######## block 1 ########
==> block_1/layer_met1.png <==
Scale bar: 20 um.
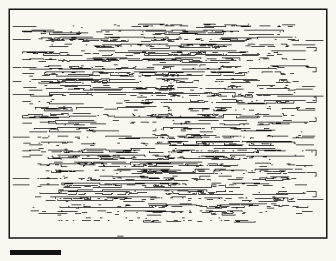
==> block_1/layer_met2.png <==
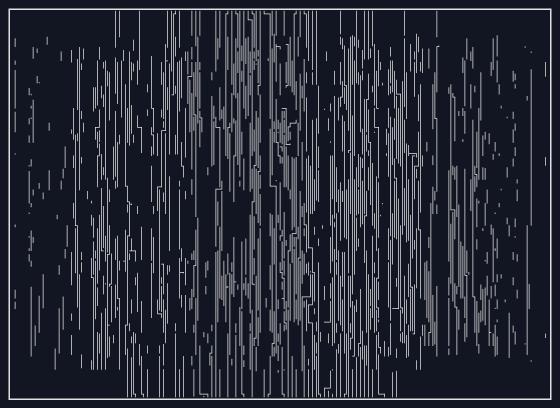
==> block_1/layer_met3.png <==
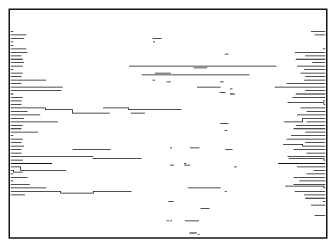
`config.mk`:
```
export PLATFORM = sky130hd
export DESIGN_NAME = idp_sequencer_flat
export DESIGN_NICKNAME = d
export VERILOG_FILES = /design/src/rtl/idp_sequencer_if.sv /design/src/rtl/idp_sequencer.sv /design/src/flat_wrapper.sv
export SDC_FILE = /design/constraint.sdc
export NUM_CORES = 1
export LEC_CHECK = 0
export ABC_CLOCK_PERIOD_IN_PS = 1570
export CORE_ASPECT_RATIO = 0.7
export CORE_MARGIN = 4
export CORE_UTILIZATION = 36
export CTS_CLUSTER_SIZE = 20
export DETAILED_ROUTE_END_ITERATION = 16
export HOLD_SLACK_MARGIN = 0.06
export PLACE_DENSITY_LB_ADDON = 0.1
export SLEW_MARGIN = 10
export SYNTH_ARGS = -nofsm -noshare
export SYNTH_HDL_FRONTEND = slang
export SYNTH_SLANG_ARGS = --single-unit
```
`constraint.sdc`:
```
create_clock -name clk -period 1.57 [get_ports clk]
set_input_delay 0.157 -clock clk [delete_from_list [all_inputs] [get_ports clk]]
set_output_delay 0.157 -clock clk [all_outputs]
set_load 0.02 [all_outputs]
```
`src/rtl/idp_sequencer_if.sv`:
```
// Request/ack bus shared by the two requesters and the datapath control word
// driven back by the sequencer.
interface idp_sequencer_if;
  logic        req_a, req_b;
  logic [2:0]  cls_a, cls_b;
  logic [4:0]  fs_a, fs_b, s_a, s_b, t_a, t_b, d_a, d_b;
  logic [31:0] imm_a, imm_b;
  logic        ack_a, ack_b, err, busy;
  logic        D_En, HILO_ld, VHILO_ld, S_Sel;
  logic [1:0]  D_sel, T_Sel;
  logic [2:0]  Y_Sel;
  logic [4:0]  D_Addr, S_Addr, T_Addr, FS;
  logic [31:0] DT;

  modport master (
    output req_a, req_b, cls_a, cls_b, fs_a, fs_b, s_a, s_b, t_a, t_b, d_a, d_b, imm_a, imm_b,
    input  ack_a, ack_b, err, busy, D_En, HILO_ld, VHILO_ld, S_Sel,
           D_sel, T_Sel, Y_Sel, D_Addr, S_Addr, T_Addr, FS, DT
  );

  modport slave (
    input  req_a, req_b, cls_a, cls_b, fs_a, fs_b, s_a, s_b, t_a, t_b, d_a, d_b, imm_a, imm_b,
    output ack_a, ack_b, err, busy, D_En, HILO_ld, VHILO_ld, S_Sel,
           D_sel, T_Sel, Y_Sel, D_Addr, S_Addr, T_Addr, FS, DT
  );
endinterface

```
`src/rtl/idp_sequencer.sv`:
```
// Integer datapath sequencer: arbitrates between two requesters, latches the
// winning operation and walks the datapath through READ, EXEC and WB.
// All datapath controls are Moore outputs decoded from state and latched fields.
module idp_sequencer #(
  parameter bit FAIR             = 1'b1,
  parameter bit ZERO_WB_SUPPRESS = 1'b1
) (
  input  logic           clk,
  input  logic           reset,
  idp_sequencer_if.slave io_bus
);

  localparam logic [2:0] CLS_RR     = 3'b000;
  localparam logic [2:0] CLS_RI     = 3'b001;
  localparam logic [2:0] CLS_MULDIV = 3'b010;
  localparam logic [2:0] CLS_MFHI   = 3'b011;
  localparam logic [2:0] CLS_MFLO   = 3'b100;
  localparam logic [2:0] CLS_VALU   = 3'b101;

  typedef enum logic [2:0] {IDLE, READ, EXEC, WB, ERR} state_t;

  state_t      r_state, w_next;
  logic        r_grantB, r_ptrB;
  logic [2:0]  r_cls;
  logic [4:0]  r_fs, r_s, r_t, r_d;
  logic [31:0] r_imm;
  logic        w_grant, w_pickB, w_done;
  logic [2:0]  w_pickCls;
  logic [4:0]  w_effDest;

  // Arbitration: round-robin pointer breaks ties when FAIR, else A has priority
  always_comb begin
    w_grant = io_bus.req_a | io_bus.req_b;
    if (FAIR) begin
      w_pickB = io_bus.req_b & (~io_bus.req_a | r_ptrB);
    end else begin
      w_pickB = io_bus.req_b & ~io_bus.req_a;
    end
    w_pickCls = w_pickB ? io_bus.cls_b : io_bus.cls_a;
  end

  // RI writes back through the T address, every other class through D
  assign w_effDest = (r_cls == CLS_RI) ? r_t : r_d;

  // State register
  always_ff @(posedge clk or posedge reset) begin
    if (reset) begin
      r_state <= IDLE;
    end else begin
      r_state <= w_next;
    end
  end

  // Latch the winner's fields and move the fairness pointer only on a grant
  always_ff @(posedge clk or posedge reset) begin
    if (reset) begin
      r_grantB <= 1'b0;
      r_ptrB   <= 1'b0;
      r_cls    <= 3'd0;
      r_fs     <= 5'd0;
      r_s      <= 5'd0;
      r_t      <= 5'd0;
      r_d      <= 5'd0;
      r_imm    <= 32'd0;
    end else if (r_state == IDLE && w_grant) begin
      r_grantB <= w_pickB;
      r_ptrB   <= ~w_pickB;
      r_cls    <= w_pickCls;
      r_fs     <= w_pickB ? io_bus.fs_b  : io_bus.fs_a;
      r_s      <= w_pickB ? io_bus.s_b   : io_bus.s_a;
      r_t      <= w_pickB ? io_bus.t_b   : io_bus.t_a;
      r_d      <= w_pickB ? io_bus.d_b   : io_bus.d_a;
      r_imm    <= w_pickB ? io_bus.imm_b : io_bus.imm_a;
    end
  end

  // Next-state: move-from-HI/LO skip straight to writeback, MULDIV ends in EXEC
  always_comb begin
    w_next = r_state;
    case (r_state)
      IDLE: begin
        if (w_grant) begin
          case (w_pickCls)
            CLS_RR, CLS_RI, CLS_MULDIV, CLS_VALU: w_next = READ;
            CLS_MFHI, CLS_MFLO:                   w_next = WB;
            default:                              w_next = ERR;
          endcase
        end
      end
      READ:    w_next = EXEC;
      EXEC:    w_next = (r_cls == CLS_MULDIV) ? IDLE : WB;
      WB:      w_next = IDLE;
      ERR:     w_next = IDLE;
      default: w_next = IDLE;
    endcase
  end

  // Moore control word; addresses and FS stay stable from READ through WB
  always_comb begin
    io_bus.D_En     = 1'b0;
    io_bus.HILO_ld  = 1'b0;
    io_bus.VHILO_ld = 1'b0;
    io_bus.S_Sel    = 1'b0;
    io_bus.D_sel    = 2'b00;
    io_bus.T_Sel    = 2'b00;
    io_bus.Y_Sel    = 3'd0;
    io_bus.D_Addr   = 5'd0;
    io_bus.S_Addr   = 5'd0;
    io_bus.T_Addr   = 5'd0;
    io_bus.FS       = 5'd0;
    io_bus.DT       = 32'd0;
    io_bus.err      = 1'b0;
    io_bus.busy     = (r_state != IDLE);
    w_done          = 1'b0;
    if (r_state == READ || r_state == EXEC || r_state == WB) begin
      io_bus.S_Addr = r_s;
      io_bus.T_Addr = r_t;
      io_bus.D_Addr = r_d;
      io_bus.FS     = r_fs;
      if (r_cls == CLS_RI) begin
        io_bus.T_Sel = 2'b01;
        io_bus.DT    = r_imm;
      end
    end
    case (r_state)
      EXEC: begin
        io_bus.HILO_ld  = (r_cls == CLS_MULDIV);
        io_bus.VHILO_ld = (r_cls == CLS_VALU);
        w_done          = (r_cls == CLS_MULDIV);
      end
      WB: begin
        io_bus.D_En  = !(ZERO_WB_SUPPRESS && w_effDest == 5'd0);
        io_bus.D_sel = (r_cls == CLS_RI) ? 2'b01 : 2'b00;
        case (r_cls)
          CLS_MFHI: io_bus.Y_Sel = 3'd0;
          CLS_MFLO: io_bus.Y_Sel = 3'd1;
          CLS_VALU: io_bus.Y_Sel = 3'd7;
          default:  io_bus.Y_Sel = 3'd2;
        endcase
        w_done = 1'b1;
      end
      ERR: begin
        io_bus.err = 1'b1;
        w_done     = 1'b1;
      end
      default: ;
    endcase
    io_bus.ack_a = w_done & ~r_grantB;
    io_bus.ack_b = w_done & r_grantB;
  end

endmodule

```
`src/flat_wrapper.sv`:
```
// flat-port wrapper written by rule: the top's interface ports become plain ports
module idp_sequencer_flat 
#(
  parameter bit FAIR             = 1'b1,
  parameter bit ZERO_WB_SUPPRESS = 1'b1
)
  (clk, reset, io_bus_req_a, io_bus_req_b, io_bus_cls_a, io_bus_cls_b, io_bus_fs_a, io_bus_fs_b, io_bus_s_a, io_bus_s_b, io_bus_t_a, io_bus_t_b, io_bus_d_a, io_bus_d_b, io_bus_imm_a, io_bus_imm_b, io_bus_ack_a, io_bus_ack_b, io_bus_err, io_bus_busy, io_bus_D_En, io_bus_HILO_ld, io_bus_VHILO_ld, io_bus_S_Sel, io_bus_D_sel, io_bus_T_Sel, io_bus_Y_Sel, io_bus_D_Addr, io_bus_S_Addr, io_bus_T_Addr, io_bus_FS, io_bus_DT);
  idp_sequencer_if io_bus_i ();
  input  logic clk;
  input  logic reset;
  input wire logic [$bits(io_bus_i.req_a)-1:0] io_bus_req_a;
  input wire logic [$bits(io_bus_i.req_b)-1:0] io_bus_req_b;
  input wire logic [$bits(io_bus_i.cls_a)-1:0] io_bus_cls_a;
  input wire logic [$bits(io_bus_i.cls_b)-1:0] io_bus_cls_b;
  input wire logic [$bits(io_bus_i.fs_a)-1:0] io_bus_fs_a;
  input wire logic [$bits(io_bus_i.fs_b)-1:0] io_bus_fs_b;
  input wire logic [$bits(io_bus_i.s_a)-1:0] io_bus_s_a;
  input wire logic [$bits(io_bus_i.s_b)-1:0] io_bus_s_b;
  input wire logic [$bits(io_bus_i.t_a)-1:0] io_bus_t_a;
  input wire logic [$bits(io_bus_i.t_b)-1:0] io_bus_t_b;
  input wire logic [$bits(io_bus_i.d_a)-1:0] io_bus_d_a;
  input wire logic [$bits(io_bus_i.d_b)-1:0] io_bus_d_b;
  input wire logic [$bits(io_bus_i.imm_a)-1:0] io_bus_imm_a;
  input wire logic [$bits(io_bus_i.imm_b)-1:0] io_bus_imm_b;
  output wire logic [$bits(io_bus_i.ack_a)-1:0] io_bus_ack_a;
  output wire logic [$bits(io_bus_i.ack_b)-1:0] io_bus_ack_b;
  output wire logic [$bits(io_bus_i.err)-1:0] io_bus_err;
  output wire logic [$bits(io_bus_i.busy)-1:0] io_bus_busy;
  output wire logic [$bits(io_bus_i.D_En)-1:0] io_bus_D_En;
  output wire logic [$bits(io_bus_i.HILO_ld)-1:0] io_bus_HILO_ld;
  output wire logic [$bits(io_bus_i.VHILO_ld)-1:0] io_bus_VHILO_ld;
  output wire logic [$bits(io_bus_i.S_Sel)-1:0] io_bus_S_Sel;
  output wire logic [$bits(io_bus_i.D_sel)-1:0] io_bus_D_sel;
  output wire logic [$bits(io_bus_i.T_Sel)-1:0] io_bus_T_Sel;
  output wire logic [$bits(io_bus_i.Y_Sel)-1:0] io_bus_Y_Sel;
  output wire logic [$bits(io_bus_i.D_Addr)-1:0] io_bus_D_Addr;
  output wire logic [$bits(io_bus_i.S_Addr)-1:0] io_bus_S_Addr;
  output wire logic [$bits(io_bus_i.T_Addr)-1:0] io_bus_T_Addr;
  output wire logic [$bits(io_bus_i.FS)-1:0] io_bus_FS;
  output wire logic [$bits(io_bus_i.DT)-1:0] io_bus_DT;
  assign io_bus_i.req_a = io_bus_req_a;
  assign io_bus_i.req_b = io_bus_req_b;
  assign io_bus_i.cls_a = io_bus_cls_a;
  assign io_bus_i.cls_b = io_bus_cls_b;
  assign io_bus_i.fs_a = io_bus_fs_a;
  assign io_bus_i.fs_b = io_bus_fs_b;
  assign io_bus_i.s_a = io_bus_s_a;
  assign io_bus_i.s_b = io_bus_s_b;
  assign io_bus_i.t_a = io_bus_t_a;
  assign io_bus_i.t_b = io_bus_t_b;
  assign io_bus_i.d_a = io_bus_d_a;
  assign io_bus_i.d_b = io_bus_d_b;
  assign io_bus_i.imm_a = io_bus_imm_a;
  assign io_bus_i.imm_b = io_bus_imm_b;
  assign io_bus_ack_a = io_bus_i.ack_a;
  assign io_bus_ack_b = io_bus_i.ack_b;
  assign io_bus_err = io_bus_i.err;
  assign io_bus_busy = io_bus_i.busy;
  assign io_bus_D_En = io_bus_i.D_En;
  assign io_bus_HILO_ld = io_bus_i.HILO_ld;
  assign io_bus_VHILO_ld = io_bus_i.VHILO_ld;
  assign io_bus_S_Sel = io_bus_i.S_Sel;
  assign io_bus_D_sel = io_bus_i.D_sel;
  assign io_bus_T_Sel = io_bus_i.T_Sel;
  assign io_bus_Y_Sel = io_bus_i.Y_Sel;
  assign io_bus_D_Addr = io_bus_i.D_Addr;
  assign io_bus_S_Addr = io_bus_i.S_Addr;
  assign io_bus_T_Addr = io_bus_i.T_Addr;
  assign io_bus_FS = io_bus_i.FS;
  assign io_bus_DT = io_bus_i.DT;
  idp_sequencer #(.FAIR(FAIR), .ZERO_WB_SUPPRESS(ZERO_WB_SUPPRESS)) u_core (.clk(clk), .reset(reset), .io_bus(io_bus_i));
endmodule
```
==> results.ini <==
[status]
status=finished with violations
violations=setup timing

[routing]
remaining_drc_errors=0

[grt]
grt_antenna_before_repair=0
grt_pass1_vias=3713

[synth]
flop_cell=dfrtp_1
synth.most_common_cell=o21ai_0
yosys-top-cells-count=o21ai_0 (61), dfrtp_1 (60), nand2_1 (60)
topCellsByArea=dfrtp_1 (45%), mux2i_1 (16%), and2_1 (10%)
ys_ff=60

[final_layout]
clkbuf_count=11
logic_gate_count=277
num-fill-cells=536
largest_register_ffs=32
final-comb-area_um2=2430
fin_area_um2=7360
lay_top_count=clkdlybuf4s50_1

[critical_path]
critPathLaunch=u_core.r_cls[1]$_DFFE_PP0P_
r2r-end=u_core.r_imm[13]$_DFFE_PP0P_
critical-path-top-delay-family=simple AND/OR/NAND/NOR gates
reg2regPathDepth=8
cp.buffers_inverters=3
crit_slowest_cell=or3b_4
r2r_setup_slack_ns=-0.31

[sta]
setup_ws_ns=-0.438
setup_viol=123

[clocking]
clock_path_buffers=2
post-cts-setup-buffers=26
clkTransAtPathRegs_ns=0.06

[job]
drv_cap=0

[floorplanning]
taps=124

[power_and_ir_drop]
power-top-group=combinational cells
comb_power_share_pct=65.4

## Picture notes: block_1/layer_met1.png
wire length on this layer: 5510 um
share of all routed wire: 41%
longest straight run: 41.4 um
main direction: horizontal

## Picture notes: block_1/layer_met2.png
nets with wire on the layer: 609
main direction: vertical
wire length on this layer: 6580 um
share of all routed wire: 49%
longest straight run: 40.8 um

## Picture notes: block_1/layer_met3.png
share of all routed wire: 8.3%
nets with wire on the layer: 117
longest straight run: 57.5 um
wire length on this layer: 1130 um

[cell families (layout without fill, tap and decap cells)]
family | after synthesis | in the layout | synth area share, %
mux | 55 | 55 | 16.4
buf+inv | 30 | 271 | 5.38
flops | 60 | 60 | 44.5
simple gates | 148 | 149 | 22.9
compound gates | 70 | 70 | 10.8
other cells | 1 | 3 | 0.111
[per-layer routing]
| metal | wire, um | GRT usage, % |
|---|---|---|
| met1 | 5510 | 29.3 |
| met2 | 6580 | 38.4 |
| met3 | 1130 | 6.64 |
| met4 | 311 | 7.24 |
| met5 | 0 | 0 |

######## block 2 ########
[config.mk]
export PLATFORM = sky130hd
export DESIGN_NAME = spi_slave_core
export DESIGN_NICKNAME = d
export VERILOG_FILES = /design/src/rtl/spi_pkg.sv /design/src/rtl/spi_counter.sv /design/src/rtl/spi_pin_sync.sv /design/src/rtl/spi_slave_core.sv
export SDC_FILE = /design/constraint.sdc
export NUM_CORES = 1
export LEC_CHECK = 0
export CELL_PAD_IN_SITES_DETAIL_PLACEMENT = 2
export CELL_PAD_IN_SITES_GLOBAL_PLACEMENT = 2
export CORE_AREA = 10 10 183 185
export CTS_CLUSTER_SIZE = 16
export DETAILED_ROUTE_END_ITERATION = 16
export DIE_AREA = 0 0 193 195
export PLACE_DENSITY_LB_ADDON = 0.12
export SLEW_MARGIN = 20
export SYNTH_ARGS = -nofsm -noshare
export SYNTH_HDL_FRONTEND = slang
export SYNTH_SLANG_ARGS = --single-unit
[constraint.sdc]
create_clock -name pclk -period 8.45 [get_ports pclk]
set_input_delay 1.69 -clock pclk [delete_from_list [all_inputs] [get_ports pclk]]
set_output_delay 1.69 -clock pclk [all_outputs]
set_load 0.01 [all_outputs]
[src/rtl/spi_pkg.sv]
// Shared types and helpers for the SPI target shift engine.
package spi_pkg;

  typedef enum logic {IDLE, ACTIVE} spi_slv_state_e;

  // Edge counter width: two edges per bit, up to 32 bits per character.
  localparam int unsigned MAX_LEN_W = 6;

  function automatic logic [MAX_LEN_W-1:0] char_len_decode(input logic [4:0] code);
    return (code == 5'd0) ? MAX_LEN_W'(32) : {1'b0, code};
  endfunction

endpackage

[src/rtl/spi_counter.sv]
// Generic up-counter with synchronous clear (priority) and count enable.
module spi_counter #(
  parameter int unsigned Width = 6
) (
  input  logic             clk_i,
  input  logic             rst_i,
  input  logic             clr_i,
  input  logic             en_i,
  output logic [Width-1:0] count_o
);

  logic [Width-1:0] count_q;

  always_ff @(posedge clk_i) begin
    if (rst_i || clr_i) begin
      count_q <= '0;
    end else if (en_i) begin
      count_q <= count_q + Width'(1);
    end
  end

  assign count_o = count_q;

endmodule

[src/rtl/spi_pin_sync.sv]
// Multi-flop synchronizer for an asynchronous pin, with rise/fall pulses taken
// from the last stage and its registered copy.
module spi_pin_sync #(
  parameter int unsigned SyncStages = 2,
  parameter logic        ResetVal   = 1'b0
) (
  input  logic clk_i,
  input  logic rst_i,
  input  logic pin_i,
  output logic level_o,
  output logic rise_o,
  output logic fall_o
);

  logic [SyncStages-1:0] sync_q;
  logic                  last_q;

  always_ff @(posedge clk_i) begin
    if (rst_i) begin
      sync_q <= {SyncStages{ResetVal}};
      last_q <= ResetVal;
    end else begin
      sync_q <= (sync_q << 1) | SyncStages'(pin_i);
      last_q <= sync_q[SyncStages-1];
    end
  end

  always_comb begin
    level_o = sync_q[SyncStages-1];
    rise_o  = sync_q[SyncStages-1] & ~last_q;
    fall_o  = ~sync_q[SyncStages-1] & last_q;
  end

endmodule

[src/rtl/spi_slave_core.sv]
// SPI target shift engine: oversamples the pins in the pclk domain, receives
// 1..32-bit characters and drives miso from a one-entry transmit holding register.
module spi_slave_core
  import spi_pkg::*;
#(
  parameter int unsigned MAX_LEN     = 32,
  parameter int unsigned SYNC_STAGES = 2
) (
  input  logic               pclk,
  input  logic               preset,
  input  logic               cfg_cpol,
  input  logic               cfg_cpha,
  input  logic               cfg_lsb,
  input  logic [4:0]         cfg_char_len,
  input  logic               sclk_i,
  input  logic               cs_n_i,
  input  logic               mosi_i,
  output logic               miso_o,
  output logic               miso_oe,
  input  logic [MAX_LEN-1:0] tx_data,
  input  logic               tx_valid,
  output logic               tx_ready,
  output logic [MAX_LEN-1:0] rx_data,
  output logic               rx_valid,
  output logic               busy,
  output logic               tx_underrun
);

  logic sclk_level, sclk_rise, sclk_fall;
  logic cs_level, cs_rise, cs_fall;
  logic mosi_s, mosi_rise, mosi_fall;

  spi_pin_sync #(.SyncStages(SYNC_STAGES), .ResetVal(1'b0)) u_sclk_sync (
    .clk_i   (pclk),
    .rst_i   (preset),
    .pin_i   (sclk_i),
    .level_o (sclk_level),
    .rise_o  (sclk_rise),
    .fall_o  (sclk_fall)
  );

  // cs_n idles high; resetting its synchronizer high avoids a false select.
  spi_pin_sync #(.SyncStages(SYNC_STAGES), .ResetVal(1'b1)) u_cs_sync (
    .clk_i   (pclk),
    .rst_i   (preset),
    .pin_i   (cs_n_i),
    .level_o (cs_level),
    .rise_o  (cs_rise),
    .fall_o  (cs_fall)
  );

  spi_pin_sync #(.SyncStages(SYNC_STAGES), .ResetVal(1'b0)) u_mosi_sync (
    .clk_i   (pclk),
    .rst_i   (preset),
    .pin_i   (mosi_i),
    .level_o (mosi_s),
    .rise_o  (mosi_rise),
    .fall_o  (mosi_fall)
  );

  logic unused_pins;
  assign unused_pins = ^{sclk_level, cs_level, mosi_rise, mosi_fall};

  spi_slv_state_e       state_q, state_d;
  logic                 cpol_q, cpol_d, cpha_q, cpha_d, lsb_q, lsb_d;
  logic [MAX_LEN_W-1:0] len_q, len_d;
  logic [MAX_LEN-1:0]   tx_shift_q, tx_shift_d;
  logic [MAX_LEN-1:0]   rx_shift_q, rx_shift_d;
  logic [MAX_LEN-1:0]   rx_data_q, rx_data_d;
  logic                 rx_valid_q, rx_valid_d;
  logic                 underrun_q, underrun_d;
  logic                 hold_full_q, hold_full_d;
  logic [MAX_LEN-1:0]   hold_data_q, hold_data_d;

  logic                 active, any_edge, leading, trailing, sample_edge, shift_edge;
  logic                 char_end, cs_start, cs_stop, load;
  logic [MAX_LEN_W:0]   last_edge;
  logic [MAX_LEN_W-1:0] edge_cnt;

  always_comb begin
    active      = (state_q == ACTIVE);
    any_edge    = sclk_rise | sclk_fall;
    leading     = cpol_q ? sclk_fall : sclk_rise;
    trailing    = cpol_q ? sclk_rise : sclk_fall;
    sample_edge = cpha_q ? trailing : leading;
    shift_edge  = cpha_q ? leading : trailing;
    last_edge   = {len_q, 1'b0} - (MAX_LEN_W + 1)'(1);
    // Character ends on the 2*len-th edge, i.e. while the counter shows 2*len-1.
    char_end    = active && any_edge && ({1'b0, edge_cnt} == last_edge);
    cs_start    = !active && cs_fall;
    cs_stop     = active && cs_rise;
    load        = cs_start || (char_end && !cs_stop);
  end

  spi_counter #(.Width(MAX_LEN_W)) u_edge_cnt (
    .clk_i   (pclk),
    .rst_i   (preset),
    .clr_i   (char_end || cs_start),
    .en_i    (active && any_edge),
    .count_o (edge_cnt)
  );

  always_comb begin
    state_d     = state_q;
    cpol_d      = cpol_q;
    cpha_d      = cpha_q;
    lsb_d       = lsb_q;
    len_d       = len_q;
    tx_shift_d  = tx_shift_q;
    rx_shift_d  = rx_shift_q;
    rx_data_d   = rx_data_q;
    rx_valid_d  = 1'b0;
    underrun_d  = 1'b0;
    hold_full_d = hold_full_q;
    hold_data_d = hold_data_q;

    if (tx_valid && !hold_full_q) begin
      hold_full_d = 1'b1;
      hold_data_d = tx_data;
    end

    if (active) begin
      if (sample_edge) begin
        rx_shift_d = lsb_q ? {mosi_s, rx_shift_q[MAX_LEN-1:1]}
                           : {rx_shift_q[MAX_LEN-2:0], mosi_s};
      end
      // With CPHA=1 the first leading edge holds the first bit until it is sampled.
      if (shift_edge && (edge_cnt != '0)) begin
        tx_shift_d = lsb_q ? (tx_shift_q >> 1) : (tx_shift_q << 1);
      end
      if (char_end) begin
        rx_valid_d = 1'b1;
        rx_data_d  = lsb_q ? (rx_shift_d >> (MAX_LEN_W'(MAX_LEN) - len_q)) : rx_shift_d;
        rx_shift_d = '0;
      end
      if (cs_stop) begin
        state_d = IDLE;
      end
    end

    if (load) begin
      state_d    = ACTIVE;
      cpol_d     = cfg_cpol;
      cpha_d     = cfg_cpha;
      lsb_d      = cfg_lsb;
      len_d      = char_len_decode(cfg_char_len);
      rx_shift_d = '0;
      // MSB-first data is left-justified so the outgoing bit is always the top one.
      if (hold_full_q) begin
        tx_shift_d  = cfg_lsb ? hold_data_q
                              : (hold_data_q << (MAX_LEN_W'(MAX_LEN) - len_d));
        hold_full_d = 1'b0;
      end else begin
        tx_shift_d = '0;
        underrun_d = 1'b1;
      end
    end
  end

  always_ff @(posedge pclk) begin
    if (preset) begin
      state_q     <= IDLE;
      cpol_q      <= 1'b0;
      cpha_q      <= 1'b0;
      lsb_q       <= 1'b0;
      len_q       <= '0;
      tx_shift_q  <= '0;
      rx_shift_q  <= '0;
      rx_data_q   <= '0;
      rx_valid_q  <= 1'b0;
      underrun_q  <= 1'b0;
      hold_full_q <= 1'b0;
      hold_data_q <= '0;
    end else begin
      state_q     <= state_d;
      cpol_q      <= cpol_d;
      cpha_q      <= cpha_d;
      lsb_q       <= lsb_d;
      len_q       <= len_d;
      tx_shift_q  <= tx_shift_d;
      rx_shift_q  <= rx_shift_d;
      rx_data_q   <= rx_data_d;
      rx_valid_q  <= rx_valid_d;
      underrun_q  <= underrun_d;
      hold_full_q <= hold_full_d;
      hold_data_q <= hold_data_d;
    end
  end

  always_comb begin
    miso_o      = active ? (lsb_q ? tx_shift_q[0] : tx_shift_q[MAX_LEN-1]) : 1'b0;
    miso_oe     = active;
    busy        = active;
    tx_ready    = !hold_full_q;
    rx_data     = rx_data_q;
    rx_valid    = rx_valid_q;
    tx_underrun = underrun_q;
  end

endmodule
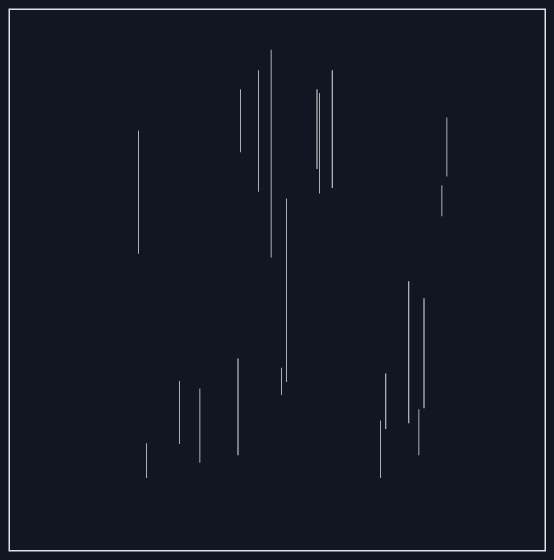
(block_2/layer_met4.png)
longest straight run: 74.8 um
share of all routed wire: 1.4%
nets with wire on the layer: 16
wire length on this layer: 642 um

==> results.ini <==
[routing]
totalWireLength_um=47000
post_drt_via_cell_ratio=6.42
met2_length_um=20700
drtAntennaViolNets=0
dr.pass1.iters=5

[critical_path]
r2r-end=rx_data[2]$_SDFFE_PP0P_
critical-path-top-delay-family=buffers and inverters
setup.worst_path.end_class=flip-flop
r2r_setup_slack_ns=3.82
crit_chain=buf_2, buf_4, inv_1, ha_1, buf_4, mux4_2, mux2_2, o211a_1, o311ai_0, mux2_2, o32ai_1

[place]
dp_hpwl_um=33500

[sta]
layout_min_cycle_time_ns=4.79
rsz0062_at_grt=false
fmax_ghz=0.209
slew_violations=0
fin_crit_sh_pct=56.7
final_hold_viol_count=0

[final_layout]
flops=155
nNetsFinal=1426
lay_top_count=nand2_1
clkbuf_count=17
seq_area_share_pct=23.8

[synth]
ys_sh_aoi_pct=21.3
synth-edff-count=0
yosysWarnings=0
muxShareOfSynthArea_pct=24.1
yosys-top-cells-count=nand2_1 (253), dfxtp_1 (155), nor2_1 (116)
ys_ff=155
ys_seq_share_pct=27.2

[floorplanning]
core_um2=30000
rows=64

[job]
drv_cap=0

[status]
status=finished clean

[clocking]
clkTransAtPathRegs_ns=0.08

[grt]
grt_pass1_vias=11600
met3_usage_pct=4.81
grt_pass1_wl_um=72700

[worst_hold_path]
hold_depth=1
whs_endpoint=u_sclk_sync.sync_q[1]$_SDFF_PP0_

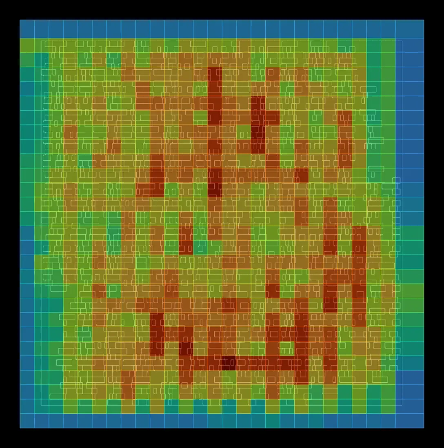
(block_2/congestion.png)
final design utilization: 43.5%
busiest grt layer: met1
total global-route track usage: 24.7%
routed len/inst: 26.4 um
grt met1 use: 36.4%

==> power by group through the flow <==
stage / registers, mW / logic, mW / clock network (mW)
after global placement: 0.792 / 0.316 / 0
after global routing: 0.779 / 0.362 / 0.881
after CTS: 0.776 / 0.329 / 0.848
after detailed placement: 0.793 / 0.325 / 0
after floorplan: 0.775 / 0.233 / 0
final: 0.777 / 0.335 / 0.830
==> per-stage QoR <==
stage               cells  cell area [um2]  power [mW]
floorplan            1373            11400        1.01
global placement     1749            12400        1.11
detailed placement   1749            12400        1.12
CTS                  1781            13000        1.95
global route         1782            13100        2.02
finish               1783            13100        1.94

######## block 3 ########
==> block_3/layer_met1.png <==
Scale bar: 20 um.
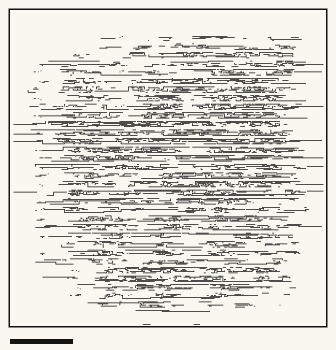
==> block_3/layer_met2.png <==
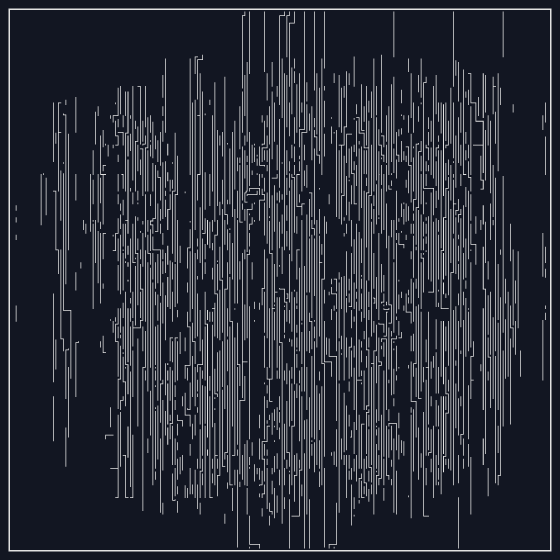
**config.mk**
```make
export PLATFORM = sky130hd
export DESIGN_NAME = regfile_sb
export DESIGN_NICKNAME = d
export VERILOG_FILES = /design/src/rtl/regfile_pkg.sv /design/src/rtl/regfile_scoreboard.sv /design/src/rtl/regfile_sb.sv
export SDC_FILE = /design/constraint.sdc
export NUM_CORES = 1
export LEC_CHECK = 0
export ABC_AREA = 1
export CORE_MARGIN = 5
export CORE_UTILIZATION = 58
export CTS_CLUSTER_SIZE = 20
export DETAILED_ROUTE_END_ITERATION = 8
export HOLD_SLACK_MARGIN = 0.05
export PLACE_DENSITY = 0.82
export SETUP_SLACK_MARGIN = 0.5
export SLEW_MARGIN = 15
export SYNTH_ARGS = -nofsm -noshare
export SYNTH_HDL_FRONTEND = slang
export SYNTH_SLANG_ARGS = --single-unit
```
**constraint.sdc**
```tcl
create_clock -name clk -period 2.7 [get_ports clk]
set_clock_uncertainty 0.2 [all_clocks]
set_input_delay 0.54 -clock clk [delete_from_list [all_inputs] [get_ports clk]]
set_output_delay 0.54 -clock clk [all_outputs]
set_load 0.03 [all_outputs]
```
**src/rtl/regfile_pkg.sv**
```systemverilog
`default_nettype none
// ============================================================================
// Module      : regfile_pkg
// Description : Shared types, default sizes and port-field helper for the
//               regfile_sb register bank.
// Revision    : 1.0 - initial release
// ============================================================================
package regfile_pkg;

    localparam int DATA_W_DEF   = 8;
    localparam int ADDR_W_DEF   = 3;
    localparam int NUM_RD_DEF   = 2;
    localparam int PORT_BUS_MAX = 256;

    typedef enum logic [0:0] {
        ST_IDLE  = 1'b0,
        ST_CLEAR = 1'b1
    } clr_state_e;

    // Pulls field idx (each width bits) out of a zero-extended packed port bus.
    function automatic logic [31:0] port_field(
        input logic [PORT_BUS_MAX-1:0] bus,
        input int                      idx,
        input int                      width
    );
        logic [31:0] w_mask;
        w_mask = (width >= 32) ? 32'hFFFF_FFFF : ((32'd1 << width) - 32'd1);
        return 32'(bus >> (idx * width)) & w_mask;
    endfunction

endpackage
`default_nettype wire

```
**src/rtl/regfile_scoreboard.sv**
```systemverilog
`default_nettype none
// ============================================================================
// Module      : regfile_scoreboard
// Description : One busy bit per register with reserve-set, writeback-clear
//               and sweep-clear; asynchronously cleared on reset.
// Revision    : 1.0 - initial release
// ============================================================================
module regfile_scoreboard
    import regfile_pkg::*;
#(
    parameter int ADDR_W = ADDR_W_DEF
) (
    input  logic                 clk,
    input  logic                 rst_n,
    input  logic                 set_en_i,
    input  logic [ADDR_W-1:0]    set_addr_i,
    input  logic                 clr_en_i,
    input  logic [ADDR_W-1:0]    clr_addr_i,
    input  logic                 sweep_en_i,
    input  logic [ADDR_W-1:0]    sweep_addr_i,
    output logic [2**ADDR_W-1:0] busy_o
);

    localparam int DEPTH = 2**ADDR_W;

    logic [DEPTH-1:0] busy_q;
    logic [DEPTH-1:0] busy_d;

    always_comb begin
        busy_d = busy_q;
        if (sweep_en_i) begin
            busy_d[sweep_addr_i] = 1'b0;
        end else begin
            if (clr_en_i) begin
                busy_d[clr_addr_i] = 1'b0;
            end
            // Set is applied last so a same-cycle reservation beats the writeback.
            if (set_en_i) begin
                busy_d[set_addr_i] = 1'b1;
            end
        end
    end

    always_ff @(posedge clk or negedge rst_n) begin
        if (!rst_n) begin
            busy_q <= '0;
        end else begin
            busy_q <= busy_d;
        end
    end

    assign busy_o = busy_q;

endmodule
`default_nettype wire

```
**src/rtl/regfile_sb.sv**
```systemverilog
`default_nettype none
// ============================================================================
// Module      : regfile_sb
// Description : Multi-port register file with write-through bypass, busy
//               scoreboard and clear sequencer. Define REGFILE_ZERO_R0_EN to
//               hard-wire register 0 to zero.
// Revision    : 1.0 - initial release
// ============================================================================
module regfile_sb
    import regfile_pkg::*;
#(
    parameter int DATA_W = DATA_W_DEF,
    parameter int ADDR_W = ADDR_W_DEF,
    parameter int NUM_RD = NUM_RD_DEF
) (
    input  logic                     clk,
    input  logic                     rst_n,
    input  logic                     clr_req,
    output logic                     ready,
    input  logic                     wr_en,
    input  logic [ADDR_W-1:0]        wr_addr,
    input  logic [DATA_W-1:0]        wr_data,
    input  logic                     rsv_en,
    input  logic [ADDR_W-1:0]        rsv_addr,
    input  logic [NUM_RD*ADDR_W-1:0] rd_addr,
    output logic [NUM_RD*DATA_W-1:0] rd_data,
    output logic [NUM_RD-1:0]        rd_busy
);

    localparam int DEPTH = 2**ADDR_W;
    localparam logic [ADDR_W-1:0] C_LAST_PTR = ADDR_W'(DEPTH - 1);

`ifdef REGFILE_ZERO_R0_EN
    localparam logic C_ZERO_R0 = 1'b1;
`else
    localparam logic C_ZERO_R0 = 1'b0;
`endif

    clr_state_e              state_q;
    clr_state_e              state_d;
    logic [ADDR_W-1:0]       ptr_q;
    logic [ADDR_W-1:0]       ptr_d;
    logic [DATA_W-1:0]       mem_q [DEPTH];

    logic [DEPTH-1:0]        w_busy;
    logic                    w_sweep;
    logic                    w_wr_ok;
    logic                    w_rsv_ok;
    logic [PORT_BUS_MAX-1:0] w_rd_addr_bus;

    assign ready    = (state_q == ST_IDLE);
    assign w_sweep  = (state_q == ST_CLEAR);
    assign w_wr_ok  = wr_en  & ready & ~(C_ZERO_R0 & (wr_addr  == '0));
    assign w_rsv_ok = rsv_en & ready & ~(C_ZERO_R0 & (rsv_addr == '0));

    assign w_rd_addr_bus = PORT_BUS_MAX'(rd_addr);

    // Clear sequencer: reset lands in CLEAR so storage is swept before first use.
    always_comb begin
        state_d = state_q;
        ptr_d   = ptr_q;
        case (state_q)
            ST_IDLE: begin
                if (clr_req) begin
                    state_d = ST_CLEAR;
                    ptr_d   = '0;
                end
            end
            ST_CLEAR: begin
                ptr_d = ptr_q + 1'b1;
                if (ptr_q == C_LAST_PTR) begin
                    state_d = ST_IDLE;
                    ptr_d   = '0;
                end
            end
            default: begin
                state_d = ST_CLEAR;
                ptr_d   = '0;
            end
        endcase
    end

    always_ff @(posedge clk or negedge rst_n) begin
        if (!rst_n) begin
            state_q <= ST_CLEAR;
            ptr_q   <= '0;
        end else begin
            state_q <= state_d;
            ptr_q   <= ptr_d;
        end
    end

    // Storage carries no reset so it can map onto RAM/LUT-RAM.
    always_ff @(posedge clk) begin
        if (w_sweep) begin
            mem_q[ptr_q] <= '0;
        end else if (w_wr_ok) begin
            mem_q[wr_addr] <= wr_data;
        end
    end

    regfile_scoreboard #(
        .ADDR_W (ADDR_W)
    ) u_scoreboard (
        .clk          (clk),
        .rst_n        (rst_n),
        .set_en_i     (w_rsv_ok),
        .set_addr_i   (rsv_addr),
        .clr_en_i     (w_wr_ok),
        .clr_addr_i   (wr_addr),
        .sweep_en_i   (w_sweep),
        .sweep_addr_i (ptr_q),
        .busy_o       (w_busy)
    );

    generate
        for (genvar i = 0; i < NUM_RD; i++) begin : g_rd_port
            logic [ADDR_W-1:0] w_addr;
            logic              w_hit;
            logic              w_zero;

            assign w_addr = ADDR_W'(port_field(w_rd_addr_bus, i, ADDR_W));
            assign w_hit  = wr_en & (wr_addr == w_addr);
            assign w_zero = ~ready | (C_ZERO_R0 & (w_addr == '0));

            assign rd_data[i*DATA_W +: DATA_W] = w_zero ? '0 :
                                                 (w_hit ? wr_data : mem_q[w_addr]);
            assign rd_busy[i] = ~w_zero & w_busy[w_addr] & ~w_hit;
        end
    endgenerate

endmodule
`default_nettype wire

```
==> results.ini <==
[status]
status=finished clean

[final_layout]
largestClassByArea=combinational gates
inverters=34
antenna_cells=0
syn2layout_area_growth_pct=31.5
clkbuf_count=9
fin_cells=798
seq_area_share_pct=36.0
fin_area_um2=6180

[grt]
grt_max_degree=38
met3_usage_pct=8.13
met2_usage_pct=50.3

[routing]
met1Wirelength_um=5640
totalWireLength_um=16000
met2_length_um=7580
drtAntennaViolNets=0
dr.pass1.iters=5

[floorplanning]
taps=102
fp.dieW_um=100

[critical_path]
critPathLaunch=wr_addr[1]
reg2regPathDepth=6
r2r-end=mem_q[6][4]$_DFFE_PP_
setup.worst_path.end_class=output pin

[synth]
ys_area_um2=4700
top_cell_area_share_pct=40.9
fp_nets=634
synth-edff-count=64
ys_seq_share_pct=47.3
adder_share_pct=0.533
yosys-top-cells-count=nand2_1 (232), nand3_1 (106), edfxtp_1 (64)
synth_cell_types=32
syn_area_um2=4700
topCellsByArea=edfxtp_1 (41%), nand2_1 (19%), nand3_1 (11%)
muxShareOfSynthArea_pct=0

[clocking]
cts.sinks=76
root_buffer=clkbuf_8
cts_buffers=9
clock_path_buffers=2
clkTransAtPathRegs_ns=0.09
clk_latency_ns=0.36

[place]
dp_cells=772
place_area_um2=5490

[sta]
fin_crit_sh_pct=89.1
final_hold_viol_count=0

About block_3/layer_met1.png:
longest straight run: 24.8 um
wire length on this layer: 5640 um

About block_3/layer_met2.png:
nets with wire on the layer: 607
share of all routed wire: 47%
main direction: vertical

-- state kept, by name (all words and copies together), names as in the netlist --
signal	flops
mem_q	64
u_scoreboard.busy_o	8
ptr_q	3
g_rd_port.w_zero	1
-- power breakdown --
| part | internal (mW) | total (mW) | switching [mW] |
|---|---|---|---|
| Sequential | 1.69 | 1.87 | 0.183 |
| Combinational | 0.722 | 2.02 | 1.29 |
| Clock | 0.430 | 0.902 | 0.472 |
| Total | 2.84 | 4.79 | 1.95 |
-- repair_timing --
item,CTS,global route
cloned,5,0
hold buffers,0,0
setup endpoints to repair,85,18
pin swaps,32,17
setup buffers,5,0
gates resized,122,35

######## block 4 ########
==> block_4/layer_met2.png <==
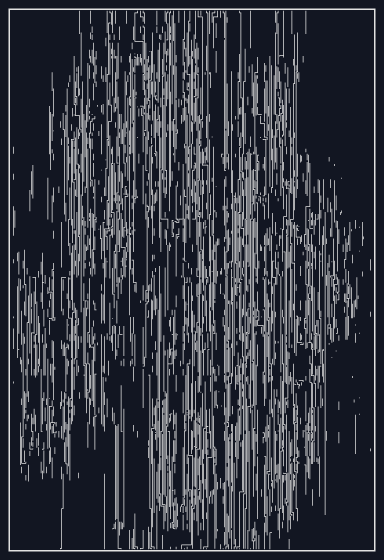
==> block_4/congestion.png <==
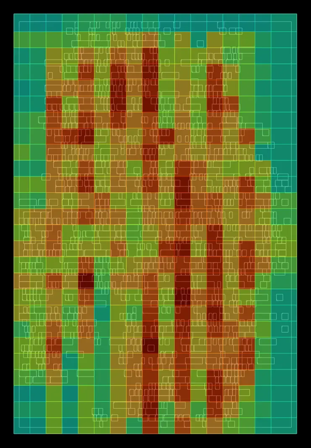
--- src/rtl/cpu65_pkg.sv ---
// Shared types and constants for the cpu65 datapath: bus select codes, vector FSM
// states, interrupt vector bases and control-word bit positions.
package cpu65_pkg;

    typedef enum logic [3:0] {
        BUS_Y     = 4'h0,
        BUS_X     = 4'h1,
        BUS_SP    = 4'h2,
        BUS_ALU   = 4'h3,
        BUS_A     = 4'h4,
        BUS_PCL   = 4'h5,
        BUS_PCH   = 4'h6,
        BUS_IDL   = 4'h7,
        BUS_DBUFF = 4'h8,
        BUS_PSR   = 4'h9,
        BUS_BZ    = 4'hA
    } bus_sel_e;

    typedef enum logic [1:0] {
        VEC_IDLE = 2'd0,
        VEC_LO   = 2'd1,
        VEC_HI   = 2'd2
    } vec_state_e;

    localparam logic [15:0] VEC_RES = 16'hFFFC;
    localparam logic [15:0] VEC_NMI = 16'hFFFA;
    localparam logic [15:0] VEC_IRQ = 16'hFFFE;

    localparam int IDC_INC_PC    = 9;
    localparam int IDC_INC_A     = 8;
    localparam int IDC_DEC_A     = 7;
    localparam int IDC_INC_X     = 6;
    localparam int IDC_DEC_X     = 5;
    localparam int IDC_INC_Y     = 4;
    localparam int IDC_DEC_Y     = 3;
    localparam int IDC_INC_SP    = 2;
    localparam int IDC_DEC_SP    = 1;
    localparam int IDC_CLEAR_IDL = 0;

    localparam int VO_PUSH_VECTOR = 4;
    localparam int VO_PUSH_RESB   = 3;
    localparam int VO_PUSH_NMIB   = 2;
    localparam int VO_PUSH_IRQB   = 1;
    localparam int VO_RESET_STACK = 0;

    // Simultaneous inc and dec cancel out; the conflict itself is flagged elsewhere.
    function automatic logic [7:0] step_byte(input logic [7:0] value,
                                             input logic       inc,
                                             input logic       dec);
        logic [7:0] result;
        if (inc && !dec) begin
            result = value + 8'd1;
        end else if (dec && !inc) begin
            result = value - 8'd1;
        end else begin
            result = value;
        end
        return result;
    endfunction

    function automatic logic is_undef_code(input logic [3:0] code);
        return (code > 4'hA);
    endfunction

endpackage

--- src/rtl/rtu_vector_fsm.sv ---
// Reset/NMI/IRQ vector fetch sequencer: latches the vector base, collects the low
// byte and hands a complete 16-bit target to the register file.
module rtu_vector_fsm
    import cpu65_pkg::*;
(
    input  logic        fclk,
    input  logic        reset,
    input  logic        rdy,
    input  logic        push_vector,
    input  logic        push_resb,
    input  logic        push_nmib,
    input  logic        push_irqb,
    input  logic [7:0]  data_in,
    output logic        vec_busy,
    output logic [15:0] vec_addr,
    output logic        pc_load,
    output logic [15:0] pc_value,
    output logic        vec_err
);

    vec_state_e  state_r;
    logic [7:0]  temp_r;
    logic [15:0] vec_addr_r;
    logic        busy_r;
    logic        one_hot_s;
    logic [15:0] base_s;

    // Decode the vector select and flag malformed or overlapping requests.
    always_comb begin
        one_hot_s = 1'b1;
        base_s    = VEC_RES;
        case ({push_resb, push_nmib, push_irqb})
            3'b100:  base_s = VEC_RES;
            3'b010:  base_s = VEC_NMI;
            3'b001:  base_s = VEC_IRQ;
            default: one_hot_s = 1'b0;
        endcase
        if (push_vector) begin
            vec_err = (state_r != VEC_IDLE) || !one_hot_s;
        end else begin
            vec_err = 1'b0;
        end
    end

    // Sequencer state, fetched low byte and presented vector address.
    always_ff @(posedge fclk) begin
        if (reset) begin
            state_r    <= VEC_IDLE;
            temp_r     <= 8'h00;
            vec_addr_r <= 16'h0000;
            busy_r     <= 1'b0;
        end else if (rdy) begin
            case (state_r)
                VEC_IDLE: begin
                    if (push_vector && one_hot_s) begin
                        state_r    <= VEC_LO;
                        vec_addr_r <= base_s;
                        busy_r     <= 1'b1;
                    end
                end
                VEC_LO: begin
                    temp_r     <= data_in;
                    state_r    <= VEC_HI;
                    vec_addr_r <= vec_addr_r + 16'd1;
                end
                VEC_HI: begin
                    state_r    <= VEC_IDLE;
                    vec_addr_r <= 16'h0000;
                    busy_r     <= 1'b0;
                end
                default: begin
                    state_r    <= VEC_IDLE;
                    vec_addr_r <= 16'h0000;
                    busy_r     <= 1'b0;
                end
            endcase
        end
    end

    assign vec_busy = busy_r;
    assign vec_addr = vec_addr_r;
    assign pc_load  = rdy && (state_r == VEC_HI);
    assign pc_value = {data_in, temp_r};

endmodule

--- src/rtl/register_transfer_unit.sv ---
// Register file and internal bus for the cpu65 datapath. Optional build macro
// RTU_UNDEF_TRAP_EN makes bus codes B-F raise xfer_err instead of acting as BZ.
module register_transfer_unit
    import cpu65_pkg::*;
#(
    parameter logic [7:0] PSR_RESET = 8'h34,
    parameter logic [7:0] SP_RESET  = 8'hFF
) (
    input  logic        fclk,
    input  logic        reset,
    input  logic        rdy,
    input  logic [3:0]  read,
    input  logic [3:0]  write,
    input  logic        adb_to_pc,
    input  logic [9:0]  inc_dec_clr,
    input  logic [4:0]  vector_ops,
    input  logic [7:0]  alu_result,
    input  logic [7:0]  data_in,
    input  logic        load_dl,
    input  logic [7:0]  adl_in,
    input  logic [7:0]  adh_in,
    output logic [7:0]  reg_a,
    output logic [7:0]  reg_x,
    output logic [7:0]  reg_y,
    output logic [7:0]  reg_sp,
    output logic [7:0]  reg_pcl,
    output logic [7:0]  reg_pch,
    output logic [7:0]  reg_idl,
    output logic [7:0]  reg_dbuff,
    output logic [7:0]  reg_psr,
    output logic [7:0]  int_bus,
    output logic        vec_busy,
    output logic [15:0] vec_addr,
    output logic        xfer_err
);

    logic [7:0]  a_r, x_r, y_r, sp_r, pcl_r, pch_r, idl_r, dbuff_r, psr_r;
    logic        xfer_err_r;
    logic [7:0]  int_bus_s;
    logic        vec_busy_s, vec_load_s, vec_err_s;
    logic [15:0] vec_pc_s, pc_inc_s;
    logic        bus_wr_ok_s, inc_pc_en_s, adb_en_s;
    logic        wr_y_s, wr_x_s, wr_sp_s, wr_a_s, wr_pcl_s, wr_pch_s;
    logic        wr_idl_s, wr_dbuff_s, wr_psr_s;
    logic        conflict_s, undef_err_s;

    rtu_vector_fsm u_vector_fsm (
        .fclk        (fclk),
        .reset       (reset),
        .rdy         (rdy),
        .push_vector (vector_ops[VO_PUSH_VECTOR]),
        .push_resb   (vector_ops[VO_PUSH_RESB]),
        .push_nmib   (vector_ops[VO_PUSH_NMIB]),
        .push_irqb   (vector_ops[VO_PUSH_IRQB]),
        .data_in     (data_in),
        .vec_busy    (vec_busy_s),
        .vec_addr    (vec_addr),
        .pc_load     (vec_load_s),
        .pc_value    (vec_pc_s),
        .vec_err     (vec_err_s)
    );

    // Internal bus source mux; BZ and every unassigned code drive zero.
    always_comb begin
        int_bus_s = 8'h00;
        case (read)
            BUS_Y:     int_bus_s = y_r;
            BUS_X:     int_bus_s = x_r;
            BUS_SP:    int_bus_s = sp_r;
            BUS_ALU:   int_bus_s = alu_result;
            BUS_A:     int_bus_s = a_r;
            BUS_PCL:   int_bus_s = pcl_r;
            BUS_PCH:   int_bus_s = pch_r;
            BUS_IDL:   int_bus_s = idl_r;
            BUS_DBUFF: int_bus_s = dbuff_r;
            BUS_PSR:   int_bus_s = psr_r;
            default:   int_bus_s = 8'h00;
        endcase
    end

    assign bus_wr_ok_s = !vec_busy_s;
    assign inc_pc_en_s = inc_dec_clr[IDC_INC_PC] && !vec_busy_s;
    assign adb_en_s    = adb_to_pc && !vec_busy_s;
    assign pc_inc_s    = {pch_r, pcl_r} + 16'd1;

    // Destination decode; ALU as a destination has no storage and is a no-op.
    always_comb begin
        wr_y_s     = 1'b0;
        wr_x_s     = 1'b0;
        wr_sp_s    = 1'b0;
        wr_a_s     = 1'b0;
        wr_pcl_s   = 1'b0;
        wr_pch_s   = 1'b0;
        wr_idl_s   = 1'b0;
        wr_dbuff_s = 1'b0;
        wr_psr_s   = 1'b0;
        if (bus_wr_ok_s) begin
            case (write)
                BUS_Y:     wr_y_s     = 1'b1;
                BUS_X:     wr_x_s     = 1'b1;
                BUS_SP:    wr_sp_s    = 1'b1;
                BUS_A:     wr_a_s     = 1'b1;
                BUS_PCL:   wr_pcl_s   = 1'b1;
                BUS_PCH:   wr_pch_s   = 1'b1;
                BUS_IDL:   wr_idl_s   = 1'b1;
                BUS_DBUFF: wr_dbuff_s = 1'b1;
                BUS_PSR:   wr_psr_s   = 1'b1;
                default:   wr_y_s     = 1'b0;
            endcase
        end else begin
            wr_y_s = 1'b0;
        end
    end

    assign conflict_s = (inc_dec_clr[IDC_INC_A]  && inc_dec_clr[IDC_DEC_A])  ||
                        (inc_dec_clr[IDC_INC_X]  && inc_dec_clr[IDC_DEC_X])  ||
                        (inc_dec_clr[IDC_INC_Y]  && inc_dec_clr[IDC_DEC_Y])  ||
                        (inc_dec_clr[IDC_INC_SP] && inc_dec_clr[IDC_DEC_SP]);

`ifdef RTU_UNDEF_TRAP_EN
    assign undef_err_s = is_undef_code(read) || is_undef_code(write);
`else
    assign undef_err_s = 1'b0;
`endif

    // Register file: vector load > adb_to_pc > bus write > load_dl > inc/dec/clear.
    always_ff @(posedge fclk) begin
        if (reset) begin
            a_r        <= 8'h00;
            x_r        <= 8'h00;
            y_r        <= 8'h00;
            sp_r       <= SP_RESET;
            pcl_r      <= 8'h00;
            pch_r      <= 8'h00;
            idl_r      <= 8'h00;
            dbuff_r    <= 8'h00;
            psr_r      <= PSR_RESET;
            xfer_err_r <= 1'b0;
        end else if (rdy) begin
            a_r <= wr_a_s ? int_bus_s
                          : step_byte(a_r, inc_dec_clr[IDC_INC_A], inc_dec_clr[IDC_DEC_A]);
            x_r <= wr_x_s ? int_bus_s
                          : step_byte(x_r, inc_dec_clr[IDC_INC_X], inc_dec_clr[IDC_DEC_X]);
            y_r <= wr_y_s ? int_bus_s
                          : step_byte(y_r, inc_dec_clr[IDC_INC_Y], inc_dec_clr[IDC_DEC_Y]);

            if (vector_ops[VO_RESET_STACK]) begin
                sp_r <= SP_RESET;
            end else if (wr_sp_s) begin
                sp_r <= int_bus_s;
            end else begin
                sp_r <= step_byte(sp_r, inc_dec_clr[IDC_INC_SP], inc_dec_clr[IDC_DEC_SP]);
            end

            // PC bytes resolve priority independently once no full-word load applies.
            if (vec_load_s) begin
                pcl_r <= vec_pc_s[7:0];
                pch_r <= vec_pc_s[15:8];
            end else if (adb_en_s) begin
                pcl_r <= adl_in;
                pch_r <= adh_in;
            end else begin
                if (wr_pcl_s) begin
                    pcl_r <= int_bus_s;
                end else if (inc_pc_en_s) begin
                    pcl_r <= pc_inc_s[7:0];
                end else begin
                    pcl_r <= pcl_r;
                end
                if (wr_pch_s) begin
                    pch_r <= int_bus_s;
                end else if (inc_pc_en_s) begin
                    pch_r <= pc_inc_s[15:8];
                end else begin
                    pch_r <= pch_r;
                end
            end

            if (wr_idl_s) begin
                idl_r <= int_bus_s;
            end else if (load_dl) begin
                idl_r <= data_in;
            end else if (inc_dec_clr[IDC_CLEAR_IDL]) begin
                idl_r <= 8'h00;
            end else begin
                idl_r <= idl_r;
            end

            dbuff_r    <= wr_dbuff_s ? int_bus_s : dbuff_r;
            psr_r      <= wr_psr_s ? int_bus_s : psr_r;
            xfer_err_r <= xfer_err_r | conflict_s | vec_err_s | undef_err_s;
        end
    end

    assign reg_a     = a_r;
    assign reg_x     = x_r;
    assign reg_y     = y_r;
    assign reg_sp    = sp_r;
    assign reg_pcl   = pcl_r;
    assign reg_pch   = pch_r;
    assign reg_idl   = idl_r;
    assign reg_dbuff = dbuff_r;
    assign reg_psr   = psr_r;
    assign int_bus   = int_bus_s;
    assign vec_busy  = vec_busy_s;
    assign xfer_err  = xfer_err_r;

endmodule

--- config.mk ---
export PLATFORM = sky130hd
export DESIGN_NAME = register_transfer_unit
export DESIGN_NICKNAME = d
export VERILOG_FILES = /design/src/rtl/cpu65_pkg.sv /design/src/rtl/rtu_vector_fsm.sv /design/src/rtl/register_transfer_unit.sv
export SDC_FILE = /design/constraint.sdc
export NUM_CORES = 1
export LEC_CHECK = 0
export ABC_AREA = 1
export CORE_ASPECT_RATIO = 1.5
export CORE_MARGIN = 2
export CORE_UTILIZATION = 35
export DETAILED_ROUTE_END_ITERATION = 7
export DONT_BUFFER_PORTS = 1
export HOLD_SLACK_MARGIN = 0.15
export PLACE_DENSITY = 0.58
export SLEW_MARGIN = 30
export SYNTH_ARGS = -nofsm -noshare
export SYNTH_HDL_FRONTEND = slang
export SYNTH_SLANG_ARGS = --single-unit
--- constraint.sdc ---
create_clock -name fclk -period 2.1 [get_ports fclk]
set_input_delay 0.21 -clock fclk [delete_from_list [all_inputs] [get_ports fclk]]
set_output_delay 0.21 -clock fclk [all_outputs]
set_load 0.05 [all_outputs]
==> results.ini <==
[status]
status=finished clean

[final_layout]
num-fill-cells=2210
regArea_um2=2000
largestClassByArea=combinational gates
inverters=126

[synth]
avgSynthCellArea_um2=6.32
adder_share_pct=5.95
syn-instance-count=1146

[critical_path]
startpoint_type=flip-flop
r2r_setup_slack_ns=0.24

[power_and_ir_drop]
power_frac_clock_pct=29.6
p_clk_mw=1.77

[clocking]
tritoncts=done
holdBufCountCts=17
clock_path_buffers=2

[worst_hold_path]
whs_endpoint=u_vector_fsm.vec_addr[2]$_SDFFE_PP0P_
holdCritPathClass=primary input to flip-flop
worstHoldStart=vector_ops[2]

[floorplanning]
taps=264

[routing]
drt_iter0_markers=566

## Picture notes: block_4/layer_met2.png
nets with wire on the layer: 1066
wire length on this layer: 14000 um
main direction: vertical

## Picture notes: block_4/congestion.png
GR Layer Usage met2: 44.6%
final design utilization: 43.9%
busiest grt layer: met2

## per-stage QoR
step                instance area (um2)  hold slack (ns)  setup WS (ns)
floorplan                          7240            0.375         0.0791
global placement                   8420            0.284          0.150
detailed placement                 8420            0.284          0.132
CTS                                8910            0.152         0.0237
global route                       8930            0.166        0.00775
finish                             8930            0.157         0.0920
## tightest hold or removal path, stage by stage
cell      delay [ns]
nand3b_1        0.09
nand2_1         0.09
a31oi_1         0.08
## layer usage
layer	vias up	global-route usage (%)	routed length [um]
met5	-	0	0
met4	0	11.4	1200
met3	75	6.68	2260
met2	301	44.6	14000
met1	3720	30.0	10800
li1	4059	-	-

######## block 5 ########
==> block_5/layer_met1.png <==
Scale bar: 20 um.
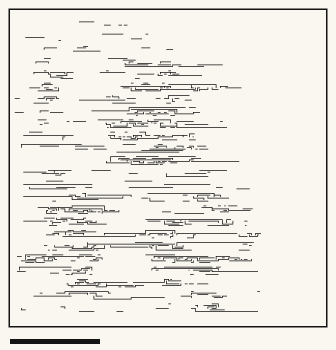
==> block_5/layer_met2.png <==
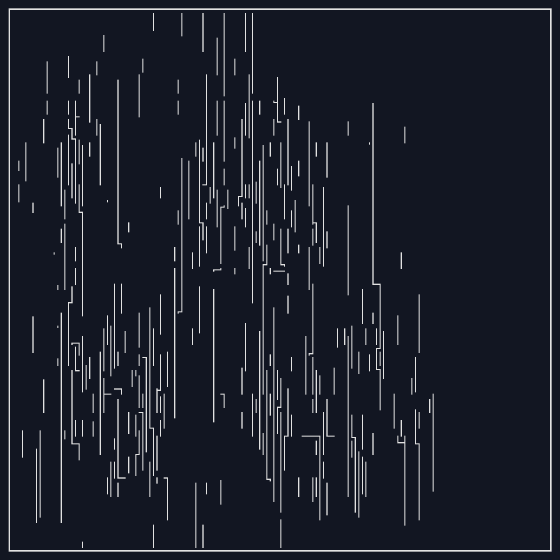
===== src/rtl/plane_life_ctrl.sv =====
// plane_life_ctrl: game-flow controller for the player plane.
// Sequences IDLE -> PLAY -> BOOM -> RESPAWN/OVER, gates one-hot key
// direction into the plane, drives the explosion request, tracks lives and
// produces invincibility / blink flags for the renderer and collision logic.
//
// Ports:
//   clk, rst          clock, asynchronous active-high reset
//   frame_tick        one-clk pulse per video frame
//   start, hit        start/restart request, plane collision (levels)
//   key_dir[3:0]      raw key direction (one-hot codes)
//   direction[3:0]    filtered direction to the plane
//   boom              explosion request to the plane
//   invincible        hits ignored while high
//   visible           sprite enable (blinks during respawn)
//   game_over         high in OVER
//   lives[1:0]        remaining lives
//   state[2:0]        IDLE=0 PLAY=1 BOOM=2 RESPAWN=3 OVER=4
module plane_life_ctrl #(
  parameter int unsigned LIVES        = 3,
  parameter int unsigned BOOM_FRAMES  = 15,
  parameter int unsigned INV_FRAMES   = 120,
  parameter int unsigned BLINK_FRAMES = 8
) (
  input  logic       clk,
  input  logic       rst,
  input  logic       frame_tick,
  input  logic       start,
  input  logic       hit,
  input  logic [3:0] key_dir,
  output logic [3:0] direction,
  output logic       boom,
  output logic       invincible,
  output logic       visible,
  output logic       game_over,
  output logic [1:0] lives,
  output logic [2:0] state
);

  localparam int unsigned CNT_W  = 8;
  localparam int unsigned LIFE_W = 2;
  localparam int unsigned DIR_W  = 4;

  localparam logic [CNT_W-1:0]  BOOM_LAST  = CNT_W'(BOOM_FRAMES - 1);
  localparam logic [CNT_W-1:0]  INV_LAST   = CNT_W'(INV_FRAMES - 1);
  localparam logic [CNT_W-1:0]  BLINK_LAST = CNT_W'(BLINK_FRAMES - 1);
  localparam logic [LIFE_W-1:0] LIVES_INIT = LIFE_W'(LIVES);

  typedef enum logic [2:0] {
    S_IDLE    = 3'd0,
    S_PLAY    = 3'd1,
    S_BOOM    = 3'd2,
    S_RESPAWN = 3'd3,
    S_OVER    = 3'd4
  } state_t;

  state_t             state_q, state_d;
  logic [CNT_W-1:0]   fcnt_q, fcnt_d;
  logic [CNT_W-1:0]   bcnt_q, bcnt_d;
  logic [LIFE_W-1:0]  lives_q, lives_d;
  logic [DIR_W-1:0]   dir_q, dir_d;
  logic               boom_q, boom_d;
  logic               inv_q, inv_d;
  logic               vis_q, vis_d;
  logic               over_q, over_d;

  logic               onehot_c;
  logic [DIR_W-1:0]   dir_filt_c;

  // Exactly one bit set: non-zero and clearing the lowest set bit leaves zero.
  always_comb begin
    onehot_c   = (key_dir != '0) && ((key_dir & (key_dir - DIR_W'(1))) == '0);
    dir_filt_c = onehot_c ? key_dir : '0;
  end

  // Next-state and next-output logic. Outputs are derived from the next
  // state so each registered flag tracks the state it belongs to.
  always_comb begin
    state_d = state_q;
    lives_d = lives_q;
    fcnt_d  = fcnt_q;
    bcnt_d  = '0;
    vis_d   = 1'b1;

    case (state_q)
      S_IDLE, S_OVER: begin
        if (start) begin
          state_d = S_PLAY;
          lives_d = LIVES_INIT;
        end
      end
      S_PLAY: begin
        if (hit) begin
          state_d = S_BOOM;
          lives_d = (lives_q == '0) ? '0 : lives_q - LIFE_W'(1);
        end
      end
      S_BOOM: begin
        if (frame_tick && (fcnt_q == BOOM_LAST)) begin
          state_d = (lives_q == '0) ? S_OVER : S_RESPAWN;
        end
      end
      S_RESPAWN: begin
        if (frame_tick && (fcnt_q == INV_LAST)) begin
          state_d = S_PLAY;
        end
      end
      default: state_d = S_IDLE;
    endcase

    // Cleared on every state entry, so a tick on the entry edge is not counted.
    if (state_d != state_q) begin
      fcnt_d = '0;
    end else if (frame_tick && ((state_q == S_BOOM) || (state_q == S_RESPAWN))) begin
      fcnt_d = fcnt_q + CNT_W'(1);
    end

    // Blink only while staying in RESPAWN; the exit edge forces visible high.
    if ((state_q == S_RESPAWN) && (state_d == S_RESPAWN)) begin
      bcnt_d = bcnt_q;
      vis_d  = vis_q;
      if (frame_tick) begin
        if (bcnt_q == BLINK_LAST) begin
          bcnt_d = '0;
          vis_d  = ~vis_q;
        end else begin
          bcnt_d = bcnt_q + CNT_W'(1);
        end
      end
    end

    dir_d  = ((state_d == S_PLAY) || (state_d == S_RESPAWN)) ? dir_filt_c : '0;
    boom_d = (state_d == S_BOOM);
    inv_d  = (state_d == S_RESPAWN);
    over_d = (state_d == S_OVER);
  end

  // State and output registers.
  always_ff @(posedge clk or posedge rst) begin
    if (rst) begin
      state_q <= S_IDLE;
      lives_q <= LIVES_INIT;
      fcnt_q  <= '0;
      bcnt_q  <= '0;
      dir_q   <= '0;
      boom_q  <= 1'b0;
      inv_q   <= 1'b0;
      vis_q   <= 1'b1;
      over_q  <= 1'b0;
    end else begin
      state_q <= state_d;
      lives_q <= lives_d;
      fcnt_q  <= fcnt_d;
      bcnt_q  <= bcnt_d;
      dir_q   <= dir_d;
      boom_q  <= boom_d;
      inv_q   <= inv_d;
      vis_q   <= vis_d;
      over_q  <= over_d;
    end
  end

  assign direction  = dir_q;
  assign boom       = boom_q;
  assign invincible = inv_q;
  assign visible    = vis_q;
  assign game_over  = over_q;
  assign lives      = lives_q;
  assign state      = state_q;

endmodule


===== config.mk =====
export PLATFORM = sky130hd
export DESIGN_NAME = plane_life_ctrl
export DESIGN_NICKNAME = d
export VERILOG_FILES = /design/src/rtl/plane_life_ctrl.sv
export SDC_FILE = /design/constraint.sdc
export NUM_CORES = 1
export LEC_CHECK = 0
export ABC_AREA = 1
export ABC_CLOCK_PERIOD_IN_PS = 2300
export CAP_MARGIN = 10
export CORE_MARGIN = 1.5
export CORE_UTILIZATION = 35
export DETAILED_ROUTE_END_ITERATION = 16
export MAX_ROUTING_LAYER = met4
export PLACE_DENSITY = 0.63
export SETUP_SLACK_MARGIN = 0.3
export SYNTH_ARGS = -nofsm -noshare
export SYNTH_HDL_FRONTEND = slang
export SYNTH_SLANG_ARGS = --single-unit

===== constraint.sdc =====
create_clock -name clk -period 2.3 [get_ports clk]
set_input_delay 0.46 -clock clk [delete_from_list [all_inputs] [get_ports clk]]
set_output_delay 0.46 -clock clk [all_outputs]
set_load 0.03 [all_outputs]

==> results.ini <==
[status]
status=finished clean

[routing]
drtAntennaViolNets=0
highest-signal-layer=met4
met2_length_um=1350

[synth]
syn-instance-count=209
synth_cell_types=22
flop_cell=dfrtp_1

[grt]
grt_pass1_vias=1231

[critical_path]
crit_end=lives[0]
path_class=flip-flop to output pin
critical-path-top-delay-family=buffers and inverters
slowest_delay_ns=0.67

[clocking]
post-cts-setup-buffers=0
cts_resized=0
root_buffer=clkbuf_8

[sta]
timing_worst_slew_pin_value_ns=0.365

[floorplanning]
dieArea_um2=4920
die_h_um=70.1

[power_and_ir_drop]
power.density_nw_per_um2=1010

[final_layout]
lay_top_count=nand2_1
nNetsFinal=251

[worst_hold_path]
worstHoldStart=lives[1]$_DFFE_PP1P_
hold_depth=2

Notes on block_5/layer_met1.png above:
wire length on this layer: 1480 um
main direction: horizontal

Notes on block_5/layer_met2.png above:
main direction: vertical
longest straight run: 27.2 um

==> logic make-up (layout without fill, tap and decap cells) <==
kind of cell	Yosys count	in the layout	synth area share [%]
buffers and inverters	34	65	8.25
adders and majority gates	3	3	2.38
xor gates and xnor gates	10	10	5.55
and+or+nand+nor	117	117	32.4
DFF	29	29	46.2
AOI/OAI and AO/OA	16	16	5.15
==> layout make-up <==
cell class,instances,area [um2],share of cell area [%]
multi-input combinational,146,718,36.5
sequential,29,729,37.0
timing repair buffer,23,225,11.4
clock inverter,1,5.00,0.254
tap,52,65.1,3.30
inverter,34,130,6.61
clock buffer,7,96.3,4.89

######## block 6 ########
===== src/rtl/enable_delay_pipe.sv =====
// enable_delay_pipe
//   Delays a level enable by exactly DELAY clock cycles through a shift
//   register, flags when the pipeline has been filled since reset (primed),
//   and emits one-cycle rise/fall pulses on transitions of the delayed enable.
//
//   Optional feature macro: ENABLE_DELAY_PIPE_STAT_EN
//     defined   -> toggle_cnt port plus a saturating transition counter,
//                  cleared synchronously by cnt_clr.
//     undefined -> no toggle_cnt port; cnt_clr is accepted and ignored.
//
//   Reset is asynchronous, active-low. Release must already be synchronous
//   to clk; there is no internal reset synchronizer.
module enable_delay_pipe #(
    parameter int unsigned DELAY = 2,
    parameter int unsigned CNT_W = 16
) (
    input  logic             clk,
    input  logic             rst_n,
    input  logic             enable_in,
    input  logic             cnt_clr,
    output logic             enable_out,
    output logic             primed,
    output logic             rise_pulse,
    output logic             fall_pulse
`ifdef ENABLE_DELAY_PIPE_STAT_EN
    ,
    output logic [CNT_W-1:0] toggle_cnt
`endif
);

    // Fill counter only has to reach DELAY-1.
    localparam int unsigned FW = (DELAY > 1) ? $clog2(DELAY) : 1;
    localparam logic [FW-1:0] FILL_LAST = FW'(DELAY - 1);

    typedef enum logic {
        FILL = 1'b0,
        RUN  = 1'b1
    } state_t;

    // Reject out-of-range configurations at elaboration.
    if (DELAY < 1 || DELAY > 16) begin : g_bad_delay
        $error("enable_delay_pipe: DELAY must be in 1..16");
    end
    if (CNT_W < 1) begin : g_bad_cnt_w
        $error("enable_delay_pipe: CNT_W must be at least 1");
    end

    logic [DELAY-1:0] r_stage;
    logic [DELAY-1:0] w_stage_nxt;
    state_t           r_state;
    logic [FW-1:0]    r_fill_cnt;
    logic             r_primed;
    logic             r_enable_out_d;
    logic             r_rise;
    logic             r_fall;
    logic             w_enter_run;
    logic             w_primed_nxt;
    logic             w_out_nxt;

    // Next shift-register contents: stage 0 takes enable_in, others shift up.
    always_comb begin
        w_stage_nxt    = '0;
        w_stage_nxt[0] = enable_in;
        for (int unsigned i = 1; i < DELAY; i++) begin
            w_stage_nxt[i] = r_stage[i-1];
        end
    end

    // Look-ahead of primed and enable_out so pulses line up with them.
    always_comb begin
        w_enter_run  = (r_state == FILL) && (r_fill_cnt == FILL_LAST);
        w_primed_nxt = r_primed | w_enter_run;
        w_out_nxt    = w_stage_nxt[DELAY-1];
    end

    // Delay line; reset fills every stage with 0 so the output is never X.
    always_ff @(posedge clk or negedge rst_n) begin
        if (!rst_n) begin
            r_stage <= '0;
        end else begin
            r_stage <= w_stage_nxt;
        end
    end

    // Fill FSM: count DELAY edges after reset, then stay in RUN.
    always_ff @(posedge clk or negedge rst_n) begin
        if (!rst_n) begin
            r_state    <= FILL;
            r_fill_cnt <= '0;
            r_primed   <= 1'b0;
        end else begin
            case (r_state)
                FILL: begin
                    if (r_fill_cnt == FILL_LAST) begin
                        r_state  <= RUN;
                        r_primed <= 1'b1;
                    end else begin
                        r_fill_cnt <= r_fill_cnt + FW'(1);
                    end
                end
                RUN: begin
                    r_primed <= 1'b1;
                end
                default: begin
                    r_state  <= FILL;
                    r_primed <= 1'b0;
                end
            endcase
        end
    end

    // Edge pulses are computed from next-state values so that, as seen at the
    // outputs, rise = out & ~out_d & primed and fall = out_d & ~out & primed.
    always_ff @(posedge clk or negedge rst_n) begin
        if (!rst_n) begin
            r_enable_out_d <= 1'b0;
            r_rise         <= 1'b0;
            r_fall         <= 1'b0;
        end else begin
            r_enable_out_d <= r_stage[DELAY-1];
            r_rise         <= w_primed_nxt &  w_out_nxt & ~r_stage[DELAY-1];
            r_fall         <= w_primed_nxt & ~w_out_nxt &  r_stage[DELAY-1];
        end
    end

    assign enable_out = r_stage[DELAY-1];
    assign primed     = r_primed;
    assign rise_pulse = r_rise;
    assign fall_pulse = r_fall;

`ifdef ENABLE_DELAY_PIPE_STAT_EN
    logic [CNT_W-1:0] r_toggle_cnt;

    // Saturating transition counter; counts the cycle after a pulse, clear wins.
    always_ff @(posedge clk or negedge rst_n) begin
        if (!rst_n) begin
            r_toggle_cnt <= '0;
        end else if (cnt_clr) begin
            r_toggle_cnt <= '0;
        end else if ((r_rise | r_fall) && (r_toggle_cnt != '1)) begin
            r_toggle_cnt <= r_toggle_cnt + CNT_W'(1);
        end
    end

    assign toggle_cnt = r_toggle_cnt;
`else
    logic w_unused_cnt_clr;
    assign w_unused_cnt_clr = cnt_clr;
`endif

endmodule


===== config.mk =====
export PLATFORM = sky130hd
export DESIGN_NAME = enable_delay_pipe
export DESIGN_NICKNAME = d
export VERILOG_FILES = /design/src/rtl/enable_delay_pipe.sv
export SDC_FILE = /design/constraint.sdc
export NUM_CORES = 1
export LEC_CHECK = 0
export ABC_AREA = 1
export CAP_MARGIN = 40
export CORE_AREA = 5 5 42 44
export DETAILED_ROUTE_END_ITERATION = 12
export DIE_AREA = 0 0 47 49
export GPL_TIMING_DRIVEN = 0
export PLACE_DENSITY = 0.35
export SYNTH_ARGS = -nofsm -noshare
export SYNTH_HDL_FRONTEND = slang
export SYNTH_SLANG_ARGS = --single-unit

===== constraint.sdc =====
create_clock -name clk -period 0.8 [get_ports clk]
set_input_delay 0.16 -clock clk [delete_from_list [all_inputs] [get_ports clk]]
set_output_delay 0.16 -clock clk [all_outputs]
set_load 0.1 [all_outputs]

==> results.ini <==
[critical_path]
r2r_setup_slack_ns=-0.02
critPathLaunch=r_stage[1]$_DFF_PN0_

[clocking]
clock_path_buffers=2
cts_buffers=3

[final_layout]
nNetsFinal=36
finish.utilization_pct=29.2
sh_comb_area_pct=10.4

[sta]
fin_setup_tns_ns=-1.02
setup_ws_ns=-0.276
timing_worst_slew_pin_value_ns=0.317
setup_viol=7
fin_crit_sh_pct=134

[synth]
top_logic_kind=simple AND/OR/NAND/NOR gates
synth_area_leader_cell=dfrtp_1
ys_seq_share_pct=76.5
syn_area_um2=229

[routing]
highest-signal-layer=met4

[grt]
grt_max_degree=8
use_met1_pct=4.73

[status]
status=finished with violations
violations=setup timing

==> flip-flops by register name, indices dropped and copies added (netlist names) <==
name	flops
r_state	1
primed	1
fall_pulse	1
r_fill_cnt	1
rise_pulse	1
r_stage	2
==> power breakdown <==
group	switching (mW)	internal, mW	leakage (nW)	total (mW)
registers	0.00965	0.369	0.0718	0.378
logic	0.0729	0.0424	0.0889	0.115
clock network	0.124	0.190	0.0150	0.314
total	0.207	0.601	0.176	0.807
==> cells in the mapped netlist <==
library cell  n
a21oi_1       2
dfrtp_1       7
inv_1         5
nand2_1       4
nor2_1        1
or2_1         1
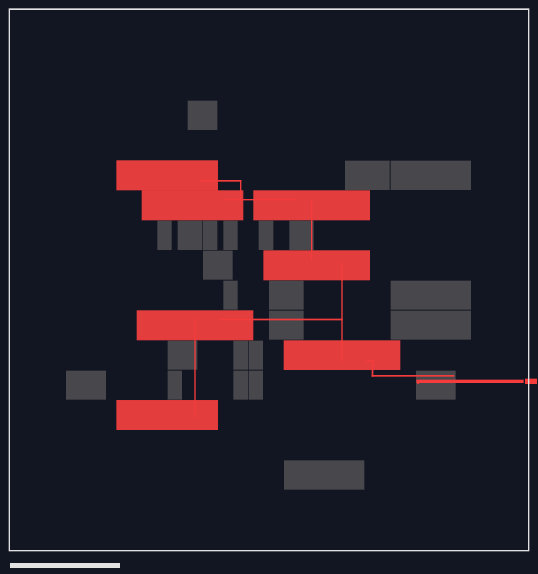
(block_6/io_fan.png)
Scale bar: 10 um.
legend:
  red:
    port: rst_n
    bits: 1
    direction: input
    edge: right
    end_cells: 7
    buffers: 1
    wire: 64.8 um


######## block 7 ########
==> block_7/layer_met1.png <==
Scale bar: 20 um.
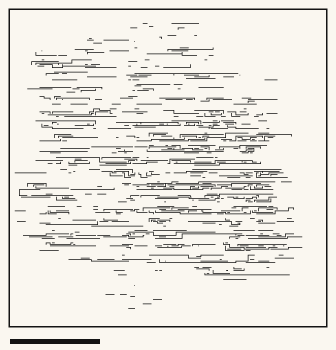
`config.mk`:
```
export PLATFORM = sky130hd
export DESIGN_NAME = pong_match_ctrl
export DESIGN_NICKNAME = d
export VERILOG_FILES = /design/src/rtl/pong_match_ctrl.sv
export SDC_FILE = /design/constraint.sdc
export NUM_CORES = 1
export LEC_CHECK = 0
export CORE_MARGIN = 2
export CORE_UTILIZATION = 40
export DETAILED_ROUTE_END_ITERATION = 6
export HOLD_SLACK_MARGIN = 0.05
export PLACE_DENSITY = 0.74
export RECOVER_POWER = 50
export SYNTH_ARGS = -nofsm -noshare
export SYNTH_HDL_FRONTEND = slang
export SYNTH_SLANG_ARGS = --single-unit
export TNS_END_PERCENT = 50
```
`constraint.sdc`:
```
create_clock -name clk -period 2.62 [get_ports clk]
set_input_delay 0.393 -clock clk [delete_from_list [all_inputs] [get_ports clk]]
set_output_delay 0.393 -clock clk [all_outputs]
set_load 0.02 [all_outputs]
```
`src/rtl/pong_match_ctrl.sv`:
```
// Match sequencer for the Pong panel: start -> serve countdown -> rally -> point hold -> game over.
// Latency: all outputs registered; score change freezes play 1 cycle later, start edge to clear 3 cycles.
// Backpressure: none; countdowns advance only on frame_tick, events outside their states are dropped.
module pong_match_ctrl #(
  parameter int SERVE_FRAMES = 60,
  parameter int POINT_FRAMES = 90,
  parameter int WIN_SCORE    = 7
) (
  input  logic       clk,
  input  logic       rst,
  input  logic       frame_tick,
  input  logic       start,
  input  logic       pause,
  input  logic [5:0] p1_score,
  input  logic [5:0] p2_score,
  output logic       play_enable,
  output logic       panel_clr,
  output logic [2:0] state,
  output logic [7:0] countdown,
  output logic [1:0] winner,
  output logic       game_over
);

  localparam logic [7:0] SERVE_LOAD = 8'(SERVE_FRAMES);
  localparam logic [7:0] POINT_LOAD = 8'(POINT_FRAMES);
  localparam logic [5:0] WIN_LEVEL  = 6'(WIN_SCORE);

  typedef enum logic [2:0] {
    S_IDLE   = 3'd0,
    S_CLEAR  = 3'd1,
    S_SERVE  = 3'd2,
    S_PLAY   = 3'd3,
    S_POINT  = 3'd4,
    S_PAUSED = 3'd5,
    S_OVER   = 3'd6
  } state_t;

  state_t     cur_state;
  state_t     nxt_state;
  logic [7:0] cnt_nxt;
  logic [1:0] win_nxt;
  logic [5:0] p1_snap;
  logic [5:0] p2_snap;
  logic [5:0] p1_snap_nxt;
  logic [5:0] p2_snap_nxt;
  logic       play_en_nxt;
  logic       clr_nxt;
  logic       over_nxt;

  logic       start_s0;
  logic       start_s1;
  logic       start_edge;
  logic       start_rise;

  logic       score_chg;
  logic       p1_win;
  logic       p2_win;

  // Bring the raw start button into the clock domain and remember the last synced level.
  always_ff @(posedge clk) begin
    if (!rst) begin
      start_s0   <= 1'b0;
      start_s1   <= 1'b0;
      start_edge <= 1'b0;
    end else begin
      start_s0   <= start;
      start_s1   <= start_s0;
      start_edge <= start_s1;
    end
  end

  // A held button yields a single rise; it must drop before it can start again.
  assign start_rise = start_s1 & ~start_edge;

  // Any difference from the snapshot counts as a point, including a decrease.
  assign score_chg = (p1_score != p1_snap) || (p2_score != p2_snap);
  assign p1_win    = (p1_score >= WIN_LEVEL);
  assign p2_win    = (p2_score >= WIN_LEVEL);

  // Next-state, countdown, snapshot and output decode for the match sequence.
  always_comb begin
    nxt_state   = cur_state;
    cnt_nxt     = countdown;
    win_nxt     = winner;
    p1_snap_nxt = p1_snap;
    p2_snap_nxt = p2_snap;

    case (cur_state)
      S_IDLE, S_OVER: begin
        if (start_rise) begin
          nxt_state   = S_CLEAR;
          win_nxt     = 2'b00;
          p1_snap_nxt = 6'd0;
          p2_snap_nxt = 6'd0;
          cnt_nxt     = 8'd0;
        end
      end

      S_CLEAR: begin
        nxt_state = S_SERVE;
        cnt_nxt   = SERVE_LOAD;
      end

      S_SERVE: begin
        if (frame_tick) begin
          if (countdown <= 8'd1) begin
            nxt_state = S_PLAY;
            cnt_nxt   = 8'd0;
          end else begin
            cnt_nxt = countdown - 8'd1;
          end
        end
      end

      S_PLAY: begin
        // A point outranks a pause request raised in the same cycle.
        if (score_chg) begin
          p1_snap_nxt = p1_score;
          p2_snap_nxt = p2_score;
          if (p1_win || p2_win) begin
            nxt_state = S_OVER;
            win_nxt   = {p2_win, p1_win};
          end else begin
            nxt_state = S_POINT;
            cnt_nxt   = POINT_LOAD;
          end
        end else if (pause) begin
          nxt_state = S_PAUSED;
        end
      end

      S_POINT: begin
        if (frame_tick) begin
          if (countdown <= 8'd1) begin
            nxt_state = S_SERVE;
            cnt_nxt   = SERVE_LOAD;
          end else begin
            cnt_nxt = countdown - 8'd1;
          end
        end
      end

      S_PAUSED: begin
        // Panel is frozen here, so scores are left for PLAY to pick up.
        if (!pause) begin
          nxt_state = S_PLAY;
        end
      end

      default: begin
        nxt_state = S_IDLE;
        cnt_nxt   = 8'd0;
        win_nxt   = 2'b00;
      end
    endcase

    play_en_nxt = (nxt_state == S_PLAY);
    clr_nxt     = (nxt_state == S_CLEAR);
    over_nxt    = (nxt_state == S_OVER);
  end

  // State, counters and all outputs register together so they change on the same edge.
  always_ff @(posedge clk) begin
    if (!rst) begin
      cur_state   <= S_IDLE;
      countdown   <= 8'd0;
      winner      <= 2'b00;
      p1_snap     <= 6'd0;
      p2_snap     <= 6'd0;
      play_enable <= 1'b0;
      panel_clr   <= 1'b0;
      game_over   <= 1'b0;
    end else begin
      cur_state   <= nxt_state;
      countdown   <= cnt_nxt;
      winner      <= win_nxt;
      p1_snap     <= p1_snap_nxt;
      p2_snap     <= p2_snap_nxt;
      play_enable <= play_en_nxt;
      panel_clr   <= clr_nxt;
      game_over   <= over_nxt;
    end
  end

  assign state = cur_state;

endmodule

```
==> results.ini <==
[final_layout]
syn2layout_area_growth_pct=23.6
top_regs=countdown x8, p1_snap x6, p2_snap x6

[place]
portBuffers=32
gp_congestion=0.927

[critical_path]
r2r_start=state[1]$_SDFF_PN0_
r2r-end=countdown[2]$_SDFFE_PN0P_
setup.worst_path.end_class=flip-flop

[status]
status=finished clean

[grt]
met2_usage_pct=29.7
grtUsageTotal_pct=17.7

[sta]
hold_ws_ns=0.429

[power_and_ir_drop]
comb_power_share_pct=18.3
p_comb_mw=0.187
p_clk_mw=0.341

[synth]
simple_gate_share_pct=24.1

[clocking]
tritoncts=done
cts_htree_levels=2

[routing]
wire_per_inst_um=14.6

About block_7/layer_met1.png:
longest straight run: 23.0 um
main direction: horizontal
nets with wire on the layer: 222
share of all routed wire: 46%

area by class of cell:
type | count | area (um2)
clock buffers | 6 | 72.6
fillers | 429 | 2110
well taps | 52 | 65.1
flip-flops and latches | 31 | 621
multi-input cells | 151 | 1040
repair buffers | 38 | 362
inverters | 7 | 26.3
metal layers:
metal / share of wire (%) / routed length [um] / vias to the layer above
met1: 46 / 1900 / 746
met3: 4.3 / 180 / 8
met5: 0 / 0 / -
li1: - / - / 815
met2: 48 / 2010 / 43
met4: 2.0 / 82 / 0

######## block 8 ########
### src/rtl/led_matrix_pkg.sv
// led_matrix_pkg
//   Shared constants and helpers for the LED dot-matrix scanner.
//   - DEFAULT_* : default geometry and timing of the matrix driver.
//   - MAX_COLS  : widest column word the rotate helper handles.
//   - idx_width : bit width for an index or counter over n values (min 1).
//   - rotl      : rotates the low `cols` bits of a word left by `offset`.
package led_matrix_pkg;

  localparam int DEFAULT_ROWS          = 8;
  localparam int DEFAULT_COLS          = 8;
  localparam int DEFAULT_DWELL         = 1;
  localparam int DEFAULT_SCROLL_FRAMES = 4;
  localparam int MAX_COLS              = 64;

  function automatic int idx_width(input int n);
    return (n <= 2) ? 1 : $clog2(n);
  endfunction

  // Bit c moves to bit (c + offset) mod cols. Bits at or above `cols` are
  // ignored and return as zero. The caller keeps offset below cols, so one
  // conditional subtract replaces a modulo.
  function automatic logic [MAX_COLS-1:0] rotl(
    input logic [MAX_COLS-1:0] word,
    input int                  offset,
    input int                  cols
  );
    logic [MAX_COLS-1:0] result;
    int                  dst;
    result = '0;
    for (int c = 0; c < MAX_COLS; c++) begin
      if (c < cols) begin
        dst = c + offset;
        if (dst >= cols) dst = dst - cols;
        result[dst] = word[c];
      end
    end
    return result;
  endfunction

endpackage

### src/rtl/led_matrix_bank.sv
// led_matrix_bank
//   Two-bank frame store for the matrix scanner. One bank is displayed and the
//   other is hidden. Host writes always land in the hidden bank. A toggle
//   exchanges the two banks at the clock edge.
//   Ports:
//     divided_clk  scan clock
//     rst          synchronous active-high reset; clears both banks, shows bank 0
//     wr_en        write strobe into the bank hidden in this cycle
//     wr_addr      row written; out-of-range rows are ignored
//     wr_data      column pattern for that row
//     toggle       exchange displayed and hidden banks at this edge
//     rd_addr      row to read
//     rd_data      combinational read of the bank that is displayed after this
//                  edge (includes a toggle happening at this edge)
module led_matrix_bank
  import led_matrix_pkg::*;
#(
  parameter int ROWS = DEFAULT_ROWS,
  parameter int COLS = DEFAULT_COLS,
  parameter int AW   = idx_width(ROWS)
) (
  input  logic            divided_clk,
  input  logic            rst,
  input  logic            wr_en,
  input  logic [AW-1:0]   wr_addr,
  input  logic [COLS-1:0] wr_data,
  input  logic            toggle,
  input  logic [AW-1:0]   rd_addr,
  output logic [COLS-1:0] rd_data
);

  logic [COLS-1:0] mem [2][ROWS];
  logic            sel;
  logic            addr_ok;

  // The range check is needed only when the address field can encode rows
  // that do not exist.
  if ((2 ** AW) > ROWS) begin : g_addr_chk
    assign addr_ok = int'(wr_addr) < ROWS;
  end else begin : g_addr_full
    assign addr_ok = 1'b1;
  end

  always_ff @(posedge divided_clk) begin
    if (rst) begin
      sel <= 1'b0;
      // NOTE: the banks are cleared on reset because the frame after reset
      // must read dark. A reset like this prevents mapping the store onto
      // block RAM, so it is built from flops.
      for (int b = 0; b < 2; b++) begin
        for (int r = 0; r < ROWS; r++) begin
          mem[b][r] <= '0;
        end
      end
    end else begin
      // The bank hidden in this cycle is written, even when a toggle happens
      // at the same edge. The write therefore lands in the frame about to be
      // shown.
      if (wr_en && addr_ok) mem[~sel][wr_addr] <= wr_data;
      if (toggle) sel <= ~sel;
    end
  end

  assign rd_data = mem[sel ^ toggle][rd_addr];

endmodule

### src/rtl/led_matrix_scan.sv
// led_matrix_scan
//   Row-scanning driver for a ROWS x COLS LED dot matrix. It uses double-buffered
//   frames with atomic swap at frame boundaries, per-row dwell, column scroll and
//   blanking.
//   Ports:
//     divided_clk  scan clock (only clock)
//     rst          synchronous active-high reset
//     en           scan advance enable; low freezes dwell/row/swap/scroll
//     wr_en        write strobe into the hidden bank
//     wr_addr      row index written
//     wr_data      column pattern written (bit c lights column c)
//     swap_req     request to exchange displayed and hidden banks
//     swap_ack     one-cycle pulse on the edge the swap takes effect
//     scroll_en    rotate displayed columns one step every SCROLL_FRAMES frames
//     blank        force columns dark; the row scan continues
//     row          one-hot active row (registered)
//     column       column drive for the active row (registered with row)
//     frame_start  one-cycle pulse on the edge row returns to row 0
//   COLS must not exceed led_matrix_pkg::MAX_COLS.
module led_matrix_scan
  import led_matrix_pkg::*;
#(
  parameter int ROWS          = DEFAULT_ROWS,
  parameter int COLS          = DEFAULT_COLS,
  parameter int DWELL         = DEFAULT_DWELL,
  parameter int SCROLL_FRAMES = DEFAULT_SCROLL_FRAMES,
  localparam int AW           = idx_width(ROWS)
) (
  input  logic            divided_clk,
  input  logic            rst,
  input  logic            en,
  input  logic            wr_en,
  input  logic [AW-1:0]   wr_addr,
  input  logic [COLS-1:0] wr_data,
  input  logic            swap_req,
  output logic            swap_ack,
  input  logic            scroll_en,
  input  logic            blank,
  output logic [ROWS-1:0] row,
  output logic [COLS-1:0] column,
  output logic            frame_start
);

  localparam int DW = idx_width(DWELL);
  localparam int OW = idx_width(COLS);
  localparam int FW = idx_width(SCROLL_FRAMES);

  logic [DW-1:0]   dwell_q,   dwell_d;
  logic [AW-1:0]   idx_q,     idx_d;
  logic [OW-1:0]   offset_q,  offset_d;
  logic [FW-1:0]   frame_q,   frame_d;
  logic            pending_q, pending_d;
  logic            advance;
  logic            boundary;
  logic            do_swap;
  logic [COLS-1:0] disp_word;

  always_comb begin
    // NOTE: every variable gets a default before any branch. This way no path
    // leaves it unassigned, and no latch is inferred.
    dwell_d   = dwell_q;
    idx_d     = idx_q;
    offset_d  = offset_q;
    frame_d   = frame_q;
    pending_d = pending_q;

    advance  = en && (dwell_q == DW'(DWELL - 1));
    boundary = advance && (idx_q == AW'(ROWS - 1));
    // A request in the boundary cycle itself still makes this swap.
    do_swap  = boundary && (pending_q || swap_req);

    if (advance) begin
      dwell_d = '0;
      idx_d   = boundary ? '0 : idx_q + AW'(1);
    end else if (en) begin
      dwell_d = dwell_q + DW'(1);
    end

    // The pending flag latches even when en=0. Repeated requests do nothing extra.
    if (do_swap) pending_d = 1'b0;
    else if (swap_req) pending_d = 1'b1;

    if (!scroll_en) begin
      offset_d = '0;
      frame_d  = '0;
    end else if (boundary) begin
      if (frame_q == FW'(SCROLL_FRAMES - 1)) begin
        frame_d  = '0;
        offset_d = (offset_q == OW'(COLS - 1)) ? '0 : offset_q + OW'(1);
      end else begin
        frame_d = frame_q + FW'(1);
      end
    end
  end

  // The read uses the next row index and post-swap bank. The registered column
  // therefore matches the registered row.
  led_matrix_bank #(
    .ROWS (ROWS),
    .COLS (COLS),
    .AW   (AW)
  ) u_bank (
    .divided_clk (divided_clk),
    .rst         (rst),
    .wr_en       (wr_en),
    .wr_addr     (wr_addr),
    .wr_data     (wr_data),
    .toggle      (do_swap),
    .rd_addr     (idx_d),
    .rd_data     (disp_word)
  );

  // NOTE: sequential state uses non-blocking assignments. Every register then
  // samples values from before the edge, whatever the statement order.
  always_ff @(posedge divided_clk) begin
    if (rst) begin
      dwell_q     <= '0;
      idx_q       <= '0;
      offset_q    <= '0;
      frame_q     <= '0;
      pending_q   <= 1'b0;
      row         <= ROWS'(1);
      column      <= '0;
      swap_ack    <= 1'b0;
      frame_start <= 1'b0;
    end else begin
      dwell_q     <= dwell_d;
      idx_q       <= idx_d;
      offset_q    <= offset_d;
      frame_q     <= frame_d;
      pending_q   <= pending_d;
      row         <= ROWS'(1) << idx_d;
      column      <= blank ? '0
                           : COLS'(rotl(MAX_COLS'(disp_word), int'(offset_d), COLS));
      swap_ack    <= do_swap;
      frame_start <= boundary;
    end
  end

endmodule

### config.mk
export PLATFORM = sky130hd
export DESIGN_NAME = led_matrix_scan
export DESIGN_NICKNAME = d
export VERILOG_FILES = /design/src/rtl/led_matrix_pkg.sv /design/src/rtl/led_matrix_bank.sv /design/src/rtl/led_matrix_scan.sv
export SDC_FILE = /design/constraint.sdc
export NUM_CORES = 1
export LEC_CHECK = 0
export CAP_MARGIN = 20
export CELL_PAD_IN_SITES_DETAIL_PLACEMENT = 1
export CELL_PAD_IN_SITES_GLOBAL_PLACEMENT = 2
export CORE_MARGIN = 8
export CORE_UTILIZATION = 37
export DETAILED_ROUTE_END_ITERATION = 16
export PLACE_DENSITY_LB_ADDON = 0.1
export SYNTH_ARGS = -nofsm -noshare
export SYNTH_HDL_FRONTEND = slang
export SYNTH_SLANG_ARGS = --single-unit
### constraint.sdc
create_clock -name divided_clk -period 3 [get_ports divided_clk]
set_input_delay 0.6 -clock divided_clk [delete_from_list [all_inputs] [get_ports divided_clk]]
set_output_delay 0.6 -clock divided_clk [all_outputs]
set_load 0.005 [all_outputs]
==> results.ini <==
[routing]
met2_length_um=13300

[final_layout]
buffers=181
fin_area_um2=10400
fin_cells=1150
buf_share_pct=15.2
finish.utilization_pct=49.7
syn2layout_area_growth_pct=32.3
lay_top_count=buf_4

[sta]
setup_viol=0
finClkSkew_ns=0.0146
slew_headroom_pct=60.3
fin_crit_sh_pct=96.5

[power_and_ir_drop]
comb_power_share_pct=14.0
power-top-group=registers
power_frac_seq_pct=45.7
power_frac_clock_pct=40.3

[synth]
yosys-top-cells-count=edfxtp_1 (128), nor2_1 (97), nand2_1 (54)
top_logic_kind=AND-OR/OR-AND gates
synth_area_leader_cell=edfxtp_1
flop_cell=edfxtp_1

[job]
warnings=32
drv_cap=0

[status]
status=finished clean

[worst_hold_path]
worstHoldStart=frame_q[1]$_SDFFE_PP0P_
hold_depth=2

[clocking]
clkTransAtPathRegs_ns=0.07
cts.sinks=157

[grt]
busiest_layer=met2

[critical_path]
critPathLaunch=idx_q[0]$_SDFF_PP0_

## stage by stage
stage / setup WS (ns) / TNS [ns]
finish: 0.106 / 0
CTS: 0.00529 / 0
floorplan: 0.00507 / 0
global route: -0.0433 / -0.152
global placement: -0.552 / -3.84
detailed placement: -0.587 / -4.18
## tightest hold or removal path, cell delays in order, from the launching register on
cell and delay (ns):
dfxtp_1 0.32, nand2_1 0.06, a21oi_1 0.06
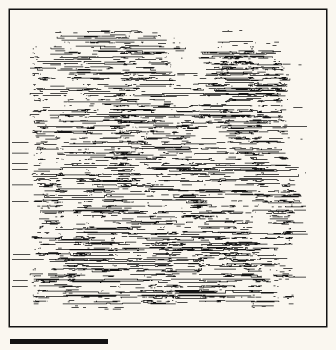
(block_8/layer_met1.png)
Scale bar: 50 um.
main direction: horizontal
longest straight run: 55.7 um
nets with wire on the layer: 852
wire length on this layer: 11700 um

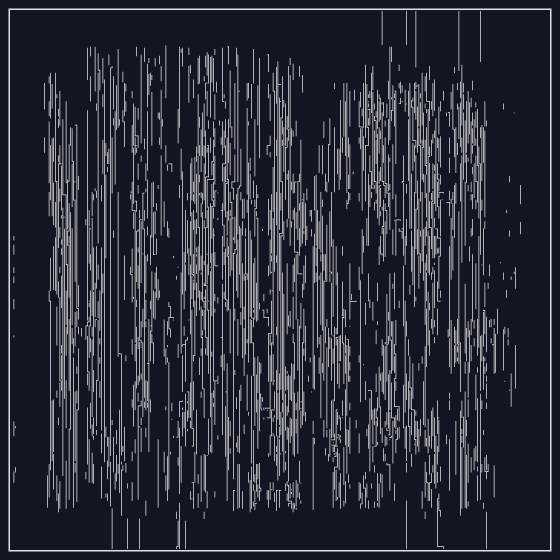
(block_8/layer_met2.png)
nets with wire on the layer: 800
main direction: vertical
wire length on this layer: 13300 um
share of all routed wire: 49%


######## block 9 ########
<file path="src/rtl/pixel_write_pkg.sv">
// Shared types and constants for the UART-to-framebuffer pixel writer.
// Frame wrap behaviour is selected in the top level by PIXEL_WC_FRAME_WRAP_EN.
package pixel_write_pkg;

  typedef enum logic [2:0] {
    S_WAIT  = 3'd0,
    S_WRITE = 3'd1,
    S_INC   = 3'd2,
    S_DONE  = 3'd3
  } pw_state_t;

  localparam int BYTES_PER_PIXEL    = 3;
  localparam int PIXEL_W            = 8 * BYTES_PER_PIXEL;
  localparam int DEFAULT_IMG_PIXELS = 66564;
  localparam int DEFAULT_ADDR_W     = 18;

  // True when the byte being packed completes the current pixel.
  function automatic logic is_last_byte(input logic [1:0] cnt);
    return cnt == 2'(BYTES_PER_PIXEL - 1);
  endfunction

endpackage

</file>
<file path="src/rtl/pixel_write_controller_rx_edge_detect.sv">
// Rising-edge detector for the UART RX byte-valid strobe; a strobe held
// for several cycles yields a single-cycle rise pulse.
module rx_edge_detect (
  input  logic clk,
  input  logic rst,
  input  logic in,
  output logic rise
);

  logic in_d;

  always_ff @(posedge clk) begin
    if (!rst) in_d <= 1'b0;
    else      in_d <= in;
  end

  assign rise = in & ~in_d;

endmodule

</file>
<file path="src/rtl/pixel_write_controller.sv">
// Packs UART bytes into 24-bit RGB pixels and writes them sequentially to BRAM.
// Define PIXEL_WC_FRAME_WRAP_EN to restart at address 0 after the last pixel.
module pixel_write_controller
  import pixel_write_pkg::*;
#(
  parameter int IMG_PIXELS = DEFAULT_IMG_PIXELS,
  parameter int ADDR_W     = DEFAULT_ADDR_W
) (
  input  logic                clk,
  input  logic                rst,
  input  logic [7:0]          byte_received,
  input  logic                rx_data_ready,
  output logic                en,
  output logic                we,
  output logic [ADDR_W-1:0]   addr,
  output logic [PIXEL_W-1:0]  din,
  output logic [2:0]          status,
  output logic [2:0]          status_next,
  output logic [PIXEL_W-1:0]  array,
  output logic [1:0]          byte_counter
);

  // Handshake: byte_received is valid while rx_data_ready is high; each rising
  // edge of rx_data_ready is one byte. There is no back-pressure: a byte that
  // arrives while a pixel is being written is held in a 1-deep pending slot.
  // IMG_PIXELS must not exceed 2**ADDR_W.

  localparam logic [ADDR_W-1:0] LAST_ADDR = ADDR_W'(IMG_PIXELS - 1);

  pw_state_t             state_q, state_d;
  logic                  rise;
  logic                  pending_q;
  logic                  take_byte;
  logic                  at_last;
  logic [ADDR_W-1:0]     addr_q;
  logic [PIXEL_W-1:0]    array_q, array_d;
  logic [PIXEL_W-1:0]    din_q;
  logic [1:0]            cnt_q;

  rx_edge_detect u_rx_edge (
    .clk  (clk),
    .rst  (rst),
    .in   (rx_data_ready),
    .rise (rise)
  );

  assign at_last = (addr_q == LAST_ADDR);
  assign array_d = {array_q[PIXEL_W-9:0], byte_received};

  always_comb begin
    state_d   = state_q;
    take_byte = 1'b0;
    case (state_q)
      S_WAIT: begin
        if (rise || pending_q) begin
          take_byte = 1'b1;
          if (is_last_byte(cnt_q)) state_d = S_WRITE;
        end
      end
      S_WRITE: state_d = S_INC;
      S_INC: begin
`ifdef PIXEL_WC_FRAME_WRAP_EN
        state_d = S_WAIT;
`else
        state_d = at_last ? S_DONE : S_WAIT;
`endif
      end
      S_DONE:  state_d = S_DONE;
      default: state_d = S_WAIT;
    endcase
  end

  always_ff @(posedge clk) begin
    if (!rst) begin
      state_q   <= S_WAIT;
      addr_q    <= '0;
      array_q   <= '0;
      cnt_q     <= '0;
      pending_q <= 1'b0;
      din_q     <= '0;
    end else begin
      state_q <= state_d;

      if (take_byte) begin
        array_q <= array_d;
        cnt_q   <= is_last_byte(cnt_q) ? 2'd0 : cnt_q + 2'd1;
      end

      // A rise during the write/increment cycles is remembered for the next S_WAIT.
      if (state_q == S_WAIT)
        pending_q <= 1'b0;
      else if ((state_q == S_WRITE || state_q == S_INC) && rise)
        pending_q <= 1'b1;
      else if (state_q != S_WRITE && state_q != S_INC)
        pending_q <= 1'b0;

      if (state_q == S_WAIT && state_d == S_WRITE)
        din_q <= array_d;

      if (state_q == S_INC) begin
        if (!at_last)
          addr_q <= addr_q + ADDR_W'(1);
`ifdef PIXEL_WC_FRAME_WRAP_EN
        else
          addr_q <= '0;
`endif
      end
    end
  end

  assign en           = (state_q == S_WRITE);
  assign we           = (state_q == S_WRITE);
  assign addr         = addr_q;
  assign din          = din_q;
  assign status       = state_q;
  assign status_next  = state_d;
  assign array        = array_q;
  assign byte_counter = cnt_q;

endmodule

</file>
<file path="config.mk">
export PLATFORM = sky130hd
export DESIGN_NAME = pixel_write_controller
export DESIGN_NICKNAME = d
export VERILOG_FILES = /design/src/rtl/pixel_write_pkg.sv /design/src/rtl/pixel_write_controller_rx_edge_detect.sv /design/src/rtl/pixel_write_controller.sv
export SDC_FILE = /design/constraint.sdc
export NUM_CORES = 1
export LEC_CHECK = 0
export ABC_AREA = 0
export CAP_MARGIN = 10
export CORE_UTILIZATION = 35
export CTS_BUF_LIST = sky130_fd_sc_hd__clkbuf_8
export CTS_CLUSTER_SIZE = 28
export DETAILED_ROUTE_END_ITERATION = 8
export GPL_TIMING_DRIVEN = 0
export PLACE_DENSITY = 0.62
export REMOVE_ABC_BUFFERS = 1
export SKIP_CTS_REPAIR_TIMING = 1
export SLEW_MARGIN = 10
export SYNTH_ARGS = -nofsm -noshare
export SYNTH_HDL_FRONTEND = slang
export SYNTH_SLANG_ARGS = --single-unit
</file>
<file path="constraint.sdc">
create_clock -name clk -period 3 [get_ports clk]
set_input_delay 0.6 -clock clk [delete_from_list [all_inputs] [get_ports clk]]
set_output_delay 0.6 -clock clk [all_outputs]
set_load 0.03 [all_outputs]
</file>
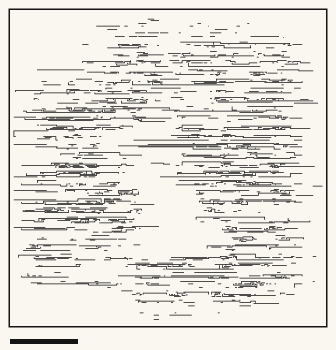
(block_9/layer_met1.png)
Scale bar: 20 um.
wire length on this layer: 3650 um
nets with wire on the layer: 387
longest straight run: 29.4 um
main direction: horizontal
share of all routed wire: 48%

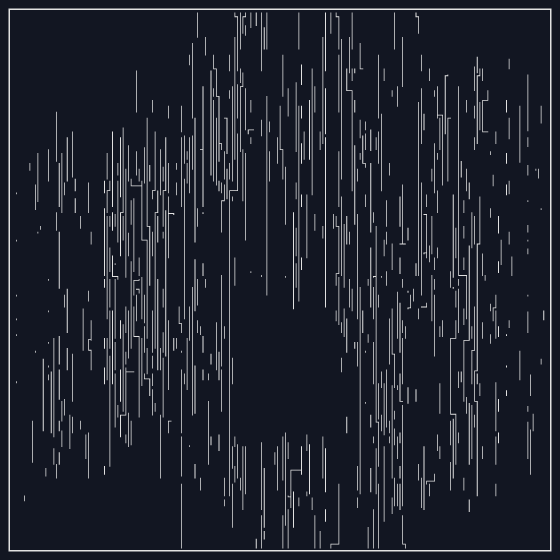
(block_9/layer_met2.png)
share of all routed wire: 45%
wire length on this layer: 3390 um
main direction: vertical
nets with wire on the layer: 367
longest straight run: 52.8 um

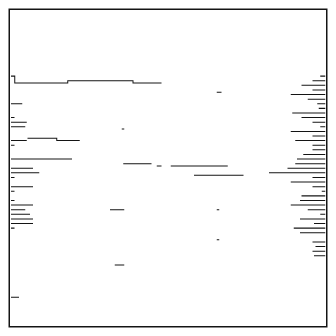
(block_9/layer_met3.png)
nets with wire on the layer: 63
main direction: horizontal
longest straight run: 19.3 um
share of all routed wire: 5.5%

-- final cells by class --
cell class / count / area, um2 / area share [%]
well taps: 102 / 128 / 3.06
flip-flops and latches: 73 / 1460 / 35.1
clock inverters: 7 / 119 / 2.85
clock buffers: 9 / 124 / 2.97
inverters: 1 / 3.75 / 0.0900
repair buffers: 95 / 942 / 22.6
multi-input cells: 257 / 1390 / 33.3
-- registers in the layout, indices dropped and copies added (netlist names) --
| name | cells |
|---|---|
| u_rx_edge.in_d | 1 |
| addr | 18 |
| status | 3 |
| din | 24 |
| pending_q | 1 |
| byte_counter | 2 |
| array | 24 |
==> results.ini <==
[status]
status=finished clean

[critical_path]
worst-path-max-fanout=4
r2r_start=status[2]$_SDFF_PN0_
cp.buffers_inverters=2
crit_required_ns=2.40
startpoint_type=primary input
critical-path-top-delay-family=simple AND/OR/NAND/NOR gates

[grt]
met2_usage_pct=26.8
busiest_layer=met2
grt_pass1_wl_um=11500
use_met1_pct=21.5

[power_and_ir_drop]
power_frac_clock_pct=46.0
powerSeq_mw=0.990
comb_power_share_pct=5.2
switching_share_pct=22.5
power.density_nw_per_um2=486

[place]
dp_cells=519
dp_hpwl_um=4790
dp_worst_setup_slack_ns=-1.66

[synth]
synth-edff-count=0
yosysWarnings=0
ys_sh_aoi_pct=11.0
muxShareOfSynthArea_pct=0.686
adder_share_pct=0.429
syn-instance-count=353
ys_ff=73
flop_cell=dfxtp_1
synth.most_common_cell=nand2_1

[floorplanning]
fp.dieW_um=93.3
dieArea_um2=8710
fp_util_pct=37.0
die_h_um=93.3

[clocking]
cts.sinks=73
cts_buffers=9
clock_path_buffers=2

[sta]
slew_violations=0
slew_headroom_pct=48.7
setup_viol=0

[routing]
remaining_drc_errors=0
drt_iter0_markers=89
wl_met3_um=417
drtAntennaViolNets=0

[final_layout]
fin_cells=544


######## block 10 ########
==> block_10/layer_met1.png <==
Scale bar: 50 um.
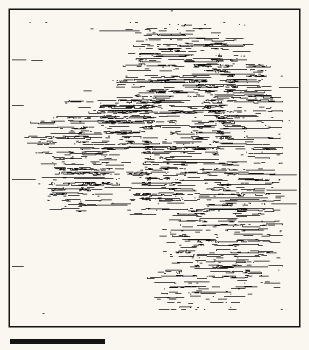
==> block_10/layer_met2.png <==
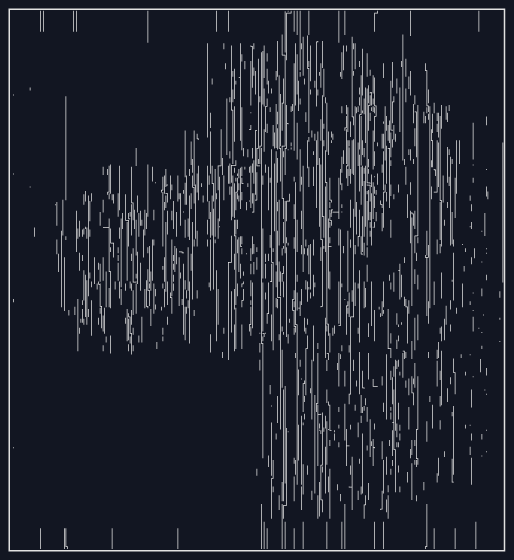
## config.mk

```make
export PLATFORM = sky130hd
export DESIGN_NAME = imem_loader_flat
export DESIGN_NICKNAME = d
export VERILOG_FILES = /design/src/rtl/imem_loader_if.sv /design/src/rtl/imem_loader.sv /design/src/flat_wrapper.sv
export SDC_FILE = /design/constraint.sdc
export NUM_CORES = 1
export LEC_CHECK = 0
export ABC_CLOCK_PERIOD_IN_PS = 6300
export CAP_MARGIN = 20
export CORE_ASPECT_RATIO = 1.1
export CORE_MARGIN = 5
export CORE_UTILIZATION = 30
export DETAILED_ROUTE_END_ITERATION = 12
export PLACE_DENSITY_LB_ADDON = 0.3
export SYNTH_ARGS = -nofsm -noshare
export SYNTH_HDL_FRONTEND = slang
export SYNTH_SLANG_ARGS = --single-unit
```

## constraint.sdc

```tcl
create_clock -name clk -period 6.3 [get_ports clk]
set_input_delay 1.575 -clock clk [delete_from_list [all_inputs] [get_ports clk]]
set_output_delay 1.575 -clock clk [all_outputs]
set_load 0.05 [all_outputs]
```

## src/rtl/imem_loader_if.sv

```systemverilog
// Byte-stream input and instruction-RAM write/status bundle of the boot loader.
// master = byte source / system side, slave = imem_loader.
interface imem_loader_if #(
    parameter int ADDR_WIDTH = 8
);
    logic [7:0]          rx_data;
    logic                rx_valid;
    logic                start;
    logic                mem_we;
    logic [31:0]         mem_addr;
    logic [31:0]         mem_wdata;
    logic                cpu_hold;
    logic                busy;
    logic                done;
    logic                error;
    logic [ADDR_WIDTH:0] word_count;

    modport master (
        output rx_data, rx_valid, start,
        input  mem_we, mem_addr, mem_wdata, cpu_hold, busy, done, error, word_count
    );

    modport slave (
        input  rx_data, rx_valid, start,
        output mem_we, mem_addr, mem_wdata, cpu_hold, busy, done, error, word_count
    );
endinterface

```

## src/rtl/imem_loader.sv

```systemverilog
// Boot loader: framed byte stream (len16, 4N data bytes, sum8) -> big-endian words in instruction RAM.
// Write issues one cycle after a word's 4th byte; no backpressure, one byte per cycle sustained.
module imem_loader #(
    parameter int ADDR_WIDTH = 8,
    parameter int TIMEOUT    = 50000
) (
    input  logic         clk,
    input  logic         rst_n,
    imem_loader_if.slave bus
);
    localparam int TW = (TIMEOUT > 1) ? $clog2(TIMEOUT) : 1;
    localparam logic [16:0]         CAPACITY = 17'd1 << ADDR_WIDTH;
    localparam logic [ADDR_WIDTH:0] WC_ONE   = 1;
    localparam logic [TW-1:0]       IDLE_MAX = TW'(TIMEOUT - 1);
    localparam logic [TW-1:0]       IDLE_ONE = 1;

    typedef enum logic [2:0] {
        S_IDLE,
        S_LEN_HI,
        S_LEN_LO,
        S_DATA,
        S_CHECK,
        S_DONE,
        S_ERR
    } state_t;

    state_t              state;
    logic [7:0]          len_hi;
    logic [15:0]         len;
    logic [1:0]          byte_cnt;
    logic [7:0]          csum;
    logic [23:0]         word_asm;
    logic [TW-1:0]       idle_cnt;
    logic                mem_we_q;
    logic [31:0]         mem_addr_q;
    logic [31:0]         mem_wdata_q;
    logic                cpu_hold_q;
    logic                busy_q;
    logic                done_q;
    logic                error_q;
    logic [ADDR_WIDTH:0] word_count_q;

    logic [15:0] len_rx;
    logic        len_bad;
    logic        last_word;

    assign len_rx    = {len_hi, bus.rx_data};
    assign len_bad   = (len_rx == 16'd0) || ({1'b0, len_rx} > CAPACITY);
    assign last_word = (17'(word_count_q) + 17'd1) == {1'b0, len};

    always_ff @(posedge clk or negedge rst_n) begin
        if (!rst_n) begin
            state        <= S_IDLE;
            len_hi       <= '0;
            len          <= '0;
            byte_cnt     <= '0;
            csum         <= '0;
            word_asm     <= '0;
            idle_cnt     <= '0;
            mem_we_q     <= 1'b0;
            mem_addr_q   <= '0;
            mem_wdata_q  <= '0;
            cpu_hold_q   <= 1'b0;
            busy_q       <= 1'b0;
            done_q       <= 1'b0;
            error_q      <= 1'b0;
            word_count_q <= '0;
        end else begin
            mem_we_q <= 1'b0;
            case (state)
                S_IDLE, S_DONE, S_ERR: begin
                    // Bytes are ignored here; a start coinciding with a byte drops that byte.
                    if (bus.start) begin
                        state        <= S_LEN_HI;
                        done_q       <= 1'b0;
                        error_q      <= 1'b0;
                        word_count_q <= '0;
                        byte_cnt     <= '0;
                        csum         <= '0;
                        idle_cnt     <= '0;
                        cpu_hold_q   <= 1'b1;
                        busy_q       <= 1'b1;
                    end
                end
                default: begin
                    if (bus.rx_valid) begin
                        idle_cnt <= '0;
                        case (state)
                            S_LEN_HI: begin
                                len_hi <= bus.rx_data;
                                state  <= S_LEN_LO;
                            end
                            S_LEN_LO: begin
                                len <= len_rx;
                                if (len_bad) begin
                                    state   <= S_ERR;
                                    error_q <= 1'b1;
                                    busy_q  <= 1'b0;
                                end else begin
                                    state <= S_DATA;
                                end
                            end
                            S_DATA: begin
                                csum     <= csum + bus.rx_data;
                                byte_cnt <= byte_cnt + 2'd1;
                                word_asm <= {word_asm[15:0], bus.rx_data};
                                if (byte_cnt == 2'd3) begin
                                    mem_we_q     <= 1'b1;
                                    mem_wdata_q  <= {word_asm, bus.rx_data};
                                    mem_addr_q   <= 32'({word_count_q, 2'b00});
                                    word_count_q <= word_count_q + WC_ONE;
                                    if (last_word) begin
                                        state <= S_CHECK;
                                    end
                                end
                            end
                            S_CHECK: begin
                                busy_q <= 1'b0;
                                if (bus.rx_data == csum) begin
                                    state      <= S_DONE;
                                    done_q     <= 1'b1;
                                    cpu_hold_q <= 1'b0;
                                end else begin
                                    state   <= S_ERR;
                                    error_q <= 1'b1;
                                end
                            end
                            default: begin
                            end
                        endcase
                    end else if (idle_cnt == IDLE_MAX) begin
                        // Stream went silent: abort, any partial word is dropped, CPU stays held.
                        state   <= S_ERR;
                        error_q <= 1'b1;
                        busy_q  <= 1'b0;
                    end else begin
                        idle_cnt <= idle_cnt + IDLE_ONE;
                    end
                end
            endcase
        end
    end

    assign bus.mem_we     = mem_we_q;
    assign bus.mem_addr   = mem_addr_q;
    assign bus.mem_wdata  = mem_wdata_q;
    assign bus.cpu_hold   = cpu_hold_q;
    assign bus.busy       = busy_q;
    assign bus.done       = done_q;
    assign bus.error      = error_q;
    assign bus.word_count = word_count_q;
endmodule

```

## src/flat_wrapper.sv

```systemverilog
// flat-port wrapper written by rule: the top's interface ports become plain ports
module imem_loader_flat 
#(
    parameter int ADDR_WIDTH = 8,
    parameter int TIMEOUT    = 50000
)
  (clk, rst_n, bus_rx_data, bus_rx_valid, bus_start, bus_mem_we, bus_mem_addr, bus_mem_wdata, bus_cpu_hold, bus_busy, bus_done, bus_error, bus_word_count);
  imem_loader_if #(.ADDR_WIDTH(ADDR_WIDTH)) bus_i ();
  input  logic clk;
  input  logic rst_n;
  input wire logic [$bits(bus_i.rx_data)-1:0] bus_rx_data;
  input wire logic [$bits(bus_i.rx_valid)-1:0] bus_rx_valid;
  input wire logic [$bits(bus_i.start)-1:0] bus_start;
  output wire logic [$bits(bus_i.mem_we)-1:0] bus_mem_we;
  output wire logic [$bits(bus_i.mem_addr)-1:0] bus_mem_addr;
  output wire logic [$bits(bus_i.mem_wdata)-1:0] bus_mem_wdata;
  output wire logic [$bits(bus_i.cpu_hold)-1:0] bus_cpu_hold;
  output wire logic [$bits(bus_i.busy)-1:0] bus_busy;
  output wire logic [$bits(bus_i.done)-1:0] bus_done;
  output wire logic [$bits(bus_i.error)-1:0] bus_error;
  output wire logic [$bits(bus_i.word_count)-1:0] bus_word_count;
  assign bus_i.rx_data = bus_rx_data;
  assign bus_i.rx_valid = bus_rx_valid;
  assign bus_i.start = bus_start;
  assign bus_mem_we = bus_i.mem_we;
  assign bus_mem_addr = bus_i.mem_addr;
  assign bus_mem_wdata = bus_i.mem_wdata;
  assign bus_cpu_hold = bus_i.cpu_hold;
  assign bus_busy = bus_i.busy;
  assign bus_done = bus_i.done;
  assign bus_error = bus_i.error;
  assign bus_word_count = bus_i.word_count;
  imem_loader #(.ADDR_WIDTH(ADDR_WIDTH), .TIMEOUT(TIMEOUT)) u_core (.clk(clk), .rst_n(rst_n), .bus(bus_i));
endmodule
```

==> results.ini <==
[status]
status=finished clean

[worst_hold_path]
hold_depth=2
whs_endpoint=u_core.word_asm[17]$_DFFE_PN0P_
holdCritPathClass=flip-flop to flip-flop

[grt]
grtUsageTotal_pct=12.1
grt_overflow=0

[critical_path]
worst-path-max-fanout=27
r2r_start=u_core.state[2]$_DFFE_PN0P_
startpoint_type=primary input

[synth]
avgSynthCellArea_um2=10.6
ys_cells=628

[final_layout]
fin_cells=994
logic_gate_count=451

[clocking]
clkTransAtPathRegs_ns=0.06
cts_buffers=17

[floorplanning]
die_h_um=167
fp_util_pct=30.3

[place]
dp_cells=962
portBuffers=66

Notes on block_10/layer_met1.png above:
share of all routed wire: 47%
wire length on this layer: 7140 um
nets with wire on the layer: 604

Notes on block_10/layer_met2.png above:
share of all routed wire: 47%
wire length on this layer: 7200 um
nets with wire on the layer: 596
longest straight run: 62.2 um
main direction: vertical

-- layer usage --
metal | wire (um) | up-vias
met5 | 0 | -
met4 | 202 | 0
met3 | 707 | 18
met2 | 7200 | 99
met1 | 7140 | 2364
li1 | - | 2303
-- logic make-up after synthesis --
family	after synthesis	share of synthesized area, %
AND-OR/OR-AND	117	13.4
XOR/XNOR	24	3.14
adder cells (fa/ha/maj)	12	2.47
buffers and inverters	67	5.43
flip-flops	132	49.4
multiplexers	63	10.6
other	1	0.0561
AND/OR/NAND/NOR	212	15.5

######## block 11 ########
**src/rtl/circuit_sweep_ctrl.sv**
```systemverilog
// Exhaustive 0..31 sweep sequencer for the 5-in/5-out circuit block, folding responses into a 16-bit MISR.
// Optional golden-signature comparator (exp_sig/pass) is built only when CIRCUIT_SWEEP_CMP_EN is defined.
module circuit_sweep_ctrl #(
    parameter int          SETTLE = 1,
    parameter logic [15:0] SEED   = 16'h0000
) (
    input  logic        clk,
    input  logic        rst,
    input  logic        start,
    input  logic        abort,
    input  logic [4:0]  dut_out,
    output logic [4:0]  dut_in,
    output logic        busy,
    output logic        done,
    output logic [15:0] sig
`ifdef CIRCUIT_SWEEP_CMP_EN
    ,
    input  logic [15:0] exp_sig,
    output logic        pass
`endif
);

    typedef enum logic [1:0] {
        S_IDLE    = 2'd0,
        S_DRIVE   = 2'd1,
        S_CAPTURE = 2'd2,
        S_DONE    = 2'd3
    } state_t;

    localparam logic [3:0] SETTLE_M1 = 4'(SETTLE - 1);
    localparam logic [4:0] VEC_LAST  = 5'd31;

    // MISR taps 15,14,12,3 shifted in at bit 0, response XORed into the low five bits
    function automatic logic [15:0] misr_step(input logic [15:0] s, input logic [4:0] d);
        logic fb;
        fb = s[15] ^ s[14] ^ s[12] ^ s[3];
        return {s[14:0], fb} ^ {11'b0, d};
    endfunction

    state_t      r_state;
    state_t      w_state_next;
    logic [4:0]  r_vec;
    logic [4:0]  w_vec_next;
    logic [3:0]  r_cnt;
    logic [3:0]  w_cnt_next;
    logic [15:0] r_sig;
    logic [15:0] w_sig_next;
    logic [4:0]  r_dut_in;
    logic [4:0]  w_dut_in_next;
    logic        r_busy;
    logic        w_busy_next;
    logic        r_done;
    logic        w_done_next;
    logic        w_start_acc;
    logic        w_abort_acc;
    logic        w_finish;

    // State and datapath registers
    always_ff @(posedge clk or posedge rst) begin
        if (rst) begin
            r_state  <= S_IDLE;
            r_vec    <= 5'd0;
            r_cnt    <= 4'd0;
            r_sig    <= SEED;
            r_dut_in <= 5'd0;
            r_busy   <= 1'b0;
            r_done   <= 1'b0;
        end else begin
            r_state  <= w_state_next;
            r_vec    <= w_vec_next;
            r_cnt    <= w_cnt_next;
            r_sig    <= w_sig_next;
            r_dut_in <= w_dut_in_next;
            r_busy   <= w_busy_next;
            r_done   <= w_done_next;
        end
    end

    // Next-state, datapath update and look-ahead of the registered outputs
    always_comb begin
        w_state_next = r_state;
        w_vec_next   = r_vec;
        w_cnt_next   = r_cnt;
        w_sig_next   = r_sig;
        w_start_acc  = 1'b0;
        w_abort_acc  = 1'b0;
        w_finish     = 1'b0;
        case (r_state)
            S_IDLE: begin
                if (start) begin
                    w_state_next = S_DRIVE;
                    w_vec_next   = 5'd0;
                    w_cnt_next   = 4'd0;
                    w_sig_next   = SEED;
                    w_start_acc  = 1'b1;
                end else begin
                    w_state_next = S_IDLE;
                end
            end
            S_DRIVE: begin
                if (abort) begin
                    w_state_next = S_IDLE;
                    w_cnt_next   = 4'd0;
                    w_abort_acc  = 1'b1;
                end else if (r_cnt == SETTLE_M1) begin
                    w_state_next = S_CAPTURE;
                    w_cnt_next   = 4'd0;
                end else begin
                    w_cnt_next   = r_cnt + 4'd1;
                end
            end
            S_CAPTURE: begin
                // abort wins: the partial signature is kept without this vector's response
                if (abort) begin
                    w_state_next = S_IDLE;
                    w_abort_acc  = 1'b1;
                end else begin
                    w_sig_next = misr_step(r_sig, dut_out);
                    if (r_vec == VEC_LAST) begin
                        w_state_next = S_DONE;
                        w_finish     = 1'b1;
                    end else begin
                        w_state_next = S_DRIVE;
                        w_vec_next   = r_vec + 5'd1;
                    end
                end
            end
            S_DONE: begin
                w_state_next = S_IDLE;
            end
            default: begin
                w_state_next = S_IDLE;
            end
        endcase

        w_busy_next   = (w_state_next == S_DRIVE) || (w_state_next == S_CAPTURE);
        w_done_next   = (w_state_next == S_DONE);
        if (w_busy_next) begin
            w_dut_in_next = w_vec_next;
        end else begin
            w_dut_in_next = 5'd0;
        end
    end

    assign dut_in = r_dut_in;
    assign busy   = r_busy;
    assign done   = r_done;
    assign sig    = r_sig;

`ifdef CIRCUIT_SWEEP_CMP_EN
    logic r_pass;

    // Golden compare latched on the final capture, cleared on new start or abort
    always_ff @(posedge clk or posedge rst) begin
        if (rst) begin
            r_pass <= 1'b0;
        end else if (w_start_acc || w_abort_acc) begin
            r_pass <= 1'b0;
        end else if (w_finish) begin
            r_pass <= (w_sig_next == exp_sig);
        end else begin
            r_pass <= r_pass;
        end
    end

    assign pass = r_pass;
`else
    // Comparator absent: start/abort/finish strobes only steer the FSM.
`endif

endmodule

```
**config.mk**
```make
export PLATFORM = sky130hd
export DESIGN_NAME = circuit_sweep_ctrl
export DESIGN_NICKNAME = d
export VERILOG_FILES = /design/src/rtl/circuit_sweep_ctrl.sv
export SDC_FILE = /design/constraint.sdc
export NUM_CORES = 1
export LEC_CHECK = 0
export ABC_AREA = 0
export CAP_MARGIN = 20
export CORE_UTILIZATION = 45
export DETAILED_ROUTE_END_ITERATION = 10
export PLACE_DENSITY = 0.72
export SLEW_MARGIN = 30
export SYNTH_ARGS = -nofsm -noshare
export SYNTH_HDL_FRONTEND = slang
export SYNTH_SLANG_ARGS = --single-unit
export TNS_END_PERCENT = 1
```
**constraint.sdc**
```tcl
create_clock -name clk -period 1.6 [get_ports clk]
set_clock_uncertainty 0.05 [all_clocks]
set_input_delay 0.32 -clock clk [delete_from_list [all_inputs] [get_ports clk]]
set_output_delay 0.32 -clock clk [all_outputs]
set_load 0.01 [all_outputs]
```
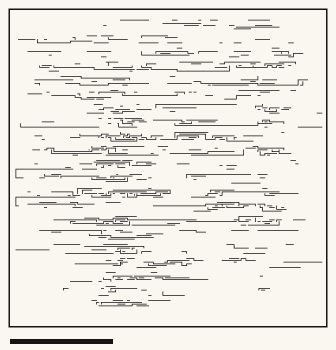
(block_11/layer_met1.png)
Scale bar: 20 um.
main direction: horizontal
share of all routed wire: 43%
nets with wire on the layer: 190

-- synthesized netlist by cell type (all sizes together) (2+ instances only) --
library cell,n
a21o,2
and2,5
ha,4
nor3b,5
o21bai,3
dfrtp,34
o21ai,13
nand2,29
a21oi,8
a22o,3
nand2b,5
inv,6
buf,6
o31ai,4
xnor2,8
nand3,2
nor2,2
-- sequential cells by signal (all words and copies together), names as in the netlist --
name,cells
busy,1
r_state,2
dut_in,5
r_vec,5
r_cnt,4
done,1
sig,16
-- repair_timing --
item                       4_1_cts  5_1_grt
resized                         24        4
setup endpoints to repair       29        8
buffers inserted                 5        1
pin swaps                        1        1
==> results.ini <==
[sta]
setup_ws_ns=-0.0609
setup_viol=6
slew_violations=0
hold_ws_ns=0.275

[critical_path]
crit_required_ns=1.77
crit_slowest_cell=dfrtp_1
r2r_setup_slack_ns=-0.06

[floorplanning]
dieArea_um2=3760
fp.dieW_um=61.3

[final_layout]
inverters=6
logic_gate_count=103

[grt]
busiest_layer=met2
met2_usage_pct=34.0

[place]
dp_hpwl_um=2350
dp_worst_setup_slack_ns=-0.373
portBuffers=31

[synth]
avgSynthCellArea_um2=10.6
ys_cells=149
adder_share_pct=3.16
ys_ff=34
top_cell_area_share_pct=53.8
ys_area_um2=1580
flop_cell=dfrtp_1

[power_and_ir_drop]
p_clk_mw=0.434

[routing]
met1Wirelength_um=1420
num_vias=1260
drt_iter0_markers=109

[status]
violations=setup timing
status=finished with violations

[clocking]
cts.sinks=34
tritoncts=done

[job]
warnings=30


######## block 12 ########
==> block_12/layer_met4.png <==
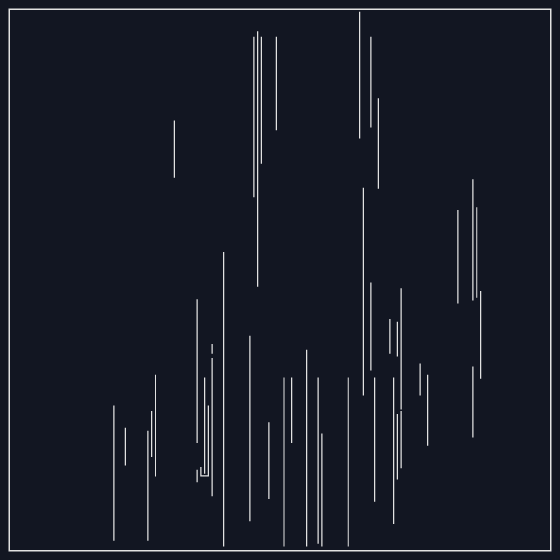
==> block_12/congestion.png <==
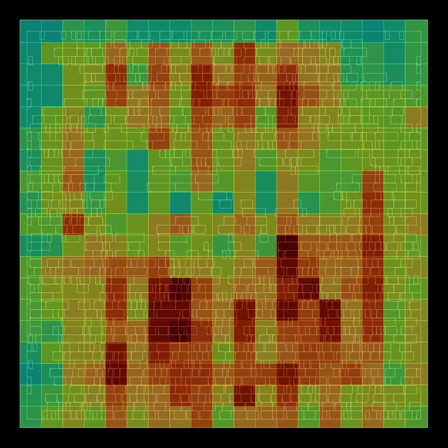
==> config.mk <==
export PLATFORM = sky130hd
export DESIGN_NAME = fetch_unit
export DESIGN_NICKNAME = d
export VERILOG_FILES = /design/src/rtl/pipeline_pkg.sv /design/src/rtl/if_id_reg.sv /design/src/rtl/fetch_unit.sv
export SDC_FILE = /design/constraint.sdc
export NUM_CORES = 1
export LEC_CHECK = 0
export CORE_MARGIN = 2
export CORE_UTILIZATION = 46
export CTS_CLUSTER_SIZE = 28
export DETAILED_ROUTE_END_ITERATION = 7
export GPL_ROUTABILITY_DRIVEN = 0
export GPL_TIMING_DRIVEN = 1
export PLACE_DENSITY = 0.86
export SLEW_MARGIN = 20
export SYNTH_ARGS = -nofsm -noshare
export SYNTH_HDL_FRONTEND = slang
export SYNTH_SLANG_ARGS = --single-unit
==> constraint.sdc <==
create_clock -name clk -period 5.35 [get_ports clk]
set_input_delay 0.535 -clock clk [delete_from_list [all_inputs] [get_ports clk]]
set_output_delay 0.535 -clock clk [all_outputs]
set_load 0.005 [all_outputs]
==> src/rtl/pipeline_pkg.sv <==
// Shared fetch-pipeline types: fetch FSM states, i_jump encodings and PC constants.
package pipeline_pkg;

  typedef enum logic [1:0] {
    S_REQ  = 2'd0,
    S_WAIT = 2'd1,
    S_DROP = 2'd2,
    S_HOLD = 2'd3
  } fetch_state_e;

  localparam logic [1:0]  JUMP_NONE        = 2'b00;
  localparam logic [1:0]  JUMP_J           = 2'b01;
  localparam logic [1:0]  JUMP_JR          = 2'b10;
  localparam logic [31:0] RESET_PC_DEFAULT = 32'h0040_0000;
  localparam logic [31:0] INSTR_BYTES      = 32'd4;

endpackage

==> src/rtl/if_id_reg.sv <==
// IF/ID pipeline register: branch kill beats keep, keep beats flush, flush beats a new load.
module if_id_reg
  import pipeline_pkg::*;
(
  input  logic        clk,
  input  logic        reset,
  input  logic        i_branch_final,
  input  logic        i_keep,
  input  logic        i_flush,
  input  logic        i_load,
  input  logic [31:0] i_instruction,
  input  logic [31:0] i_pc_plus4,
  output logic [31:0] o_instruction,
  output logic [31:0] o_pc_plus4,
  output logic        o_valid
);

  always_ff @(posedge clk) begin
    if (!reset) begin
      o_instruction <= '0;
      o_pc_plus4    <= '0;
      o_valid       <= 1'b0;
    end else if (i_branch_final || (!i_keep && (i_flush || !i_load))) begin
      // data fields are left as they were; only the valid bit is killed
      o_valid <= 1'b0;
    end else if (!i_keep) begin
      o_instruction <= i_instruction;
      o_pc_plus4    <= i_pc_plus4;
      o_valid       <= 1'b1;
    end
  end

endmodule

==> src/rtl/fetch_unit.sv <==
// Instruction fetch: PC, single-outstanding imem request FSM and IF/ID register.
// Optional saturating stall/flush counters are built only with FETCH_PERF_CNT_EN defined.
//
// state  | meaning
// S_REQ  | o_imem_req asserted for o_pc
// S_WAIT | request granted, waiting for rvalid
// S_DROP | waiting for rvalid of a stale request, data discarded
// S_HOLD | response held in the one-entry buffer while stalled
module fetch_unit
  import pipeline_pkg::*;
#(
  parameter logic [31:0] RESET_PC = RESET_PC_DEFAULT
) (
  input  logic        clk,
  input  logic        reset,
  input  logic        i_pc_keep,
  input  logic        i_IF_ID_keep,
  input  logic        i_IF_ID_flush,
  input  logic        i_branch_final,
  input  logic [31:0] i_branch_target,
  input  logic [31:0] i_jump_target,
  input  logic [31:0] i_jr_target,
  input  logic [1:0]  i_jump,
  output logic        o_imem_req,
  output logic [31:0] o_imem_addr,
  input  logic        i_imem_gnt,
  input  logic        i_imem_rvalid,
  input  logic [31:0] i_imem_rdata,
  output logic [31:0] o_IF_ID_instruction,
  output logic [31:0] o_IF_ID_pc_plus4,
  output logic        o_IF_ID_valid,
  output logic [31:0] o_pc,
  output logic [31:0] o_stall_count,
  output logic [31:0] o_flush_count
);

  fetch_state_e state, state_nxt;
  logic [31:0]  pc, pc_nxt, hold_buf, word;
  logic         jump_j, jump_jr, redirect, hold_req, word_avail, accept, buf_wr;

  assign jump_j     = (i_jump == JUMP_J);
  assign jump_jr    = (i_jump == JUMP_JR);
  assign redirect   = i_branch_final | (~i_pc_keep & (jump_j | jump_jr));
  assign hold_req   = i_pc_keep | i_IF_ID_keep;
  assign word_avail = ((state == S_WAIT) & i_imem_rvalid) | (state == S_HOLD);
  assign accept     = word_avail & ~redirect & ~hold_req & ~i_IF_ID_flush;
  assign buf_wr     = (state == S_WAIT) & i_imem_rvalid & ~redirect & hold_req;
  assign word       = (state == S_HOLD) ? hold_buf : i_imem_rdata;

  // request is gated by reset so no grant can be taken while the pipe is being reset
  assign o_imem_req  = (state == S_REQ) & reset;
  assign o_imem_addr = pc;
  assign o_pc        = pc;

  always_comb begin
    state_nxt = state;
    case (state)
      S_REQ:  if (i_imem_gnt) state_nxt = redirect ? S_DROP : S_WAIT;
      S_WAIT: begin
        if (i_imem_rvalid)  state_nxt = (!redirect && hold_req) ? S_HOLD : S_REQ;
        else if (redirect)  state_nxt = S_DROP;
      end
      S_DROP: if (i_imem_rvalid) state_nxt = S_REQ;
      S_HOLD: if (redirect || !hold_req) state_nxt = S_REQ;
      default: state_nxt = S_REQ;
    endcase
  end

  always_comb begin
    pc_nxt = pc;
    if (i_branch_final)  pc_nxt = i_branch_target;
    else if (i_pc_keep)  pc_nxt = pc;
    else if (jump_j)     pc_nxt = i_jump_target;
    else if (jump_jr)    pc_nxt = i_jr_target;
    else if (accept)     pc_nxt = pc + INSTR_BYTES;
  end

  always_ff @(posedge clk) begin
    if (!reset) begin
      pc       <= RESET_PC;
      hold_buf <= '0;
      // a response still in flight must be swallowed after reset is released
      state    <= ((state == S_WAIT || state == S_DROP) && !i_imem_rvalid) ? S_DROP : S_REQ;
    end else begin
      pc    <= pc_nxt;
      state <= state_nxt;
      if (buf_wr) hold_buf <= i_imem_rdata;
    end
  end

  if_id_reg u_if_id_reg (
    .clk            (clk),
    .reset          (reset),
    .i_branch_final (i_branch_final),
    .i_keep         (i_IF_ID_keep),
    .i_flush        (i_IF_ID_flush),
    .i_load         (accept),
    .i_instruction  (word),
    .i_pc_plus4     (pc + INSTR_BYTES),
    .o_instruction  (o_IF_ID_instruction),
    .o_pc_plus4     (o_IF_ID_pc_plus4),
    .o_valid        (o_IF_ID_valid)
  );

`ifdef FETCH_PERF_CNT_EN
  logic [31:0] stall_count, flush_count;

  always_ff @(posedge clk) begin
    if (!reset) begin
      stall_count <= '0;
      flush_count <= '0;
    end else begin
      if (i_pc_keep && stall_count != '1) stall_count <= stall_count + 32'd1;
      if ((i_IF_ID_flush || i_branch_final) && flush_count != '1) flush_count <= flush_count + 32'd1;
    end
  end

  assign o_stall_count = stall_count;
  assign o_flush_count = flush_count;
`else
  assign o_stall_count = '0;
  assign o_flush_count = '0;
`endif

endmodule

==> results.ini <==
[status]
status=finished clean

[place]
dp_cells=1315
dp_hpwl_um=17700

[critical_path]
crit_chain=clkdlybuf4s50_1, ha_1, inv_1, nand2_1, a21oi_1, a2111oi_0, a21oi_1
r2r-end=u_if_id_reg.o_instruction[7]$_SDFFE_PN0P_
crit_required_ns=5.64

[clocking]
post-cts-setup-buffers=0

[final_layout]
fin_area_um2=10300
sh_comb_area_pct=39.0
syn2layout_area_growth_pct=37.6
drive_gt1_share_pct=5.49
clk_share_pct=5.54

[sta]
slew_violations=0

[routing]
post_drt_via_cell_ratio=5.71

[floorplanning]
die_h_um=131

[synth]
yosysWarnings=0
ys_area_um2=7470

## Picture notes: block_12/layer_met4.png
longest straight run: 71.4 um
wire length on this layer: 1160 um
nets with wire on the layer: 34

## Picture notes: block_12/congestion.png
GR Util met3: 6.60%
final design utilization: 64.7%
total global-route track usage: 27.9%

power groups by stage:
stage               sequential [mW]  clock [mW]  combinational, mW
global placement               1.12           0              0.567
detailed placement             1.12           0              0.575
finish                         1.10        1.14              0.585
global route                   1.11        1.19              0.629
floorplan                      1.09           0              0.363
CTS                            1.10        1.14              0.580
layer usage:
| layer | global-route usage [%] | wire length [um] |
|---|---|---|
| met1 | 35.6 | 10300 |
| met2 | 43.1 | 11500 |
| met3 | 6.60 | 2180 |
| met4 | 16.1 | 1160 |
| met5 | 0 | 0 |

######## block 13 ########
===== src/rtl/cryptoveril_pkg.sv =====
// cryptoveril_pkg: shared limits and width-generic rotate/round-key helpers for the cipher pipeline
package cryptoveril_pkg;
  localparam int MAX_ROUNDS = 16;
  localparam int MAX_W = 64;
  typedef logic [MAX_W-1:0] word_t;
  function automatic word_t wmask(int w);
    return w >= MAX_W ? '1 : (word_t'(1) << w) - word_t'(1);
  endfunction
  function automatic word_t rotl(word_t x, int sh, int w);
    word_t m;
    word_t v;
    m = wmask(w);
    v = x & m;
    return ((v << sh) | (v >> (w - sh))) & m;
  endfunction
  function automatic word_t rotr(word_t x, int sh, int w);
    word_t m;
    word_t v;
    m = wmask(w);
    v = x & m;
    return ((v >> sh) | (v << (w - sh))) & m;
  endfunction
  function automatic word_t round_key(word_t key, int i, int w);
    return (key + word_t'(i)) & wmask(w);
  endfunction
  // w is a power of two, so masking the round key equals (key + i) mod w
  function automatic int round_shift(word_t key, int i, int w);
    return int'(round_key(key, i, w) & word_t'(w - 1));
  endfunction
endpackage


===== src/rtl/cryptoveril_if.sv =====
// cryptoveril_if: key-load, input and output handshakes; in_dec exists only with CRYPTOVERIL_DEC_EN
interface cryptoveril_if #(
  parameter int DATA_W = 16,
  parameter int KEY_W = 5
);
  logic [KEY_W-1:0] key_in;
  logic key_ld;
  logic key_ready;
  logic [DATA_W-1:0] in_data;
  logic in_valid;
  logic in_ready;
`ifdef CRYPTOVERIL_DEC_EN
  logic in_dec;
`endif
  logic [DATA_W-1:0] out_data;
  logic out_valid;
  logic out_ready;
  modport master (
    output key_in, key_ld, in_data, in_valid, out_ready,
`ifdef CRYPTOVERIL_DEC_EN
    output in_dec,
`endif
    input key_ready, in_ready, out_data, out_valid
  );
  modport slave (
    input key_in, key_ld, in_data, in_valid, out_ready,
`ifdef CRYPTOVERIL_DEC_EN
    input in_dec,
`endif
    output key_ready, in_ready, out_data, out_valid
  );
endinterface


===== src/rtl/cryptoveril_round.sv =====
// cryptoveril_round: one registered cipher round carrying data, key, valid (and dec with CRYPTOVERIL_DEC_EN)
module cryptoveril_round
  import cryptoveril_pkg::*;
#(
  parameter int DATA_W = 16,
  parameter int KEY_W = 5,
  parameter int ROUNDS = 3,
  parameter int IDX = 0
) (
  input  logic clk,
  input  logic rst,
  input  logic en,
  input  logic v_in,
  input  logic [DATA_W-1:0] x_in,
  input  logic [KEY_W-1:0] k_in,
`ifdef CRYPTOVERIL_DEC_EN
  input  logic d_in,
  output logic d,
`endif
  output logic v,
  output logic [DATA_W-1:0] x,
  output logic [KEY_W-1:0] k
);
  localparam int INV = ROUNDS - 1 - IDX;
  word_t kw;
  logic [DATA_W-1:0] x_enc;
  logic [DATA_W-1:0] x_nxt;
  assign kw = word_t'(k_in);
  assign x_enc = DATA_W'(rotl(word_t'(x_in) ^ round_key(kw, IDX, DATA_W),
                              round_shift(kw, IDX, DATA_W), DATA_W));
`ifdef CRYPTOVERIL_DEC_EN
  logic [DATA_W-1:0] x_dec;
  // decrypt walks the rounds backwards: this stage undoes round ROUNDS-1-IDX
  assign x_dec = DATA_W'(rotr(word_t'(x_in), round_shift(kw, INV, DATA_W), DATA_W)
                         ^ round_key(kw, INV, DATA_W));
  assign x_nxt = d_in ? x_dec : x_enc;
  always_ff @(posedge clk)
    if (rst) d <= 1'b0;
    else if (en) d <= d_in;
`else
  assign x_nxt = x_enc;
`endif
  always_ff @(posedge clk) begin
    if (rst) begin
      v <= 1'b0;
      x <= '0;
      k <= '0;
    end else if (en) begin
      v <= v_in;
      x <= x_nxt;
      k <= k_in;
    end
  end
endmodule


===== src/rtl/cryptoveril_pipe.sv =====
// cryptoveril_pipe: ROUNDS-deep keyed cipher pipeline with full back-pressure and gated key load
// Optional decrypt path enabled by defining CRYPTOVERIL_DEC_EN.
module cryptoveril_pipe
  import cryptoveril_pkg::*;
#(
  parameter int DATA_W = 16,
  parameter int KEY_W = 5,
  parameter int ROUNDS = 3
) (
  input logic clk,
  input logic rst,
  cryptoveril_if.slave bus
);
  logic adv;
  logic key_ok;
  logic [KEY_W-1:0] key_reg;
  logic [KEY_W-1:0] key_cur;
  logic [ROUNDS-1:0] v_src;
  logic [ROUNDS-1:0] v_s;
  logic [DATA_W-1:0] x_src [ROUNDS];
  logic [DATA_W-1:0] x_s [ROUNDS];
  logic [KEY_W-1:0] k_src [ROUNDS];
  logic [KEY_W-1:0] k_s [ROUNDS];
`ifdef CRYPTOVERIL_DEC_EN
  logic d_src [ROUNDS];
  logic d_s [ROUNDS];
`endif
  assign adv = !v_s[ROUNDS-1] || bus.out_ready;
  assign bus.in_ready = adv;
  assign bus.key_ready = ~|v_s;
  assign bus.out_valid = v_s[ROUNDS-1];
  assign bus.out_data = x_s[ROUNDS-1];
  assign key_ok = bus.key_ld && bus.key_ready;
  // a word accepted alongside a key load must see the new key
  assign key_cur = key_ok ? bus.key_in : key_reg;
  always_ff @(posedge clk)
    if (rst) key_reg <= '0;
    else if (key_ok) key_reg <= bus.key_in;
  for (genvar g = 0; g < ROUNDS; g++) begin : g_stage
    if (g == 0) begin : g_head
      assign v_src[g] = bus.in_valid;
      assign x_src[g] = bus.in_data;
      assign k_src[g] = key_cur;
`ifdef CRYPTOVERIL_DEC_EN
      assign d_src[g] = bus.in_dec;
`endif
    end else begin : g_link
      assign v_src[g] = v_s[g-1];
      assign x_src[g] = x_s[g-1];
      assign k_src[g] = k_s[g-1];
`ifdef CRYPTOVERIL_DEC_EN
      assign d_src[g] = d_s[g-1];
`endif
    end
    cryptoveril_round #(
      .DATA_W(DATA_W),
      .KEY_W(KEY_W),
      .ROUNDS(ROUNDS),
      .IDX(g)
    ) u_round (
      .clk(clk),
      .rst(rst),
      .en(adv),
      .v_in(v_src[g]),
      .x_in(x_src[g]),
      .k_in(k_src[g]),
`ifdef CRYPTOVERIL_DEC_EN
      .d_in(d_src[g]),
      .d(d_s[g]),
`endif
      .v(v_s[g]),
      .x(x_s[g]),
      .k(k_s[g])
    );
  end
endmodule

===== src/flat_wrapper.sv =====
// flat-port wrapper written by rule: the top's interface ports become plain ports
module cryptoveril_pipe_flat import cryptoveril_pkg::*;
#(
  parameter int DATA_W = 16,
  parameter int KEY_W = 5,
  parameter int ROUNDS = 3
)
  (clk, rst, bus_key_in, bus_key_ld, bus_in_data, bus_in_valid, bus_out_ready, bus_key_ready, bus_in_ready, bus_out_data, bus_out_valid);
  cryptoveril_if #(.DATA_W(DATA_W), .KEY_W(KEY_W)) bus_i ();
  input logic clk;
  input logic rst;
  input wire logic [$bits(bus_i.key_in)-1:0] bus_key_in;
  input wire logic [$bits(bus_i.key_ld)-1:0] bus_key_ld;
  input wire logic [$bits(bus_i.in_data)-1:0] bus_in_data;
  input wire logic [$bits(bus_i.in_valid)-1:0] bus_in_valid;
  input wire logic [$bits(bus_i.out_ready)-1:0] bus_out_ready;
  output wire logic [$bits(bus_i.key_ready)-1:0] bus_key_ready;
  output wire logic [$bits(bus_i.in_ready)-1:0] bus_in_ready;
  output wire logic [$bits(bus_i.out_data)-1:0] bus_out_data;
  output wire logic [$bits(bus_i.out_valid)-1:0] bus_out_valid;
  assign bus_i.key_in = bus_key_in;
  assign bus_i.key_ld = bus_key_ld;
  assign bus_i.in_data = bus_in_data;
  assign bus_i.in_valid = bus_in_valid;
  assign bus_i.out_ready = bus_out_ready;
  assign bus_key_ready = bus_i.key_ready;
  assign bus_in_ready = bus_i.in_ready;
  assign bus_out_data = bus_i.out_data;
  assign bus_out_valid = bus_i.out_valid;
  cryptoveril_pipe #(.DATA_W(DATA_W), .KEY_W(KEY_W), .ROUNDS(ROUNDS)) u_core (.clk(clk), .rst(rst), .bus(bus_i));
endmodule

===== config.mk =====
export PLATFORM = sky130hd
export DESIGN_NAME = cryptoveril_pipe_flat
export DESIGN_NICKNAME = d
export VERILOG_FILES = /design/src/rtl/cryptoveril_pkg.sv /design/src/rtl/cryptoveril_if.sv /design/src/rtl/cryptoveril_round.sv /design/src/rtl/cryptoveril_pipe.sv /design/src/flat_wrapper.sv
export SDC_FILE = /design/constraint.sdc
export NUM_CORES = 1
export LEC_CHECK = 0
export ABC_AREA = 1
export ABC_CLOCK_PERIOD_IN_PS = 5830
export CAP_MARGIN = 10
export CELL_PAD_IN_SITES_DETAIL_PLACEMENT = 1
export CELL_PAD_IN_SITES_GLOBAL_PLACEMENT = 1
export CORE_MARGIN = 1
export CORE_UTILIZATION = 46
export CTS_BUF_LIST = sky130_fd_sc_hd__clkbuf_8
export DETAILED_ROUTE_END_ITERATION = 12
export HOLD_SLACK_MARGIN = 0.06
export PLACE_DENSITY_LB_ADDON = 0.1
export SLEW_MARGIN = 20
export SYNTH_ARGS = -nofsm -noshare
export SYNTH_HDL_FRONTEND = slang
export SYNTH_HIERARCHICAL = 1
export SYNTH_SLANG_ARGS = --single-unit

===== constraint.sdc =====
create_clock -name clk -period 5.83 [get_ports clk]
set_clock_uncertainty 0.2 [all_clocks]
set_input_delay 1.166 -clock clk [delete_from_list [all_inputs] [get_ports clk]]
set_output_delay 1.166 -clock clk [all_outputs]
set_load 0.01 [all_outputs]

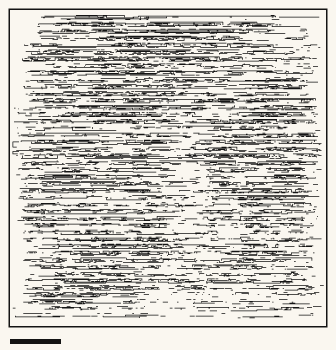
(block_13/layer_met1.png)
Scale bar: 20 um.
share of all routed wire: 44%
wire length on this layer: 11400 um
main direction: horizontal
longest straight run: 53.8 um

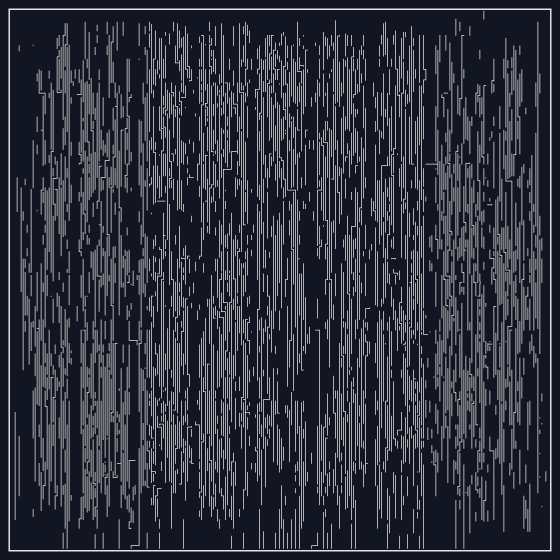
(block_13/layer_met2.png)
share of all routed wire: 50%
main direction: vertical

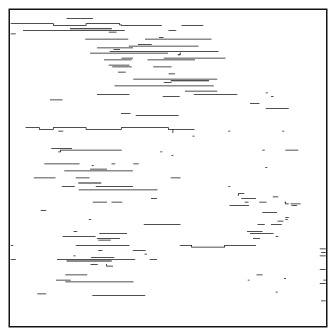
(block_13/layer_met3.png)
wire length on this layer: 1140 um
share of all routed wire: 4.4%

==> results.ini <==
[status]
status=finished clean

[final_layout]
lay_top_count=nand2_1
drive_gt1_share_pct=6.19
nNetsFinal=1238
largest_register_ffs=48

[sta]
setup_viol=0
slew_headroom_pct=39.7
slew_violations=0
fmax_ghz=0.223

[power_and_ir_drop]
power_frac_clock_pct=18.8
powerSeq_mw=0.636
ir_drop_mv=0.254
intPower_mw=1.29

[critical_path]
crit_required_ns=5.92
r2r-end=u_core/g_stage[0].u_round/x[12]$_SDFFE_PP0P_
cp_data_arrival_time_ns=4.57
crit_end=u_core/g_stage[0].u_round/x[12]$_SDFFE_PP0P_
critPathLaunch=bus_key_ld
path_class=primary input to flip-flop
r2r_setup_slack_ns=2.20

[routing]
met1Wirelength_um=11400
dr.pass1.iters=5

[floorplanning]
fp_util_pct=47.1

[worst_hold_path]
hold_depth=4
holdCritPathClass=flip-flop to flip-flop

[place]
dp_worst_setup_slack_ns=1.02

[grt]
grt_overflow=0
use_met1_pct=43.0

[clocking]
cts_htree_levels=3
clkTransAtPathRegs_ns=0.07

==> critical path, delay by kind of cell <==
family / cells / cell delay [ns]
AND-OR/OR-AND: 1 / 0.13
buffers and inverters: 4 / 1.64
adder cells (fa/ha/maj): 1 / 0.72
AND/OR/NAND/NOR: 8 / 0.90
==> area by class of cell <==
class / instances / area (um2) / share of cell area, %
multi-input cells: 966 / 4700 / 63.3
flip-flops and latches: 66 / 1320 / 17.8
repair buffers: 51 / 493 / 6.63
inverters: 113 / 442 / 5.94
well taps: 184 / 230 / 3.10
clock buffers: 9 / 124 / 1.67
clock inverters: 7 / 118 / 1.58

######## block 14 ########
==> block_14/layer_met1.png <==
Scale bar: 20 um.
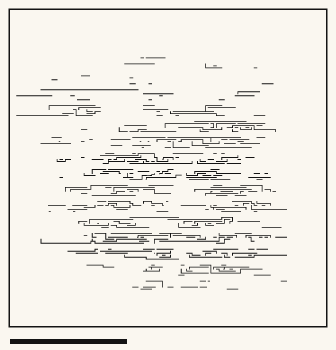
### config.mk
export PLATFORM = sky130hd
export DESIGN_NAME = filter_ctrl
export DESIGN_NICKNAME = d
export VERILOG_FILES = /design/src/rtl/filter_ctrl.sv
export SDC_FILE = /design/constraint.sdc
export NUM_CORES = 1
export LEC_CHECK = 0
export ABC_AREA = 1
export CAP_MARGIN = 5
export CORE_MARGIN = 5
export CORE_UTILIZATION = 53
export DETAILED_ROUTE_END_ITERATION = 10
export PLACE_DENSITY = 0.85
export SLEW_MARGIN = 20
export SYNTH_ARGS = -nofsm -noshare
export SYNTH_HDL_FRONTEND = slang
export SYNTH_SLANG_ARGS = --single-unit
### constraint.sdc
create_clock -name clk -period 2 [get_ports clk]
set_input_delay 0.4 -clock clk [delete_from_list [all_inputs] [get_ports clk]]
set_output_delay 0.4 -clock clk [all_outputs]
set_load 0.02 [all_outputs]
### src/rtl/filter_ctrl.sv
// Sequencing controller for the boxcar averaging filter: flush on window change, then wait out the fill.
// Optional FILTER_CTRL_RESTART_EN: requests and soft_clr are also accepted in FLUSH/FILL and restart the flush.
//
// state    | meaning
// ST_RUN   | filter settled, requests accepted, q_valid high
// ST_FLUSH | sclr held high for FLUSH_CYCLES cycles
// ST_FILL  | delay line refilling for W + FILL_MARGIN cycles
module filter_ctrl #(
  parameter int unsigned FLUSH_CYCLES = 2,
  parameter int unsigned FILL_MARGIN  = 2,
  parameter logic [2:0]  RESET_SEL    = 3'b000
) (
  input  logic       clk,
  input  logic       aclr,
  input  logic       req_valid,
  input  logic [2:0] req_sel,
  output logic       req_ready,
  input  logic       soft_clr,
  output logic [2:0] filt_sel,
  output logic       sclr,
  output logic       q_valid,
  output logic       busy
);

  localparam logic [1:0] ST_RUN   = 2'd0;
  localparam logic [1:0] ST_FLUSH = 2'd1;
  localparam logic [1:0] ST_FILL  = 2'd2;

  localparam logic [5:0] FLUSH_LAST = 6'(FLUSH_CYCLES - 1);
  localparam logic [5:0] MARGIN     = 6'(FILL_MARGIN);

`ifdef FILTER_CTRL_RESTART_EN
  localparam logic RESTART_EN = 1'b1;
`else
  localparam logic RESTART_EN = 1'b0;
`endif

  logic [1:0] state_q, state_d;
  logic [5:0] cnt_q, cnt_d;
  logic [2:0] filt_sel_q, filt_sel_d;
  logic       sclr_q, sclr_d;
  logic       q_valid_q, q_valid_d;
  logic       req_ready_q, req_ready_d;
  logic       busy_q, busy_d;

  logic [2:0] win_k;
  logic [5:0] win_len;
  logic [5:0] fill_last;
  logic       accept;

  // Window exponent saturates at 4, so selects 4..7 all mean a 16-tap window.
  always_comb begin
    win_k     = filt_sel_q[2] ? 3'd4 : filt_sel_q;
    win_len   = 6'd1 << win_k;
    fill_last = win_len + MARGIN - 6'd1;
  end

  assign accept = req_valid & req_ready_q;

  always_comb begin
    state_d    = state_q;
    cnt_d      = cnt_q;
    filt_sel_d = filt_sel_q;

    case (state_q)
      ST_RUN: begin
        // A simultaneous accept absorbs soft_clr: one flush, with the requested select.
        if ((accept && (req_sel != filt_sel_q)) || soft_clr) begin
          if (accept) filt_sel_d = req_sel;
          state_d = ST_FLUSH;
          cnt_d   = 6'd0;
        end
      end
      ST_FLUSH: begin
        if (cnt_q == FLUSH_LAST) begin
          state_d = ST_FILL;
          cnt_d   = 6'd0;
        end else begin
          cnt_d = cnt_q + 6'd1;
        end
      end
      ST_FILL: begin
        if (cnt_q == fill_last) begin
          state_d = ST_RUN;
          cnt_d   = 6'd0;
        end else begin
          cnt_d = cnt_q + 6'd1;
        end
      end
      default: begin
        state_d = ST_FLUSH;
        cnt_d   = 6'd0;
      end
    endcase

    if (RESTART_EN && (state_q != ST_RUN) && (accept || soft_clr)) begin
      if (accept) filt_sel_d = req_sel;
      state_d = ST_FLUSH;
      cnt_d   = 6'd0;
    end
  end

  // Outputs are registered copies decoded from the next state.
  always_comb begin
    sclr_d      = (state_d == ST_FLUSH);
    q_valid_d   = (state_d == ST_RUN);
    busy_d      = (state_d != ST_RUN);
    req_ready_d = RESTART_EN | (state_d == ST_RUN);
  end

  always_ff @(posedge clk or posedge aclr) begin
    if (aclr) begin
      state_q     <= ST_FLUSH;
      cnt_q       <= 6'd0;
      filt_sel_q  <= RESET_SEL;
      sclr_q      <= 1'b1;
      q_valid_q   <= 1'b0;
      req_ready_q <= RESTART_EN;
      busy_q      <= 1'b1;
    end else begin
      state_q     <= state_d;
      cnt_q       <= cnt_d;
      filt_sel_q  <= filt_sel_d;
      sclr_q      <= sclr_d;
      q_valid_q   <= q_valid_d;
      req_ready_q <= req_ready_d;
      busy_q      <= busy_d;
    end
  end

  assign filt_sel  = filt_sel_q;
  assign sclr      = sclr_q;
  assign q_valid   = q_valid_q;
  assign req_ready = req_ready_q;
  assign busy      = busy_q;

endmodule

==> results.ini <==
[critical_path]
worst-path-max-fanout=9
startpoint_type=flip-flop
r2r-end=cnt_q[4]$_DFFE_PP0P_
setup.worst_path.end_class=output pin
crit_slowest_cell=clkdlybuf4s50_1
crit_chain=clkdlybuf4s50_1

[sta]
hold_ws_ns=0.440
slew_violations=0
slew_headroom_pct=62.9

[final_layout]
buf_share_pct=10.9
syn2layout_area_growth_pct=16.4
fin_cells=174
antenna_cells=0
drive_gt1_share_pct=24.8

[floorplanning]
core_um2=1780
rows=15
fp_util_pct=57.3

[synth]
syn-instance-count=135
topCellsByArea=dfrtp_1 (27%), nand2_1 (15%), dfstp_2 (7.7%)
yosys-top-cells-count=nand2_1 (41), inv_1 (15), dfrtp_1 (11)

[status]
status=finished clean

[grt]
grt_antenna_before_repair=0

[clocking]
clk_latency_ns=0.29
cts_resized=0

Notes on block_14/layer_met1.png above:
longest straight run: 16.6 um
main direction: horizontal
nets with wire on the layer: 147
share of all routed wire: 41%
wire length on this layer: 878 um

[metal layers]
metal | vias to the layer above | wire length (um) | part of all wire, %
li1 | 447 | - | -
met1 | 409 | 878 | 41
met2 | 21 | 1140 | 54
met3 | 5 | 74 | 3.5
met4 | 0 | 32 | 1.5
met5 | - | 0 | 0
[state kept, by name, indices dropped and copies added (netlist names)]
register   count
busy           1
cnt_q          6
filt_sel       3
req_ready      1
sclr           1
state_q        2
[cells by family after synthesis]
kind of cell    after synthesis
xor+xnor                      3
compound gates               14
fa+ha+maj                     6
simple gates                 71
buf+inv                      27
flops                        14

######## block 15 ########
==> config.mk <==
export PLATFORM = sky130hd
export DESIGN_NAME = rgb_level_controller
export DESIGN_NICKNAME = d
export VERILOG_FILES = /design/src/rtl/rgb_pkg.sv /design/src/rtl/fade_tick_gen.sv /design/src/rtl/rgb_level_controller.sv
export SDC_FILE = /design/constraint.sdc
export NUM_CORES = 1
export LEC_CHECK = 0
export CORE_MARGIN = 8
export CORE_UTILIZATION = 44
export CTS_CLUSTER_SIZE = 12
export DETAILED_ROUTE_END_ITERATION = 10
export PLACE_DENSITY = 0.7
export SYNTH_ARGS = -nofsm -noshare
export SYNTH_HDL_FRONTEND = slang
export SYNTH_SLANG_ARGS = --single-unit
==> constraint.sdc <==
create_clock -name clk -period 3.3 [get_ports clk]
set_input_delay 0.66 -clock clk [delete_from_list [all_inputs] [get_ports clk]]
set_output_delay 0.66 -clock clk [all_outputs]
set_load 0.01 [all_outputs]
==> src/rtl/rgb_pkg.sv <==
// rtl/rgb_pkg.sv - shared types and constants for the RGB level controller
package rgb_pkg;

    localparam int LEVEL_WIDTH = 8;
    localparam int LEVEL_MAX   = (1 << LEVEL_WIDTH) - 1;

    typedef enum logic [1:0] {
        MANUAL  = 2'd0,
        FADE_RG = 2'd1,
        FADE_GB = 2'd2,
        FADE_BR = 2'd3
    } ctrl_state_t;

    typedef logic [1:0] ch_idx_t;

    localparam ch_idx_t CH_R = 2'd0;
    localparam ch_idx_t CH_G = 2'd1;
    localparam ch_idx_t CH_B = 2'd2;

endpackage

==> src/rtl/fade_tick_gen.sv <==
// rtl/fade_tick_gen.sv - fade prescaler, one tick every FADE_DIV enabled cycles
module fade_tick_gen #(
    parameter int FADE_DIV = 1000
) (
    input  logic clk,
    input  logic rst_n,
    input  logic en,
    input  logic clr,
    output logic tick
);

    localparam int            CW   = (FADE_DIV > 2) ? $clog2(FADE_DIV) : 1;
    localparam logic [CW-1:0] LAST = CW'(FADE_DIV - 1);

    logic [CW-1:0] cnt_q;

    assign tick = en && !clr && (cnt_q == LAST);

    always_ff @(posedge clk or negedge rst_n) begin
        if (!rst_n) begin
            cnt_q <= '0;
        end else if (clr) begin
            cnt_q <= '0;
        end else if (en) begin
            cnt_q <= (cnt_q == LAST) ? '0 : cnt_q + 1'b1;
        end
    end

endmodule

==> src/rtl/rgb_level_controller.sv <==
// rtl/rgb_level_controller.sv - encoder-driven RGB level registers with colour-wheel fade
module rgb_level_controller #(
    parameter int LEVEL_WIDTH = 8,
    parameter int STEP        = 1,
    parameter int FADE_DIV    = 1000
) (
    input  logic                   clk,
    input  logic                   reset,
    input  logic                   step_up,
    input  logic                   step_dn,
    input  logic                   sel,
    input  logic                   mode_toggle,
    output logic [LEVEL_WIDTH-1:0] level0,
    output logic [LEVEL_WIDTH-1:0] level1,
    output logic [LEVEL_WIDTH-1:0] level2,
    output logic [1:0]             sel_ch,
    output logic                   fade_active
);

    import rgb_pkg::*;

    localparam logic [LEVEL_WIDTH-1:0] LVL_MAX = '1;
    localparam logic [LEVEL_WIDTH-1:0] STEP_V  = LEVEL_WIDTH'(STEP);

    ctrl_state_t            state_q, state_d;
    ch_idx_t                sel_q, sel_d;
    logic [LEVEL_WIDTH-1:0] lvl_q [3];
    logic [LEVEL_WIDTH-1:0] lvl_d [3];
    logic                   tick;
    logic                   in_fade;

    function automatic logic [LEVEL_WIDTH-1:0] sat_up(input logic [LEVEL_WIDTH-1:0] v);
        return (v > LVL_MAX - STEP_V) ? LVL_MAX : v + STEP_V;
    endfunction

    function automatic logic [LEVEL_WIDTH-1:0] sat_dn(input logic [LEVEL_WIDTH-1:0] v);
        return (v < STEP_V) ? '0 : v - STEP_V;
    endfunction

    assign in_fade = (state_q != MANUAL);

    // Prescaler stays cleared in MANUAL and restarts on every mode change.
    fade_tick_gen #(
        .FADE_DIV (FADE_DIV)
    ) u_tick (
        .clk   (clk),
        .rst_n (reset),
        .en    (in_fade),
        .clr   (!in_fade || mode_toggle),
        .tick  (tick)
    );

    always_comb begin
        state_d = state_q;
        sel_d   = sel_q;
        lvl_d   = lvl_q;
        case (state_q)
            MANUAL: begin
                if (mode_toggle) begin
                    state_d  = FADE_RG;
                    lvl_d[0] = LVL_MAX;
                    lvl_d[1] = '0;
                    lvl_d[2] = '0;
                end else begin
                    for (int i = 0; i < 3; i++) begin
                        if (sel_q == ch_idx_t'(i)) begin
                            if (step_up && !step_dn) begin
                                lvl_d[i] = sat_up(lvl_q[i]);
                            end else if (step_dn && !step_up) begin
                                lvl_d[i] = sat_dn(lvl_q[i]);
                            end
                        end
                    end
                    if (sel) begin
                        sel_d = (sel_q == CH_B) ? CH_R : sel_q + 2'd1;
                    end
                end
            end
            FADE_RG: begin
                if (mode_toggle) begin
                    state_d = MANUAL;
                end else if (tick) begin
                    lvl_d[0] = lvl_q[0] - 1'b1;
                    lvl_d[1] = lvl_q[1] + 1'b1;
                    if (lvl_q[1] == LVL_MAX - 1'b1) state_d = FADE_GB;
                end
            end
            FADE_GB: begin
                if (mode_toggle) begin
                    state_d = MANUAL;
                end else if (tick) begin
                    lvl_d[1] = lvl_q[1] - 1'b1;
                    lvl_d[2] = lvl_q[2] + 1'b1;
                    if (lvl_q[2] == LVL_MAX - 1'b1) state_d = FADE_BR;
                end
            end
            FADE_BR: begin
                if (mode_toggle) begin
                    state_d = MANUAL;
                end else if (tick) begin
                    lvl_d[2] = lvl_q[2] - 1'b1;
                    lvl_d[0] = lvl_q[0] + 1'b1;
                    if (lvl_q[0] == LVL_MAX - 1'b1) state_d = FADE_RG;
                end
            end
            default: state_d = MANUAL;
        endcase
    end

    always_ff @(posedge clk or negedge reset) begin
        if (!reset) begin
            state_q  <= MANUAL;
            sel_q    <= CH_R;
            lvl_q[0] <= '0;
            lvl_q[1] <= '0;
            lvl_q[2] <= '0;
        end else begin
            state_q <= state_d;
            sel_q   <= sel_d;
            lvl_q   <= lvl_d;
        end
    end

    assign level0      = lvl_q[0];
    assign level1      = lvl_q[1];
    assign level2      = lvl_q[2];
    assign sel_ch      = sel_q;
    assign fade_active = in_fade;

endmodule

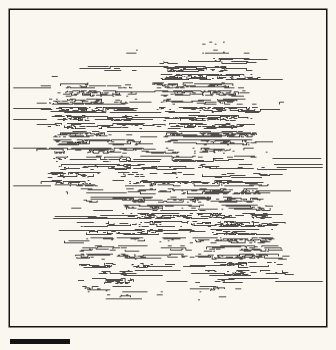
(block_15/layer_met1.png)
Scale bar: 20 um.
main direction: horizontal
wire length on this layer: 4390 um
longest straight run: 28.1 um
nets with wire on the layer: 424

==> results.ini <==
[grt]
met3_usage_pct=2.80
grt_max_degree=39

[critical_path]
r2r-end=level0[2]$_DFFE_PN0P_
crit_slowest_cell=clkdlybuf4s50_1
worst-path-max-fanout=12
reg2regPathDepth=8
r2r_setup_slack_ns=0.72

[synth]
top_cell_area_share_pct=27.1
xor_area_share_pct=5.73
synth.most_common_cell=nor2_1
synth_cell_types=63
flop_cell=dfrtp_1
ys_ff=38
synth-async-reset-ratio_pct=100
adder_share_pct=6.05

[routing]
highest-signal-layer=met4
num_vias=3550
post_drt_via_cell_ratio=6.34
wl_met3_um=555

[sta]
slew_headroom_pct=39.0
fmax_ghz=0.376
layout_min_cycle_time_ns=2.66

[final_layout]
regArea_um2=951
num-fill-cells=736
nNetsFinal=481
flops=38
finish.utilization_pct=51.2
lay_top_count=nor2_1
inverters=19

[place]
portBuffers=32

[floorplanning]
rows=32

[job]
warnings=38

[status]
status=finished clean

[clocking]
cts.sinks=38
holdBufCountCts=0

[power_and_ir_drop]
p_leak_nw=1.51
powerSeq_mw=1.03

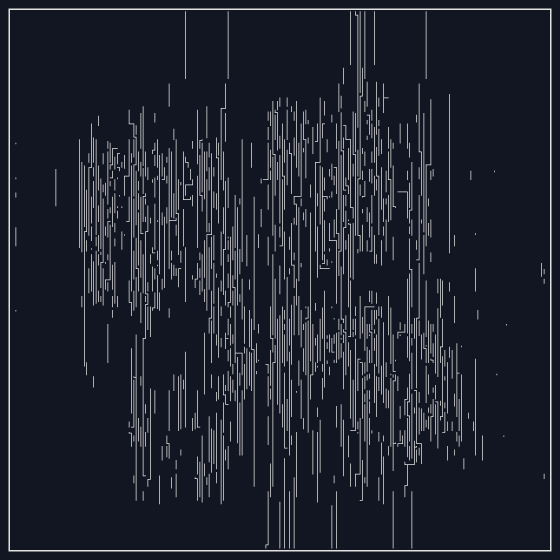
(block_15/layer_met2.png)
longest straight run: 32.3 um
wire length on this layer: 4520 um
main direction: vertical
nets with wire on the layer: 400

-- metrics by stage --
stage,setup WS [ns],instances
3_5_place_dp,0.354,553
6_report,0.638,560
5_1_grt,0.499,560
3_3_place_gp,0.412,553
4_1_cts,0.671,560
2_1_floorplan,1.06,442
-- registers in the layout, indices dropped and copies added, names as in the netlist --
name          cells
u_tick.cnt_q     10
level0            8
level1            8
level2            8
sel_ch            2
state_q           2
-- critical path, delay by kind of cell --
family	cells	cell delay, ns
AND-OR/OR-AND	2	0.38
buffers and inverters	1	0.62
AND/OR/NAND/NOR	4	1.22

######## block 16 ########
[src/rtl/alu_pkg.sv]
// Shared opcode, sub-unit mode and FSM encodings for the sequential ALU core.
package alu_pkg;

  localparam logic [3:0] OP_ADD         = 4'd0;
  localparam logic [3:0] OP_SUB         = 4'd1;
  localparam logic [3:0] OP_MUL         = 4'd2;
  localparam logic [3:0] OP_DIV         = 4'd3;
  localparam logic [3:0] OP_AND         = 4'd4;
  localparam logic [3:0] OP_OR          = 4'd5;
  localparam logic [3:0] OP_XOR         = 4'd6;
  localparam logic [3:0] OP_NAND        = 4'd7;
  localparam logic [3:0] OP_NOR         = 4'd8;
  localparam logic [3:0] OP_NOT         = 4'd9;
  localparam logic [3:0] OP_MOD         = 4'd10;
  localparam logic [3:0] OP_SHL         = 4'd11;
  localparam logic [3:0] OP_SHR         = 4'd12;
  localparam logic [3:0] OP_ILLEGAL_MIN = 4'd13;

  localparam logic MODE_MUL = 1'b0;
  localparam logic MODE_DIV = 1'b1;

  typedef enum logic [1:0] {
    ST_IDLE = 2'd0,
    ST_EXEC = 2'd1,
    ST_DONE = 2'd2
  } state_t;

  // Divide/modulo by zero is resolved immediately, so only a nonzero divisor iterates.
  function automatic logic is_iter_op(input logic [3:0] op, input logic b_nonzero);
    return (op == OP_MUL) || (b_nonzero && ((op == OP_DIV) || (op == OP_MOD)));
  endfunction

endpackage

[src/rtl/alu_iter_muldiv.sv]
// Iterative shift-add multiplier / restoring divider, one bit per cycle, one shared WIDTH+1 adder.
module alu_iter_muldiv
  import alu_pkg::*;
#(
  parameter int WIDTH = 8
) (
  input  logic             clk,
  input  logic             rst_n,
  input  logic             i_start,
  input  logic             i_mode,
  input  logic [WIDTH-1:0] i_a,
  input  logic [WIDTH-1:0] i_b,
  output logic             o_done,
  output logic [WIDTH-1:0] o_lo,
  output logic [WIDTH-1:0] o_hi
);

  localparam int CW = (WIDTH > 2) ? $clog2(WIDTH) : 1;

  logic             r_busy;
  logic             r_mode;
  logic [CW-1:0]    r_cnt;
  logic [WIDTH-1:0] r_acc;
  logic [WIDTH-1:0] r_q;
  logic [WIDTH-1:0] r_b;

  logic [WIDTH:0]   w_x;
  logic [WIDTH:0]   w_y;
  logic             w_cin;
  logic [WIDTH+1:0] w_sum;
  logic [WIDTH-1:0] w_acc_nxt;
  logic [WIDTH-1:0] w_q_nxt;

  // MUL adds b when the multiplier LSB is set; DIV subtracts b from the shifted remainder.
  always_comb begin
    w_x   = {1'b0, r_acc};
    w_y   = '0;
    w_cin = 1'b0;
    if (r_mode == MODE_DIV) begin
      w_x   = {r_acc, r_q[WIDTH-1]};
      w_y   = {1'b1, ~r_b};
      w_cin = 1'b1;
    end else if (r_q[0]) begin
      w_y = {1'b0, r_b};
    end
  end

  assign w_sum = {1'b0, w_x} + {1'b0, w_y} + {{(WIDTH+1){1'b0}}, w_cin};

  always_comb begin
    w_acc_nxt = w_sum[WIDTH:1];
    w_q_nxt   = {w_sum[0], r_q[WIDTH-1:1]};
    if (r_mode == MODE_DIV) begin
      // Carry out of the WIDTH+1 adder means the trial subtraction did not borrow.
      if (w_sum[WIDTH+1]) begin
        w_acc_nxt = w_sum[WIDTH-1:0];
        w_q_nxt   = {r_q[WIDTH-2:0], 1'b1};
      end else begin
        w_acc_nxt = w_x[WIDTH-1:0];
        w_q_nxt   = {r_q[WIDTH-2:0], 1'b0};
      end
    end
  end

  always_ff @(posedge clk) begin
    if (!rst_n) begin
      r_busy <= 1'b0;
      r_mode <= MODE_MUL;
      r_cnt  <= '0;
      r_acc  <= '0;
      r_q    <= '0;
      r_b    <= '0;
    end else if (i_start) begin
      r_busy <= 1'b1;
      r_mode <= i_mode;
      r_cnt  <= CW'(WIDTH - 1);
      r_acc  <= '0;
      r_q    <= i_a;
      r_b    <= i_b;
    end else if (r_busy) begin
      r_acc <= w_acc_nxt;
      r_q   <= w_q_nxt;
      if (r_cnt == '0) begin
        r_busy <= 1'b0;
      end else begin
        r_cnt <= r_cnt - 1'b1;
      end
    end
  end

  // The final step's values are offered combinationally so the caller can register them on that edge.
  assign o_done = r_busy && (r_cnt == '0);
  assign o_lo   = w_q_nxt;
  assign o_hi   = w_acc_nxt;

endmodule

[src/rtl/alu_seq_core.sv]
// Handshaked WIDTH-bit ALU: single-cycle logic/arith ops, iterative MUL/DIV/MOD, registered results and flags.
module alu_seq_core
  import alu_pkg::*;
#(
  parameter int WIDTH = 8,
  parameter int SHW   = $clog2(WIDTH) + 1
) (
  input  logic             clk,
  input  logic             rst_n,
  input  logic             in_valid,
  output logic             in_ready,
  input  logic [3:0]       op,
  input  logic [WIDTH-1:0] a,
  input  logic [WIDTH-1:0] b,
  output logic             out_valid,
  input  logic             out_ready,
  output logic [WIDTH-1:0] result,
  output logic [WIDTH-1:0] result_hi,
  output logic             flag_z,
  output logic             flag_c,
  output logic             flag_v,
  output logic             flag_dbz,
  output logic             flag_err,
  output logic [1:0]       o_dbg_state
);

  // Handshake: a transfer happens on a rising edge where valid && ready are both high;
  // the producer holds valid and payload stable until that edge, ready never waits on valid.

  state_t           r_state;
  logic             r_in_ready;
  logic             r_out_valid;
  logic [3:0]       r_op;
  logic [WIDTH-1:0] r_result;
  logic [WIDTH-1:0] r_result_hi;
  logic             r_z;
  logic             r_c;
  logic             r_v;
  logic             r_dbz;
  logic             r_err;

  logic             w_accept;
  logic             w_iter;
  logic             w_start;
  logic             w_b_big;
  logic [WIDTH:0]   w_add;
  logic [WIDTH:0]   w_sub;
  logic [WIDTH-1:0] w_shl;
  logic [WIDTH-1:0] w_shr;
  logic [WIDTH-1:0] w_sc_res;
  logic [WIDTH-1:0] w_sc_hi;
  logic             w_sc_c;
  logic             w_sc_v;
  logic             w_sc_dbz;
  logic             w_sc_err;
  logic             w_md_done;
  logic [WIDTH-1:0] w_md_lo;
  logic [WIDTH-1:0] w_md_hi;
  logic [WIDTH-1:0] w_it_res;
  logic [WIDTH-1:0] w_it_hi;
  logic             w_it_z;

  assign w_accept = in_valid && r_in_ready;
  assign w_iter   = is_iter_op(op, b != '0);
  assign w_start  = w_accept && w_iter;

  assign w_add   = {1'b0, a} + {1'b0, b};
  assign w_sub   = {1'b0, a} - {1'b0, b};
  assign w_b_big = (b >= WIDTH'(WIDTH));
  assign w_shl   = w_b_big ? '0 : (a << b[SHW-1:0]);
  assign w_shr   = w_b_big ? '0 : (a >> b[SHW-1:0]);

  always_comb begin
    w_sc_res = '0;
    w_sc_hi  = '0;
    w_sc_c   = 1'b0;
    w_sc_v   = 1'b0;
    w_sc_dbz = 1'b0;
    w_sc_err = 1'b0;
    case (op)
      OP_ADD: begin
        w_sc_res = w_add[WIDTH-1:0];
        w_sc_c   = w_add[WIDTH];
        w_sc_v   = (a[WIDTH-1] == b[WIDTH-1]) && (w_add[WIDTH-1] != a[WIDTH-1]);
      end
      OP_SUB: begin
        w_sc_res = w_sub[WIDTH-1:0];
        w_sc_c   = w_sub[WIDTH];
        w_sc_v   = (a[WIDTH-1] != b[WIDTH-1]) && (w_sub[WIDTH-1] != a[WIDTH-1]);
      end
      OP_DIV, OP_MOD: begin
        // Only reached here with b == 0; nonzero divisors go through the iterative unit.
        w_sc_res = '1;
        w_sc_hi  = a;
        w_sc_dbz = 1'b1;
      end
      OP_AND:  w_sc_res = a & b;
      OP_OR:   w_sc_res = a | b;
      OP_XOR:  w_sc_res = a ^ b;
      OP_NAND: w_sc_res = ~(a & b);
      OP_NOR:  w_sc_res = ~(a | b);
      OP_NOT:  w_sc_res = ~a;
      OP_SHL:  w_sc_res = w_shl;
      OP_SHR:  w_sc_res = w_shr;
      default: w_sc_err = (op >= OP_ILLEGAL_MIN);
    endcase
  end

  // Completion of an iterative op: MOD reports the remainder as the primary result.
  always_comb begin
    w_it_res = w_md_lo;
    w_it_hi  = w_md_hi;
    w_it_z   = (w_md_lo == '0);
    if (r_op == OP_MUL) begin
      w_it_z = (w_md_lo == '0) && (w_md_hi == '0);
    end else if (r_op == OP_MOD) begin
      w_it_res = w_md_hi;
      w_it_hi  = '0;
      w_it_z   = (w_md_hi == '0);
    end
  end

  alu_iter_muldiv #(
    .WIDTH (WIDTH)
  ) u_muldiv (
    .clk     (clk),
    .rst_n   (rst_n),
    .i_start (w_start),
    .i_mode  ((op == OP_MUL) ? MODE_MUL : MODE_DIV),
    .i_a     (a),
    .i_b     (b),
    .o_done  (w_md_done),
    .o_lo    (w_md_lo),
    .o_hi    (w_md_hi)
  );

  always_ff @(posedge clk) begin
    if (!rst_n) begin
      r_state     <= ST_IDLE;
      r_in_ready  <= 1'b1;
      r_out_valid <= 1'b0;
      r_op        <= OP_ADD;
      r_result    <= '0;
      r_result_hi <= '0;
      r_z         <= 1'b0;
      r_c         <= 1'b0;
      r_v         <= 1'b0;
      r_dbz       <= 1'b0;
      r_err       <= 1'b0;
    end else begin
      case (r_state)
        ST_IDLE: begin
          if (w_accept) begin
            r_op       <= op;
            r_in_ready <= 1'b0;
            if (w_iter) begin
              r_state <= ST_EXEC;
            end else begin
              r_state     <= ST_DONE;
              r_out_valid <= 1'b1;
              r_result    <= w_sc_res;
              r_result_hi <= w_sc_hi;
              r_z         <= (w_sc_res == '0);
              r_c         <= w_sc_c;
              r_v         <= w_sc_v;
              r_dbz       <= w_sc_dbz;
              r_err       <= w_sc_err;
            end
          end
        end
        ST_EXEC: begin
          if (w_md_done) begin
            r_state     <= ST_DONE;
            r_out_valid <= 1'b1;
            r_result    <= w_it_res;
            r_result_hi <= w_it_hi;
            r_z         <= w_it_z;
            r_c         <= 1'b0;
            r_v         <= 1'b0;
            r_dbz       <= 1'b0;
            r_err       <= 1'b0;
          end
        end
        ST_DONE: begin
          if (out_ready) begin
            r_state     <= ST_IDLE;
            r_out_valid <= 1'b0;
            r_in_ready  <= 1'b1;
          end
        end
        default: begin
          r_state     <= ST_IDLE;
          r_out_valid <= 1'b0;
          r_in_ready  <= 1'b1;
        end
      endcase
    end
  end

  assign in_ready    = r_in_ready;
  assign out_valid   = r_out_valid;
  assign result      = r_result;
  assign result_hi   = r_result_hi;
  assign flag_z      = r_z;
  assign flag_c      = r_c;
  assign flag_v      = r_v;
  assign flag_dbz    = r_dbz;
  assign flag_err    = r_err;
  assign o_dbg_state = r_state;

endmodule

[config.mk]
export PLATFORM = sky130hd
export DESIGN_NAME = alu_seq_core
export DESIGN_NICKNAME = d
export VERILOG_FILES = /design/src/rtl/alu_pkg.sv /design/src/rtl/alu_iter_muldiv.sv /design/src/rtl/alu_seq_core.sv
export SDC_FILE = /design/constraint.sdc
export NUM_CORES = 1
export LEC_CHECK = 0
export ABC_CLOCK_PERIOD_IN_PS = 4700
export CAP_MARGIN = 30
export CORE_MARGIN = 4
export CORE_UTILIZATION = 59
export DETAILED_ROUTE_END_ITERATION = 6
export PLACE_DENSITY = 0.81
export SLEW_MARGIN = 20
export SYNTH_ARGS = -nofsm -noshare
export SYNTH_HDL_FRONTEND = slang
export SYNTH_SLANG_ARGS = --single-unit
[constraint.sdc]
create_clock -name clk -period 4.7 [get_ports clk]
set_input_delay 0.94 -clock clk [delete_from_list [all_inputs] [get_ports clk]]
set_output_delay 0.94 -clock clk [all_outputs]
set_load 0.05 [all_outputs]
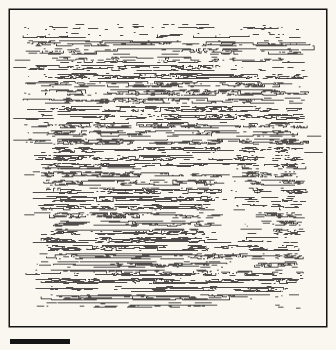
(block_16/layer_met1.png)
Scale bar: 20 um.
longest straight run: 41.9 um
main direction: horizontal

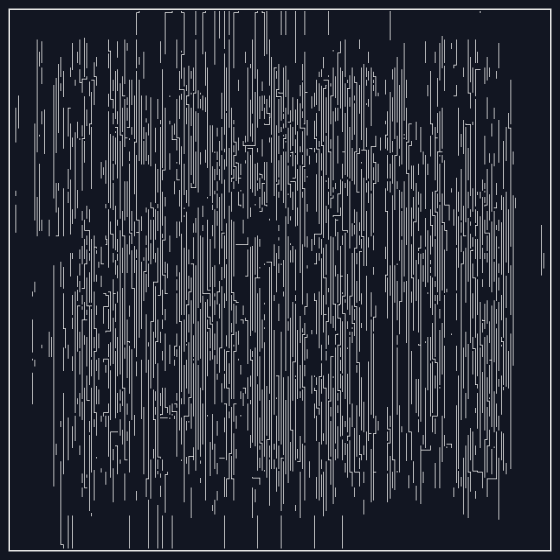
(block_16/layer_met2.png)
wire length on this layer: 8390 um
share of all routed wire: 47%
nets with wire on the layer: 698
longest straight run: 51.3 um

==> results.ini <==
[clocking]
clk_latency_ns=0.34
holdBufCountCts=0
clkTransAtPathRegs_ns=0.08

[critical_path]
cp.depth=11
worst-path-max-fanout=20
r2r_start=u_muldiv.r_mode$_SDFFE_PN0P_
cp_data_arrival_time_ns=4.31

[final_layout]
syn2layout_area_growth_pct=14.0
buf_share_pct=10.5
finish.utilization_pct=68.7
regArea_um2=1160

[routing]
post_drt_via_cell_ratio=6.75
drtAntennaViolNets=0
met1Wirelength_um=7300
num_vias=5937

[synth]
adder_share_pct=9.12
ys_sh_aoi_pct=28.5
top_cell_area_share_pct=21.0

[sta]
slew_headroom_pct=43.0
setup_viol=0
fmax_ghz=0.248

[power_and_ir_drop]
total_power_mw=1.64

[grt]
grt_overflow=0
grt_pass1_vias=5639
grt_max_degree=39
grt_pass1_wl_um=29100

[status]
status=finished clean

[floorplanning]
fp_util_pct=60.2
dieArea_um2=11000

[place]
dp_cells=863
dp_hpwl_um=13500
gp_congestion=0.991

[worst_hold_path]
hold_depth=2

[sequential cells by signal, summed over array words and instances, names as in the netlist, 2 cells and up]
| register | count |
|---|---|
| u_muldiv.r_b | 8 |
| result | 8 |
| o_dbg_state | 2 |
| result_hi | 8 |
| u_muldiv.r_q | 8 |
| u_muldiv.r_cnt | 3 |
| u_muldiv.r_acc | 8 |
| r_op | 4 |
[report_power, final]
group | internal (mW) | leakage [nW] | switching [mW]
clock | 0.357 | 0.124 | 0.223
sequential | 0.519 | 0.472 | 0.0224
combinational | 0.196 | 1.89 | 0.321

######## block 17 ########
==> block_17/layer_met1.png <==
Scale bar: 20 um.
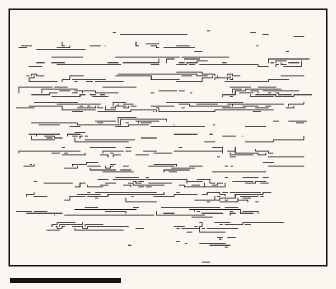
==> block_17/layer_met2.png <==
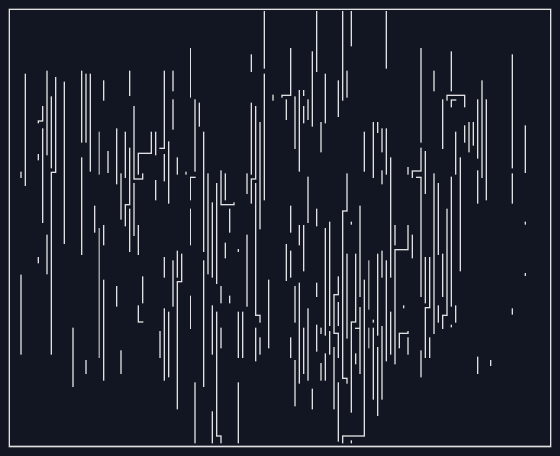
==> block_17/layer_met3.png <==
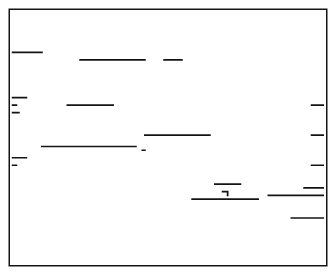
===== config.mk =====
export PLATFORM = sky130hd
export DESIGN_NAME = cpu_clock_gen
export DESIGN_NICKNAME = d
export VERILOG_FILES = /design/src/rtl/cpu_clock_gen.sv
export SDC_FILE = /design/constraint.sdc
export NUM_CORES = 1
export LEC_CHECK = 0
export CORE_ASPECT_RATIO = 0.8
export CORE_UTILIZATION = 43
export DETAILED_ROUTE_END_ITERATION = 12
export PLACE_DENSITY = 0.71
export REMOVE_ABC_BUFFERS = 1
export SLEW_MARGIN = 20
export SYNTH_ARGS = -nofsm -noshare
export SYNTH_HDL_FRONTEND = slang
export SYNTH_SLANG_ARGS = --single-unit
export TNS_END_PERCENT = 1

===== constraint.sdc =====
create_clock -name fpga_clk -period 1.9 [get_ports fpga_clk]
set_clock_uncertainty 0.1 [all_clocks]
set_input_delay 0.475 -clock fpga_clk [delete_from_list [all_inputs] [get_ports fpga_clk]]
set_output_delay 0.475 -clock fpga_clk [all_outputs]
set_load 0.05 [all_outputs]

===== src/rtl/cpu_clock_gen.sv =====
// cpu_clock_gen
//   Divides the 48 MHz FPGA oscillator clock down to the free-running CPU
//   clock. The output has a 50% duty cycle and a period of 2*HALF_PERIOD
//   fpga_clk cycles. The block also provides rise/fall strobes, a run/stop gate
//   that can only stop the clock while it is low, and a counter of completed
//   CPU cycles.
//   Optional feature macro: CLKGEN_STEP_EN. When it is defined, the block gains
//   a `step` input. A rising edge on `step` while stopped produces exactly one
//   full CPU cycle.
module cpu_clock_gen #(
   parameter int HALF_PERIOD = 24
) (
   input  logic        fpga_clk,
   input  logic        rst,
   input  logic        en,
`ifdef CLKGEN_STEP_EN
   input  logic        step,
`endif
   output logic        clk_out,
   output logic        rise_stb,
   output logic        fall_stb,
   output logic        running,
   output logic [15:0] cycle_count
);

   // The clamp only keeps the widths legal while the $error below reports the bad value
   localparam int CNT_W = (HALF_PERIOD < 2) ? 1 : $clog2(HALF_PERIOD);
   localparam logic [CNT_W-1:0] CNT_LAST = CNT_W'(HALF_PERIOD - 1);
   localparam logic [CNT_W-1:0] CNT_ONE  = {{(CNT_W-1){1'b0}}, 1'b1};

   if (HALF_PERIOD < 2) begin : g_bad_half_period
      $error("cpu_clock_gen: HALF_PERIOD must be >= 2 (got %0d)", HALF_PERIOD);
   end

   typedef enum logic [0:0] {
      ST_STOP = 1'b0,
      ST_RUN  = 1'b1
   } state_t;

   state_t           state_r, state_s;
   logic [CNT_W-1:0] cnt_r, cnt_s;
   logic             clk_out_r, clk_out_s;
   logic             rise_stb_r, rise_stb_s;
   logic             fall_stb_r, fall_stb_s;
   logic [15:0]      cycle_count_r, cycle_count_s;
   // Grants one rise at the next low->high decision even when en is low
   logic             one_shot_r, one_shot_s;
   logic             step_edge_s;

`ifdef CLKGEN_STEP_EN
   logic             step_d_r;

   // Delay step by one cycle so that a 0->1 transition can be detected
   always_ff @(posedge fpga_clk) begin
      if (!rst) begin
         step_d_r <= 1'b0;
      end else begin
         step_d_r <= step;
      end
   end

   assign step_edge_s = step & ~step_d_r;
`else
   assign step_edge_s = 1'b0;
`endif

   // Next-state logic: the phase counter, the run/stop decision and the strobes
   always_comb begin
      state_s       = state_r;
      cnt_s         = cnt_r;
      clk_out_s     = clk_out_r;
      rise_stb_s    = 1'b0;
      fall_stb_s    = 1'b0;
      cycle_count_s = cycle_count_r;
      one_shot_s    = one_shot_r;
      case (state_r)
         ST_STOP: begin
            clk_out_s = 1'b0;
            cnt_s     = '0;
            if (en) begin
               // If en and a step edge arrive together, run continuously
               state_s    = ST_RUN;
               one_shot_s = 1'b0;
            end else if (step_edge_s) begin
               state_s    = ST_RUN;
               one_shot_s = 1'b1;
            end else begin
               state_s    = ST_STOP;
            end
         end
         ST_RUN: begin
            if (cnt_r != CNT_LAST) begin
               cnt_s = cnt_r + CNT_ONE;
            end else begin
               cnt_s = '0;
               if (clk_out_r) begin
                  // A high phase always finishes, so no runt pulse is produced
                  clk_out_s     = 1'b0;
                  fall_stb_s    = 1'b1;
                  cycle_count_s = cycle_count_r + 16'd1;
               end else if (en || one_shot_r) begin
                  clk_out_s  = 1'b1;
                  rise_stb_s = 1'b1;
                  one_shot_s = 1'b0;
               end else begin
                  // The clock can only stop at the end of a full low phase
                  state_s = ST_STOP;
               end
            end
         end
         default: begin
            state_s    = ST_STOP;
            cnt_s      = '0;
            clk_out_s  = 1'b0;
            one_shot_s = 1'b0;
         end
      endcase
   end

   // State and output registers; the synchronous reset overrides everything
   always_ff @(posedge fpga_clk) begin
      if (!rst) begin
         state_r       <= ST_STOP;
         cnt_r         <= '0;
         clk_out_r     <= 1'b0;
         rise_stb_r    <= 1'b0;
         fall_stb_r    <= 1'b0;
         cycle_count_r <= 16'd0;
         one_shot_r    <= 1'b0;
      end else begin
         state_r       <= state_s;
         cnt_r         <= cnt_s;
         clk_out_r     <= clk_out_s;
         rise_stb_r    <= rise_stb_s;
         fall_stb_r    <= fall_stb_s;
         cycle_count_r <= cycle_count_s;
         one_shot_r    <= one_shot_s;
      end
   end

   assign clk_out     = clk_out_r;
   assign rise_stb    = rise_stb_r;
   assign fall_stb    = fall_stb_r;
   assign running     = (state_r == ST_RUN);
   assign cycle_count = cycle_count_r;

endmodule


==> results.ini <==
[place]
portBuffers=22

[critical_path]
crit_required_ns=2.07
path_class=flip-flop to flip-flop
cp_data_arrival_time_ns=2.08
cp.depth=5
critical-path-top-delay-family=simple AND/OR/NAND/NOR gates

[final_layout]
antenna_cells=0
syn2layout_area_growth_pct=46.1

[sta]
setup_viol=2
setup_ws_ns=-0.0159
slew_headroom_pct=73.9
fin_setup_tns_ns=-0.0190
fmax_ghz=0.522
timing_worst_slew_pin_value_ns=0.388

[routing]
dr.pass1.iters=4
drt_iter0_markers=27
drtAntennaViolNets=0

[status]
violations=setup timing
status=finished with violations

[synth]
xor_area_share_pct=7.54
simple_gate_share_pct=27.9
topCellsByArea=dfxtp_1 (48%), a21oi_1 (5.3%), xnor2_1 (5.0%)
synth-edff-count=0
avgSynthCellArea_um2=8.78
top_cell_area_share_pct=47.9

[clocking]
clkTransAtPathRegs_ns=0.15
clock_path_buffers=2

[power_and_ir_drop]
p_leak_nw=0.618
power.density_nw_per_um2=537

[floorplanning]
die_h_um=46.1
fp.dieW_um=57.1

[job]
drv_cap=0

[worst_hold_path]
holdCritPathClass=flip-flop to flip-flop
hold_depth=2
worstHoldStart=cnt_r[4]$_SDFF_PN0_

## Picture notes: block_17/layer_met1.png
wire length on this layer: 1140 um
main direction: horizontal

## Picture notes: block_17/layer_met2.png
nets with wire on the layer: 142
main direction: vertical
wire length on this layer: 1140 um
share of all routed wire: 47%
longest straight run: 19.2 um

## Picture notes: block_17/layer_met3.png
share of all routed wire: 4.5%
wire length on this layer: 109 um
main direction: horizontal
longest straight run: 17.0 um

==> where the power goes <==
group | switching, mW | internal (mW) | leakage (nW)
Combinational | 0.0213 | 0.0184 | 0.402
Clock | 0.168 | 0.0807 | 0.0139
Sequential | 0.00322 | 0.528 | 0.203
==> final cells by class <==
type / count / area (um2) / share of cell area (%)
Inverter: 4 / 15.0 / 0.984
Timing Repair Buffer: 43 / 403 / 26.4
Clock buffer: 3 / 22.5 / 1.48
Tap cell: 25 / 31.3 / 2.05
Sequential cell: 25 / 503 / 33.0
Multi-Input combinational cell: 87 / 544 / 35.7
Clock inverter: 1 / 7.51 / 0.492

######## block 18 ########
==> block_18/layer_met1.png <==
Scale bar: 50 um.
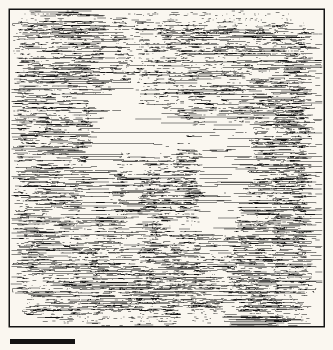
==> block_18/layer_met2.png <==
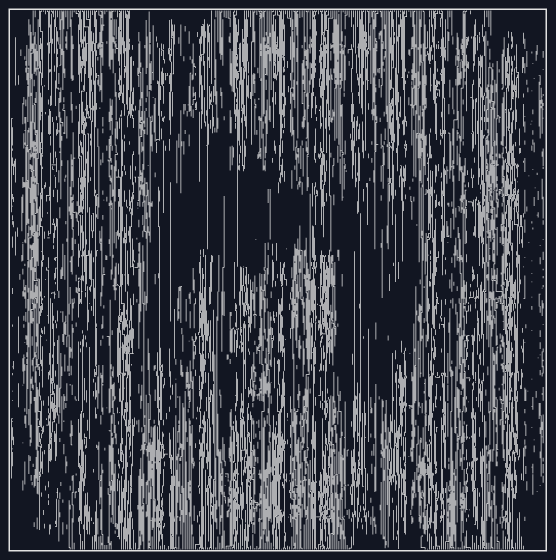
==> block_18/layer_met3.png <==
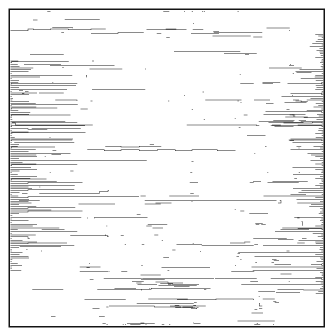
`src/rtl/conv_map_collector.sv`:
```
// Collects a raster-ordered stream of signed convolved pixels into an MxM feature map.
// Optional CONV_COLLECT_RELU_EN: clamp negative pixels to zero on write.
module conv_map_collector #(
  parameter int unsigned N  = 10,
  parameter int unsigned K  = 5,
  localparam int unsigned M  = N - K + 1,
  localparam int unsigned MM = M * M,
  localparam int unsigned DW = 16,
  localparam int unsigned RW = (M > 1) ? $clog2(M) : 1,
  localparam int unsigned IW = (MM > 1) ? $clog2(MM) : 1
) (
  input  logic                 clk,
  input  logic                 reset,
  input  logic                 start,
  input  logic                 in_valid,
  input  logic signed [DW-1:0] in_data,
  output logic                 in_ready,
  output logic signed [DW-1:0] feature_map [0:MM-1],
  output logic        [RW-1:0] row,
  output logic        [RW-1:0] col,
  output logic                 done,
  output logic                 overflow
);

  typedef enum logic [1:0] {
    IDLE    = 2'd0,
    COLLECT = 2'd1,
    FULL    = 2'd2
  } state_t;

  state_t                state;
  state_t                state_nxt;
  logic                  accept;
  logic                  last_pixel;
  logic                  ready_nxt;
  logic                  done_nxt;
  logic signed [DW-1:0]  wr_data;
  logic        [IW-1:0]  wr_idx;

  // A start in the same cycle as a beat takes priority and drops that beat.
  always_comb begin
    accept     = in_valid & in_ready & ~start;
    last_pixel = (row == RW'(M - 1)) && (col == RW'(M - 1));
    wr_idx     = IW'(row) * IW'(M) + IW'(col);
  end

  always_comb begin
`ifdef CONV_COLLECT_RELU_EN
    wr_data = in_data[DW-1] ? '0 : in_data;
`else
    wr_data = in_data;
`endif
  end

  // State register.
  always_ff @(posedge clk) begin
    if (reset) begin
      state <= IDLE;
    end else begin
      state <= state_nxt;
    end
  end

  // Next-state logic.
  always_comb begin
    state_nxt = state;
    if (start) begin
      state_nxt = COLLECT;
    end else begin
      case (state)
        COLLECT: if (accept && last_pixel) state_nxt = FULL;
        FULL:    state_nxt = FULL;
        default: state_nxt = IDLE;
      endcase
    end
  end

  // Output decode; these feed registers so in_ready/done track the state they lead into.
  always_comb begin
    ready_nxt = 1'b0;
    done_nxt  = 1'b0;
    case (state_nxt)
      COLLECT: ready_nxt = 1'b1;
      FULL:    done_nxt  = 1'b1;
      default: begin
        ready_nxt = 1'b0;
        done_nxt  = 1'b0;
      end
    endcase
  end

  always_ff @(posedge clk) begin
    if (reset) begin
      in_ready <= 1'b0;
      done     <= 1'b0;
    end else begin
      in_ready <= ready_nxt;
      done     <= done_nxt;
    end
  end

  // Raster counters: column fastest, both wrap after the final pixel.
  always_ff @(posedge clk) begin
    if (reset || start) begin
      row <= '0;
      col <= '0;
    end else if (accept) begin
      if (col == RW'(M - 1)) begin
        col <= '0;
        row <= (row == RW'(M - 1)) ? '0 : row + RW'(1);
      end else begin
        col <= col + RW'(1);
      end
    end
  end

  always_ff @(posedge clk) begin
    if (reset || start) begin
      overflow <= 1'b0;
    end else if (in_valid && state == FULL) begin
      overflow <= 1'b1;
    end
  end

  always_ff @(posedge clk) begin
    for (int i = 0; i < int'(MM); i++) begin
      if (reset || start) begin
        feature_map[i] <= '0;
      end else if (accept && wr_idx == IW'(i)) begin
        feature_map[i] <= wr_data;
      end
    end
  end

endmodule
```
`config.mk`:
```
export PLATFORM = sky130hd
export DESIGN_NAME = conv_map_collector
export DESIGN_NICKNAME = d
export VERILOG_FILES = /design/src/rtl/conv_map_collector.sv
export SDC_FILE = /design/constraint.sdc
export NUM_CORES = 1
export LEC_CHECK = 0
export CORE_AREA = 2 2 238 240
export CTS_BUF_LIST = sky130_fd_sc_hd__clkbuf_4 sky130_fd_sc_hd__clkbuf_8 sky130_fd_sc_hd__clkbuf_16
export DETAILED_ROUTE_END_ITERATION = 10
export DIE_AREA = 0 0 240 242
export GPL_ROUTABILITY_DRIVEN = 1
export PLACE_DENSITY_LB_ADDON = 0.12
export RECOVER_POWER = 50
export SKIP_LAST_GASP = 1
export SYNTH_ARGS = -nofsm -noshare
export SYNTH_HDL_FRONTEND = slang
export SYNTH_SLANG_ARGS = --single-unit
```
`constraint.sdc`:
```
create_clock -name clk -period 2.7 [get_ports clk]
set_input_delay 0.675 -clock clk [delete_from_list [all_inputs] [get_ports clk]]
set_output_delay 0.675 -clock clk [all_outputs]
set_load 0.005 [all_outputs]
```
==> results.ini <==
[status]
status=finished with violations
violations=setup timing

[grt]
grt_pass1_vias=17400
grt_antenna_before_repair=1
busiest_layer=met2

[final_layout]
num-fill-cells=4843
largest-register=feature_map
regArea_um2=11800
final-comb-area_um2=8880
syn2layout_area_growth_pct=54.0

[power_and_ir_drop]
p_comb_mw=0.569
power_frac_clock_pct=47.1
intPower_mw=13.6
switching_share_pct=21.9
power.net_switching_mw=3.82

[synth]
synth-async-reset-ratio_pct=0
flop_cell=dfxtp_1
adder_share_pct=0.666
avgSynthCellArea_um2=9.70
simple_gate_share_pct=15.5

[sta]
finClkSkew_ns=0.0129
timing_worst_slew_pin_value_ns=0.856
rsz0062_at_grt=true
setup_viol=49
setup_ws_ns=-0.0548

[routing]
highest-signal-layer=met4
drtAntennaViolNets=0
num_vias=18500

[floorplanning]
fp_util_pct=37.7
die_h_um=242
dieArea_um2=58100
io_pins=605
taps=756

[clocking]
cts_resized=25
post-cts-setup-buffers=21
clk_latency_ns=0.61
clkTransAtPathRegs_ns=0.06
tritoncts=done

[worst_hold_path]
holdCritPathClass=flip-flop to flip-flop

[place]
dp_cells=3461
portBuffers=604

[critical_path]
crit_chain=buf_6, ha_4, fa_2, or4bb_1, a31oi_4, buf_6, and4_4, clkbuf_16, nand2_4, a21oi_2

Notes on block_18/layer_met1.png above:
longest straight run: 94.8 um
main direction: horizontal
share of all routed wire: 40%

Notes on block_18/layer_met2.png above:
wire length on this layer: 39.2 mm
nets with wire on the layer: 2421
share of all routed wire: 48%

Notes on block_18/layer_met3.png above:
longest straight run: 104 um
nets with wire on the layer: 387

worst paths after layout:
check,start,endpoint,slack (ns),cells past startpoint
worst min-delay path,feature_map[41]$_SDFFE_PP0P_,feature_map[41]$_SDFFE_PP0P_,0.45,2
worst min register to register,feature_map[41]$_SDFFE_PP0P_,feature_map[41]$_SDFFE_PP0P_,0.45,2
worst max-delay path,row[0]$_SDFFE_PP0P_,feature_map[229]$_SDFFE_PP0P_,-0.05,10
worst max register to register,row[0]$_SDFFE_PP0P_,feature_map[229]$_SDFFE_PP0P_,-0.05,10

######## block 19 ########
`config.mk`:
```
export PLATFORM = sky130hd
export DESIGN_NAME = mux_l2_serializer
export DESIGN_NICKNAME = d
export VERILOG_FILES = /design/src/rtl/mux_l2_serializer.sv
export SDC_FILE = /design/constraint.sdc
export NUM_CORES = 1
export LEC_CHECK = 0
export ABC_CLOCK_PERIOD_IN_PS = 2100
export CAP_MARGIN = 15
export CORE_ASPECT_RATIO = 1.5
export CORE_MARGIN = 1.5
export CORE_UTILIZATION = 48
export CTS_CLUSTER_SIZE = 12
export DETAILED_ROUTE_END_ITERATION = 8
export MAX_ROUTING_LAYER = met4
export PLACE_DENSITY_LB_ADDON = 0.15
export SLEW_MARGIN = 20
export SYNTH_ARGS = -nofsm -noshare
export SYNTH_HDL_FRONTEND = slang
export SYNTH_SLANG_ARGS = --single-unit
```
`constraint.sdc`:
```
create_clock -name clk_4f -period 2.1 [get_ports clk_4f]
set_input_delay 0.315 -clock clk_4f [delete_from_list [all_inputs] [get_ports clk_4f]]
set_output_delay 0.315 -clock clk_4f [all_outputs]
set_load 0.03 [all_outputs]
```
`src/rtl/mux_l2_serializer.sv`:
```
// mux_l2_serializer: four parallel byte lanes -> one byte stream at 4x rate.
// All lanes are captured together at phase 0 into a shadow frame. The shadow
// frame is then emitted one lane per cycle, lane 0 first, with selector and
// valid telling the downstream demux which lane each byte belongs to.
module mux_l2_serializer #(
  parameter int WIDTH = 8
) (
  input  logic             clk_4f,
  input  logic             reset,
  input  logic [WIDTH-1:0] Entrada0,
  input  logic [WIDTH-1:0] Entrada1,
  input  logic [WIDTH-1:0] Entrada2,
  input  logic [WIDTH-1:0] Entrada3,
  input  logic             validEntrada0,
  input  logic             validEntrada1,
  input  logic             validEntrada2,
  input  logic             validEntrada3,
  output logic [WIDTH-1:0] Salida,
  output logic             validSalida,
  output logic [1:0]       selector,
  output logic             frame_start,
  output logic             fsm_run
);

  // Stream handshake: no ready signal. validSalida qualifies Salida in the
  // same cycle and the receiver must take one slot every clk_4f cycle.

  typedef enum logic {IDLE, RUN} state_t;

  state_t           state_q;
  logic [1:0]       ph_q;
  logic [WIDTH-1:0] shadow_d_q [4];
  logic             shadow_v_q [4];

  logic [WIDTH-1:0] in_d [4];
  logic             in_v [4];
  logic [1:0]       lane;
  logic [WIDTH-1:0] salida_d;
  logic             valid_d;

  // Gather the lane inputs into arrays and pick the lane emitted this phase.
  // Phase p emits lane p-1 (mod 4): lane 3 leaves on the same edge that
  // recaptures the frame, so it reads the shadow before it is overwritten.
  always_comb begin
    in_d[0]  = Entrada0;
    in_d[1]  = Entrada1;
    in_d[2]  = Entrada2;
    in_d[3]  = Entrada3;
    in_v[0]  = validEntrada0;
    in_v[1]  = validEntrada1;
    in_v[2]  = validEntrada2;
    in_v[3]  = validEntrada3;
    lane     = ph_q - 2'd1;
    valid_d  = shadow_v_q[lane];
    salida_d = shadow_v_q[lane] ? shadow_d_q[lane] : '0;
  end

  // Phase counter, frame capture, FSM and registered outputs.
  always_ff @(posedge clk_4f) begin
    if (reset) begin
      state_q     <= IDLE;
      ph_q        <= 2'd0;
      Salida      <= '0;
      validSalida <= 1'b0;
      selector    <= 2'd0;
      frame_start <= 1'b0;
      for (int k = 0; k < 4; k++) begin
        shadow_d_q[k] <= '0;
        shadow_v_q[k] <= 1'b0;
      end
    end else begin
      ph_q <= ph_q + 2'd1;
      if (ph_q == 2'd0) begin
        for (int k = 0; k < 4; k++) begin
          shadow_d_q[k] <= in_d[k];
          shadow_v_q[k] <= in_v[k];
        end
      end
      case (state_q)
        IDLE: begin
          // First edge out of reset only captures; nothing is emitted yet.
          state_q     <= RUN;
          Salida      <= '0;
          validSalida <= 1'b0;
          selector    <= 2'd0;
          frame_start <= 1'b0;
        end
        RUN: begin
          state_q     <= RUN;
          selector    <= lane;
          validSalida <= valid_d;
          Salida      <= salida_d;
          frame_start <= (lane == 2'd0);
        end
        default: state_q <= IDLE;
      endcase
    end
  end

  assign fsm_run = (state_q == RUN);

endmodule

```
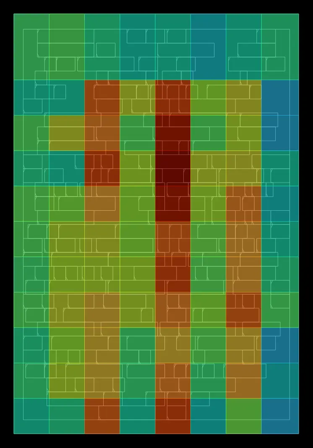
(block_19/congestion.png)
total global-route track usage: 15.9%
grt met1 use: 16.0%
routed len/inst: 13.6 um
busiest grt layer: met2
final design utilization: 68.0%

==> results.ini <==
[status]
status=finished clean

[critical_path]
r2r_setup_slack_ns=0.53
slowest_delay_ns=0.69
worst-path-max-fanout=5
crit_end=fsm_run
critical-path-top-delay-family=buffers and inverters
r2r-end=Salida[5]$_SDFF_PP0_

[final_layout]
regArea_um2=1380
logic_gate_count=65
num-fill-cells=289
largest_register_ffs=32
nNetsFinal=225

[worst_hold_path]
holdCritPathClass=flip-flop to flip-flop

[synth]
flop_cell=edfxtp_1
top_cell_area_share_pct=54.3
yosysWarnings=0

[sta]
fin_setup_tns_ns=0
slew_headroom_pct=78.4
fmax_ghz=0.588
rsz0062_at_grt=false

[clocking]
cts.sinks=51
cts_htree_levels=2

[floorplanning]
taps=45
fp_util_pct=50.3

[routing]
wl_met3_um=130

[power_and_ir_drop]
power_frac_seq_pct=58.5
p_comb_mw=0.321
ir_drop_mv=0.624
power.density_nw_per_um2=764

[place]
portBuffers=50

[job]
warnings=27

[grt]
met3_usage_pct=4.25

## placed cells by master, fill, tap and decap left out
master,instances
nor2b_2,1
or2_2,1
and2_1,36
nor2b_1,9
nor2_1,1
edfxtp_1,36
nor3b_1,1
buf_12,2
buf_4,6
a2bb2oi_2,1
and3_1,2
nand3b_1,1
mux2_2,1
ha_1,2
clkdlybuf4s50_1,50
dfxtp_1,15
clkinv_2,3
mux2i_1,1
mux4_2,8
clkbuf_8,5
inv_1,4

######## block 20 ########
**config.mk**
```make
export PLATFORM = sky130hd
export DESIGN_NAME = nn_run_controller
export DESIGN_NICKNAME = d
export VERILOG_FILES = /design/src/rtl/nn_run_controller.sv
export SDC_FILE = /design/constraint.sdc
export NUM_CORES = 1
export LEC_CHECK = 0
export CORE_ASPECT_RATIO = 0.7
export CORE_MARGIN = 4
export CORE_UTILIZATION = 30
export CTS_BUF_LIST = sky130_fd_sc_hd__clkbuf_16
export DETAILED_ROUTE_END_ITERATION = 12
export GPL_TIMING_DRIVEN = 0
export MAX_ROUTING_LAYER = met4
export PLACE_DENSITY_LB_ADDON = 0.3
export SYNTH_ARGS = -nofsm -noshare
export SYNTH_HDL_FRONTEND = slang
export SYNTH_SLANG_ARGS = --single-unit
export TNS_END_PERCENT = 1
```
**constraint.sdc**
```tcl
create_clock -name clk -period 3.9 [get_ports clk]
set_input_delay 0.585 -clock clk [delete_from_list [all_inputs] [get_ports clk]]
set_output_delay 0.585 -clock clk [all_outputs]
set_load 0.01 [all_outputs]
```
**src/rtl/nn_run_controller.sv**
```systemverilog
// Batch initiator for neural_network: fires runs, buffers results in a FWFT FIFO.
// Optional WAIT watchdog enabled by defining NN_TIMEOUT_EN.
module nn_run_controller #(
  parameter int DATA_W  = 16,
  parameter int DEPTH   = 8,
  parameter int CNT_W   = 8,
  parameter int TIMEOUT = 1024
) (
  input  logic              clk,
  input  logic              rst,
  input  logic              go,
  input  logic [CNT_W-1:0]  num_runs,
  output logic              nn_start,
  input  logic              nn_ready,
  input  logic [DATA_W-1:0] nn_out,
  input  logic              rd_en,
  output logic [DATA_W-1:0] rd_data,
  output logic              empty,
  output logic              full,
  output logic              busy,
  output logic              done,
  output logic              timeout_err
);

  localparam int AW = $clog2(DEPTH);

  typedef enum logic [2:0] {
    IDLE, FIRE, WAIT, STALL, NEXT
  } state_t;

  state_t state, state_n;

  logic              ready_q;
  logic              rise;
  logic [CNT_W-1:0]  runs_q, cnt_q;
  logic [DATA_W-1:0] skid_q;
  logic [DATA_W-1:0] mem [DEPTH];
  logic [AW:0]       wptr, rptr, wptr_n, rptr_n;
  logic              push, pop, done_n, tmo;
  logic [DATA_W-1:0] wdata;

  assign rise = nn_ready & ~ready_q;
  assign pop  = rd_en & ~empty;
  assign busy = (state != IDLE);

  always_comb begin
    state_n  = state;
    push     = 1'b0;
    wdata    = nn_out;
    done_n   = 1'b0;
    nn_start = 1'b0;
    unique case (state)
      IDLE: begin
        if (go) begin
          if (num_runs != '0) state_n = FIRE;
          else done_n = 1'b1;
        end
      end
      FIRE: begin
        nn_start = 1'b1;
        state_n  = WAIT;
      end
      WAIT: begin
        if (rise) begin
          if (!full) begin
            push    = 1'b1;
            state_n = NEXT;
          end else begin
            state_n = STALL;
          end
        end else if (tmo) begin
          done_n  = 1'b1;
          state_n = IDLE;
        end
      end
      STALL: begin
        if (!full || rd_en) begin
          push    = 1'b1;
          wdata   = skid_q;
          state_n = NEXT;
        end
      end
      NEXT: begin
        if (CNT_W'(cnt_q + 1'b1) == runs_q) begin
          done_n  = 1'b1;
          state_n = IDLE;
        end else begin
          state_n = FIRE;
        end
      end
      default: state_n = IDLE;
    endcase
  end

  always_ff @(posedge clk or negedge rst) begin
    if (!rst) begin
      state   <= IDLE;
      ready_q <= 1'b0;
      runs_q  <= '0;
      cnt_q   <= '0;
      skid_q  <= '0;
      done    <= 1'b0;
    end else begin
      state   <= state_n;
      ready_q <= nn_ready;
      done    <= done_n;
      if (state == IDLE && go) begin
        runs_q <= num_runs;
        cnt_q  <= '0;
      end else if (state == NEXT) begin
        cnt_q <= cnt_q + 1'b1;
      end
      if (state == WAIT && rise && full)
        skid_q <= nn_out;
    end
  end

  assign wptr_n = wptr + (AW+1)'(push);
  assign rptr_n = rptr + (AW+1)'(pop);

  always_ff @(posedge clk) begin
    if (push) mem[wptr[AW-1:0]] <= wdata;
  end

  // Head register: bypass the write when it lands in the next head slot.
  always_ff @(posedge clk or negedge rst) begin
    if (!rst) begin
      wptr    <= '0;
      rptr    <= '0;
      empty   <= 1'b1;
      full    <= 1'b0;
      rd_data <= '0;
    end else begin
      wptr  <= wptr_n;
      rptr  <= rptr_n;
      empty <= (wptr_n == rptr_n);
      full  <= (wptr_n[AW] != rptr_n[AW]) &&
               (wptr_n[AW-1:0] == rptr_n[AW-1:0]);
      if (wptr_n != rptr_n) begin
        if (push && wptr[AW-1:0] == rptr_n[AW-1:0])
          rd_data <= wdata;
        else
          rd_data <= mem[rptr_n[AW-1:0]];
      end
    end
  end

`ifdef NN_TIMEOUT_EN
  localparam int TW = $clog2(TIMEOUT + 1);

  logic [TW-1:0] tcnt;
  logic          terr_q;

  assign tmo         = (state == WAIT) && (tcnt == TW'(TIMEOUT - 1));
  assign timeout_err = terr_q;

  always_ff @(posedge clk or negedge rst) begin
    if (!rst) begin
      tcnt   <= '0;
      terr_q <= 1'b0;
    end else begin
      if (state != WAIT) tcnt <= '0;
      else tcnt <= tcnt + 1'b1;
      if (tmo && !rise) terr_q <= 1'b1;
    end
  end
`else
  assign tmo         = 1'b0;
  assign timeout_err = (TIMEOUT < 0);
`endif

endmodule

```
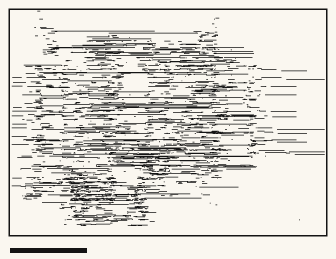
(block_20/layer_met1.png)
Scale bar: 50 um.
longest straight run: 81.4 um
nets with wire on the layer: 568
share of all routed wire: 51%
wire length on this layer: 8970 um

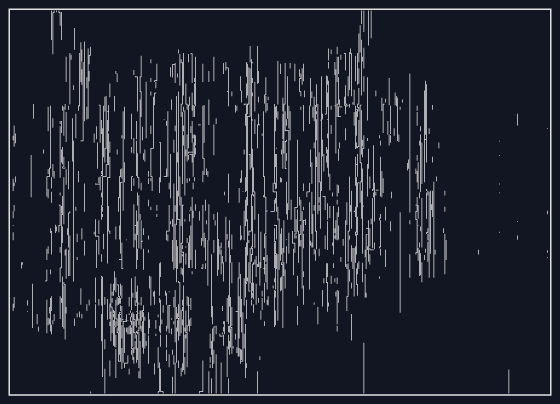
(block_20/layer_met2.png)
share of all routed wire: 44%
main direction: vertical
wire length on this layer: 7690 um
nets with wire on the layer: 536
longest straight run: 53.4 um

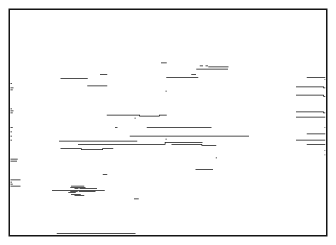
(block_20/layer_met3.png)
share of all routed wire: 4.5%
longest straight run: 77.3 um

==> results.ini <==
[synth]
muxShareOfSynthArea_pct=18.6
flop_cell=edfxtp_1

[job]
warnings=27

[sta]
finClkSkew_ns=0.00983
timing_worst_slew_pin_value_ns=0.898
layout_min_cycle_time_ns=3.58

[floorplanning]
io_pins=51

[final_layout]
inverters=3
fin_cells=941
final-comb-area_um2=2640
largest_register_ffs=128

[critical_path]
reg2regPathDepth=10

[power_and_ir_drop]
total_power_mw=7.65

[grt]
grt_pass1_wl_um=28100

[status]
status=finished clean

-- path summary, 6_finish.rpt --
path | end | slack, ns
min in group clk | rptr[3]$_DFF_PN0_ | 0.49
min | runs_q[5]$_DFFE_PN0P_ | 0.25
max | rd_data[7]$_DFFE_PN0P_ | 0.32
max in group asynchronous | rd_data[10]$_DFFE_PN0P_ | 3.11
max reg2reg | rd_data[7]$_DFFE_PN0P_ | 0.53
min reg2reg | rptr[3]$_DFF_PN0_ | 0.49

######## block 21 ########
==> block_21/layer_met1.png <==
Scale bar: 50 um.
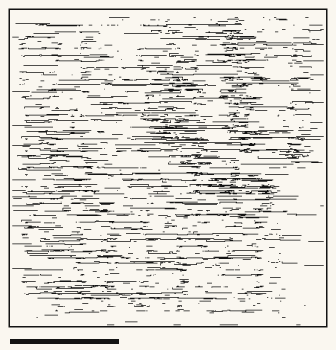
==> block_21/layer_met2.png <==
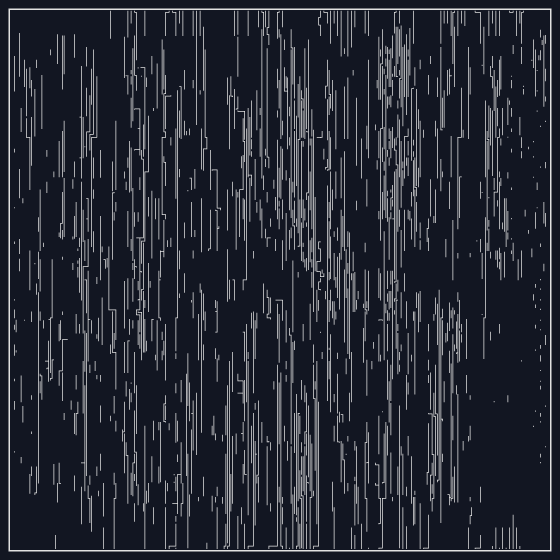
==> block_21/layer_met3.png <==
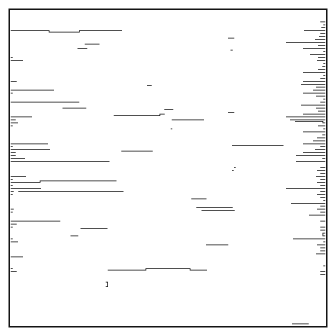
## config.mk

```make
export PLATFORM = sky130hd
export DESIGN_NAME = core_task_server
export DESIGN_NICKNAME = d
export VERILOG_FILES = /design/src/rtl/swarm.sv /design/src/rtl/task_slot_fifo.sv /design/src/rtl/core_task_server.sv
export SDC_FILE = /design/constraint.sdc
export NUM_CORES = 1
export LEC_CHECK = 0
export CORE_MARGIN = 2
export CORE_UTILIZATION = 45
export CTS_CLUSTER_DIAMETER = 30
export CTS_CLUSTER_SIZE = 30
export DETAILED_ROUTE_END_ITERATION = 8
export PLACE_DENSITY_LB_ADDON = 0.08
export SYNTH_ARGS = -nofsm -noshare
export SYNTH_HDL_FRONTEND = slang
export SYNTH_SLANG_ARGS = --single-unit
```

## constraint.sdc

```tcl
create_clock -name clk -period 4.1 [get_ports clk]
set_input_delay 0.82 -clock clk [delete_from_list [all_inputs] [get_ports clk]]
set_output_delay 0.82 -clock clk [all_outputs]
set_load 0.01 [all_outputs]
```

## src/rtl/swarm.sv

```systemverilog
// ============================================================================
// swarm : shared task, slot and server-state types for the tile task path
// Rev 1.0
// ============================================================================
`default_nettype none

package swarm;

    typedef logic [3:0] task_type_t;
    typedef logic [5:0] cq_slice_slot_t;
    typedef logic [2:0] child_id_t;

    typedef struct packed {
        task_type_t  ttype;
        logic [15:0] ts;
        logic [15:0] locale;
    } task_t;

    typedef enum logic [1:0] {
        IDLE       = 2'd0,
        DISPATCHED = 2'd1,
        RUNNING    = 2'd2
    } core_srv_state_t;

endpackage

`default_nettype wire

```

## src/rtl/task_slot_fifo.sv

```systemverilog
// ============================================================================
// task_slot_fifo : ready-task FIFO of {task, slot, killed} with a slot-matched
// kill port.  Rev 1.0
// ============================================================================
`default_nettype none

module task_slot_fifo
    import swarm::*;
#(
    parameter int DEPTH = 4
) (
    input  wire logic           clk,
    input  wire logic           rst,
    input  wire logic           push,
    input  wire task_t          push_task,
    input  wire cq_slice_slot_t push_slot,
    input  wire logic           pop,
    input  wire logic           kill_valid,
    input  wire cq_slice_slot_t kill_slot,
    output task_t               head_task,
    output cq_slice_slot_t      head_slot,
    output logic                head_killed,
    output logic                empty,
    output logic                full
);

    localparam int c_AW = $clog2(DEPTH);

    logic [c_AW:0]    r_wr_ptr;
    logic [c_AW:0]    r_rd_ptr;
    task_t            r_task [DEPTH];
    cq_slice_slot_t   r_slot [DEPTH];
    logic [DEPTH-1:0] r_killed;

    logic [c_AW:0]    w_count;
    logic [DEPTH-1:0] w_kill_hit;
    logic             w_push;
    logic             w_pop;

    assign w_count = r_wr_ptr - r_rd_ptr;
    assign empty   = (r_wr_ptr == r_rd_ptr);
    assign full    = (r_wr_ptr[c_AW] != r_rd_ptr[c_AW]) &&
                     (r_wr_ptr[c_AW-1:0] == r_rd_ptr[c_AW-1:0]);
    assign w_push  = push & ~full;
    assign w_pop   = pop & ~empty;

    // An entry is live when its distance from the read pointer is below count
    for (genvar gi = 0; gi < DEPTH; gi++) begin : g_entry
        logic [c_AW-1:0] w_off;
        assign w_off = c_AW'(gi) - r_rd_ptr[c_AW-1:0];
        assign w_kill_hit[gi] = kill_valid && ({1'b0, w_off} < w_count) &&
                                (r_slot[gi] == kill_slot);
    end

    assign head_task   = r_task[r_rd_ptr[c_AW-1:0]];
    assign head_slot   = r_slot[r_rd_ptr[c_AW-1:0]];
    assign head_killed = r_killed[r_rd_ptr[c_AW-1:0]];

    always_ff @(posedge clk or posedge rst) begin
        if (rst) begin
            r_wr_ptr <= '0;
            r_rd_ptr <= '0;
            r_killed <= '0;
        end else begin
            if (w_push) r_wr_ptr <= r_wr_ptr + 1'b1;
            if (w_pop)  r_rd_ptr <= r_rd_ptr + 1'b1;
            for (int i = 0; i < DEPTH; i++) begin
                if (w_push && (r_wr_ptr[c_AW-1:0] == c_AW'(i)))
                    r_killed[i] <= kill_valid && (kill_slot == push_slot);
                else if (w_kill_hit[i])
                    r_killed[i] <= 1'b1;
            end
        end
    end

    always_ff @(posedge clk) begin
        if (w_push) begin
            r_task[r_wr_ptr[c_AW-1:0]] <= push_task;
            r_slot[r_wr_ptr[c_AW-1:0]] <= push_slot;
        end
    end

endmodule

`default_nettype wire

```

## src/rtl/core_task_server.sv

```systemverilog
// ============================================================================
// core_task_server : per-core dequeue/start/finish responder and abort router.
// Optional statistics counters: CORE_TASK_SERVER_STATS_EN.  Rev 1.0
// ============================================================================
`default_nettype none

module core_task_server
    import swarm::*;
#(
    parameter int CORE_ID = 0,
    parameter int TILE_ID = 0,
    parameter int DEPTH   = 4
) (
    input  wire logic           clk,
    input  wire logic           rst,
    input  wire logic           tq_valid,
    output logic                tq_ready,
    input  wire task_t          tq_task,
    input  wire cq_slice_slot_t tq_slot,
    input  wire logic           task_arvalid,
    input  wire task_type_t     task_araddr,
    output logic                task_rvalid,
    output task_t               task_rdata,
    output cq_slice_slot_t      task_rslot,
    input  wire logic           start_task_valid,
    output logic                start_task_ready,
    input  wire cq_slice_slot_t start_task_slot,
    input  wire logic           finish_task_valid,
    output logic                finish_task_ready,
    input  wire cq_slice_slot_t finish_task_slot,
    input  wire child_id_t      finish_task_num_children,
    input  wire logic           finish_task_undo_log_write,
    output logic                cq_start_valid,
    input  wire logic           cq_start_ready,
    output cq_slice_slot_t      cq_start_slot,
    output logic                cq_finish_valid,
    input  wire logic           cq_finish_ready,
    output cq_slice_slot_t      cq_finish_slot,
    output child_id_t           cq_finish_num_children,
    output logic                cq_finish_undo_log_write,
    input  wire logic           abort_req_valid,
    input  wire cq_slice_slot_t abort_req_slot,
    output logic                abort_running_task,
    output cq_slice_slot_t      abort_running_slot,
    output logic                slot_err,
    output logic [31:0]         stat_dispatches,
    output logic [31:0]         stat_aborts
);

    core_srv_state_t r_state, w_state_nxt;
    cq_slice_slot_t  r_run_slot, w_run_slot_nxt;
    logic            r_abort, r_slot_err;
    cq_slice_slot_t  r_abort_slot;

    task_t           w_head_task;
    cq_slice_slot_t  w_head_slot;
    logic            w_head_killed, w_empty, w_full;
    logic            w_dispatch, w_discard, w_start_hs, w_finish_hs, w_abort_hit;

    task_slot_fifo #(.DEPTH(DEPTH)) u_fifo (
        .clk         (clk),
        .rst         (rst),
        .push        (tq_valid),
        .push_task   (tq_task),
        .push_slot   (tq_slot),
        .pop         (w_dispatch | w_discard),
        .kill_valid  (abort_req_valid),
        .kill_slot   (abort_req_slot),
        .head_task   (w_head_task),
        .head_slot   (w_head_slot),
        .head_killed (w_head_killed),
        .empty       (w_empty),
        .full        (w_full)
    );

    assign tq_ready    = ~w_full;
    assign w_discard   = ~w_empty & w_head_killed;
    assign w_dispatch  = task_arvalid & (r_state == IDLE) & ~w_empty & ~w_head_killed &
                         (w_head_task.ttype == task_araddr);
    assign task_rvalid = w_dispatch;
    assign task_rdata  = w_head_task;
    assign task_rslot  = w_head_slot;

    assign cq_start_valid   = start_task_valid & (r_state == DISPATCHED);
    assign start_task_ready = cq_start_ready & (r_state == DISPATCHED);
    assign cq_start_slot    = start_task_slot;
    assign w_start_hs       = cq_start_valid & cq_start_ready;

    assign cq_finish_valid          = finish_task_valid & (r_state == RUNNING);
    assign finish_task_ready        = cq_finish_ready & (r_state == RUNNING);
    assign cq_finish_slot           = finish_task_slot;
    assign cq_finish_num_children   = finish_task_num_children;
    assign cq_finish_undo_log_write = finish_task_undo_log_write;
    assign w_finish_hs              = cq_finish_valid & cq_finish_ready;

    always_comb begin
        w_state_nxt = r_state;
        case (r_state)
            IDLE:       if (w_dispatch)  w_state_nxt = DISPATCHED;
            DISPATCHED: if (w_start_hs)  w_state_nxt = RUNNING;
            RUNNING:    if (w_finish_hs) w_state_nxt = IDLE;
            default:    w_state_nxt = IDLE;
        endcase
    end

    // Comparing against next-cycle state/slot covers abort-with-finish (no
    // pulse) and abort-with-dispatch (pulse on the freshly dispatched slot).
    assign w_run_slot_nxt = w_dispatch ? w_head_slot : r_run_slot;
    assign w_abort_hit    = abort_req_valid & (w_state_nxt != IDLE) &
                            (abort_req_slot == w_run_slot_nxt);

    always_ff @(posedge clk or posedge rst) begin
        if (rst) begin
            r_state      <= IDLE;
            r_run_slot   <= '0;
            r_abort      <= 1'b0;
            r_abort_slot <= '0;
            r_slot_err   <= 1'b0;
        end else begin
            r_state      <= w_state_nxt;
            r_run_slot   <= w_run_slot_nxt;
            r_abort      <= w_abort_hit;
            r_abort_slot <= w_abort_hit ? w_run_slot_nxt : '0;
            if ((w_start_hs && (start_task_slot != r_run_slot)) ||
                (w_finish_hs && (finish_task_slot != r_run_slot)))
                r_slot_err <= 1'b1;
        end
    end

    assign abort_running_task = r_abort;
    assign abort_running_slot = r_abort_slot;
    assign slot_err           = r_slot_err;

`ifdef CORE_TASK_SERVER_STATS_EN
    logic [31:0] r_stat_disp, r_stat_abort;

    always_ff @(posedge clk or posedge rst) begin
        if (rst) begin
            r_stat_disp  <= '0;
            r_stat_abort <= '0;
        end else begin
            if (w_dispatch && (r_stat_disp != 32'hFFFF_FFFF))
                r_stat_disp <= r_stat_disp + 32'd1;
            if (w_abort_hit && (r_stat_abort != 32'hFFFF_FFFF))
                r_stat_abort <= r_stat_abort + 32'd1;
        end
    end

    assign stat_dispatches = r_stat_disp;
    assign stat_aborts     = r_stat_abort;
`else
    assign stat_dispatches = '0;
    assign stat_aborts     = '0;
`endif

endmodule

`default_nettype wire

```

==> results.ini <==
[routing]
drt_iter0_markers=228
highest-signal-layer=met4
met1Wirelength_um=7220
dr.pass1.iters=6
wl_met3_um=1010
met2_length_um=8820

[floorplanning]
dieArea_um2=20900

[power_and_ir_drop]
powerSeq_mw=2.96
power-top-group=combinational cells
power.density_nw_per_um2=696
power_frac_seq_pct=39.3

[grt]
grtUsageTotal_pct=17.3
met3_usage_pct=5.00

[place]
portBuffers=140

[status]
status=finished clean

[job]
drv_cap=0

[final_layout]
seq_area_share_pct=52.6
sh_comb_area_pct=24.7
largestClassByArea=registers
num-fill-cells=1576
logic_gate_count=299
final_cell_mix=edfxtp_1 (168), clkdlybuf4s50_1 (140), conb_1 (64)

[synth]
simple_gate_share_pct=5.82
adder_share_pct=1.92
topCellsByArea=edfxtp_1 (57%), mux4_2 (11%), dfrtp_1 (7.3%)
ys_cells=542
yosysWarnings=0
syn-instance-count=542

[worst_hold_path]
whs_endpoint=slot_err$_DFFE_PP0P_
worstHoldStart=slot_err$_DFFE_PP0P_

[clocking]
root_buffer=clkbuf_16
cts_htree_levels=4

[sta]
slew_violations=0
setup_ws_ns=0.301

[critical_path]
r2r_setup_slack_ns=1.02
reg2regPathDepth=8

## Picture notes: block_21/layer_met1.png
share of all routed wire: 42%
longest straight run: 36.3 um

## Picture notes: block_21/layer_met2.png
share of all routed wire: 51%
wire length on this layer: 8820 um
longest straight run: 60.8 um
main direction: vertical

## Picture notes: block_21/layer_met3.png
main direction: horizontal
longest straight run: 47.8 um
wire length on this layer: 1010 um

stage by stage:
step / utilization [%] / instances / total power [mW]
2_1_floorplan: - / 605 / 4.79
3_3_place_gp: 52.9 / 923 / 5.99
3_5_place_dp: 52.9 / 923 / 6.02
4_1_cts: 55.9 / 955 / 7.65
5_1_grt: 55.9 / 955 / 8.00
6_report: 55.9 / 955 / 7.54
registers in the layout (all words and copies together) (netlist names):
register and count:
abort_running_slot 6, abort_running_task 1, r_run_slot 6, r_state 2, slot_err 1, u_fifo.r_killed 4, u_fifo.r_rd_ptr 3, u_fifo.r_slot 24
u_fifo.r_task 144, u_fifo.r_wr_ptr 3

######## block 22 ########
`src/rtl/uart_rx_ctrl.sv`:
```
// UART receive sequencing controller: RX line synchroniser, mid-bit baud strobe and frame FSM.
// Optional build macro UART_RX_FALSE_START_EN: abort the frame when the start bit reads high at mid-bit.
module uart_rx_ctrl #(
    parameter int unsigned DIV_W     = 16,
    parameter int unsigned DATA_BITS = 8
) (
    input  logic             clk_i,
    input  logic             rst_i,
    input  logic             rx_en_i,
    input  logic             rx_i,
    input  logic             crc_en_i,
    input  logic [DIV_W-1:0] baud_div_i,
    input  logic             sampled_start_i,
    input  logic [4:0]       bit_cnt_i,
    output logic             rx_o,
    output logic             trigger_o,
    output logic             changed_rx_state_o,
    output logic             is_rx_idle_o,
    output logic             is_rx_data_o,
    output logic             is_rx_pairity_o,
    output logic             is_rx_crc_o,
    output logic             is_rx_stop_o,
    output logic             busy_o,
    output logic             frame_err_o
);

    localparam int unsigned MIN_DIV  = 4;
    localparam logic [4:0]  LAST_BIT = 5'(DATA_BITS - 1);

    typedef enum logic [2:0] {
        ST_IDLE,
        ST_START,
        ST_DATA,
        ST_PARITY,
        ST_CRC,
        ST_STOP
    } state_e;

    state_e           state_q, state_d;
    logic             rx_meta_q, rx_q;
    logic [DIV_W-1:0] baud_cnt_q, baud_cnt_d;
    logic [DIV_W-1:0] div_q, div_d;
    logic             last_bit;

    // State, synchroniser and baud registers
    always_ff @(posedge clk_i or posedge rst_i) begin
        if (rst_i) begin
            rx_meta_q  <= 1'b1;
            rx_q       <= 1'b1;
            state_q    <= ST_IDLE;
            baud_cnt_q <= '0;
            div_q      <= DIV_W'(MIN_DIV);
        end else begin
            rx_meta_q  <= rx_i;
            rx_q       <= rx_meta_q;
            state_q    <= state_d;
            baud_cnt_q <= baud_cnt_d;
            div_q      <= div_d;
        end
    end

    assign rx_o            = rx_q;
    assign is_rx_idle_o    = (state_q == ST_IDLE);
    assign is_rx_data_o    = (state_q == ST_DATA);
    assign is_rx_pairity_o = (state_q == ST_PARITY);
    assign is_rx_crc_o     = (state_q == ST_CRC);
    assign is_rx_stop_o    = (state_q == ST_STOP);
    assign busy_o          = ~is_rx_idle_o;

    // IDLE strobes every cycle so the datapath can hunt for the start edge
    assign trigger_o   = rx_en_i & (is_rx_idle_o | (baud_cnt_q == '0));
    assign last_bit    = (bit_cnt_i == LAST_BIT);
    assign frame_err_o = trigger_o & is_rx_stop_o & ~rx_q;

    always_comb begin
        changed_rx_state_o = 1'b0;
        case (state_q)
            ST_START, ST_PARITY, ST_STOP: changed_rx_state_o = trigger_o;
            ST_DATA, ST_CRC:              changed_rx_state_o = trigger_o & last_bit;
            default:                      changed_rx_state_o = 1'b0;
        endcase
    end

    // Next-state: disable wins over everything, phases advance only on their last sample
    always_comb begin
        state_d    = state_q;
        baud_cnt_d = baud_cnt_q;
        div_d      = div_q;
        if (!rx_en_i) begin
            state_d    = ST_IDLE;
            baud_cnt_d = '0;
        end else if (state_q == ST_IDLE) begin
            if (sampled_start_i) begin
                div_d      = (baud_div_i < DIV_W'(MIN_DIV)) ? DIV_W'(MIN_DIV) : baud_div_i;
                baud_cnt_d = (div_d >> 1) - DIV_W'(1);
                state_d    = ST_START;
            end
        end else begin
            baud_cnt_d = trigger_o ? (div_q - DIV_W'(1)) : (baud_cnt_q - DIV_W'(1));
            if (changed_rx_state_o) begin
                case (state_q)
`ifdef UART_RX_FALSE_START_EN
                    ST_START:  state_d = rx_q ? ST_IDLE : ST_DATA;
`else
                    ST_START:  state_d = ST_DATA;
`endif
                    ST_DATA:   state_d = crc_en_i ? ST_CRC : ST_PARITY;
                    ST_PARITY: state_d = ST_STOP;
                    ST_CRC:    state_d = ST_STOP;
                    ST_STOP:   state_d = ST_IDLE;
                    default:   state_d = ST_IDLE;
                endcase
            end
            if (state_d == ST_IDLE) begin
                baud_cnt_d = '0;
            end
        end
    end

endmodule

```
`config.mk`:
```
export PLATFORM = sky130hd
export DESIGN_NAME = uart_rx_ctrl
export DESIGN_NICKNAME = d
export VERILOG_FILES = /design/src/rtl/uart_rx_ctrl.sv
export SDC_FILE = /design/constraint.sdc
export NUM_CORES = 1
export LEC_CHECK = 0
export ABC_AREA = 0
export CAP_MARGIN = 20
export CORE_ASPECT_RATIO = 0.5
export CORE_MARGIN = 3
export CORE_UTILIZATION = 50
export DETAILED_ROUTE_END_ITERATION = 8
export PLACE_DENSITY = 0.84
export SYNTH_ARGS = -nofsm -noshare
export SYNTH_HDL_FRONTEND = slang
export SYNTH_SLANG_ARGS = --single-unit
```
`constraint.sdc`:
```
create_clock -name clk_i -period 8.2 [get_ports clk_i]
set_clock_uncertainty 0.15 [all_clocks]
set_input_delay 1.23 -clock clk_i [delete_from_list [all_inputs] [get_ports clk_i]]
set_output_delay 1.23 -clock clk_i [all_outputs]
set_load 0.005 [all_outputs]
```
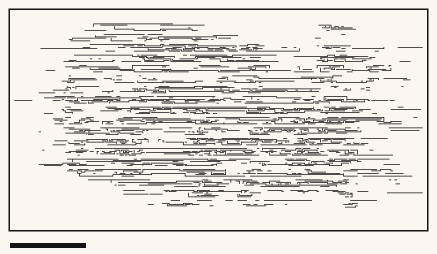
(block_22/layer_met1.png)
Scale bar: 20 um.
wire length on this layer: 3500 um
longest straight run: 39.6 um
share of all routed wire: 46%
main direction: horizontal
nets with wire on the layer: 318

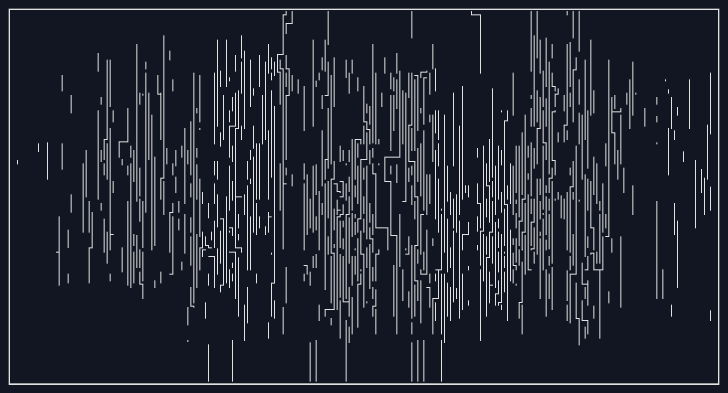
(block_22/layer_met2.png)
wire length on this layer: 3240 um
share of all routed wire: 43%
main direction: vertical
longest straight run: 35.4 um

==> results.ini <==
[final_layout]
clk_share_pct=2.74
fin_area_um2=3150
clkbuf_count=5
final_cell_mix=clkdlybuf4s50_1 (36), dfrtp_1 (34), nand2_1 (22)
top_regs=baud_cnt_q x16, div_q x16, state_q x3
sh_comb_area_pct=51.8
buffers=39
nNetsFinal=351

[status]
status=finished clean

[sta]
slew_violations=0
slew_headroom_pct=42.2
setup_ws_ns=2.50
timing_worst_slew_pin_value_ns=0.865

[power_and_ir_drop]
power_frac_clock_pct=20.4
comb_power_share_pct=38.2

[synth]
muxShareOfSynthArea_pct=12.4
ys_sh_aoi_pct=15.0
adder_share_pct=0.943
fp_nets=319
topCellsByArea=dfrtp_1 (32%), mux2_2 (6.8%), mux2i_1 (5.7%)
simple_gate_share_pct=25.5
ys_ff=37
syn-instance-count=290

[routing]
num_vias=2488
remaining_drc_errors=0
drt_iter0_markers=197
post_drt_via_cell_ratio=6.33
wire_per_inst_um=19.2

[place]
place_area_um2=3060
dp_cells=385

[worst_hold_path]
worstHoldStart=rx_meta_q$_DFF_PP1_

[clocking]
post-cts-setup-buffers=0
clk_latency_ns=0.31
cts.sinks=37

[floorplanning]
dieArea_um2=6270
core_um2=5020
fp_util_pct=52.8
io_pins=37
die_h_um=57.5

[critical_path]
cp_common_cell=clkdlybuf4s50_1
crit_slowest_cell=or4b_1
worst-path-max-fanout=15

-- power groups by stage --
stage	Sequential, mW	Clock [mW]	Combinational (mW)
after global routing	0.271	0.143	0.269
after CTS	0.264	0.134	0.243
after global placement	0.267	0	0.236
after detailed placement	0.267	0	0.242
after floorplan	0.249	0	0.182
final	0.267	0.132	0.247
-- routing by layer --
layer  vias up  track usage (%)  share of wire [%]
li1       1137                -                  -
met1      1194             36.5                 46
met2       137             37.6                 43
met3        20             7.57                8.8
met4         0             9.89                2.0
met5         -                0                  0

######## block 23 ########
==> block_23/layer_met1.png <==
Scale bar: 20 um.
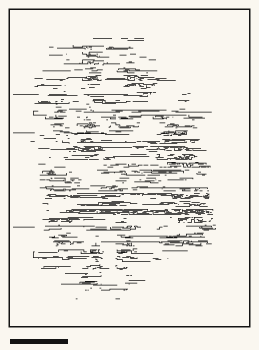
==> block_23/layer_met2.png <==
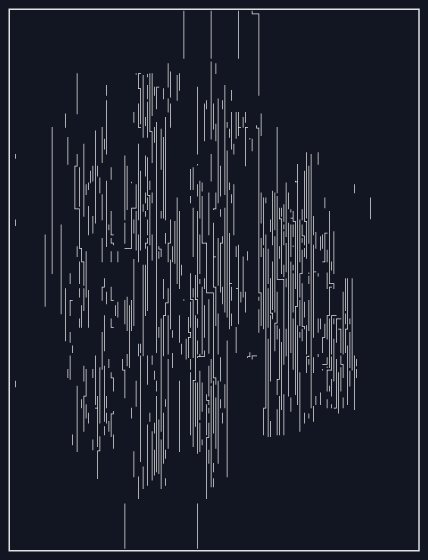
$ cat src/rtl/iot_event_scheduler_pkg.sv
// ---------------------------------------------------------------------------
// iot_pkg
//   Shared definitions for the IoT event scheduler and the downstream
//   device-count monitor that consumes its change/on_off event stream.
//   Contents:
//     N_DEV_DEFAULT - default number of monitored devices
//     dir_e         - direction encoding of one count event
//     pend_dir()    - turns a device's pending flag pair into a direction
// ---------------------------------------------------------------------------
package iot_pkg;

    localparam int N_DEV_DEFAULT = 8;

    typedef enum logic [1:0] {
        DIR_HOLD = 2'b00,
        DIR_UP   = 2'b01,
        DIR_DOWN = 2'b10
    } dir_e;

    // The flag pair is never 2'b11; up takes precedence defensively.
    function automatic dir_e pend_dir(input logic up, input logic dn);
        dir_e d;
        if (up) begin
            d = DIR_UP;
        end else if (dn) begin
            d = DIR_DOWN;
        end else begin
            d = DIR_HOLD;
        end
        return d;
    endfunction

endpackage

$ cat src/rtl/iot_event_scheduler_rr_arbiter.sv
// ---------------------------------------------------------------------------
// rr_arbiter
//   Purely combinational round-robin picker: grants the lowest index at or
//   above ptr (wrapping modulo N_DEV) whose request bit is set.
//   Ports:
//     req       in  [N_DEV-1:0] request vector, one bit per device
//     ptr       in  [PW-1:0]    index where the search starts
//     gnt_valid out             at least one request present
//     gnt_idx   out [PW-1:0]    granted index (0 when gnt_valid = 0)
// ---------------------------------------------------------------------------
module rr_arbiter
    import iot_pkg::*;
#(
    parameter int N_DEV = N_DEV_DEFAULT,
    localparam int PW   = (N_DEV > 1) ? $clog2(N_DEV) : 1
) (
    input  logic [N_DEV-1:0] req,
    input  logic [PW-1:0]    ptr,
    output logic             gnt_valid,
    output logic [PW-1:0]    gnt_idx
);

    // One extra bit so ptr + offset never overflows before wrapping.
    logic [PW:0] w_idx;

    // Walk offsets from highest to lowest so the smallest offset from ptr
    // is the last one to write the result and therefore wins.
    always_comb begin
        gnt_valid = 1'b0;
        gnt_idx   = '0;
        w_idx     = '0;
        for (int k = N_DEV - 1; k >= 0; k--) begin
            w_idx = {1'b0, ptr} + (PW+1)'(k);
            if (w_idx >= (PW+1)'(N_DEV)) begin
                w_idx = w_idx - (PW+1)'(N_DEV);
            end
            if (req[w_idx[PW-1:0]]) begin
                gnt_valid = 1'b1;
                gnt_idx   = w_idx[PW-1:0];
            end
        end
    end

endmodule

$ cat src/rtl/iot_event_scheduler.sv
// ---------------------------------------------------------------------------
// iot_event_scheduler
//   Watches N_DEV device activity levels, turns every edge into a pending
//   count event and serialises those events, one per cycle, onto a single
//   change/on_off pair feeding an up/down device-count monitor.
//   Ports:
//     clk        in             sole clock, rising edge
//     rst        in             synchronous active-high reset
//     dev_status in [N_DEV-1:0] 1 = device active
//     change     out            registered, 1 = an event is presented
//     on_off     out            registered, 1 = count up, 0 = count down
//     busy       out            registered, 1 = events still pending
// ---------------------------------------------------------------------------
module iot_event_scheduler
    import iot_pkg::*;
#(
    parameter int N_DEV = N_DEV_DEFAULT
) (
    input  logic             clk,
    input  logic             rst,
    input  logic [N_DEV-1:0] dev_status,
    output logic             change,
    output logic             on_off,
    output logic             busy
);

    localparam int PW = (N_DEV > 1) ? $clog2(N_DEV) : 1;

    logic [N_DEV-1:0] r_prev;
    logic [N_DEV-1:0] r_pend_up;
    logic [N_DEV-1:0] r_pend_dn;
    logic [PW-1:0]    r_ptr;
    logic             r_change;
    logic             r_on_off;
    logic             r_busy;

    logic [N_DEV-1:0] w_rise;
    logic [N_DEV-1:0] w_fall;
    logic [N_DEV-1:0] w_gnt_hot;
    logic [N_DEV-1:0] w_pend_up_next;
    logic [N_DEV-1:0] w_pend_dn_next;
    logic             w_gnt_valid;
    logic [PW-1:0]    w_gnt_idx;
    dir_e             w_gnt_dir;

    assign w_rise = dev_status & ~r_prev;
    assign w_fall = ~dev_status & r_prev;

    rr_arbiter #(
        .N_DEV (N_DEV)
    ) u_arb (
        .req       (r_pend_up | r_pend_dn),
        .ptr       (r_ptr),
        .gnt_valid (w_gnt_valid),
        .gnt_idx   (w_gnt_idx)
    );

    assign w_gnt_dir = pend_dir(r_pend_up[w_gnt_idx], r_pend_dn[w_gnt_idx]);

    generate
        for (genvar gi = 0; gi < N_DEV; gi++) begin : g_dev
            assign w_gnt_hot[gi] = w_gnt_valid && (w_gnt_idx == PW'(gi));

            // A granted device has its old flag consumed this edge, so a
            // transition seen at the same edge starts a fresh flag instead
            // of cancelling. Otherwise an opposite transition cancels the
            // outstanding flag (net zero) and a new one sets its own flag.
            assign w_pend_up_next[gi] = w_gnt_hot[gi] ? w_rise[gi]
                : ((r_pend_up[gi] & ~w_fall[gi]) | (w_rise[gi] & ~r_pend_dn[gi]));
            assign w_pend_dn_next[gi] = w_gnt_hot[gi] ? w_fall[gi]
                : ((r_pend_dn[gi] & ~w_rise[gi]) | (w_fall[gi] & ~r_pend_up[gi]));
        end
    endgenerate

    always_ff @(posedge clk) begin
        if (rst) begin
            r_prev    <= '0;
            r_pend_up <= '0;
            r_pend_dn <= '0;
            r_ptr     <= '0;
            r_change  <= 1'b0;
            r_on_off  <= 1'b0;
            r_busy    <= 1'b0;
        end else begin
            r_prev    <= dev_status;
            r_pend_up <= w_pend_up_next;
            r_pend_dn <= w_pend_dn_next;
            r_busy    <= |(w_pend_up_next | w_pend_dn_next);
            if (w_gnt_valid) begin
                r_change <= 1'b1;
                r_on_off <= (w_gnt_dir == DIR_UP);
                if (w_gnt_idx == PW'(N_DEV - 1)) begin
                    r_ptr <= '0;
                end else begin
                    r_ptr <= w_gnt_idx + PW'(1);
                end
            end else begin
                r_change <= 1'b0;
                r_on_off <= 1'b0;
            end
        end
    end

    assign change = r_change;
    assign on_off = r_on_off;
    assign busy   = r_busy;

endmodule

$ cat config.mk
export PLATFORM = sky130hd
export DESIGN_NAME = iot_event_scheduler
export DESIGN_NICKNAME = d
export VERILOG_FILES = /design/src/rtl/iot_event_scheduler_pkg.sv /design/src/rtl/iot_event_scheduler_rr_arbiter.sv /design/src/rtl/iot_event_scheduler.sv
export SDC_FILE = /design/constraint.sdc
export NUM_CORES = 1
export LEC_CHECK = 0
export CORE_ASPECT_RATIO = 1.4
export CORE_MARGIN = 8
export CORE_UTILIZATION = 40
export CTS_CLUSTER_SIZE = 25
export DETAILED_ROUTE_END_ITERATION = 16
export HOLD_SLACK_MARGIN = 0.02
export PLACE_DENSITY = 0.56
export SLEW_MARGIN = 20
export SYNTH_ARGS = -nofsm -noshare
export SYNTH_HDL_FRONTEND = slang
export SYNTH_HIERARCHICAL = 1
export SYNTH_SLANG_ARGS = --single-unit
$ cat constraint.sdc
create_clock -name clk -period 5.15 [get_ports clk]
set_clock_uncertainty 0.1 [all_clocks]
set_input_delay 1.03 -clock clk [delete_from_list [all_inputs] [get_ports clk]]
set_output_delay 1.03 -clock clk [all_outputs]
set_load 0.01 [all_outputs]
==> results.ini <==
[status]
status=finished clean

[routing]
wl_met3_um=166
drt_iter0_markers=102
met2_length_um=3050

[sta]
fin_crit_sh_pct=76.6
setup_viol=0
fmax_ghz=0.254

[final_layout]
clkbuf_count=6
buffers=17
lay_top_count=dfxtp_1
syn2layout_area_growth_pct=11.1
nNetsFinal=312
seq_area_share_pct=21.8

[grt]
use_met1_pct=15.9
grt_pass1_vias=2141
grtUsageTotal_pct=13.9

[power_and_ir_drop]
p_leak_nw=1.09
intPower_mw=1.00
powerSeq_mw=0.333
p_clk_mw=0.199

[place]
dp_worst_setup_slack_ns=1.20

[clocking]
clock_path_buffers=2
cts_resized=0
cts.sinks=30
clk_latency_ns=0.28
tritoncts=done

[floorplanning]
io_pins=13
dieArea_um2=9030

[critical_path]
path_class=flip-flop to flip-flop
critical-path-top-delay-family=multiplexers
crit_required_ns=5.20
worst-path-max-fanout=9
crit_chain=inv_1, ha_1, mux4_1, mux2_4, o21ai_2, a31oi_1, o21bai_1, mux2_1, inv_1, ha_1, nand3_1, a21o_1, a22oi_1, a41oi_1
critPathLaunch=r_ptr[1]$_SDFFE_PP0P_

[worst_hold_path]
holdCritPathClass=flip-flop to flip-flop

Notes on block_23/layer_met1.png above:
wire length on this layer: 2500 um
main direction: horizontal

Notes on block_23/layer_met2.png above:
longest straight run: 51.3 um
nets with wire on the layer: 261
wire length on this layer: 3050 um
main direction: vertical
share of all routed wire: 52%

cells by family (layout without fill, tap and decap cells):
kind of cell / count (synthesis) / in the layout / share of synthesized area (%)
multiplexers: 23 / 23 / 16.5
adder cells (fa/ha/maj): 8 / 8 / 4.03
AND-OR/OR-AND: 84 / 84 / 21.5
flip-flops: 30 / 30 / 24.2
buffers and inverters: 19 / 33 / 3.93
AND/OR/NAND/NOR: 108 / 108 / 26.7
XOR/XNOR: 9 / 9 / 3.17
sequential cells by signal, summed over array words and instances, names as in the netlist:
name,flops
r_prev,8
r_pend_up,8
r_ptr,3
r_pend_dn,8
busy,1
change,1
on_off,1

######## block 24 ########
==> block_24/layer_met2.png <==
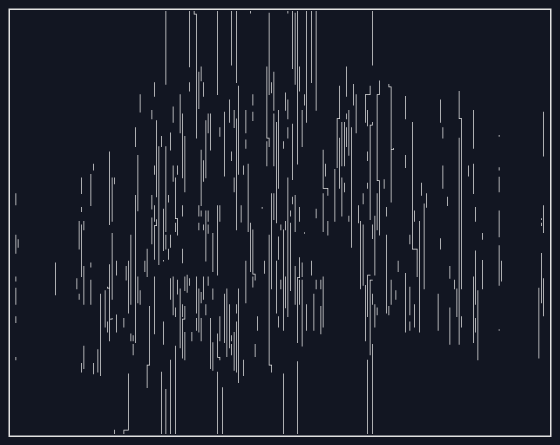
==> block_24/congestion.png <==
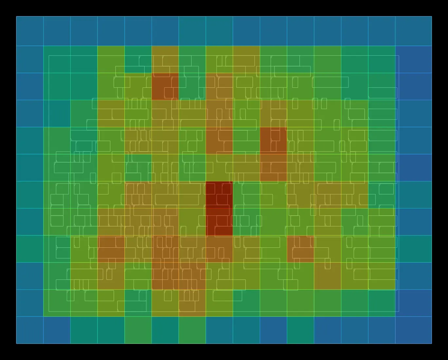
$ cat config.mk
export PLATFORM = sky130hd
export DESIGN_NAME = flag_branch_unit_flat
export DESIGN_NICKNAME = d
export VERILOG_FILES = /design/src/rtl/flag_branch_unit_if.sv /design/src/rtl/flag_branch_unit.sv /design/src/flat_wrapper.sv
export SDC_FILE = /design/constraint.sdc
export NUM_CORES = 1
export LEC_CHECK = 0
export ABC_AREA = 1
export ABC_CLOCK_PERIOD_IN_PS = 1700
export CELL_PAD_IN_SITES_DETAIL_PLACEMENT = 1
export CELL_PAD_IN_SITES_GLOBAL_PLACEMENT = 2
export CORE_ASPECT_RATIO = 0.75
export CORE_MARGIN = 8
export CORE_UTILIZATION = 23
export CTS_CLUSTER_DIAMETER = 100
export DETAILED_ROUTE_END_ITERATION = 10
export PLACE_DENSITY = 0.78
export RECOVER_POWER = 100
export SLEW_MARGIN = 20
export SYNTH_ARGS = -nofsm -noshare
export SYNTH_HDL_FRONTEND = slang
export SYNTH_SLANG_ARGS = --single-unit
$ cat constraint.sdc
create_clock -name clk -period 1.7 [get_ports clk]
set_clock_uncertainty 0.1 [all_clocks]
set_input_delay 0.34 -clock clk [delete_from_list [all_inputs] [get_ports clk]]
set_output_delay 0.34 -clock clk [all_outputs]
set_load 0.05 [all_outputs]
$ cat src/rtl/flag_branch_unit_if.sv
// Execute-stage flag / branch bus shared by the pipeline and flag_branch_unit.
// The master side is the pipeline (ALU result, branch request, stall); the
// slave side is the flag/branch unit (flag register, stall request, redirect).
interface flag_branch_unit_if #(
    parameter int PC_W = 16
);
    logic [2:0]      alu_flags;
    logic [2:0]      alu_op;
    logic            alu_valid;
    logic            stall_in;
    logic            br_valid;
    logic [2:0]      br_cond;
    logic [PC_W-1:0] br_target;
    logic [2:0]      flags_q;
    logic            stall_req;
    logic            redirect;
    logic [PC_W-1:0] redirect_pc;
    logic            flush;

    modport master (
        output alu_flags, alu_op, alu_valid, stall_in,
        output br_valid, br_cond, br_target,
        input  flags_q, stall_req, redirect, redirect_pc, flush
    );

    modport slave (
        input  alu_flags, alu_op, alu_valid, stall_in,
        input  br_valid, br_cond, br_target,
        output flags_q, stall_req, redirect, redirect_pc, flush
    );
endinterface

$ cat src/rtl/flag_branch_unit.sv
// Architectural Z/V/N flag register with per-opcode write masks, conditional
// branch resolution and a one-cycle PC redirect / wrong-path flush.
// Optional macro FLAG_BYPASS_EN: on a same-cycle flag-write/branch hazard the
// branch is resolved against the merged (about-to-be-written) flags instead of
// stalling for one cycle.
module flag_branch_unit #(
    parameter int         PC_W     = 16,
    parameter logic [2:0] FLAG_RST = 3'b000
) (
    input  logic               clk,
    input  logic               rst,
    flag_branch_unit_if.slave  bus
);

    typedef enum logic [1:0] {
        IDLE       = 2'd0,
        WAIT_FLAGS = 2'd1,
        REDIRECT   = 2'd2
    } state_t;

    state_t          state, state_d;
    logic [2:0]      flags_r;
    logic [2:0]      flags_d;
    logic [2:0]      wr_mask;
    logic            flag_wr;
    logic            hazard;
    logic            capture;
    logic            stall_req_c;
    logic [2:0]      cond_q;
    logic [PC_W-1:0] tgt_q;

    // Flags {Z,V,N} written by each opcode: arithmetic writes all,
    // logic/shift writes Z only, RED and PADSUB leave the flags alone.
    function automatic logic [2:0] op_mask(input logic [2:0] op);
        logic [2:0] m;
        m = 3'b000;
        case (op)
            3'b000, 3'b001:                 m = 3'b111;
            3'b010, 3'b100, 3'b101, 3'b110: m = 3'b100;
            default:                        m = 3'b000;
        endcase
        return m;
    endfunction

    // Branch condition code evaluated against a {Z,V,N} flag vector.
    function automatic logic cond_met(input logic [2:0] cc, input logic [2:0] f);
        logic z, v, n, r;
        z = f[2];
        v = f[1];
        n = f[0];
        r = 1'b1;
        case (cc)
            3'b000:  r = ~z;
            3'b001:  r = z;
            3'b010:  r = ~z & ~n;
            3'b011:  r = n;
            3'b100:  r = z | (~z & ~n);
            3'b101:  r = n | z;
            3'b110:  r = v;
            default: r = 1'b1;
        endcase
        return r;
    endfunction

    // Next flag value: masked merge of ALU flags over the held register.
    always_comb begin
        wr_mask = op_mask(bus.alu_op);
        flag_wr = bus.alu_valid & ~bus.stall_in;
        flags_d = flags_r;
        if (flag_wr) begin
            flags_d = (bus.alu_flags & wr_mask) | (flags_r & ~wr_mask);
        end
        hazard = bus.br_valid & flag_wr & (wr_mask != 3'b000);
    end

    // Flag register.
    always_ff @(posedge clk or posedge rst) begin
        if (rst) begin
            flags_r <= FLAG_RST;
        end else begin
            flags_r <= flags_d;
        end
    end

    // Branch FSM next-state, capture strobe and stall request.
    always_comb begin
        state_d     = state;
        capture     = 1'b0;
        stall_req_c = 1'b0;
        case (state)
            IDLE: begin
                if (bus.br_valid && !bus.stall_in) begin
`ifdef FLAG_BYPASS_EN
                    // flags_d equals flags_r whenever there is no hazard here
                    if (cond_met(bus.br_cond, hazard ? flags_d : flags_r)) begin
                        capture = 1'b1;
                        state_d = REDIRECT;
                    end
`else
                    if (hazard && bus.br_cond != 3'b111) begin
                        stall_req_c = 1'b1;
                        capture     = 1'b1;
                        state_d     = WAIT_FLAGS;
                    end else if (cond_met(bus.br_cond, flags_r)) begin
                        capture = 1'b1;
                        state_d = REDIRECT;
                    end
`endif
                end
            end
            WAIT_FLAGS: begin
                if (!bus.stall_in) begin
                    state_d = cond_met(cond_q, flags_r) ? REDIRECT : IDLE;
                end
            end
            REDIRECT: begin
                state_d = IDLE;
            end
            default: begin
                state_d = IDLE;
            end
        endcase
    end

    // FSM state and captured branch condition/target.
    always_ff @(posedge clk or posedge rst) begin
        if (rst) begin
            state  <= IDLE;
            cond_q <= '0;
            tgt_q  <= '0;
        end else begin
            state <= state_d;
            if (capture) begin
                cond_q <= bus.br_cond;
                tgt_q  <= bus.br_target;
            end
        end
    end

    assign bus.flags_q     = flags_r;
    assign bus.stall_req   = stall_req_c & ~rst;
    assign bus.redirect    = (state == REDIRECT);
    assign bus.flush       = (state == REDIRECT);
    assign bus.redirect_pc = (state == REDIRECT) ? tgt_q : '0;

endmodule
$ cat src/flat_wrapper.sv
// flat-port wrapper written by rule: the top's interface ports become plain ports
module flag_branch_unit_flat 
#(
    parameter int         PC_W     = 16,
    parameter logic [2:0] FLAG_RST = 3'b000
)
  (clk, rst, bus_alu_flags, bus_alu_op, bus_alu_valid, bus_stall_in, bus_br_valid, bus_br_cond, bus_br_target, bus_flags_q, bus_stall_req, bus_redirect, bus_redirect_pc, bus_flush);
  flag_branch_unit_if #(.PC_W(PC_W)) bus_i ();
  input  logic clk;
  input  logic rst;
  input wire logic [$bits(bus_i.alu_flags)-1:0] bus_alu_flags;
  input wire logic [$bits(bus_i.alu_op)-1:0] bus_alu_op;
  input wire logic [$bits(bus_i.alu_valid)-1:0] bus_alu_valid;
  input wire logic [$bits(bus_i.stall_in)-1:0] bus_stall_in;
  input wire logic [$bits(bus_i.br_valid)-1:0] bus_br_valid;
  input wire logic [$bits(bus_i.br_cond)-1:0] bus_br_cond;
  input wire logic [$bits(bus_i.br_target)-1:0] bus_br_target;
  output wire logic [$bits(bus_i.flags_q)-1:0] bus_flags_q;
  output wire logic [$bits(bus_i.stall_req)-1:0] bus_stall_req;
  output wire logic [$bits(bus_i.redirect)-1:0] bus_redirect;
  output wire logic [$bits(bus_i.redirect_pc)-1:0] bus_redirect_pc;
  output wire logic [$bits(bus_i.flush)-1:0] bus_flush;
  assign bus_i.alu_flags = bus_alu_flags;
  assign bus_i.alu_op = bus_alu_op;
  assign bus_i.alu_valid = bus_alu_valid;
  assign bus_i.stall_in = bus_stall_in;
  assign bus_i.br_valid = bus_br_valid;
  assign bus_i.br_cond = bus_br_cond;
  assign bus_i.br_target = bus_br_target;
  assign bus_flags_q = bus_i.flags_q;
  assign bus_stall_req = bus_i.stall_req;
  assign bus_redirect = bus_i.redirect;
  assign bus_redirect_pc = bus_i.redirect_pc;
  assign bus_flush = bus_i.flush;
  flag_branch_unit #(.PC_W(PC_W), .FLAG_RST(FLAG_RST)) u_core (.clk(clk), .rst(rst), .bus(bus_i));
endmodule
==> results.ini <==
[status]
status=finished with violations
violations=setup timing

[sta]
timing_worst_slew_pin_value_ns=0.619
rsz0062_at_grt=true
fin_setup_tns_ns=-0.463
setup_viol=17
slew_headroom_pct=58.7
setup_ws_ns=-0.0455

[final_layout]
fin_cells=341
drive_gt1_share_pct=35.7
lay_top_count=nand2_1
syn2layout_area_growth_pct=91.1
fin_area_um2=2660
inverters=30
buf_share_pct=35.4
nNetsFinal=294
final-comb-area_um2=812

[critical_path]
reg2regPathDepth=9
worst-path-max-fanout=8

[synth]
xor_area_share_pct=0.628
fp_nets=221
synth.most_common_cell=nand2_1
adder_share_pct=0
ys_seq_share_pct=43.1
avgSynthCellArea_um2=7.30
ys_cells=191
ys_area_um2=1390

[place]
gp_congestion=0.821

[grt]
grtUsageTotal_pct=10.9
grt_overflow=0

[power_and_ir_drop]
total_power_mw=3.95

[routing]
totalWireLength_um=4780
drtAntennaViolNets=0

[clocking]
root_buffer=clkbuf_8

[worst_hold_path]
holdCritPathClass=flip-flop to flip-flop
worstHoldStart=u_core.tgt_q[4]$_DFFE_PP0P_

[floorplanning]
taps=78

Notes on block_24/layer_met2.png above:
wire length on this layer: 2290 um
main direction: vertical
nets with wire on the layer: 249

Notes on block_24/congestion.png above:
GR Layer Usage met2: 18.4%
final design utilization: 45.7%

critical path, stage by stage (launching register included):
cell     delay [ns]
dfrtp_2        0.45
nor2_4         0.11
buf_12         0.14
inv_12         0.06
nor2_4         0.12
buf_12         0.14
power breakdown:
group | switching, mW | internal, mW | leakage (nW)
registers | 0.171 | 0.809 | 0.294
clock network | 0.198 | 0.315 | 0.0357
logic | 1.43 | 1.03 | 0.900
timing repair:
item                       in CTS  in global routing
gates resized                  33                 12
pin swaps                       8                  6
buffers inserted                6                  2
cloned                          1                  2
setup endpoints to repair      36                 38

######## block 25 ########
===== src/rtl/hdlc_pkg.sv =====
// hdlc_pkg
// Shared definitions for blocks that talk to the Hdlc controller register
// port: register addresses, bit positions inside Rx_SC, and the state
// enumeration used by the receive drain FSM.
package hdlc_pkg;

   // Hdlc register addresses
   localparam logic [2:0] RX_SC_ADDR   = 3'd2;
   localparam logic [2:0] RX_BUFF_ADDR = 3'd3;
   localparam logic [2:0] RX_LEN_ADDR  = 3'd4;

   // Bit positions inside Rx_SC
   localparam int RX_DROP_BIT = 1;
   localparam int RX_OVF_BIT  = 4;

   // Receive drain FSM states
   typedef enum logic [3:0] {
      IDLE,
      RD_SC,
      CAP_SC,
      RD_LEN,
      CAP_LEN,
      RD_BYTE,
      CAP_BYTE,
      HOLD,
      DROP,
      DONE
   } state_t;

endpackage


===== src/rtl/sat_counter.sv =====
// sat_counter
// Counter that steps by one on each cycle 'inc' is high and sticks at
// all-ones instead of wrapping.
// Ports:
//   clk   - clock
//   rst   - synchronous active-high reset, clears the count
//   inc   - count enable for this cycle
//   count - current count value
module sat_counter #(
   parameter int CNT_W = 16
) (
   input  logic             clk,
   input  logic             rst,
   input  logic             inc,
   output logic [CNT_W-1:0] count
);

   // Count up, holding at all-ones once reached
   always_ff @(posedge clk) begin
      if (rst) begin
         count <= '0;
      end else if (inc && (count != '1)) begin
         count <= count + 1'b1;
      end
   end

endmodule


===== src/rtl/hdlc_rx_drain.sv =====
// hdlc_rx_drain
// Drains received frames out of the Hdlc controller. When Hdlc flags a
// frame it reads Rx_SC and Rx_Len, then pulls the frame out of Rx_Buff one
// byte at a time and presents each byte on a valid/ready stream. Empty
// frames are discarded with an Rx_Drop write; overflowed frames are
// delivered with m_err set.
// Ports:
//   Clk, Rst          - clock and synchronous active-high reset
//   Rx_Ready          - Hdlc frame-available flag
//   Address, ReadEnable, WriteEnable, DataIn, DataOut - Hdlc register port
//   m_data, m_valid, m_ready, m_last, m_err           - byte stream
//   frames_ok, frames_dropped                         - saturating counters
module hdlc_rx_drain
   import hdlc_pkg::*;
#(
   parameter int MAX_LEN = 128,
   parameter int CNT_W   = 16
) (
   input  logic             Clk,
   input  logic             Rst,
   input  logic             Rx_Ready,
   output logic [2:0]       Address,
   output logic             ReadEnable,
   output logic             WriteEnable,
   output logic [7:0]       DataIn,
   input  logic [7:0]       DataOut,
   output logic [7:0]       m_data,
   output logic             m_valid,
   input  logic             m_ready,
   output logic             m_last,
   output logic             m_err,
   output logic [CNT_W-1:0] frames_ok,
   output logic [CNT_W-1:0] frames_dropped
);

   state_t     state, state_nxt;
   logic       rx_ready_q;
   logic [7:0] remaining, remaining_nxt;
   logic       ovf, ovf_nxt;
   logic [7:0] len_clamped;
   logic [2:0] address_nxt;
   logic       read_en_nxt, write_en_nxt, m_valid_nxt;
   logic       m_last_nxt, m_err_nxt;
   logic [7:0] data_in_nxt, m_data_nxt;
   logic       ok_inc, drop_inc;

   // Next-state logic. Port outputs are registered from the next state so
   // that each strobe is high exactly for the cycle spent in its state.
   always_comb begin
      state_nxt     = state;
      remaining_nxt = remaining;
      ovf_nxt       = ovf;
      m_data_nxt    = m_data;
      m_last_nxt    = m_last;
      m_err_nxt     = m_err;
      ok_inc        = 1'b0;
      drop_inc      = 1'b0;
      len_clamped   = (DataOut > 8'(MAX_LEN)) ? 8'(MAX_LEN) : DataOut;

      case (state)
         IDLE:     if (rx_ready_q) state_nxt = RD_SC;
         RD_SC:    state_nxt = CAP_SC;
         CAP_SC: begin
            ovf_nxt   = DataOut[RX_OVF_BIT];
            state_nxt = RD_LEN;
         end
         RD_LEN:   state_nxt = CAP_LEN;
         CAP_LEN: begin
            remaining_nxt = len_clamped;
            state_nxt     = (len_clamped == 8'd0) ? DROP : RD_BYTE;
         end
         RD_BYTE:  state_nxt = CAP_BYTE;
         CAP_BYTE: begin
            m_data_nxt    = DataOut;
            remaining_nxt = remaining - 8'd1;
            m_last_nxt    = (remaining == 8'd1);
            m_err_nxt     = ovf;
            state_nxt     = HOLD;
         end
         HOLD: begin
            if (m_ready) begin
               m_last_nxt = 1'b0;
               if (remaining == 8'd0) begin
                  ok_inc    = 1'b1;
                  state_nxt = DONE;
               end else begin
                  state_nxt = RD_BYTE;
               end
            end
         end
         DROP: begin
            drop_inc  = 1'b1;
            state_nxt = DONE;
         end
         DONE: begin
            // Rx_Ready must fall before a new frame is looked at, otherwise
            // the frame just drained would be read a second time.
            if (!rx_ready_q) begin
               m_err_nxt = 1'b0;
               state_nxt = IDLE;
            end
         end
         default:  state_nxt = IDLE;
      endcase

      read_en_nxt  = (state_nxt == RD_SC) || (state_nxt == RD_LEN) ||
                     (state_nxt == RD_BYTE);
      write_en_nxt = (state_nxt == DROP);
      m_valid_nxt  = (state_nxt == HOLD);
      data_in_nxt  = (state_nxt == DROP) ? 8'(1 << RX_DROP_BIT) : 8'h00;
      case (state_nxt)
         RD_SC, DROP: address_nxt = RX_SC_ADDR;
         RD_LEN:      address_nxt = RX_LEN_ADDR;
         RD_BYTE:     address_nxt = RX_BUFF_ADDR;
         default:     address_nxt = 3'd0;
      endcase
   end

   // State, datapath and registered port outputs
   always_ff @(posedge Clk) begin
      if (Rst) begin
         state       <= IDLE;
         rx_ready_q  <= 1'b0;
         remaining   <= 8'd0;
         ovf         <= 1'b0;
         Address     <= 3'd0;
         ReadEnable  <= 1'b0;
         WriteEnable <= 1'b0;
         DataIn      <= 8'h00;
         m_data      <= 8'h00;
         m_valid     <= 1'b0;
         m_last      <= 1'b0;
         m_err       <= 1'b0;
      end else begin
         state       <= state_nxt;
         rx_ready_q  <= Rx_Ready;
         remaining   <= remaining_nxt;
         ovf         <= ovf_nxt;
         Address     <= address_nxt;
         ReadEnable  <= read_en_nxt;
         WriteEnable <= write_en_nxt;
         DataIn      <= data_in_nxt;
         m_data      <= m_data_nxt;
         m_valid     <= m_valid_nxt;
         m_last      <= m_last_nxt;
         m_err       <= m_err_nxt;
      end
   end

   sat_counter #(.CNT_W(CNT_W)) ok_counter (
      .clk   (Clk),
      .rst   (Rst),
      .inc   (ok_inc),
      .count (frames_ok)
   );

   sat_counter #(.CNT_W(CNT_W)) drop_counter (
      .clk   (Clk),
      .rst   (Rst),
      .inc   (drop_inc),
      .count (frames_dropped)
   );

endmodule


===== config.mk =====
export PLATFORM = sky130hd
export DESIGN_NAME = hdlc_rx_drain
export DESIGN_NICKNAME = d
export VERILOG_FILES = /design/src/rtl/hdlc_pkg.sv /design/src/rtl/sat_counter.sv /design/src/rtl/hdlc_rx_drain.sv
export SDC_FILE = /design/constraint.sdc
export NUM_CORES = 1
export LEC_CHECK = 0
export CAP_MARGIN = 20
export CELL_PAD_IN_SITES_DETAIL_PLACEMENT = 1
export CELL_PAD_IN_SITES_GLOBAL_PLACEMENT = 2
export CORE_UTILIZATION = 27
export CTS_CLUSTER_SIZE = 8
export DETAILED_ROUTE_END_ITERATION = 8
export PLACE_DENSITY = 0.76
export REMOVE_ABC_BUFFERS = 1
export SLEW_MARGIN = 10
export SYNTH_ARGS = -nofsm -noshare
export SYNTH_HDL_FRONTEND = slang
export SYNTH_HIERARCHICAL = 1
export SYNTH_SLANG_ARGS = --single-unit

===== constraint.sdc =====
create_clock -name Clk -period 2.24 [get_ports Clk]
set_input_delay 0.448 -clock Clk [delete_from_list [all_inputs] [get_ports Clk]]
set_output_delay 0.448 -clock Clk [all_outputs]
set_load 0.05 [all_outputs]

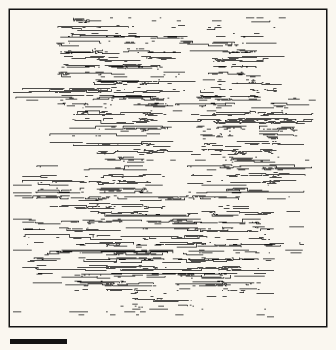
(block_25/layer_met1.png)
Scale bar: 20 um.
main direction: horizontal
longest straight run: 38.6 um
nets with wire on the layer: 444
wire length on this layer: 4760 um
share of all routed wire: 49%

==> results.ini <==
[status]
status=finished with violations
violations=DRC

[power_and_ir_drop]
intPower_mw=2.13
comb_power_share_pct=8.8
p_clk_mw=1.42
p_comb_mw=0.246

[synth]
syn_area_um2=3210
ys_ff=62
yosys-top-cells-count=dfxtp_1 (62), a21oi_1 (40), nand2_1 (37)
synth-edff-count=0
synth-async-reset-ratio_pct=0
synth_area_leader_cell=dfxtp_1

[final_layout]
antenna_cells=0
fin_cells=629
lay_top_count=dfxtp_1
final-comb-area_um2=1840

[floorplanning]
dieArea_um2=12300
core_um2=11500

[critical_path]
crit_end=ReadEnable$_SDFF_PP0_
crit_required_ns=2.50
setup.worst_path.end_class=flip-flop
r2r_setup_slack_ns=0.18
cp.depth=6
crit_slowest_cell=or4_4

[clocking]
clk_latency_ns=0.33
tritoncts=done
holdBufCountCts=0
cts_buffers=9
cts.sinks=62

[place]
gp_congestion=0.794

[grt]
grt_overflow=0
grt_pass1_vias=3361
grt_pass1_wl_um=16600
met2_usage_pct=27.6

[routing]
drt_iter0_markers=117
remaining_drc_errors=6
wl_met3_um=327

[sta]
hold_ws_ns=0.454

-- final cells by class --
type	instances	share of cell area (%)
clock buffer	12	5.64
clock inverter	4	0.990
inverter	14	1.16
multi-input combinational	291	40.5
sequential	62	27.3
tap	143	3.93
timing repair buffer	103	20.5
-- through the flow --
| stage | cell area, um2 | worst slack [ns] |
|---|---|---|
| after floorplan | 3100 | -0.00592 |
| after global placement | 4210 | -0.218 |
| after detailed placement | 4210 | -0.270 |
| after CTS | 4520 | 0.0432 |
| after global routing | 4550 | 0.00918 |
| final | 4550 | 0.0739 |


==> notes/layouts.md <==
Pictures saved along the way, in no particular order.

Met3 routing.
picture 1
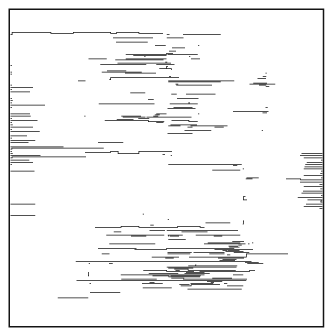
picture 2
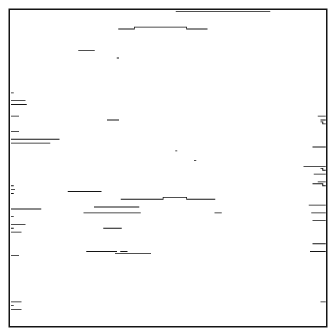
picture 3
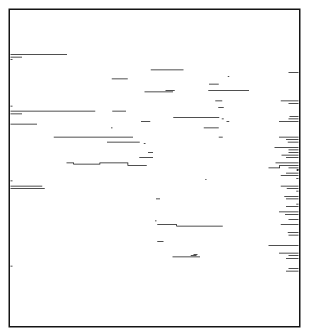
picture 4
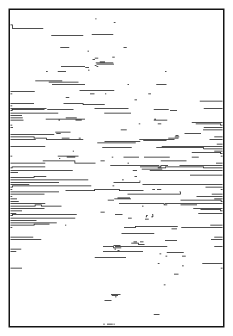
picture 5
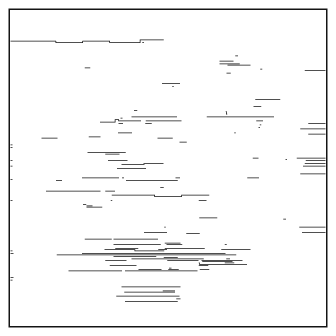
picture 6
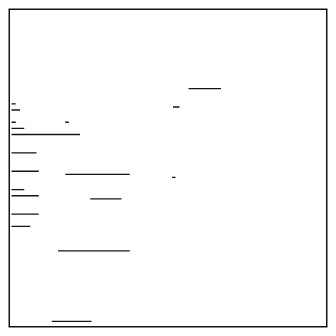
For block 25, see picture 2.
For block 4, see picture 4.
For block 2, see picture 1.
For block 8, see picture 5.
For block 10, see picture 3.
For block 5, see picture 6.


## Gallery

Metal 4.
image #1
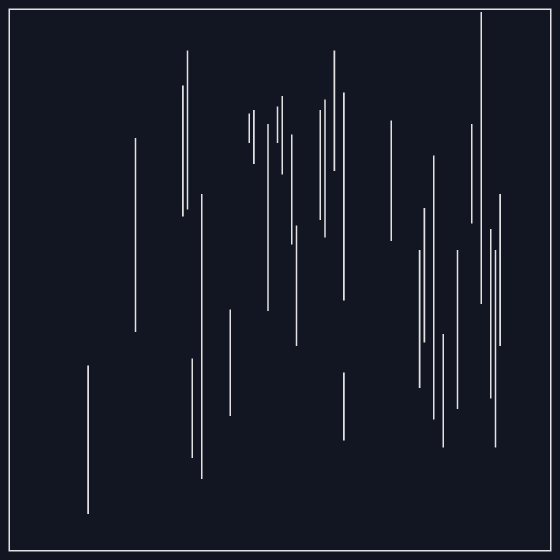
image #2
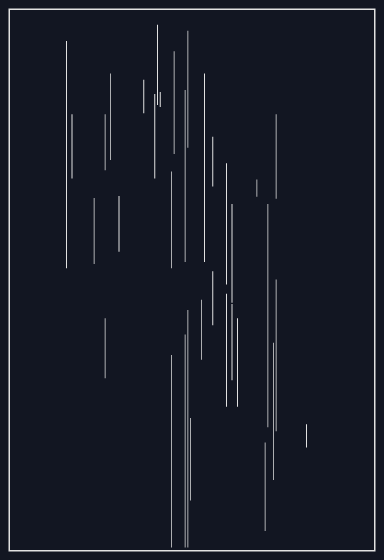
image #3
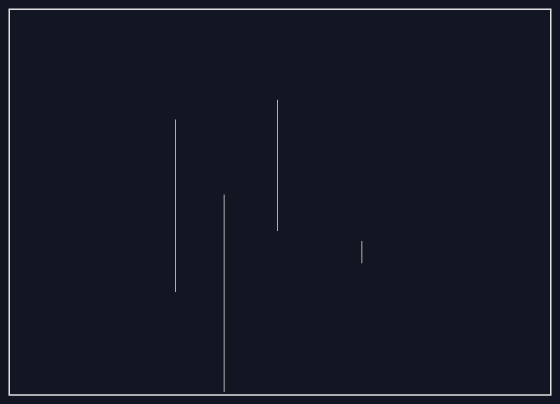
image #4
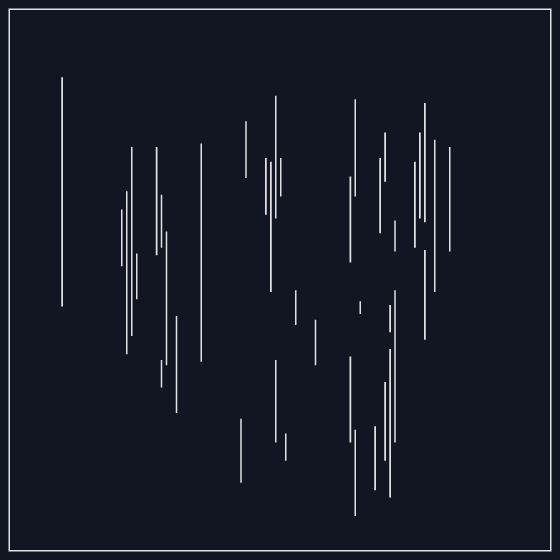
image #5
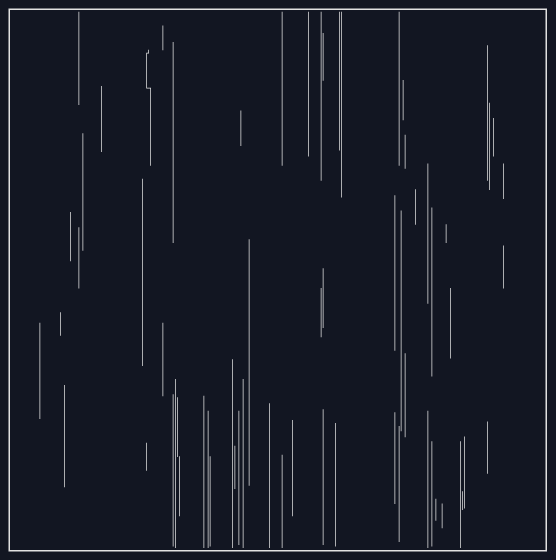
image #6
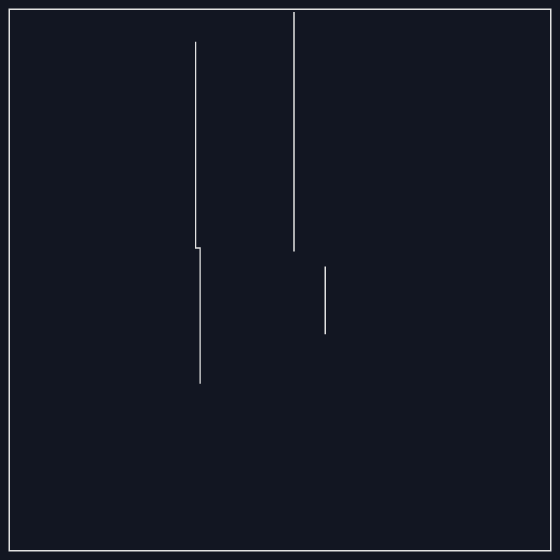
- image #3 = block 20
- image #1 = block 16
- image #6 = block 25
- image #5 = block 18
- image #2 = block 4
- image #4 = block 3

Key to image #1:
share of all routed wire: 4.5%
main direction: vertical
nets with wire on the layer: 28
wire length on this layer: 812 um

No activity file was given, so power comes from the tool's default toggle rates.
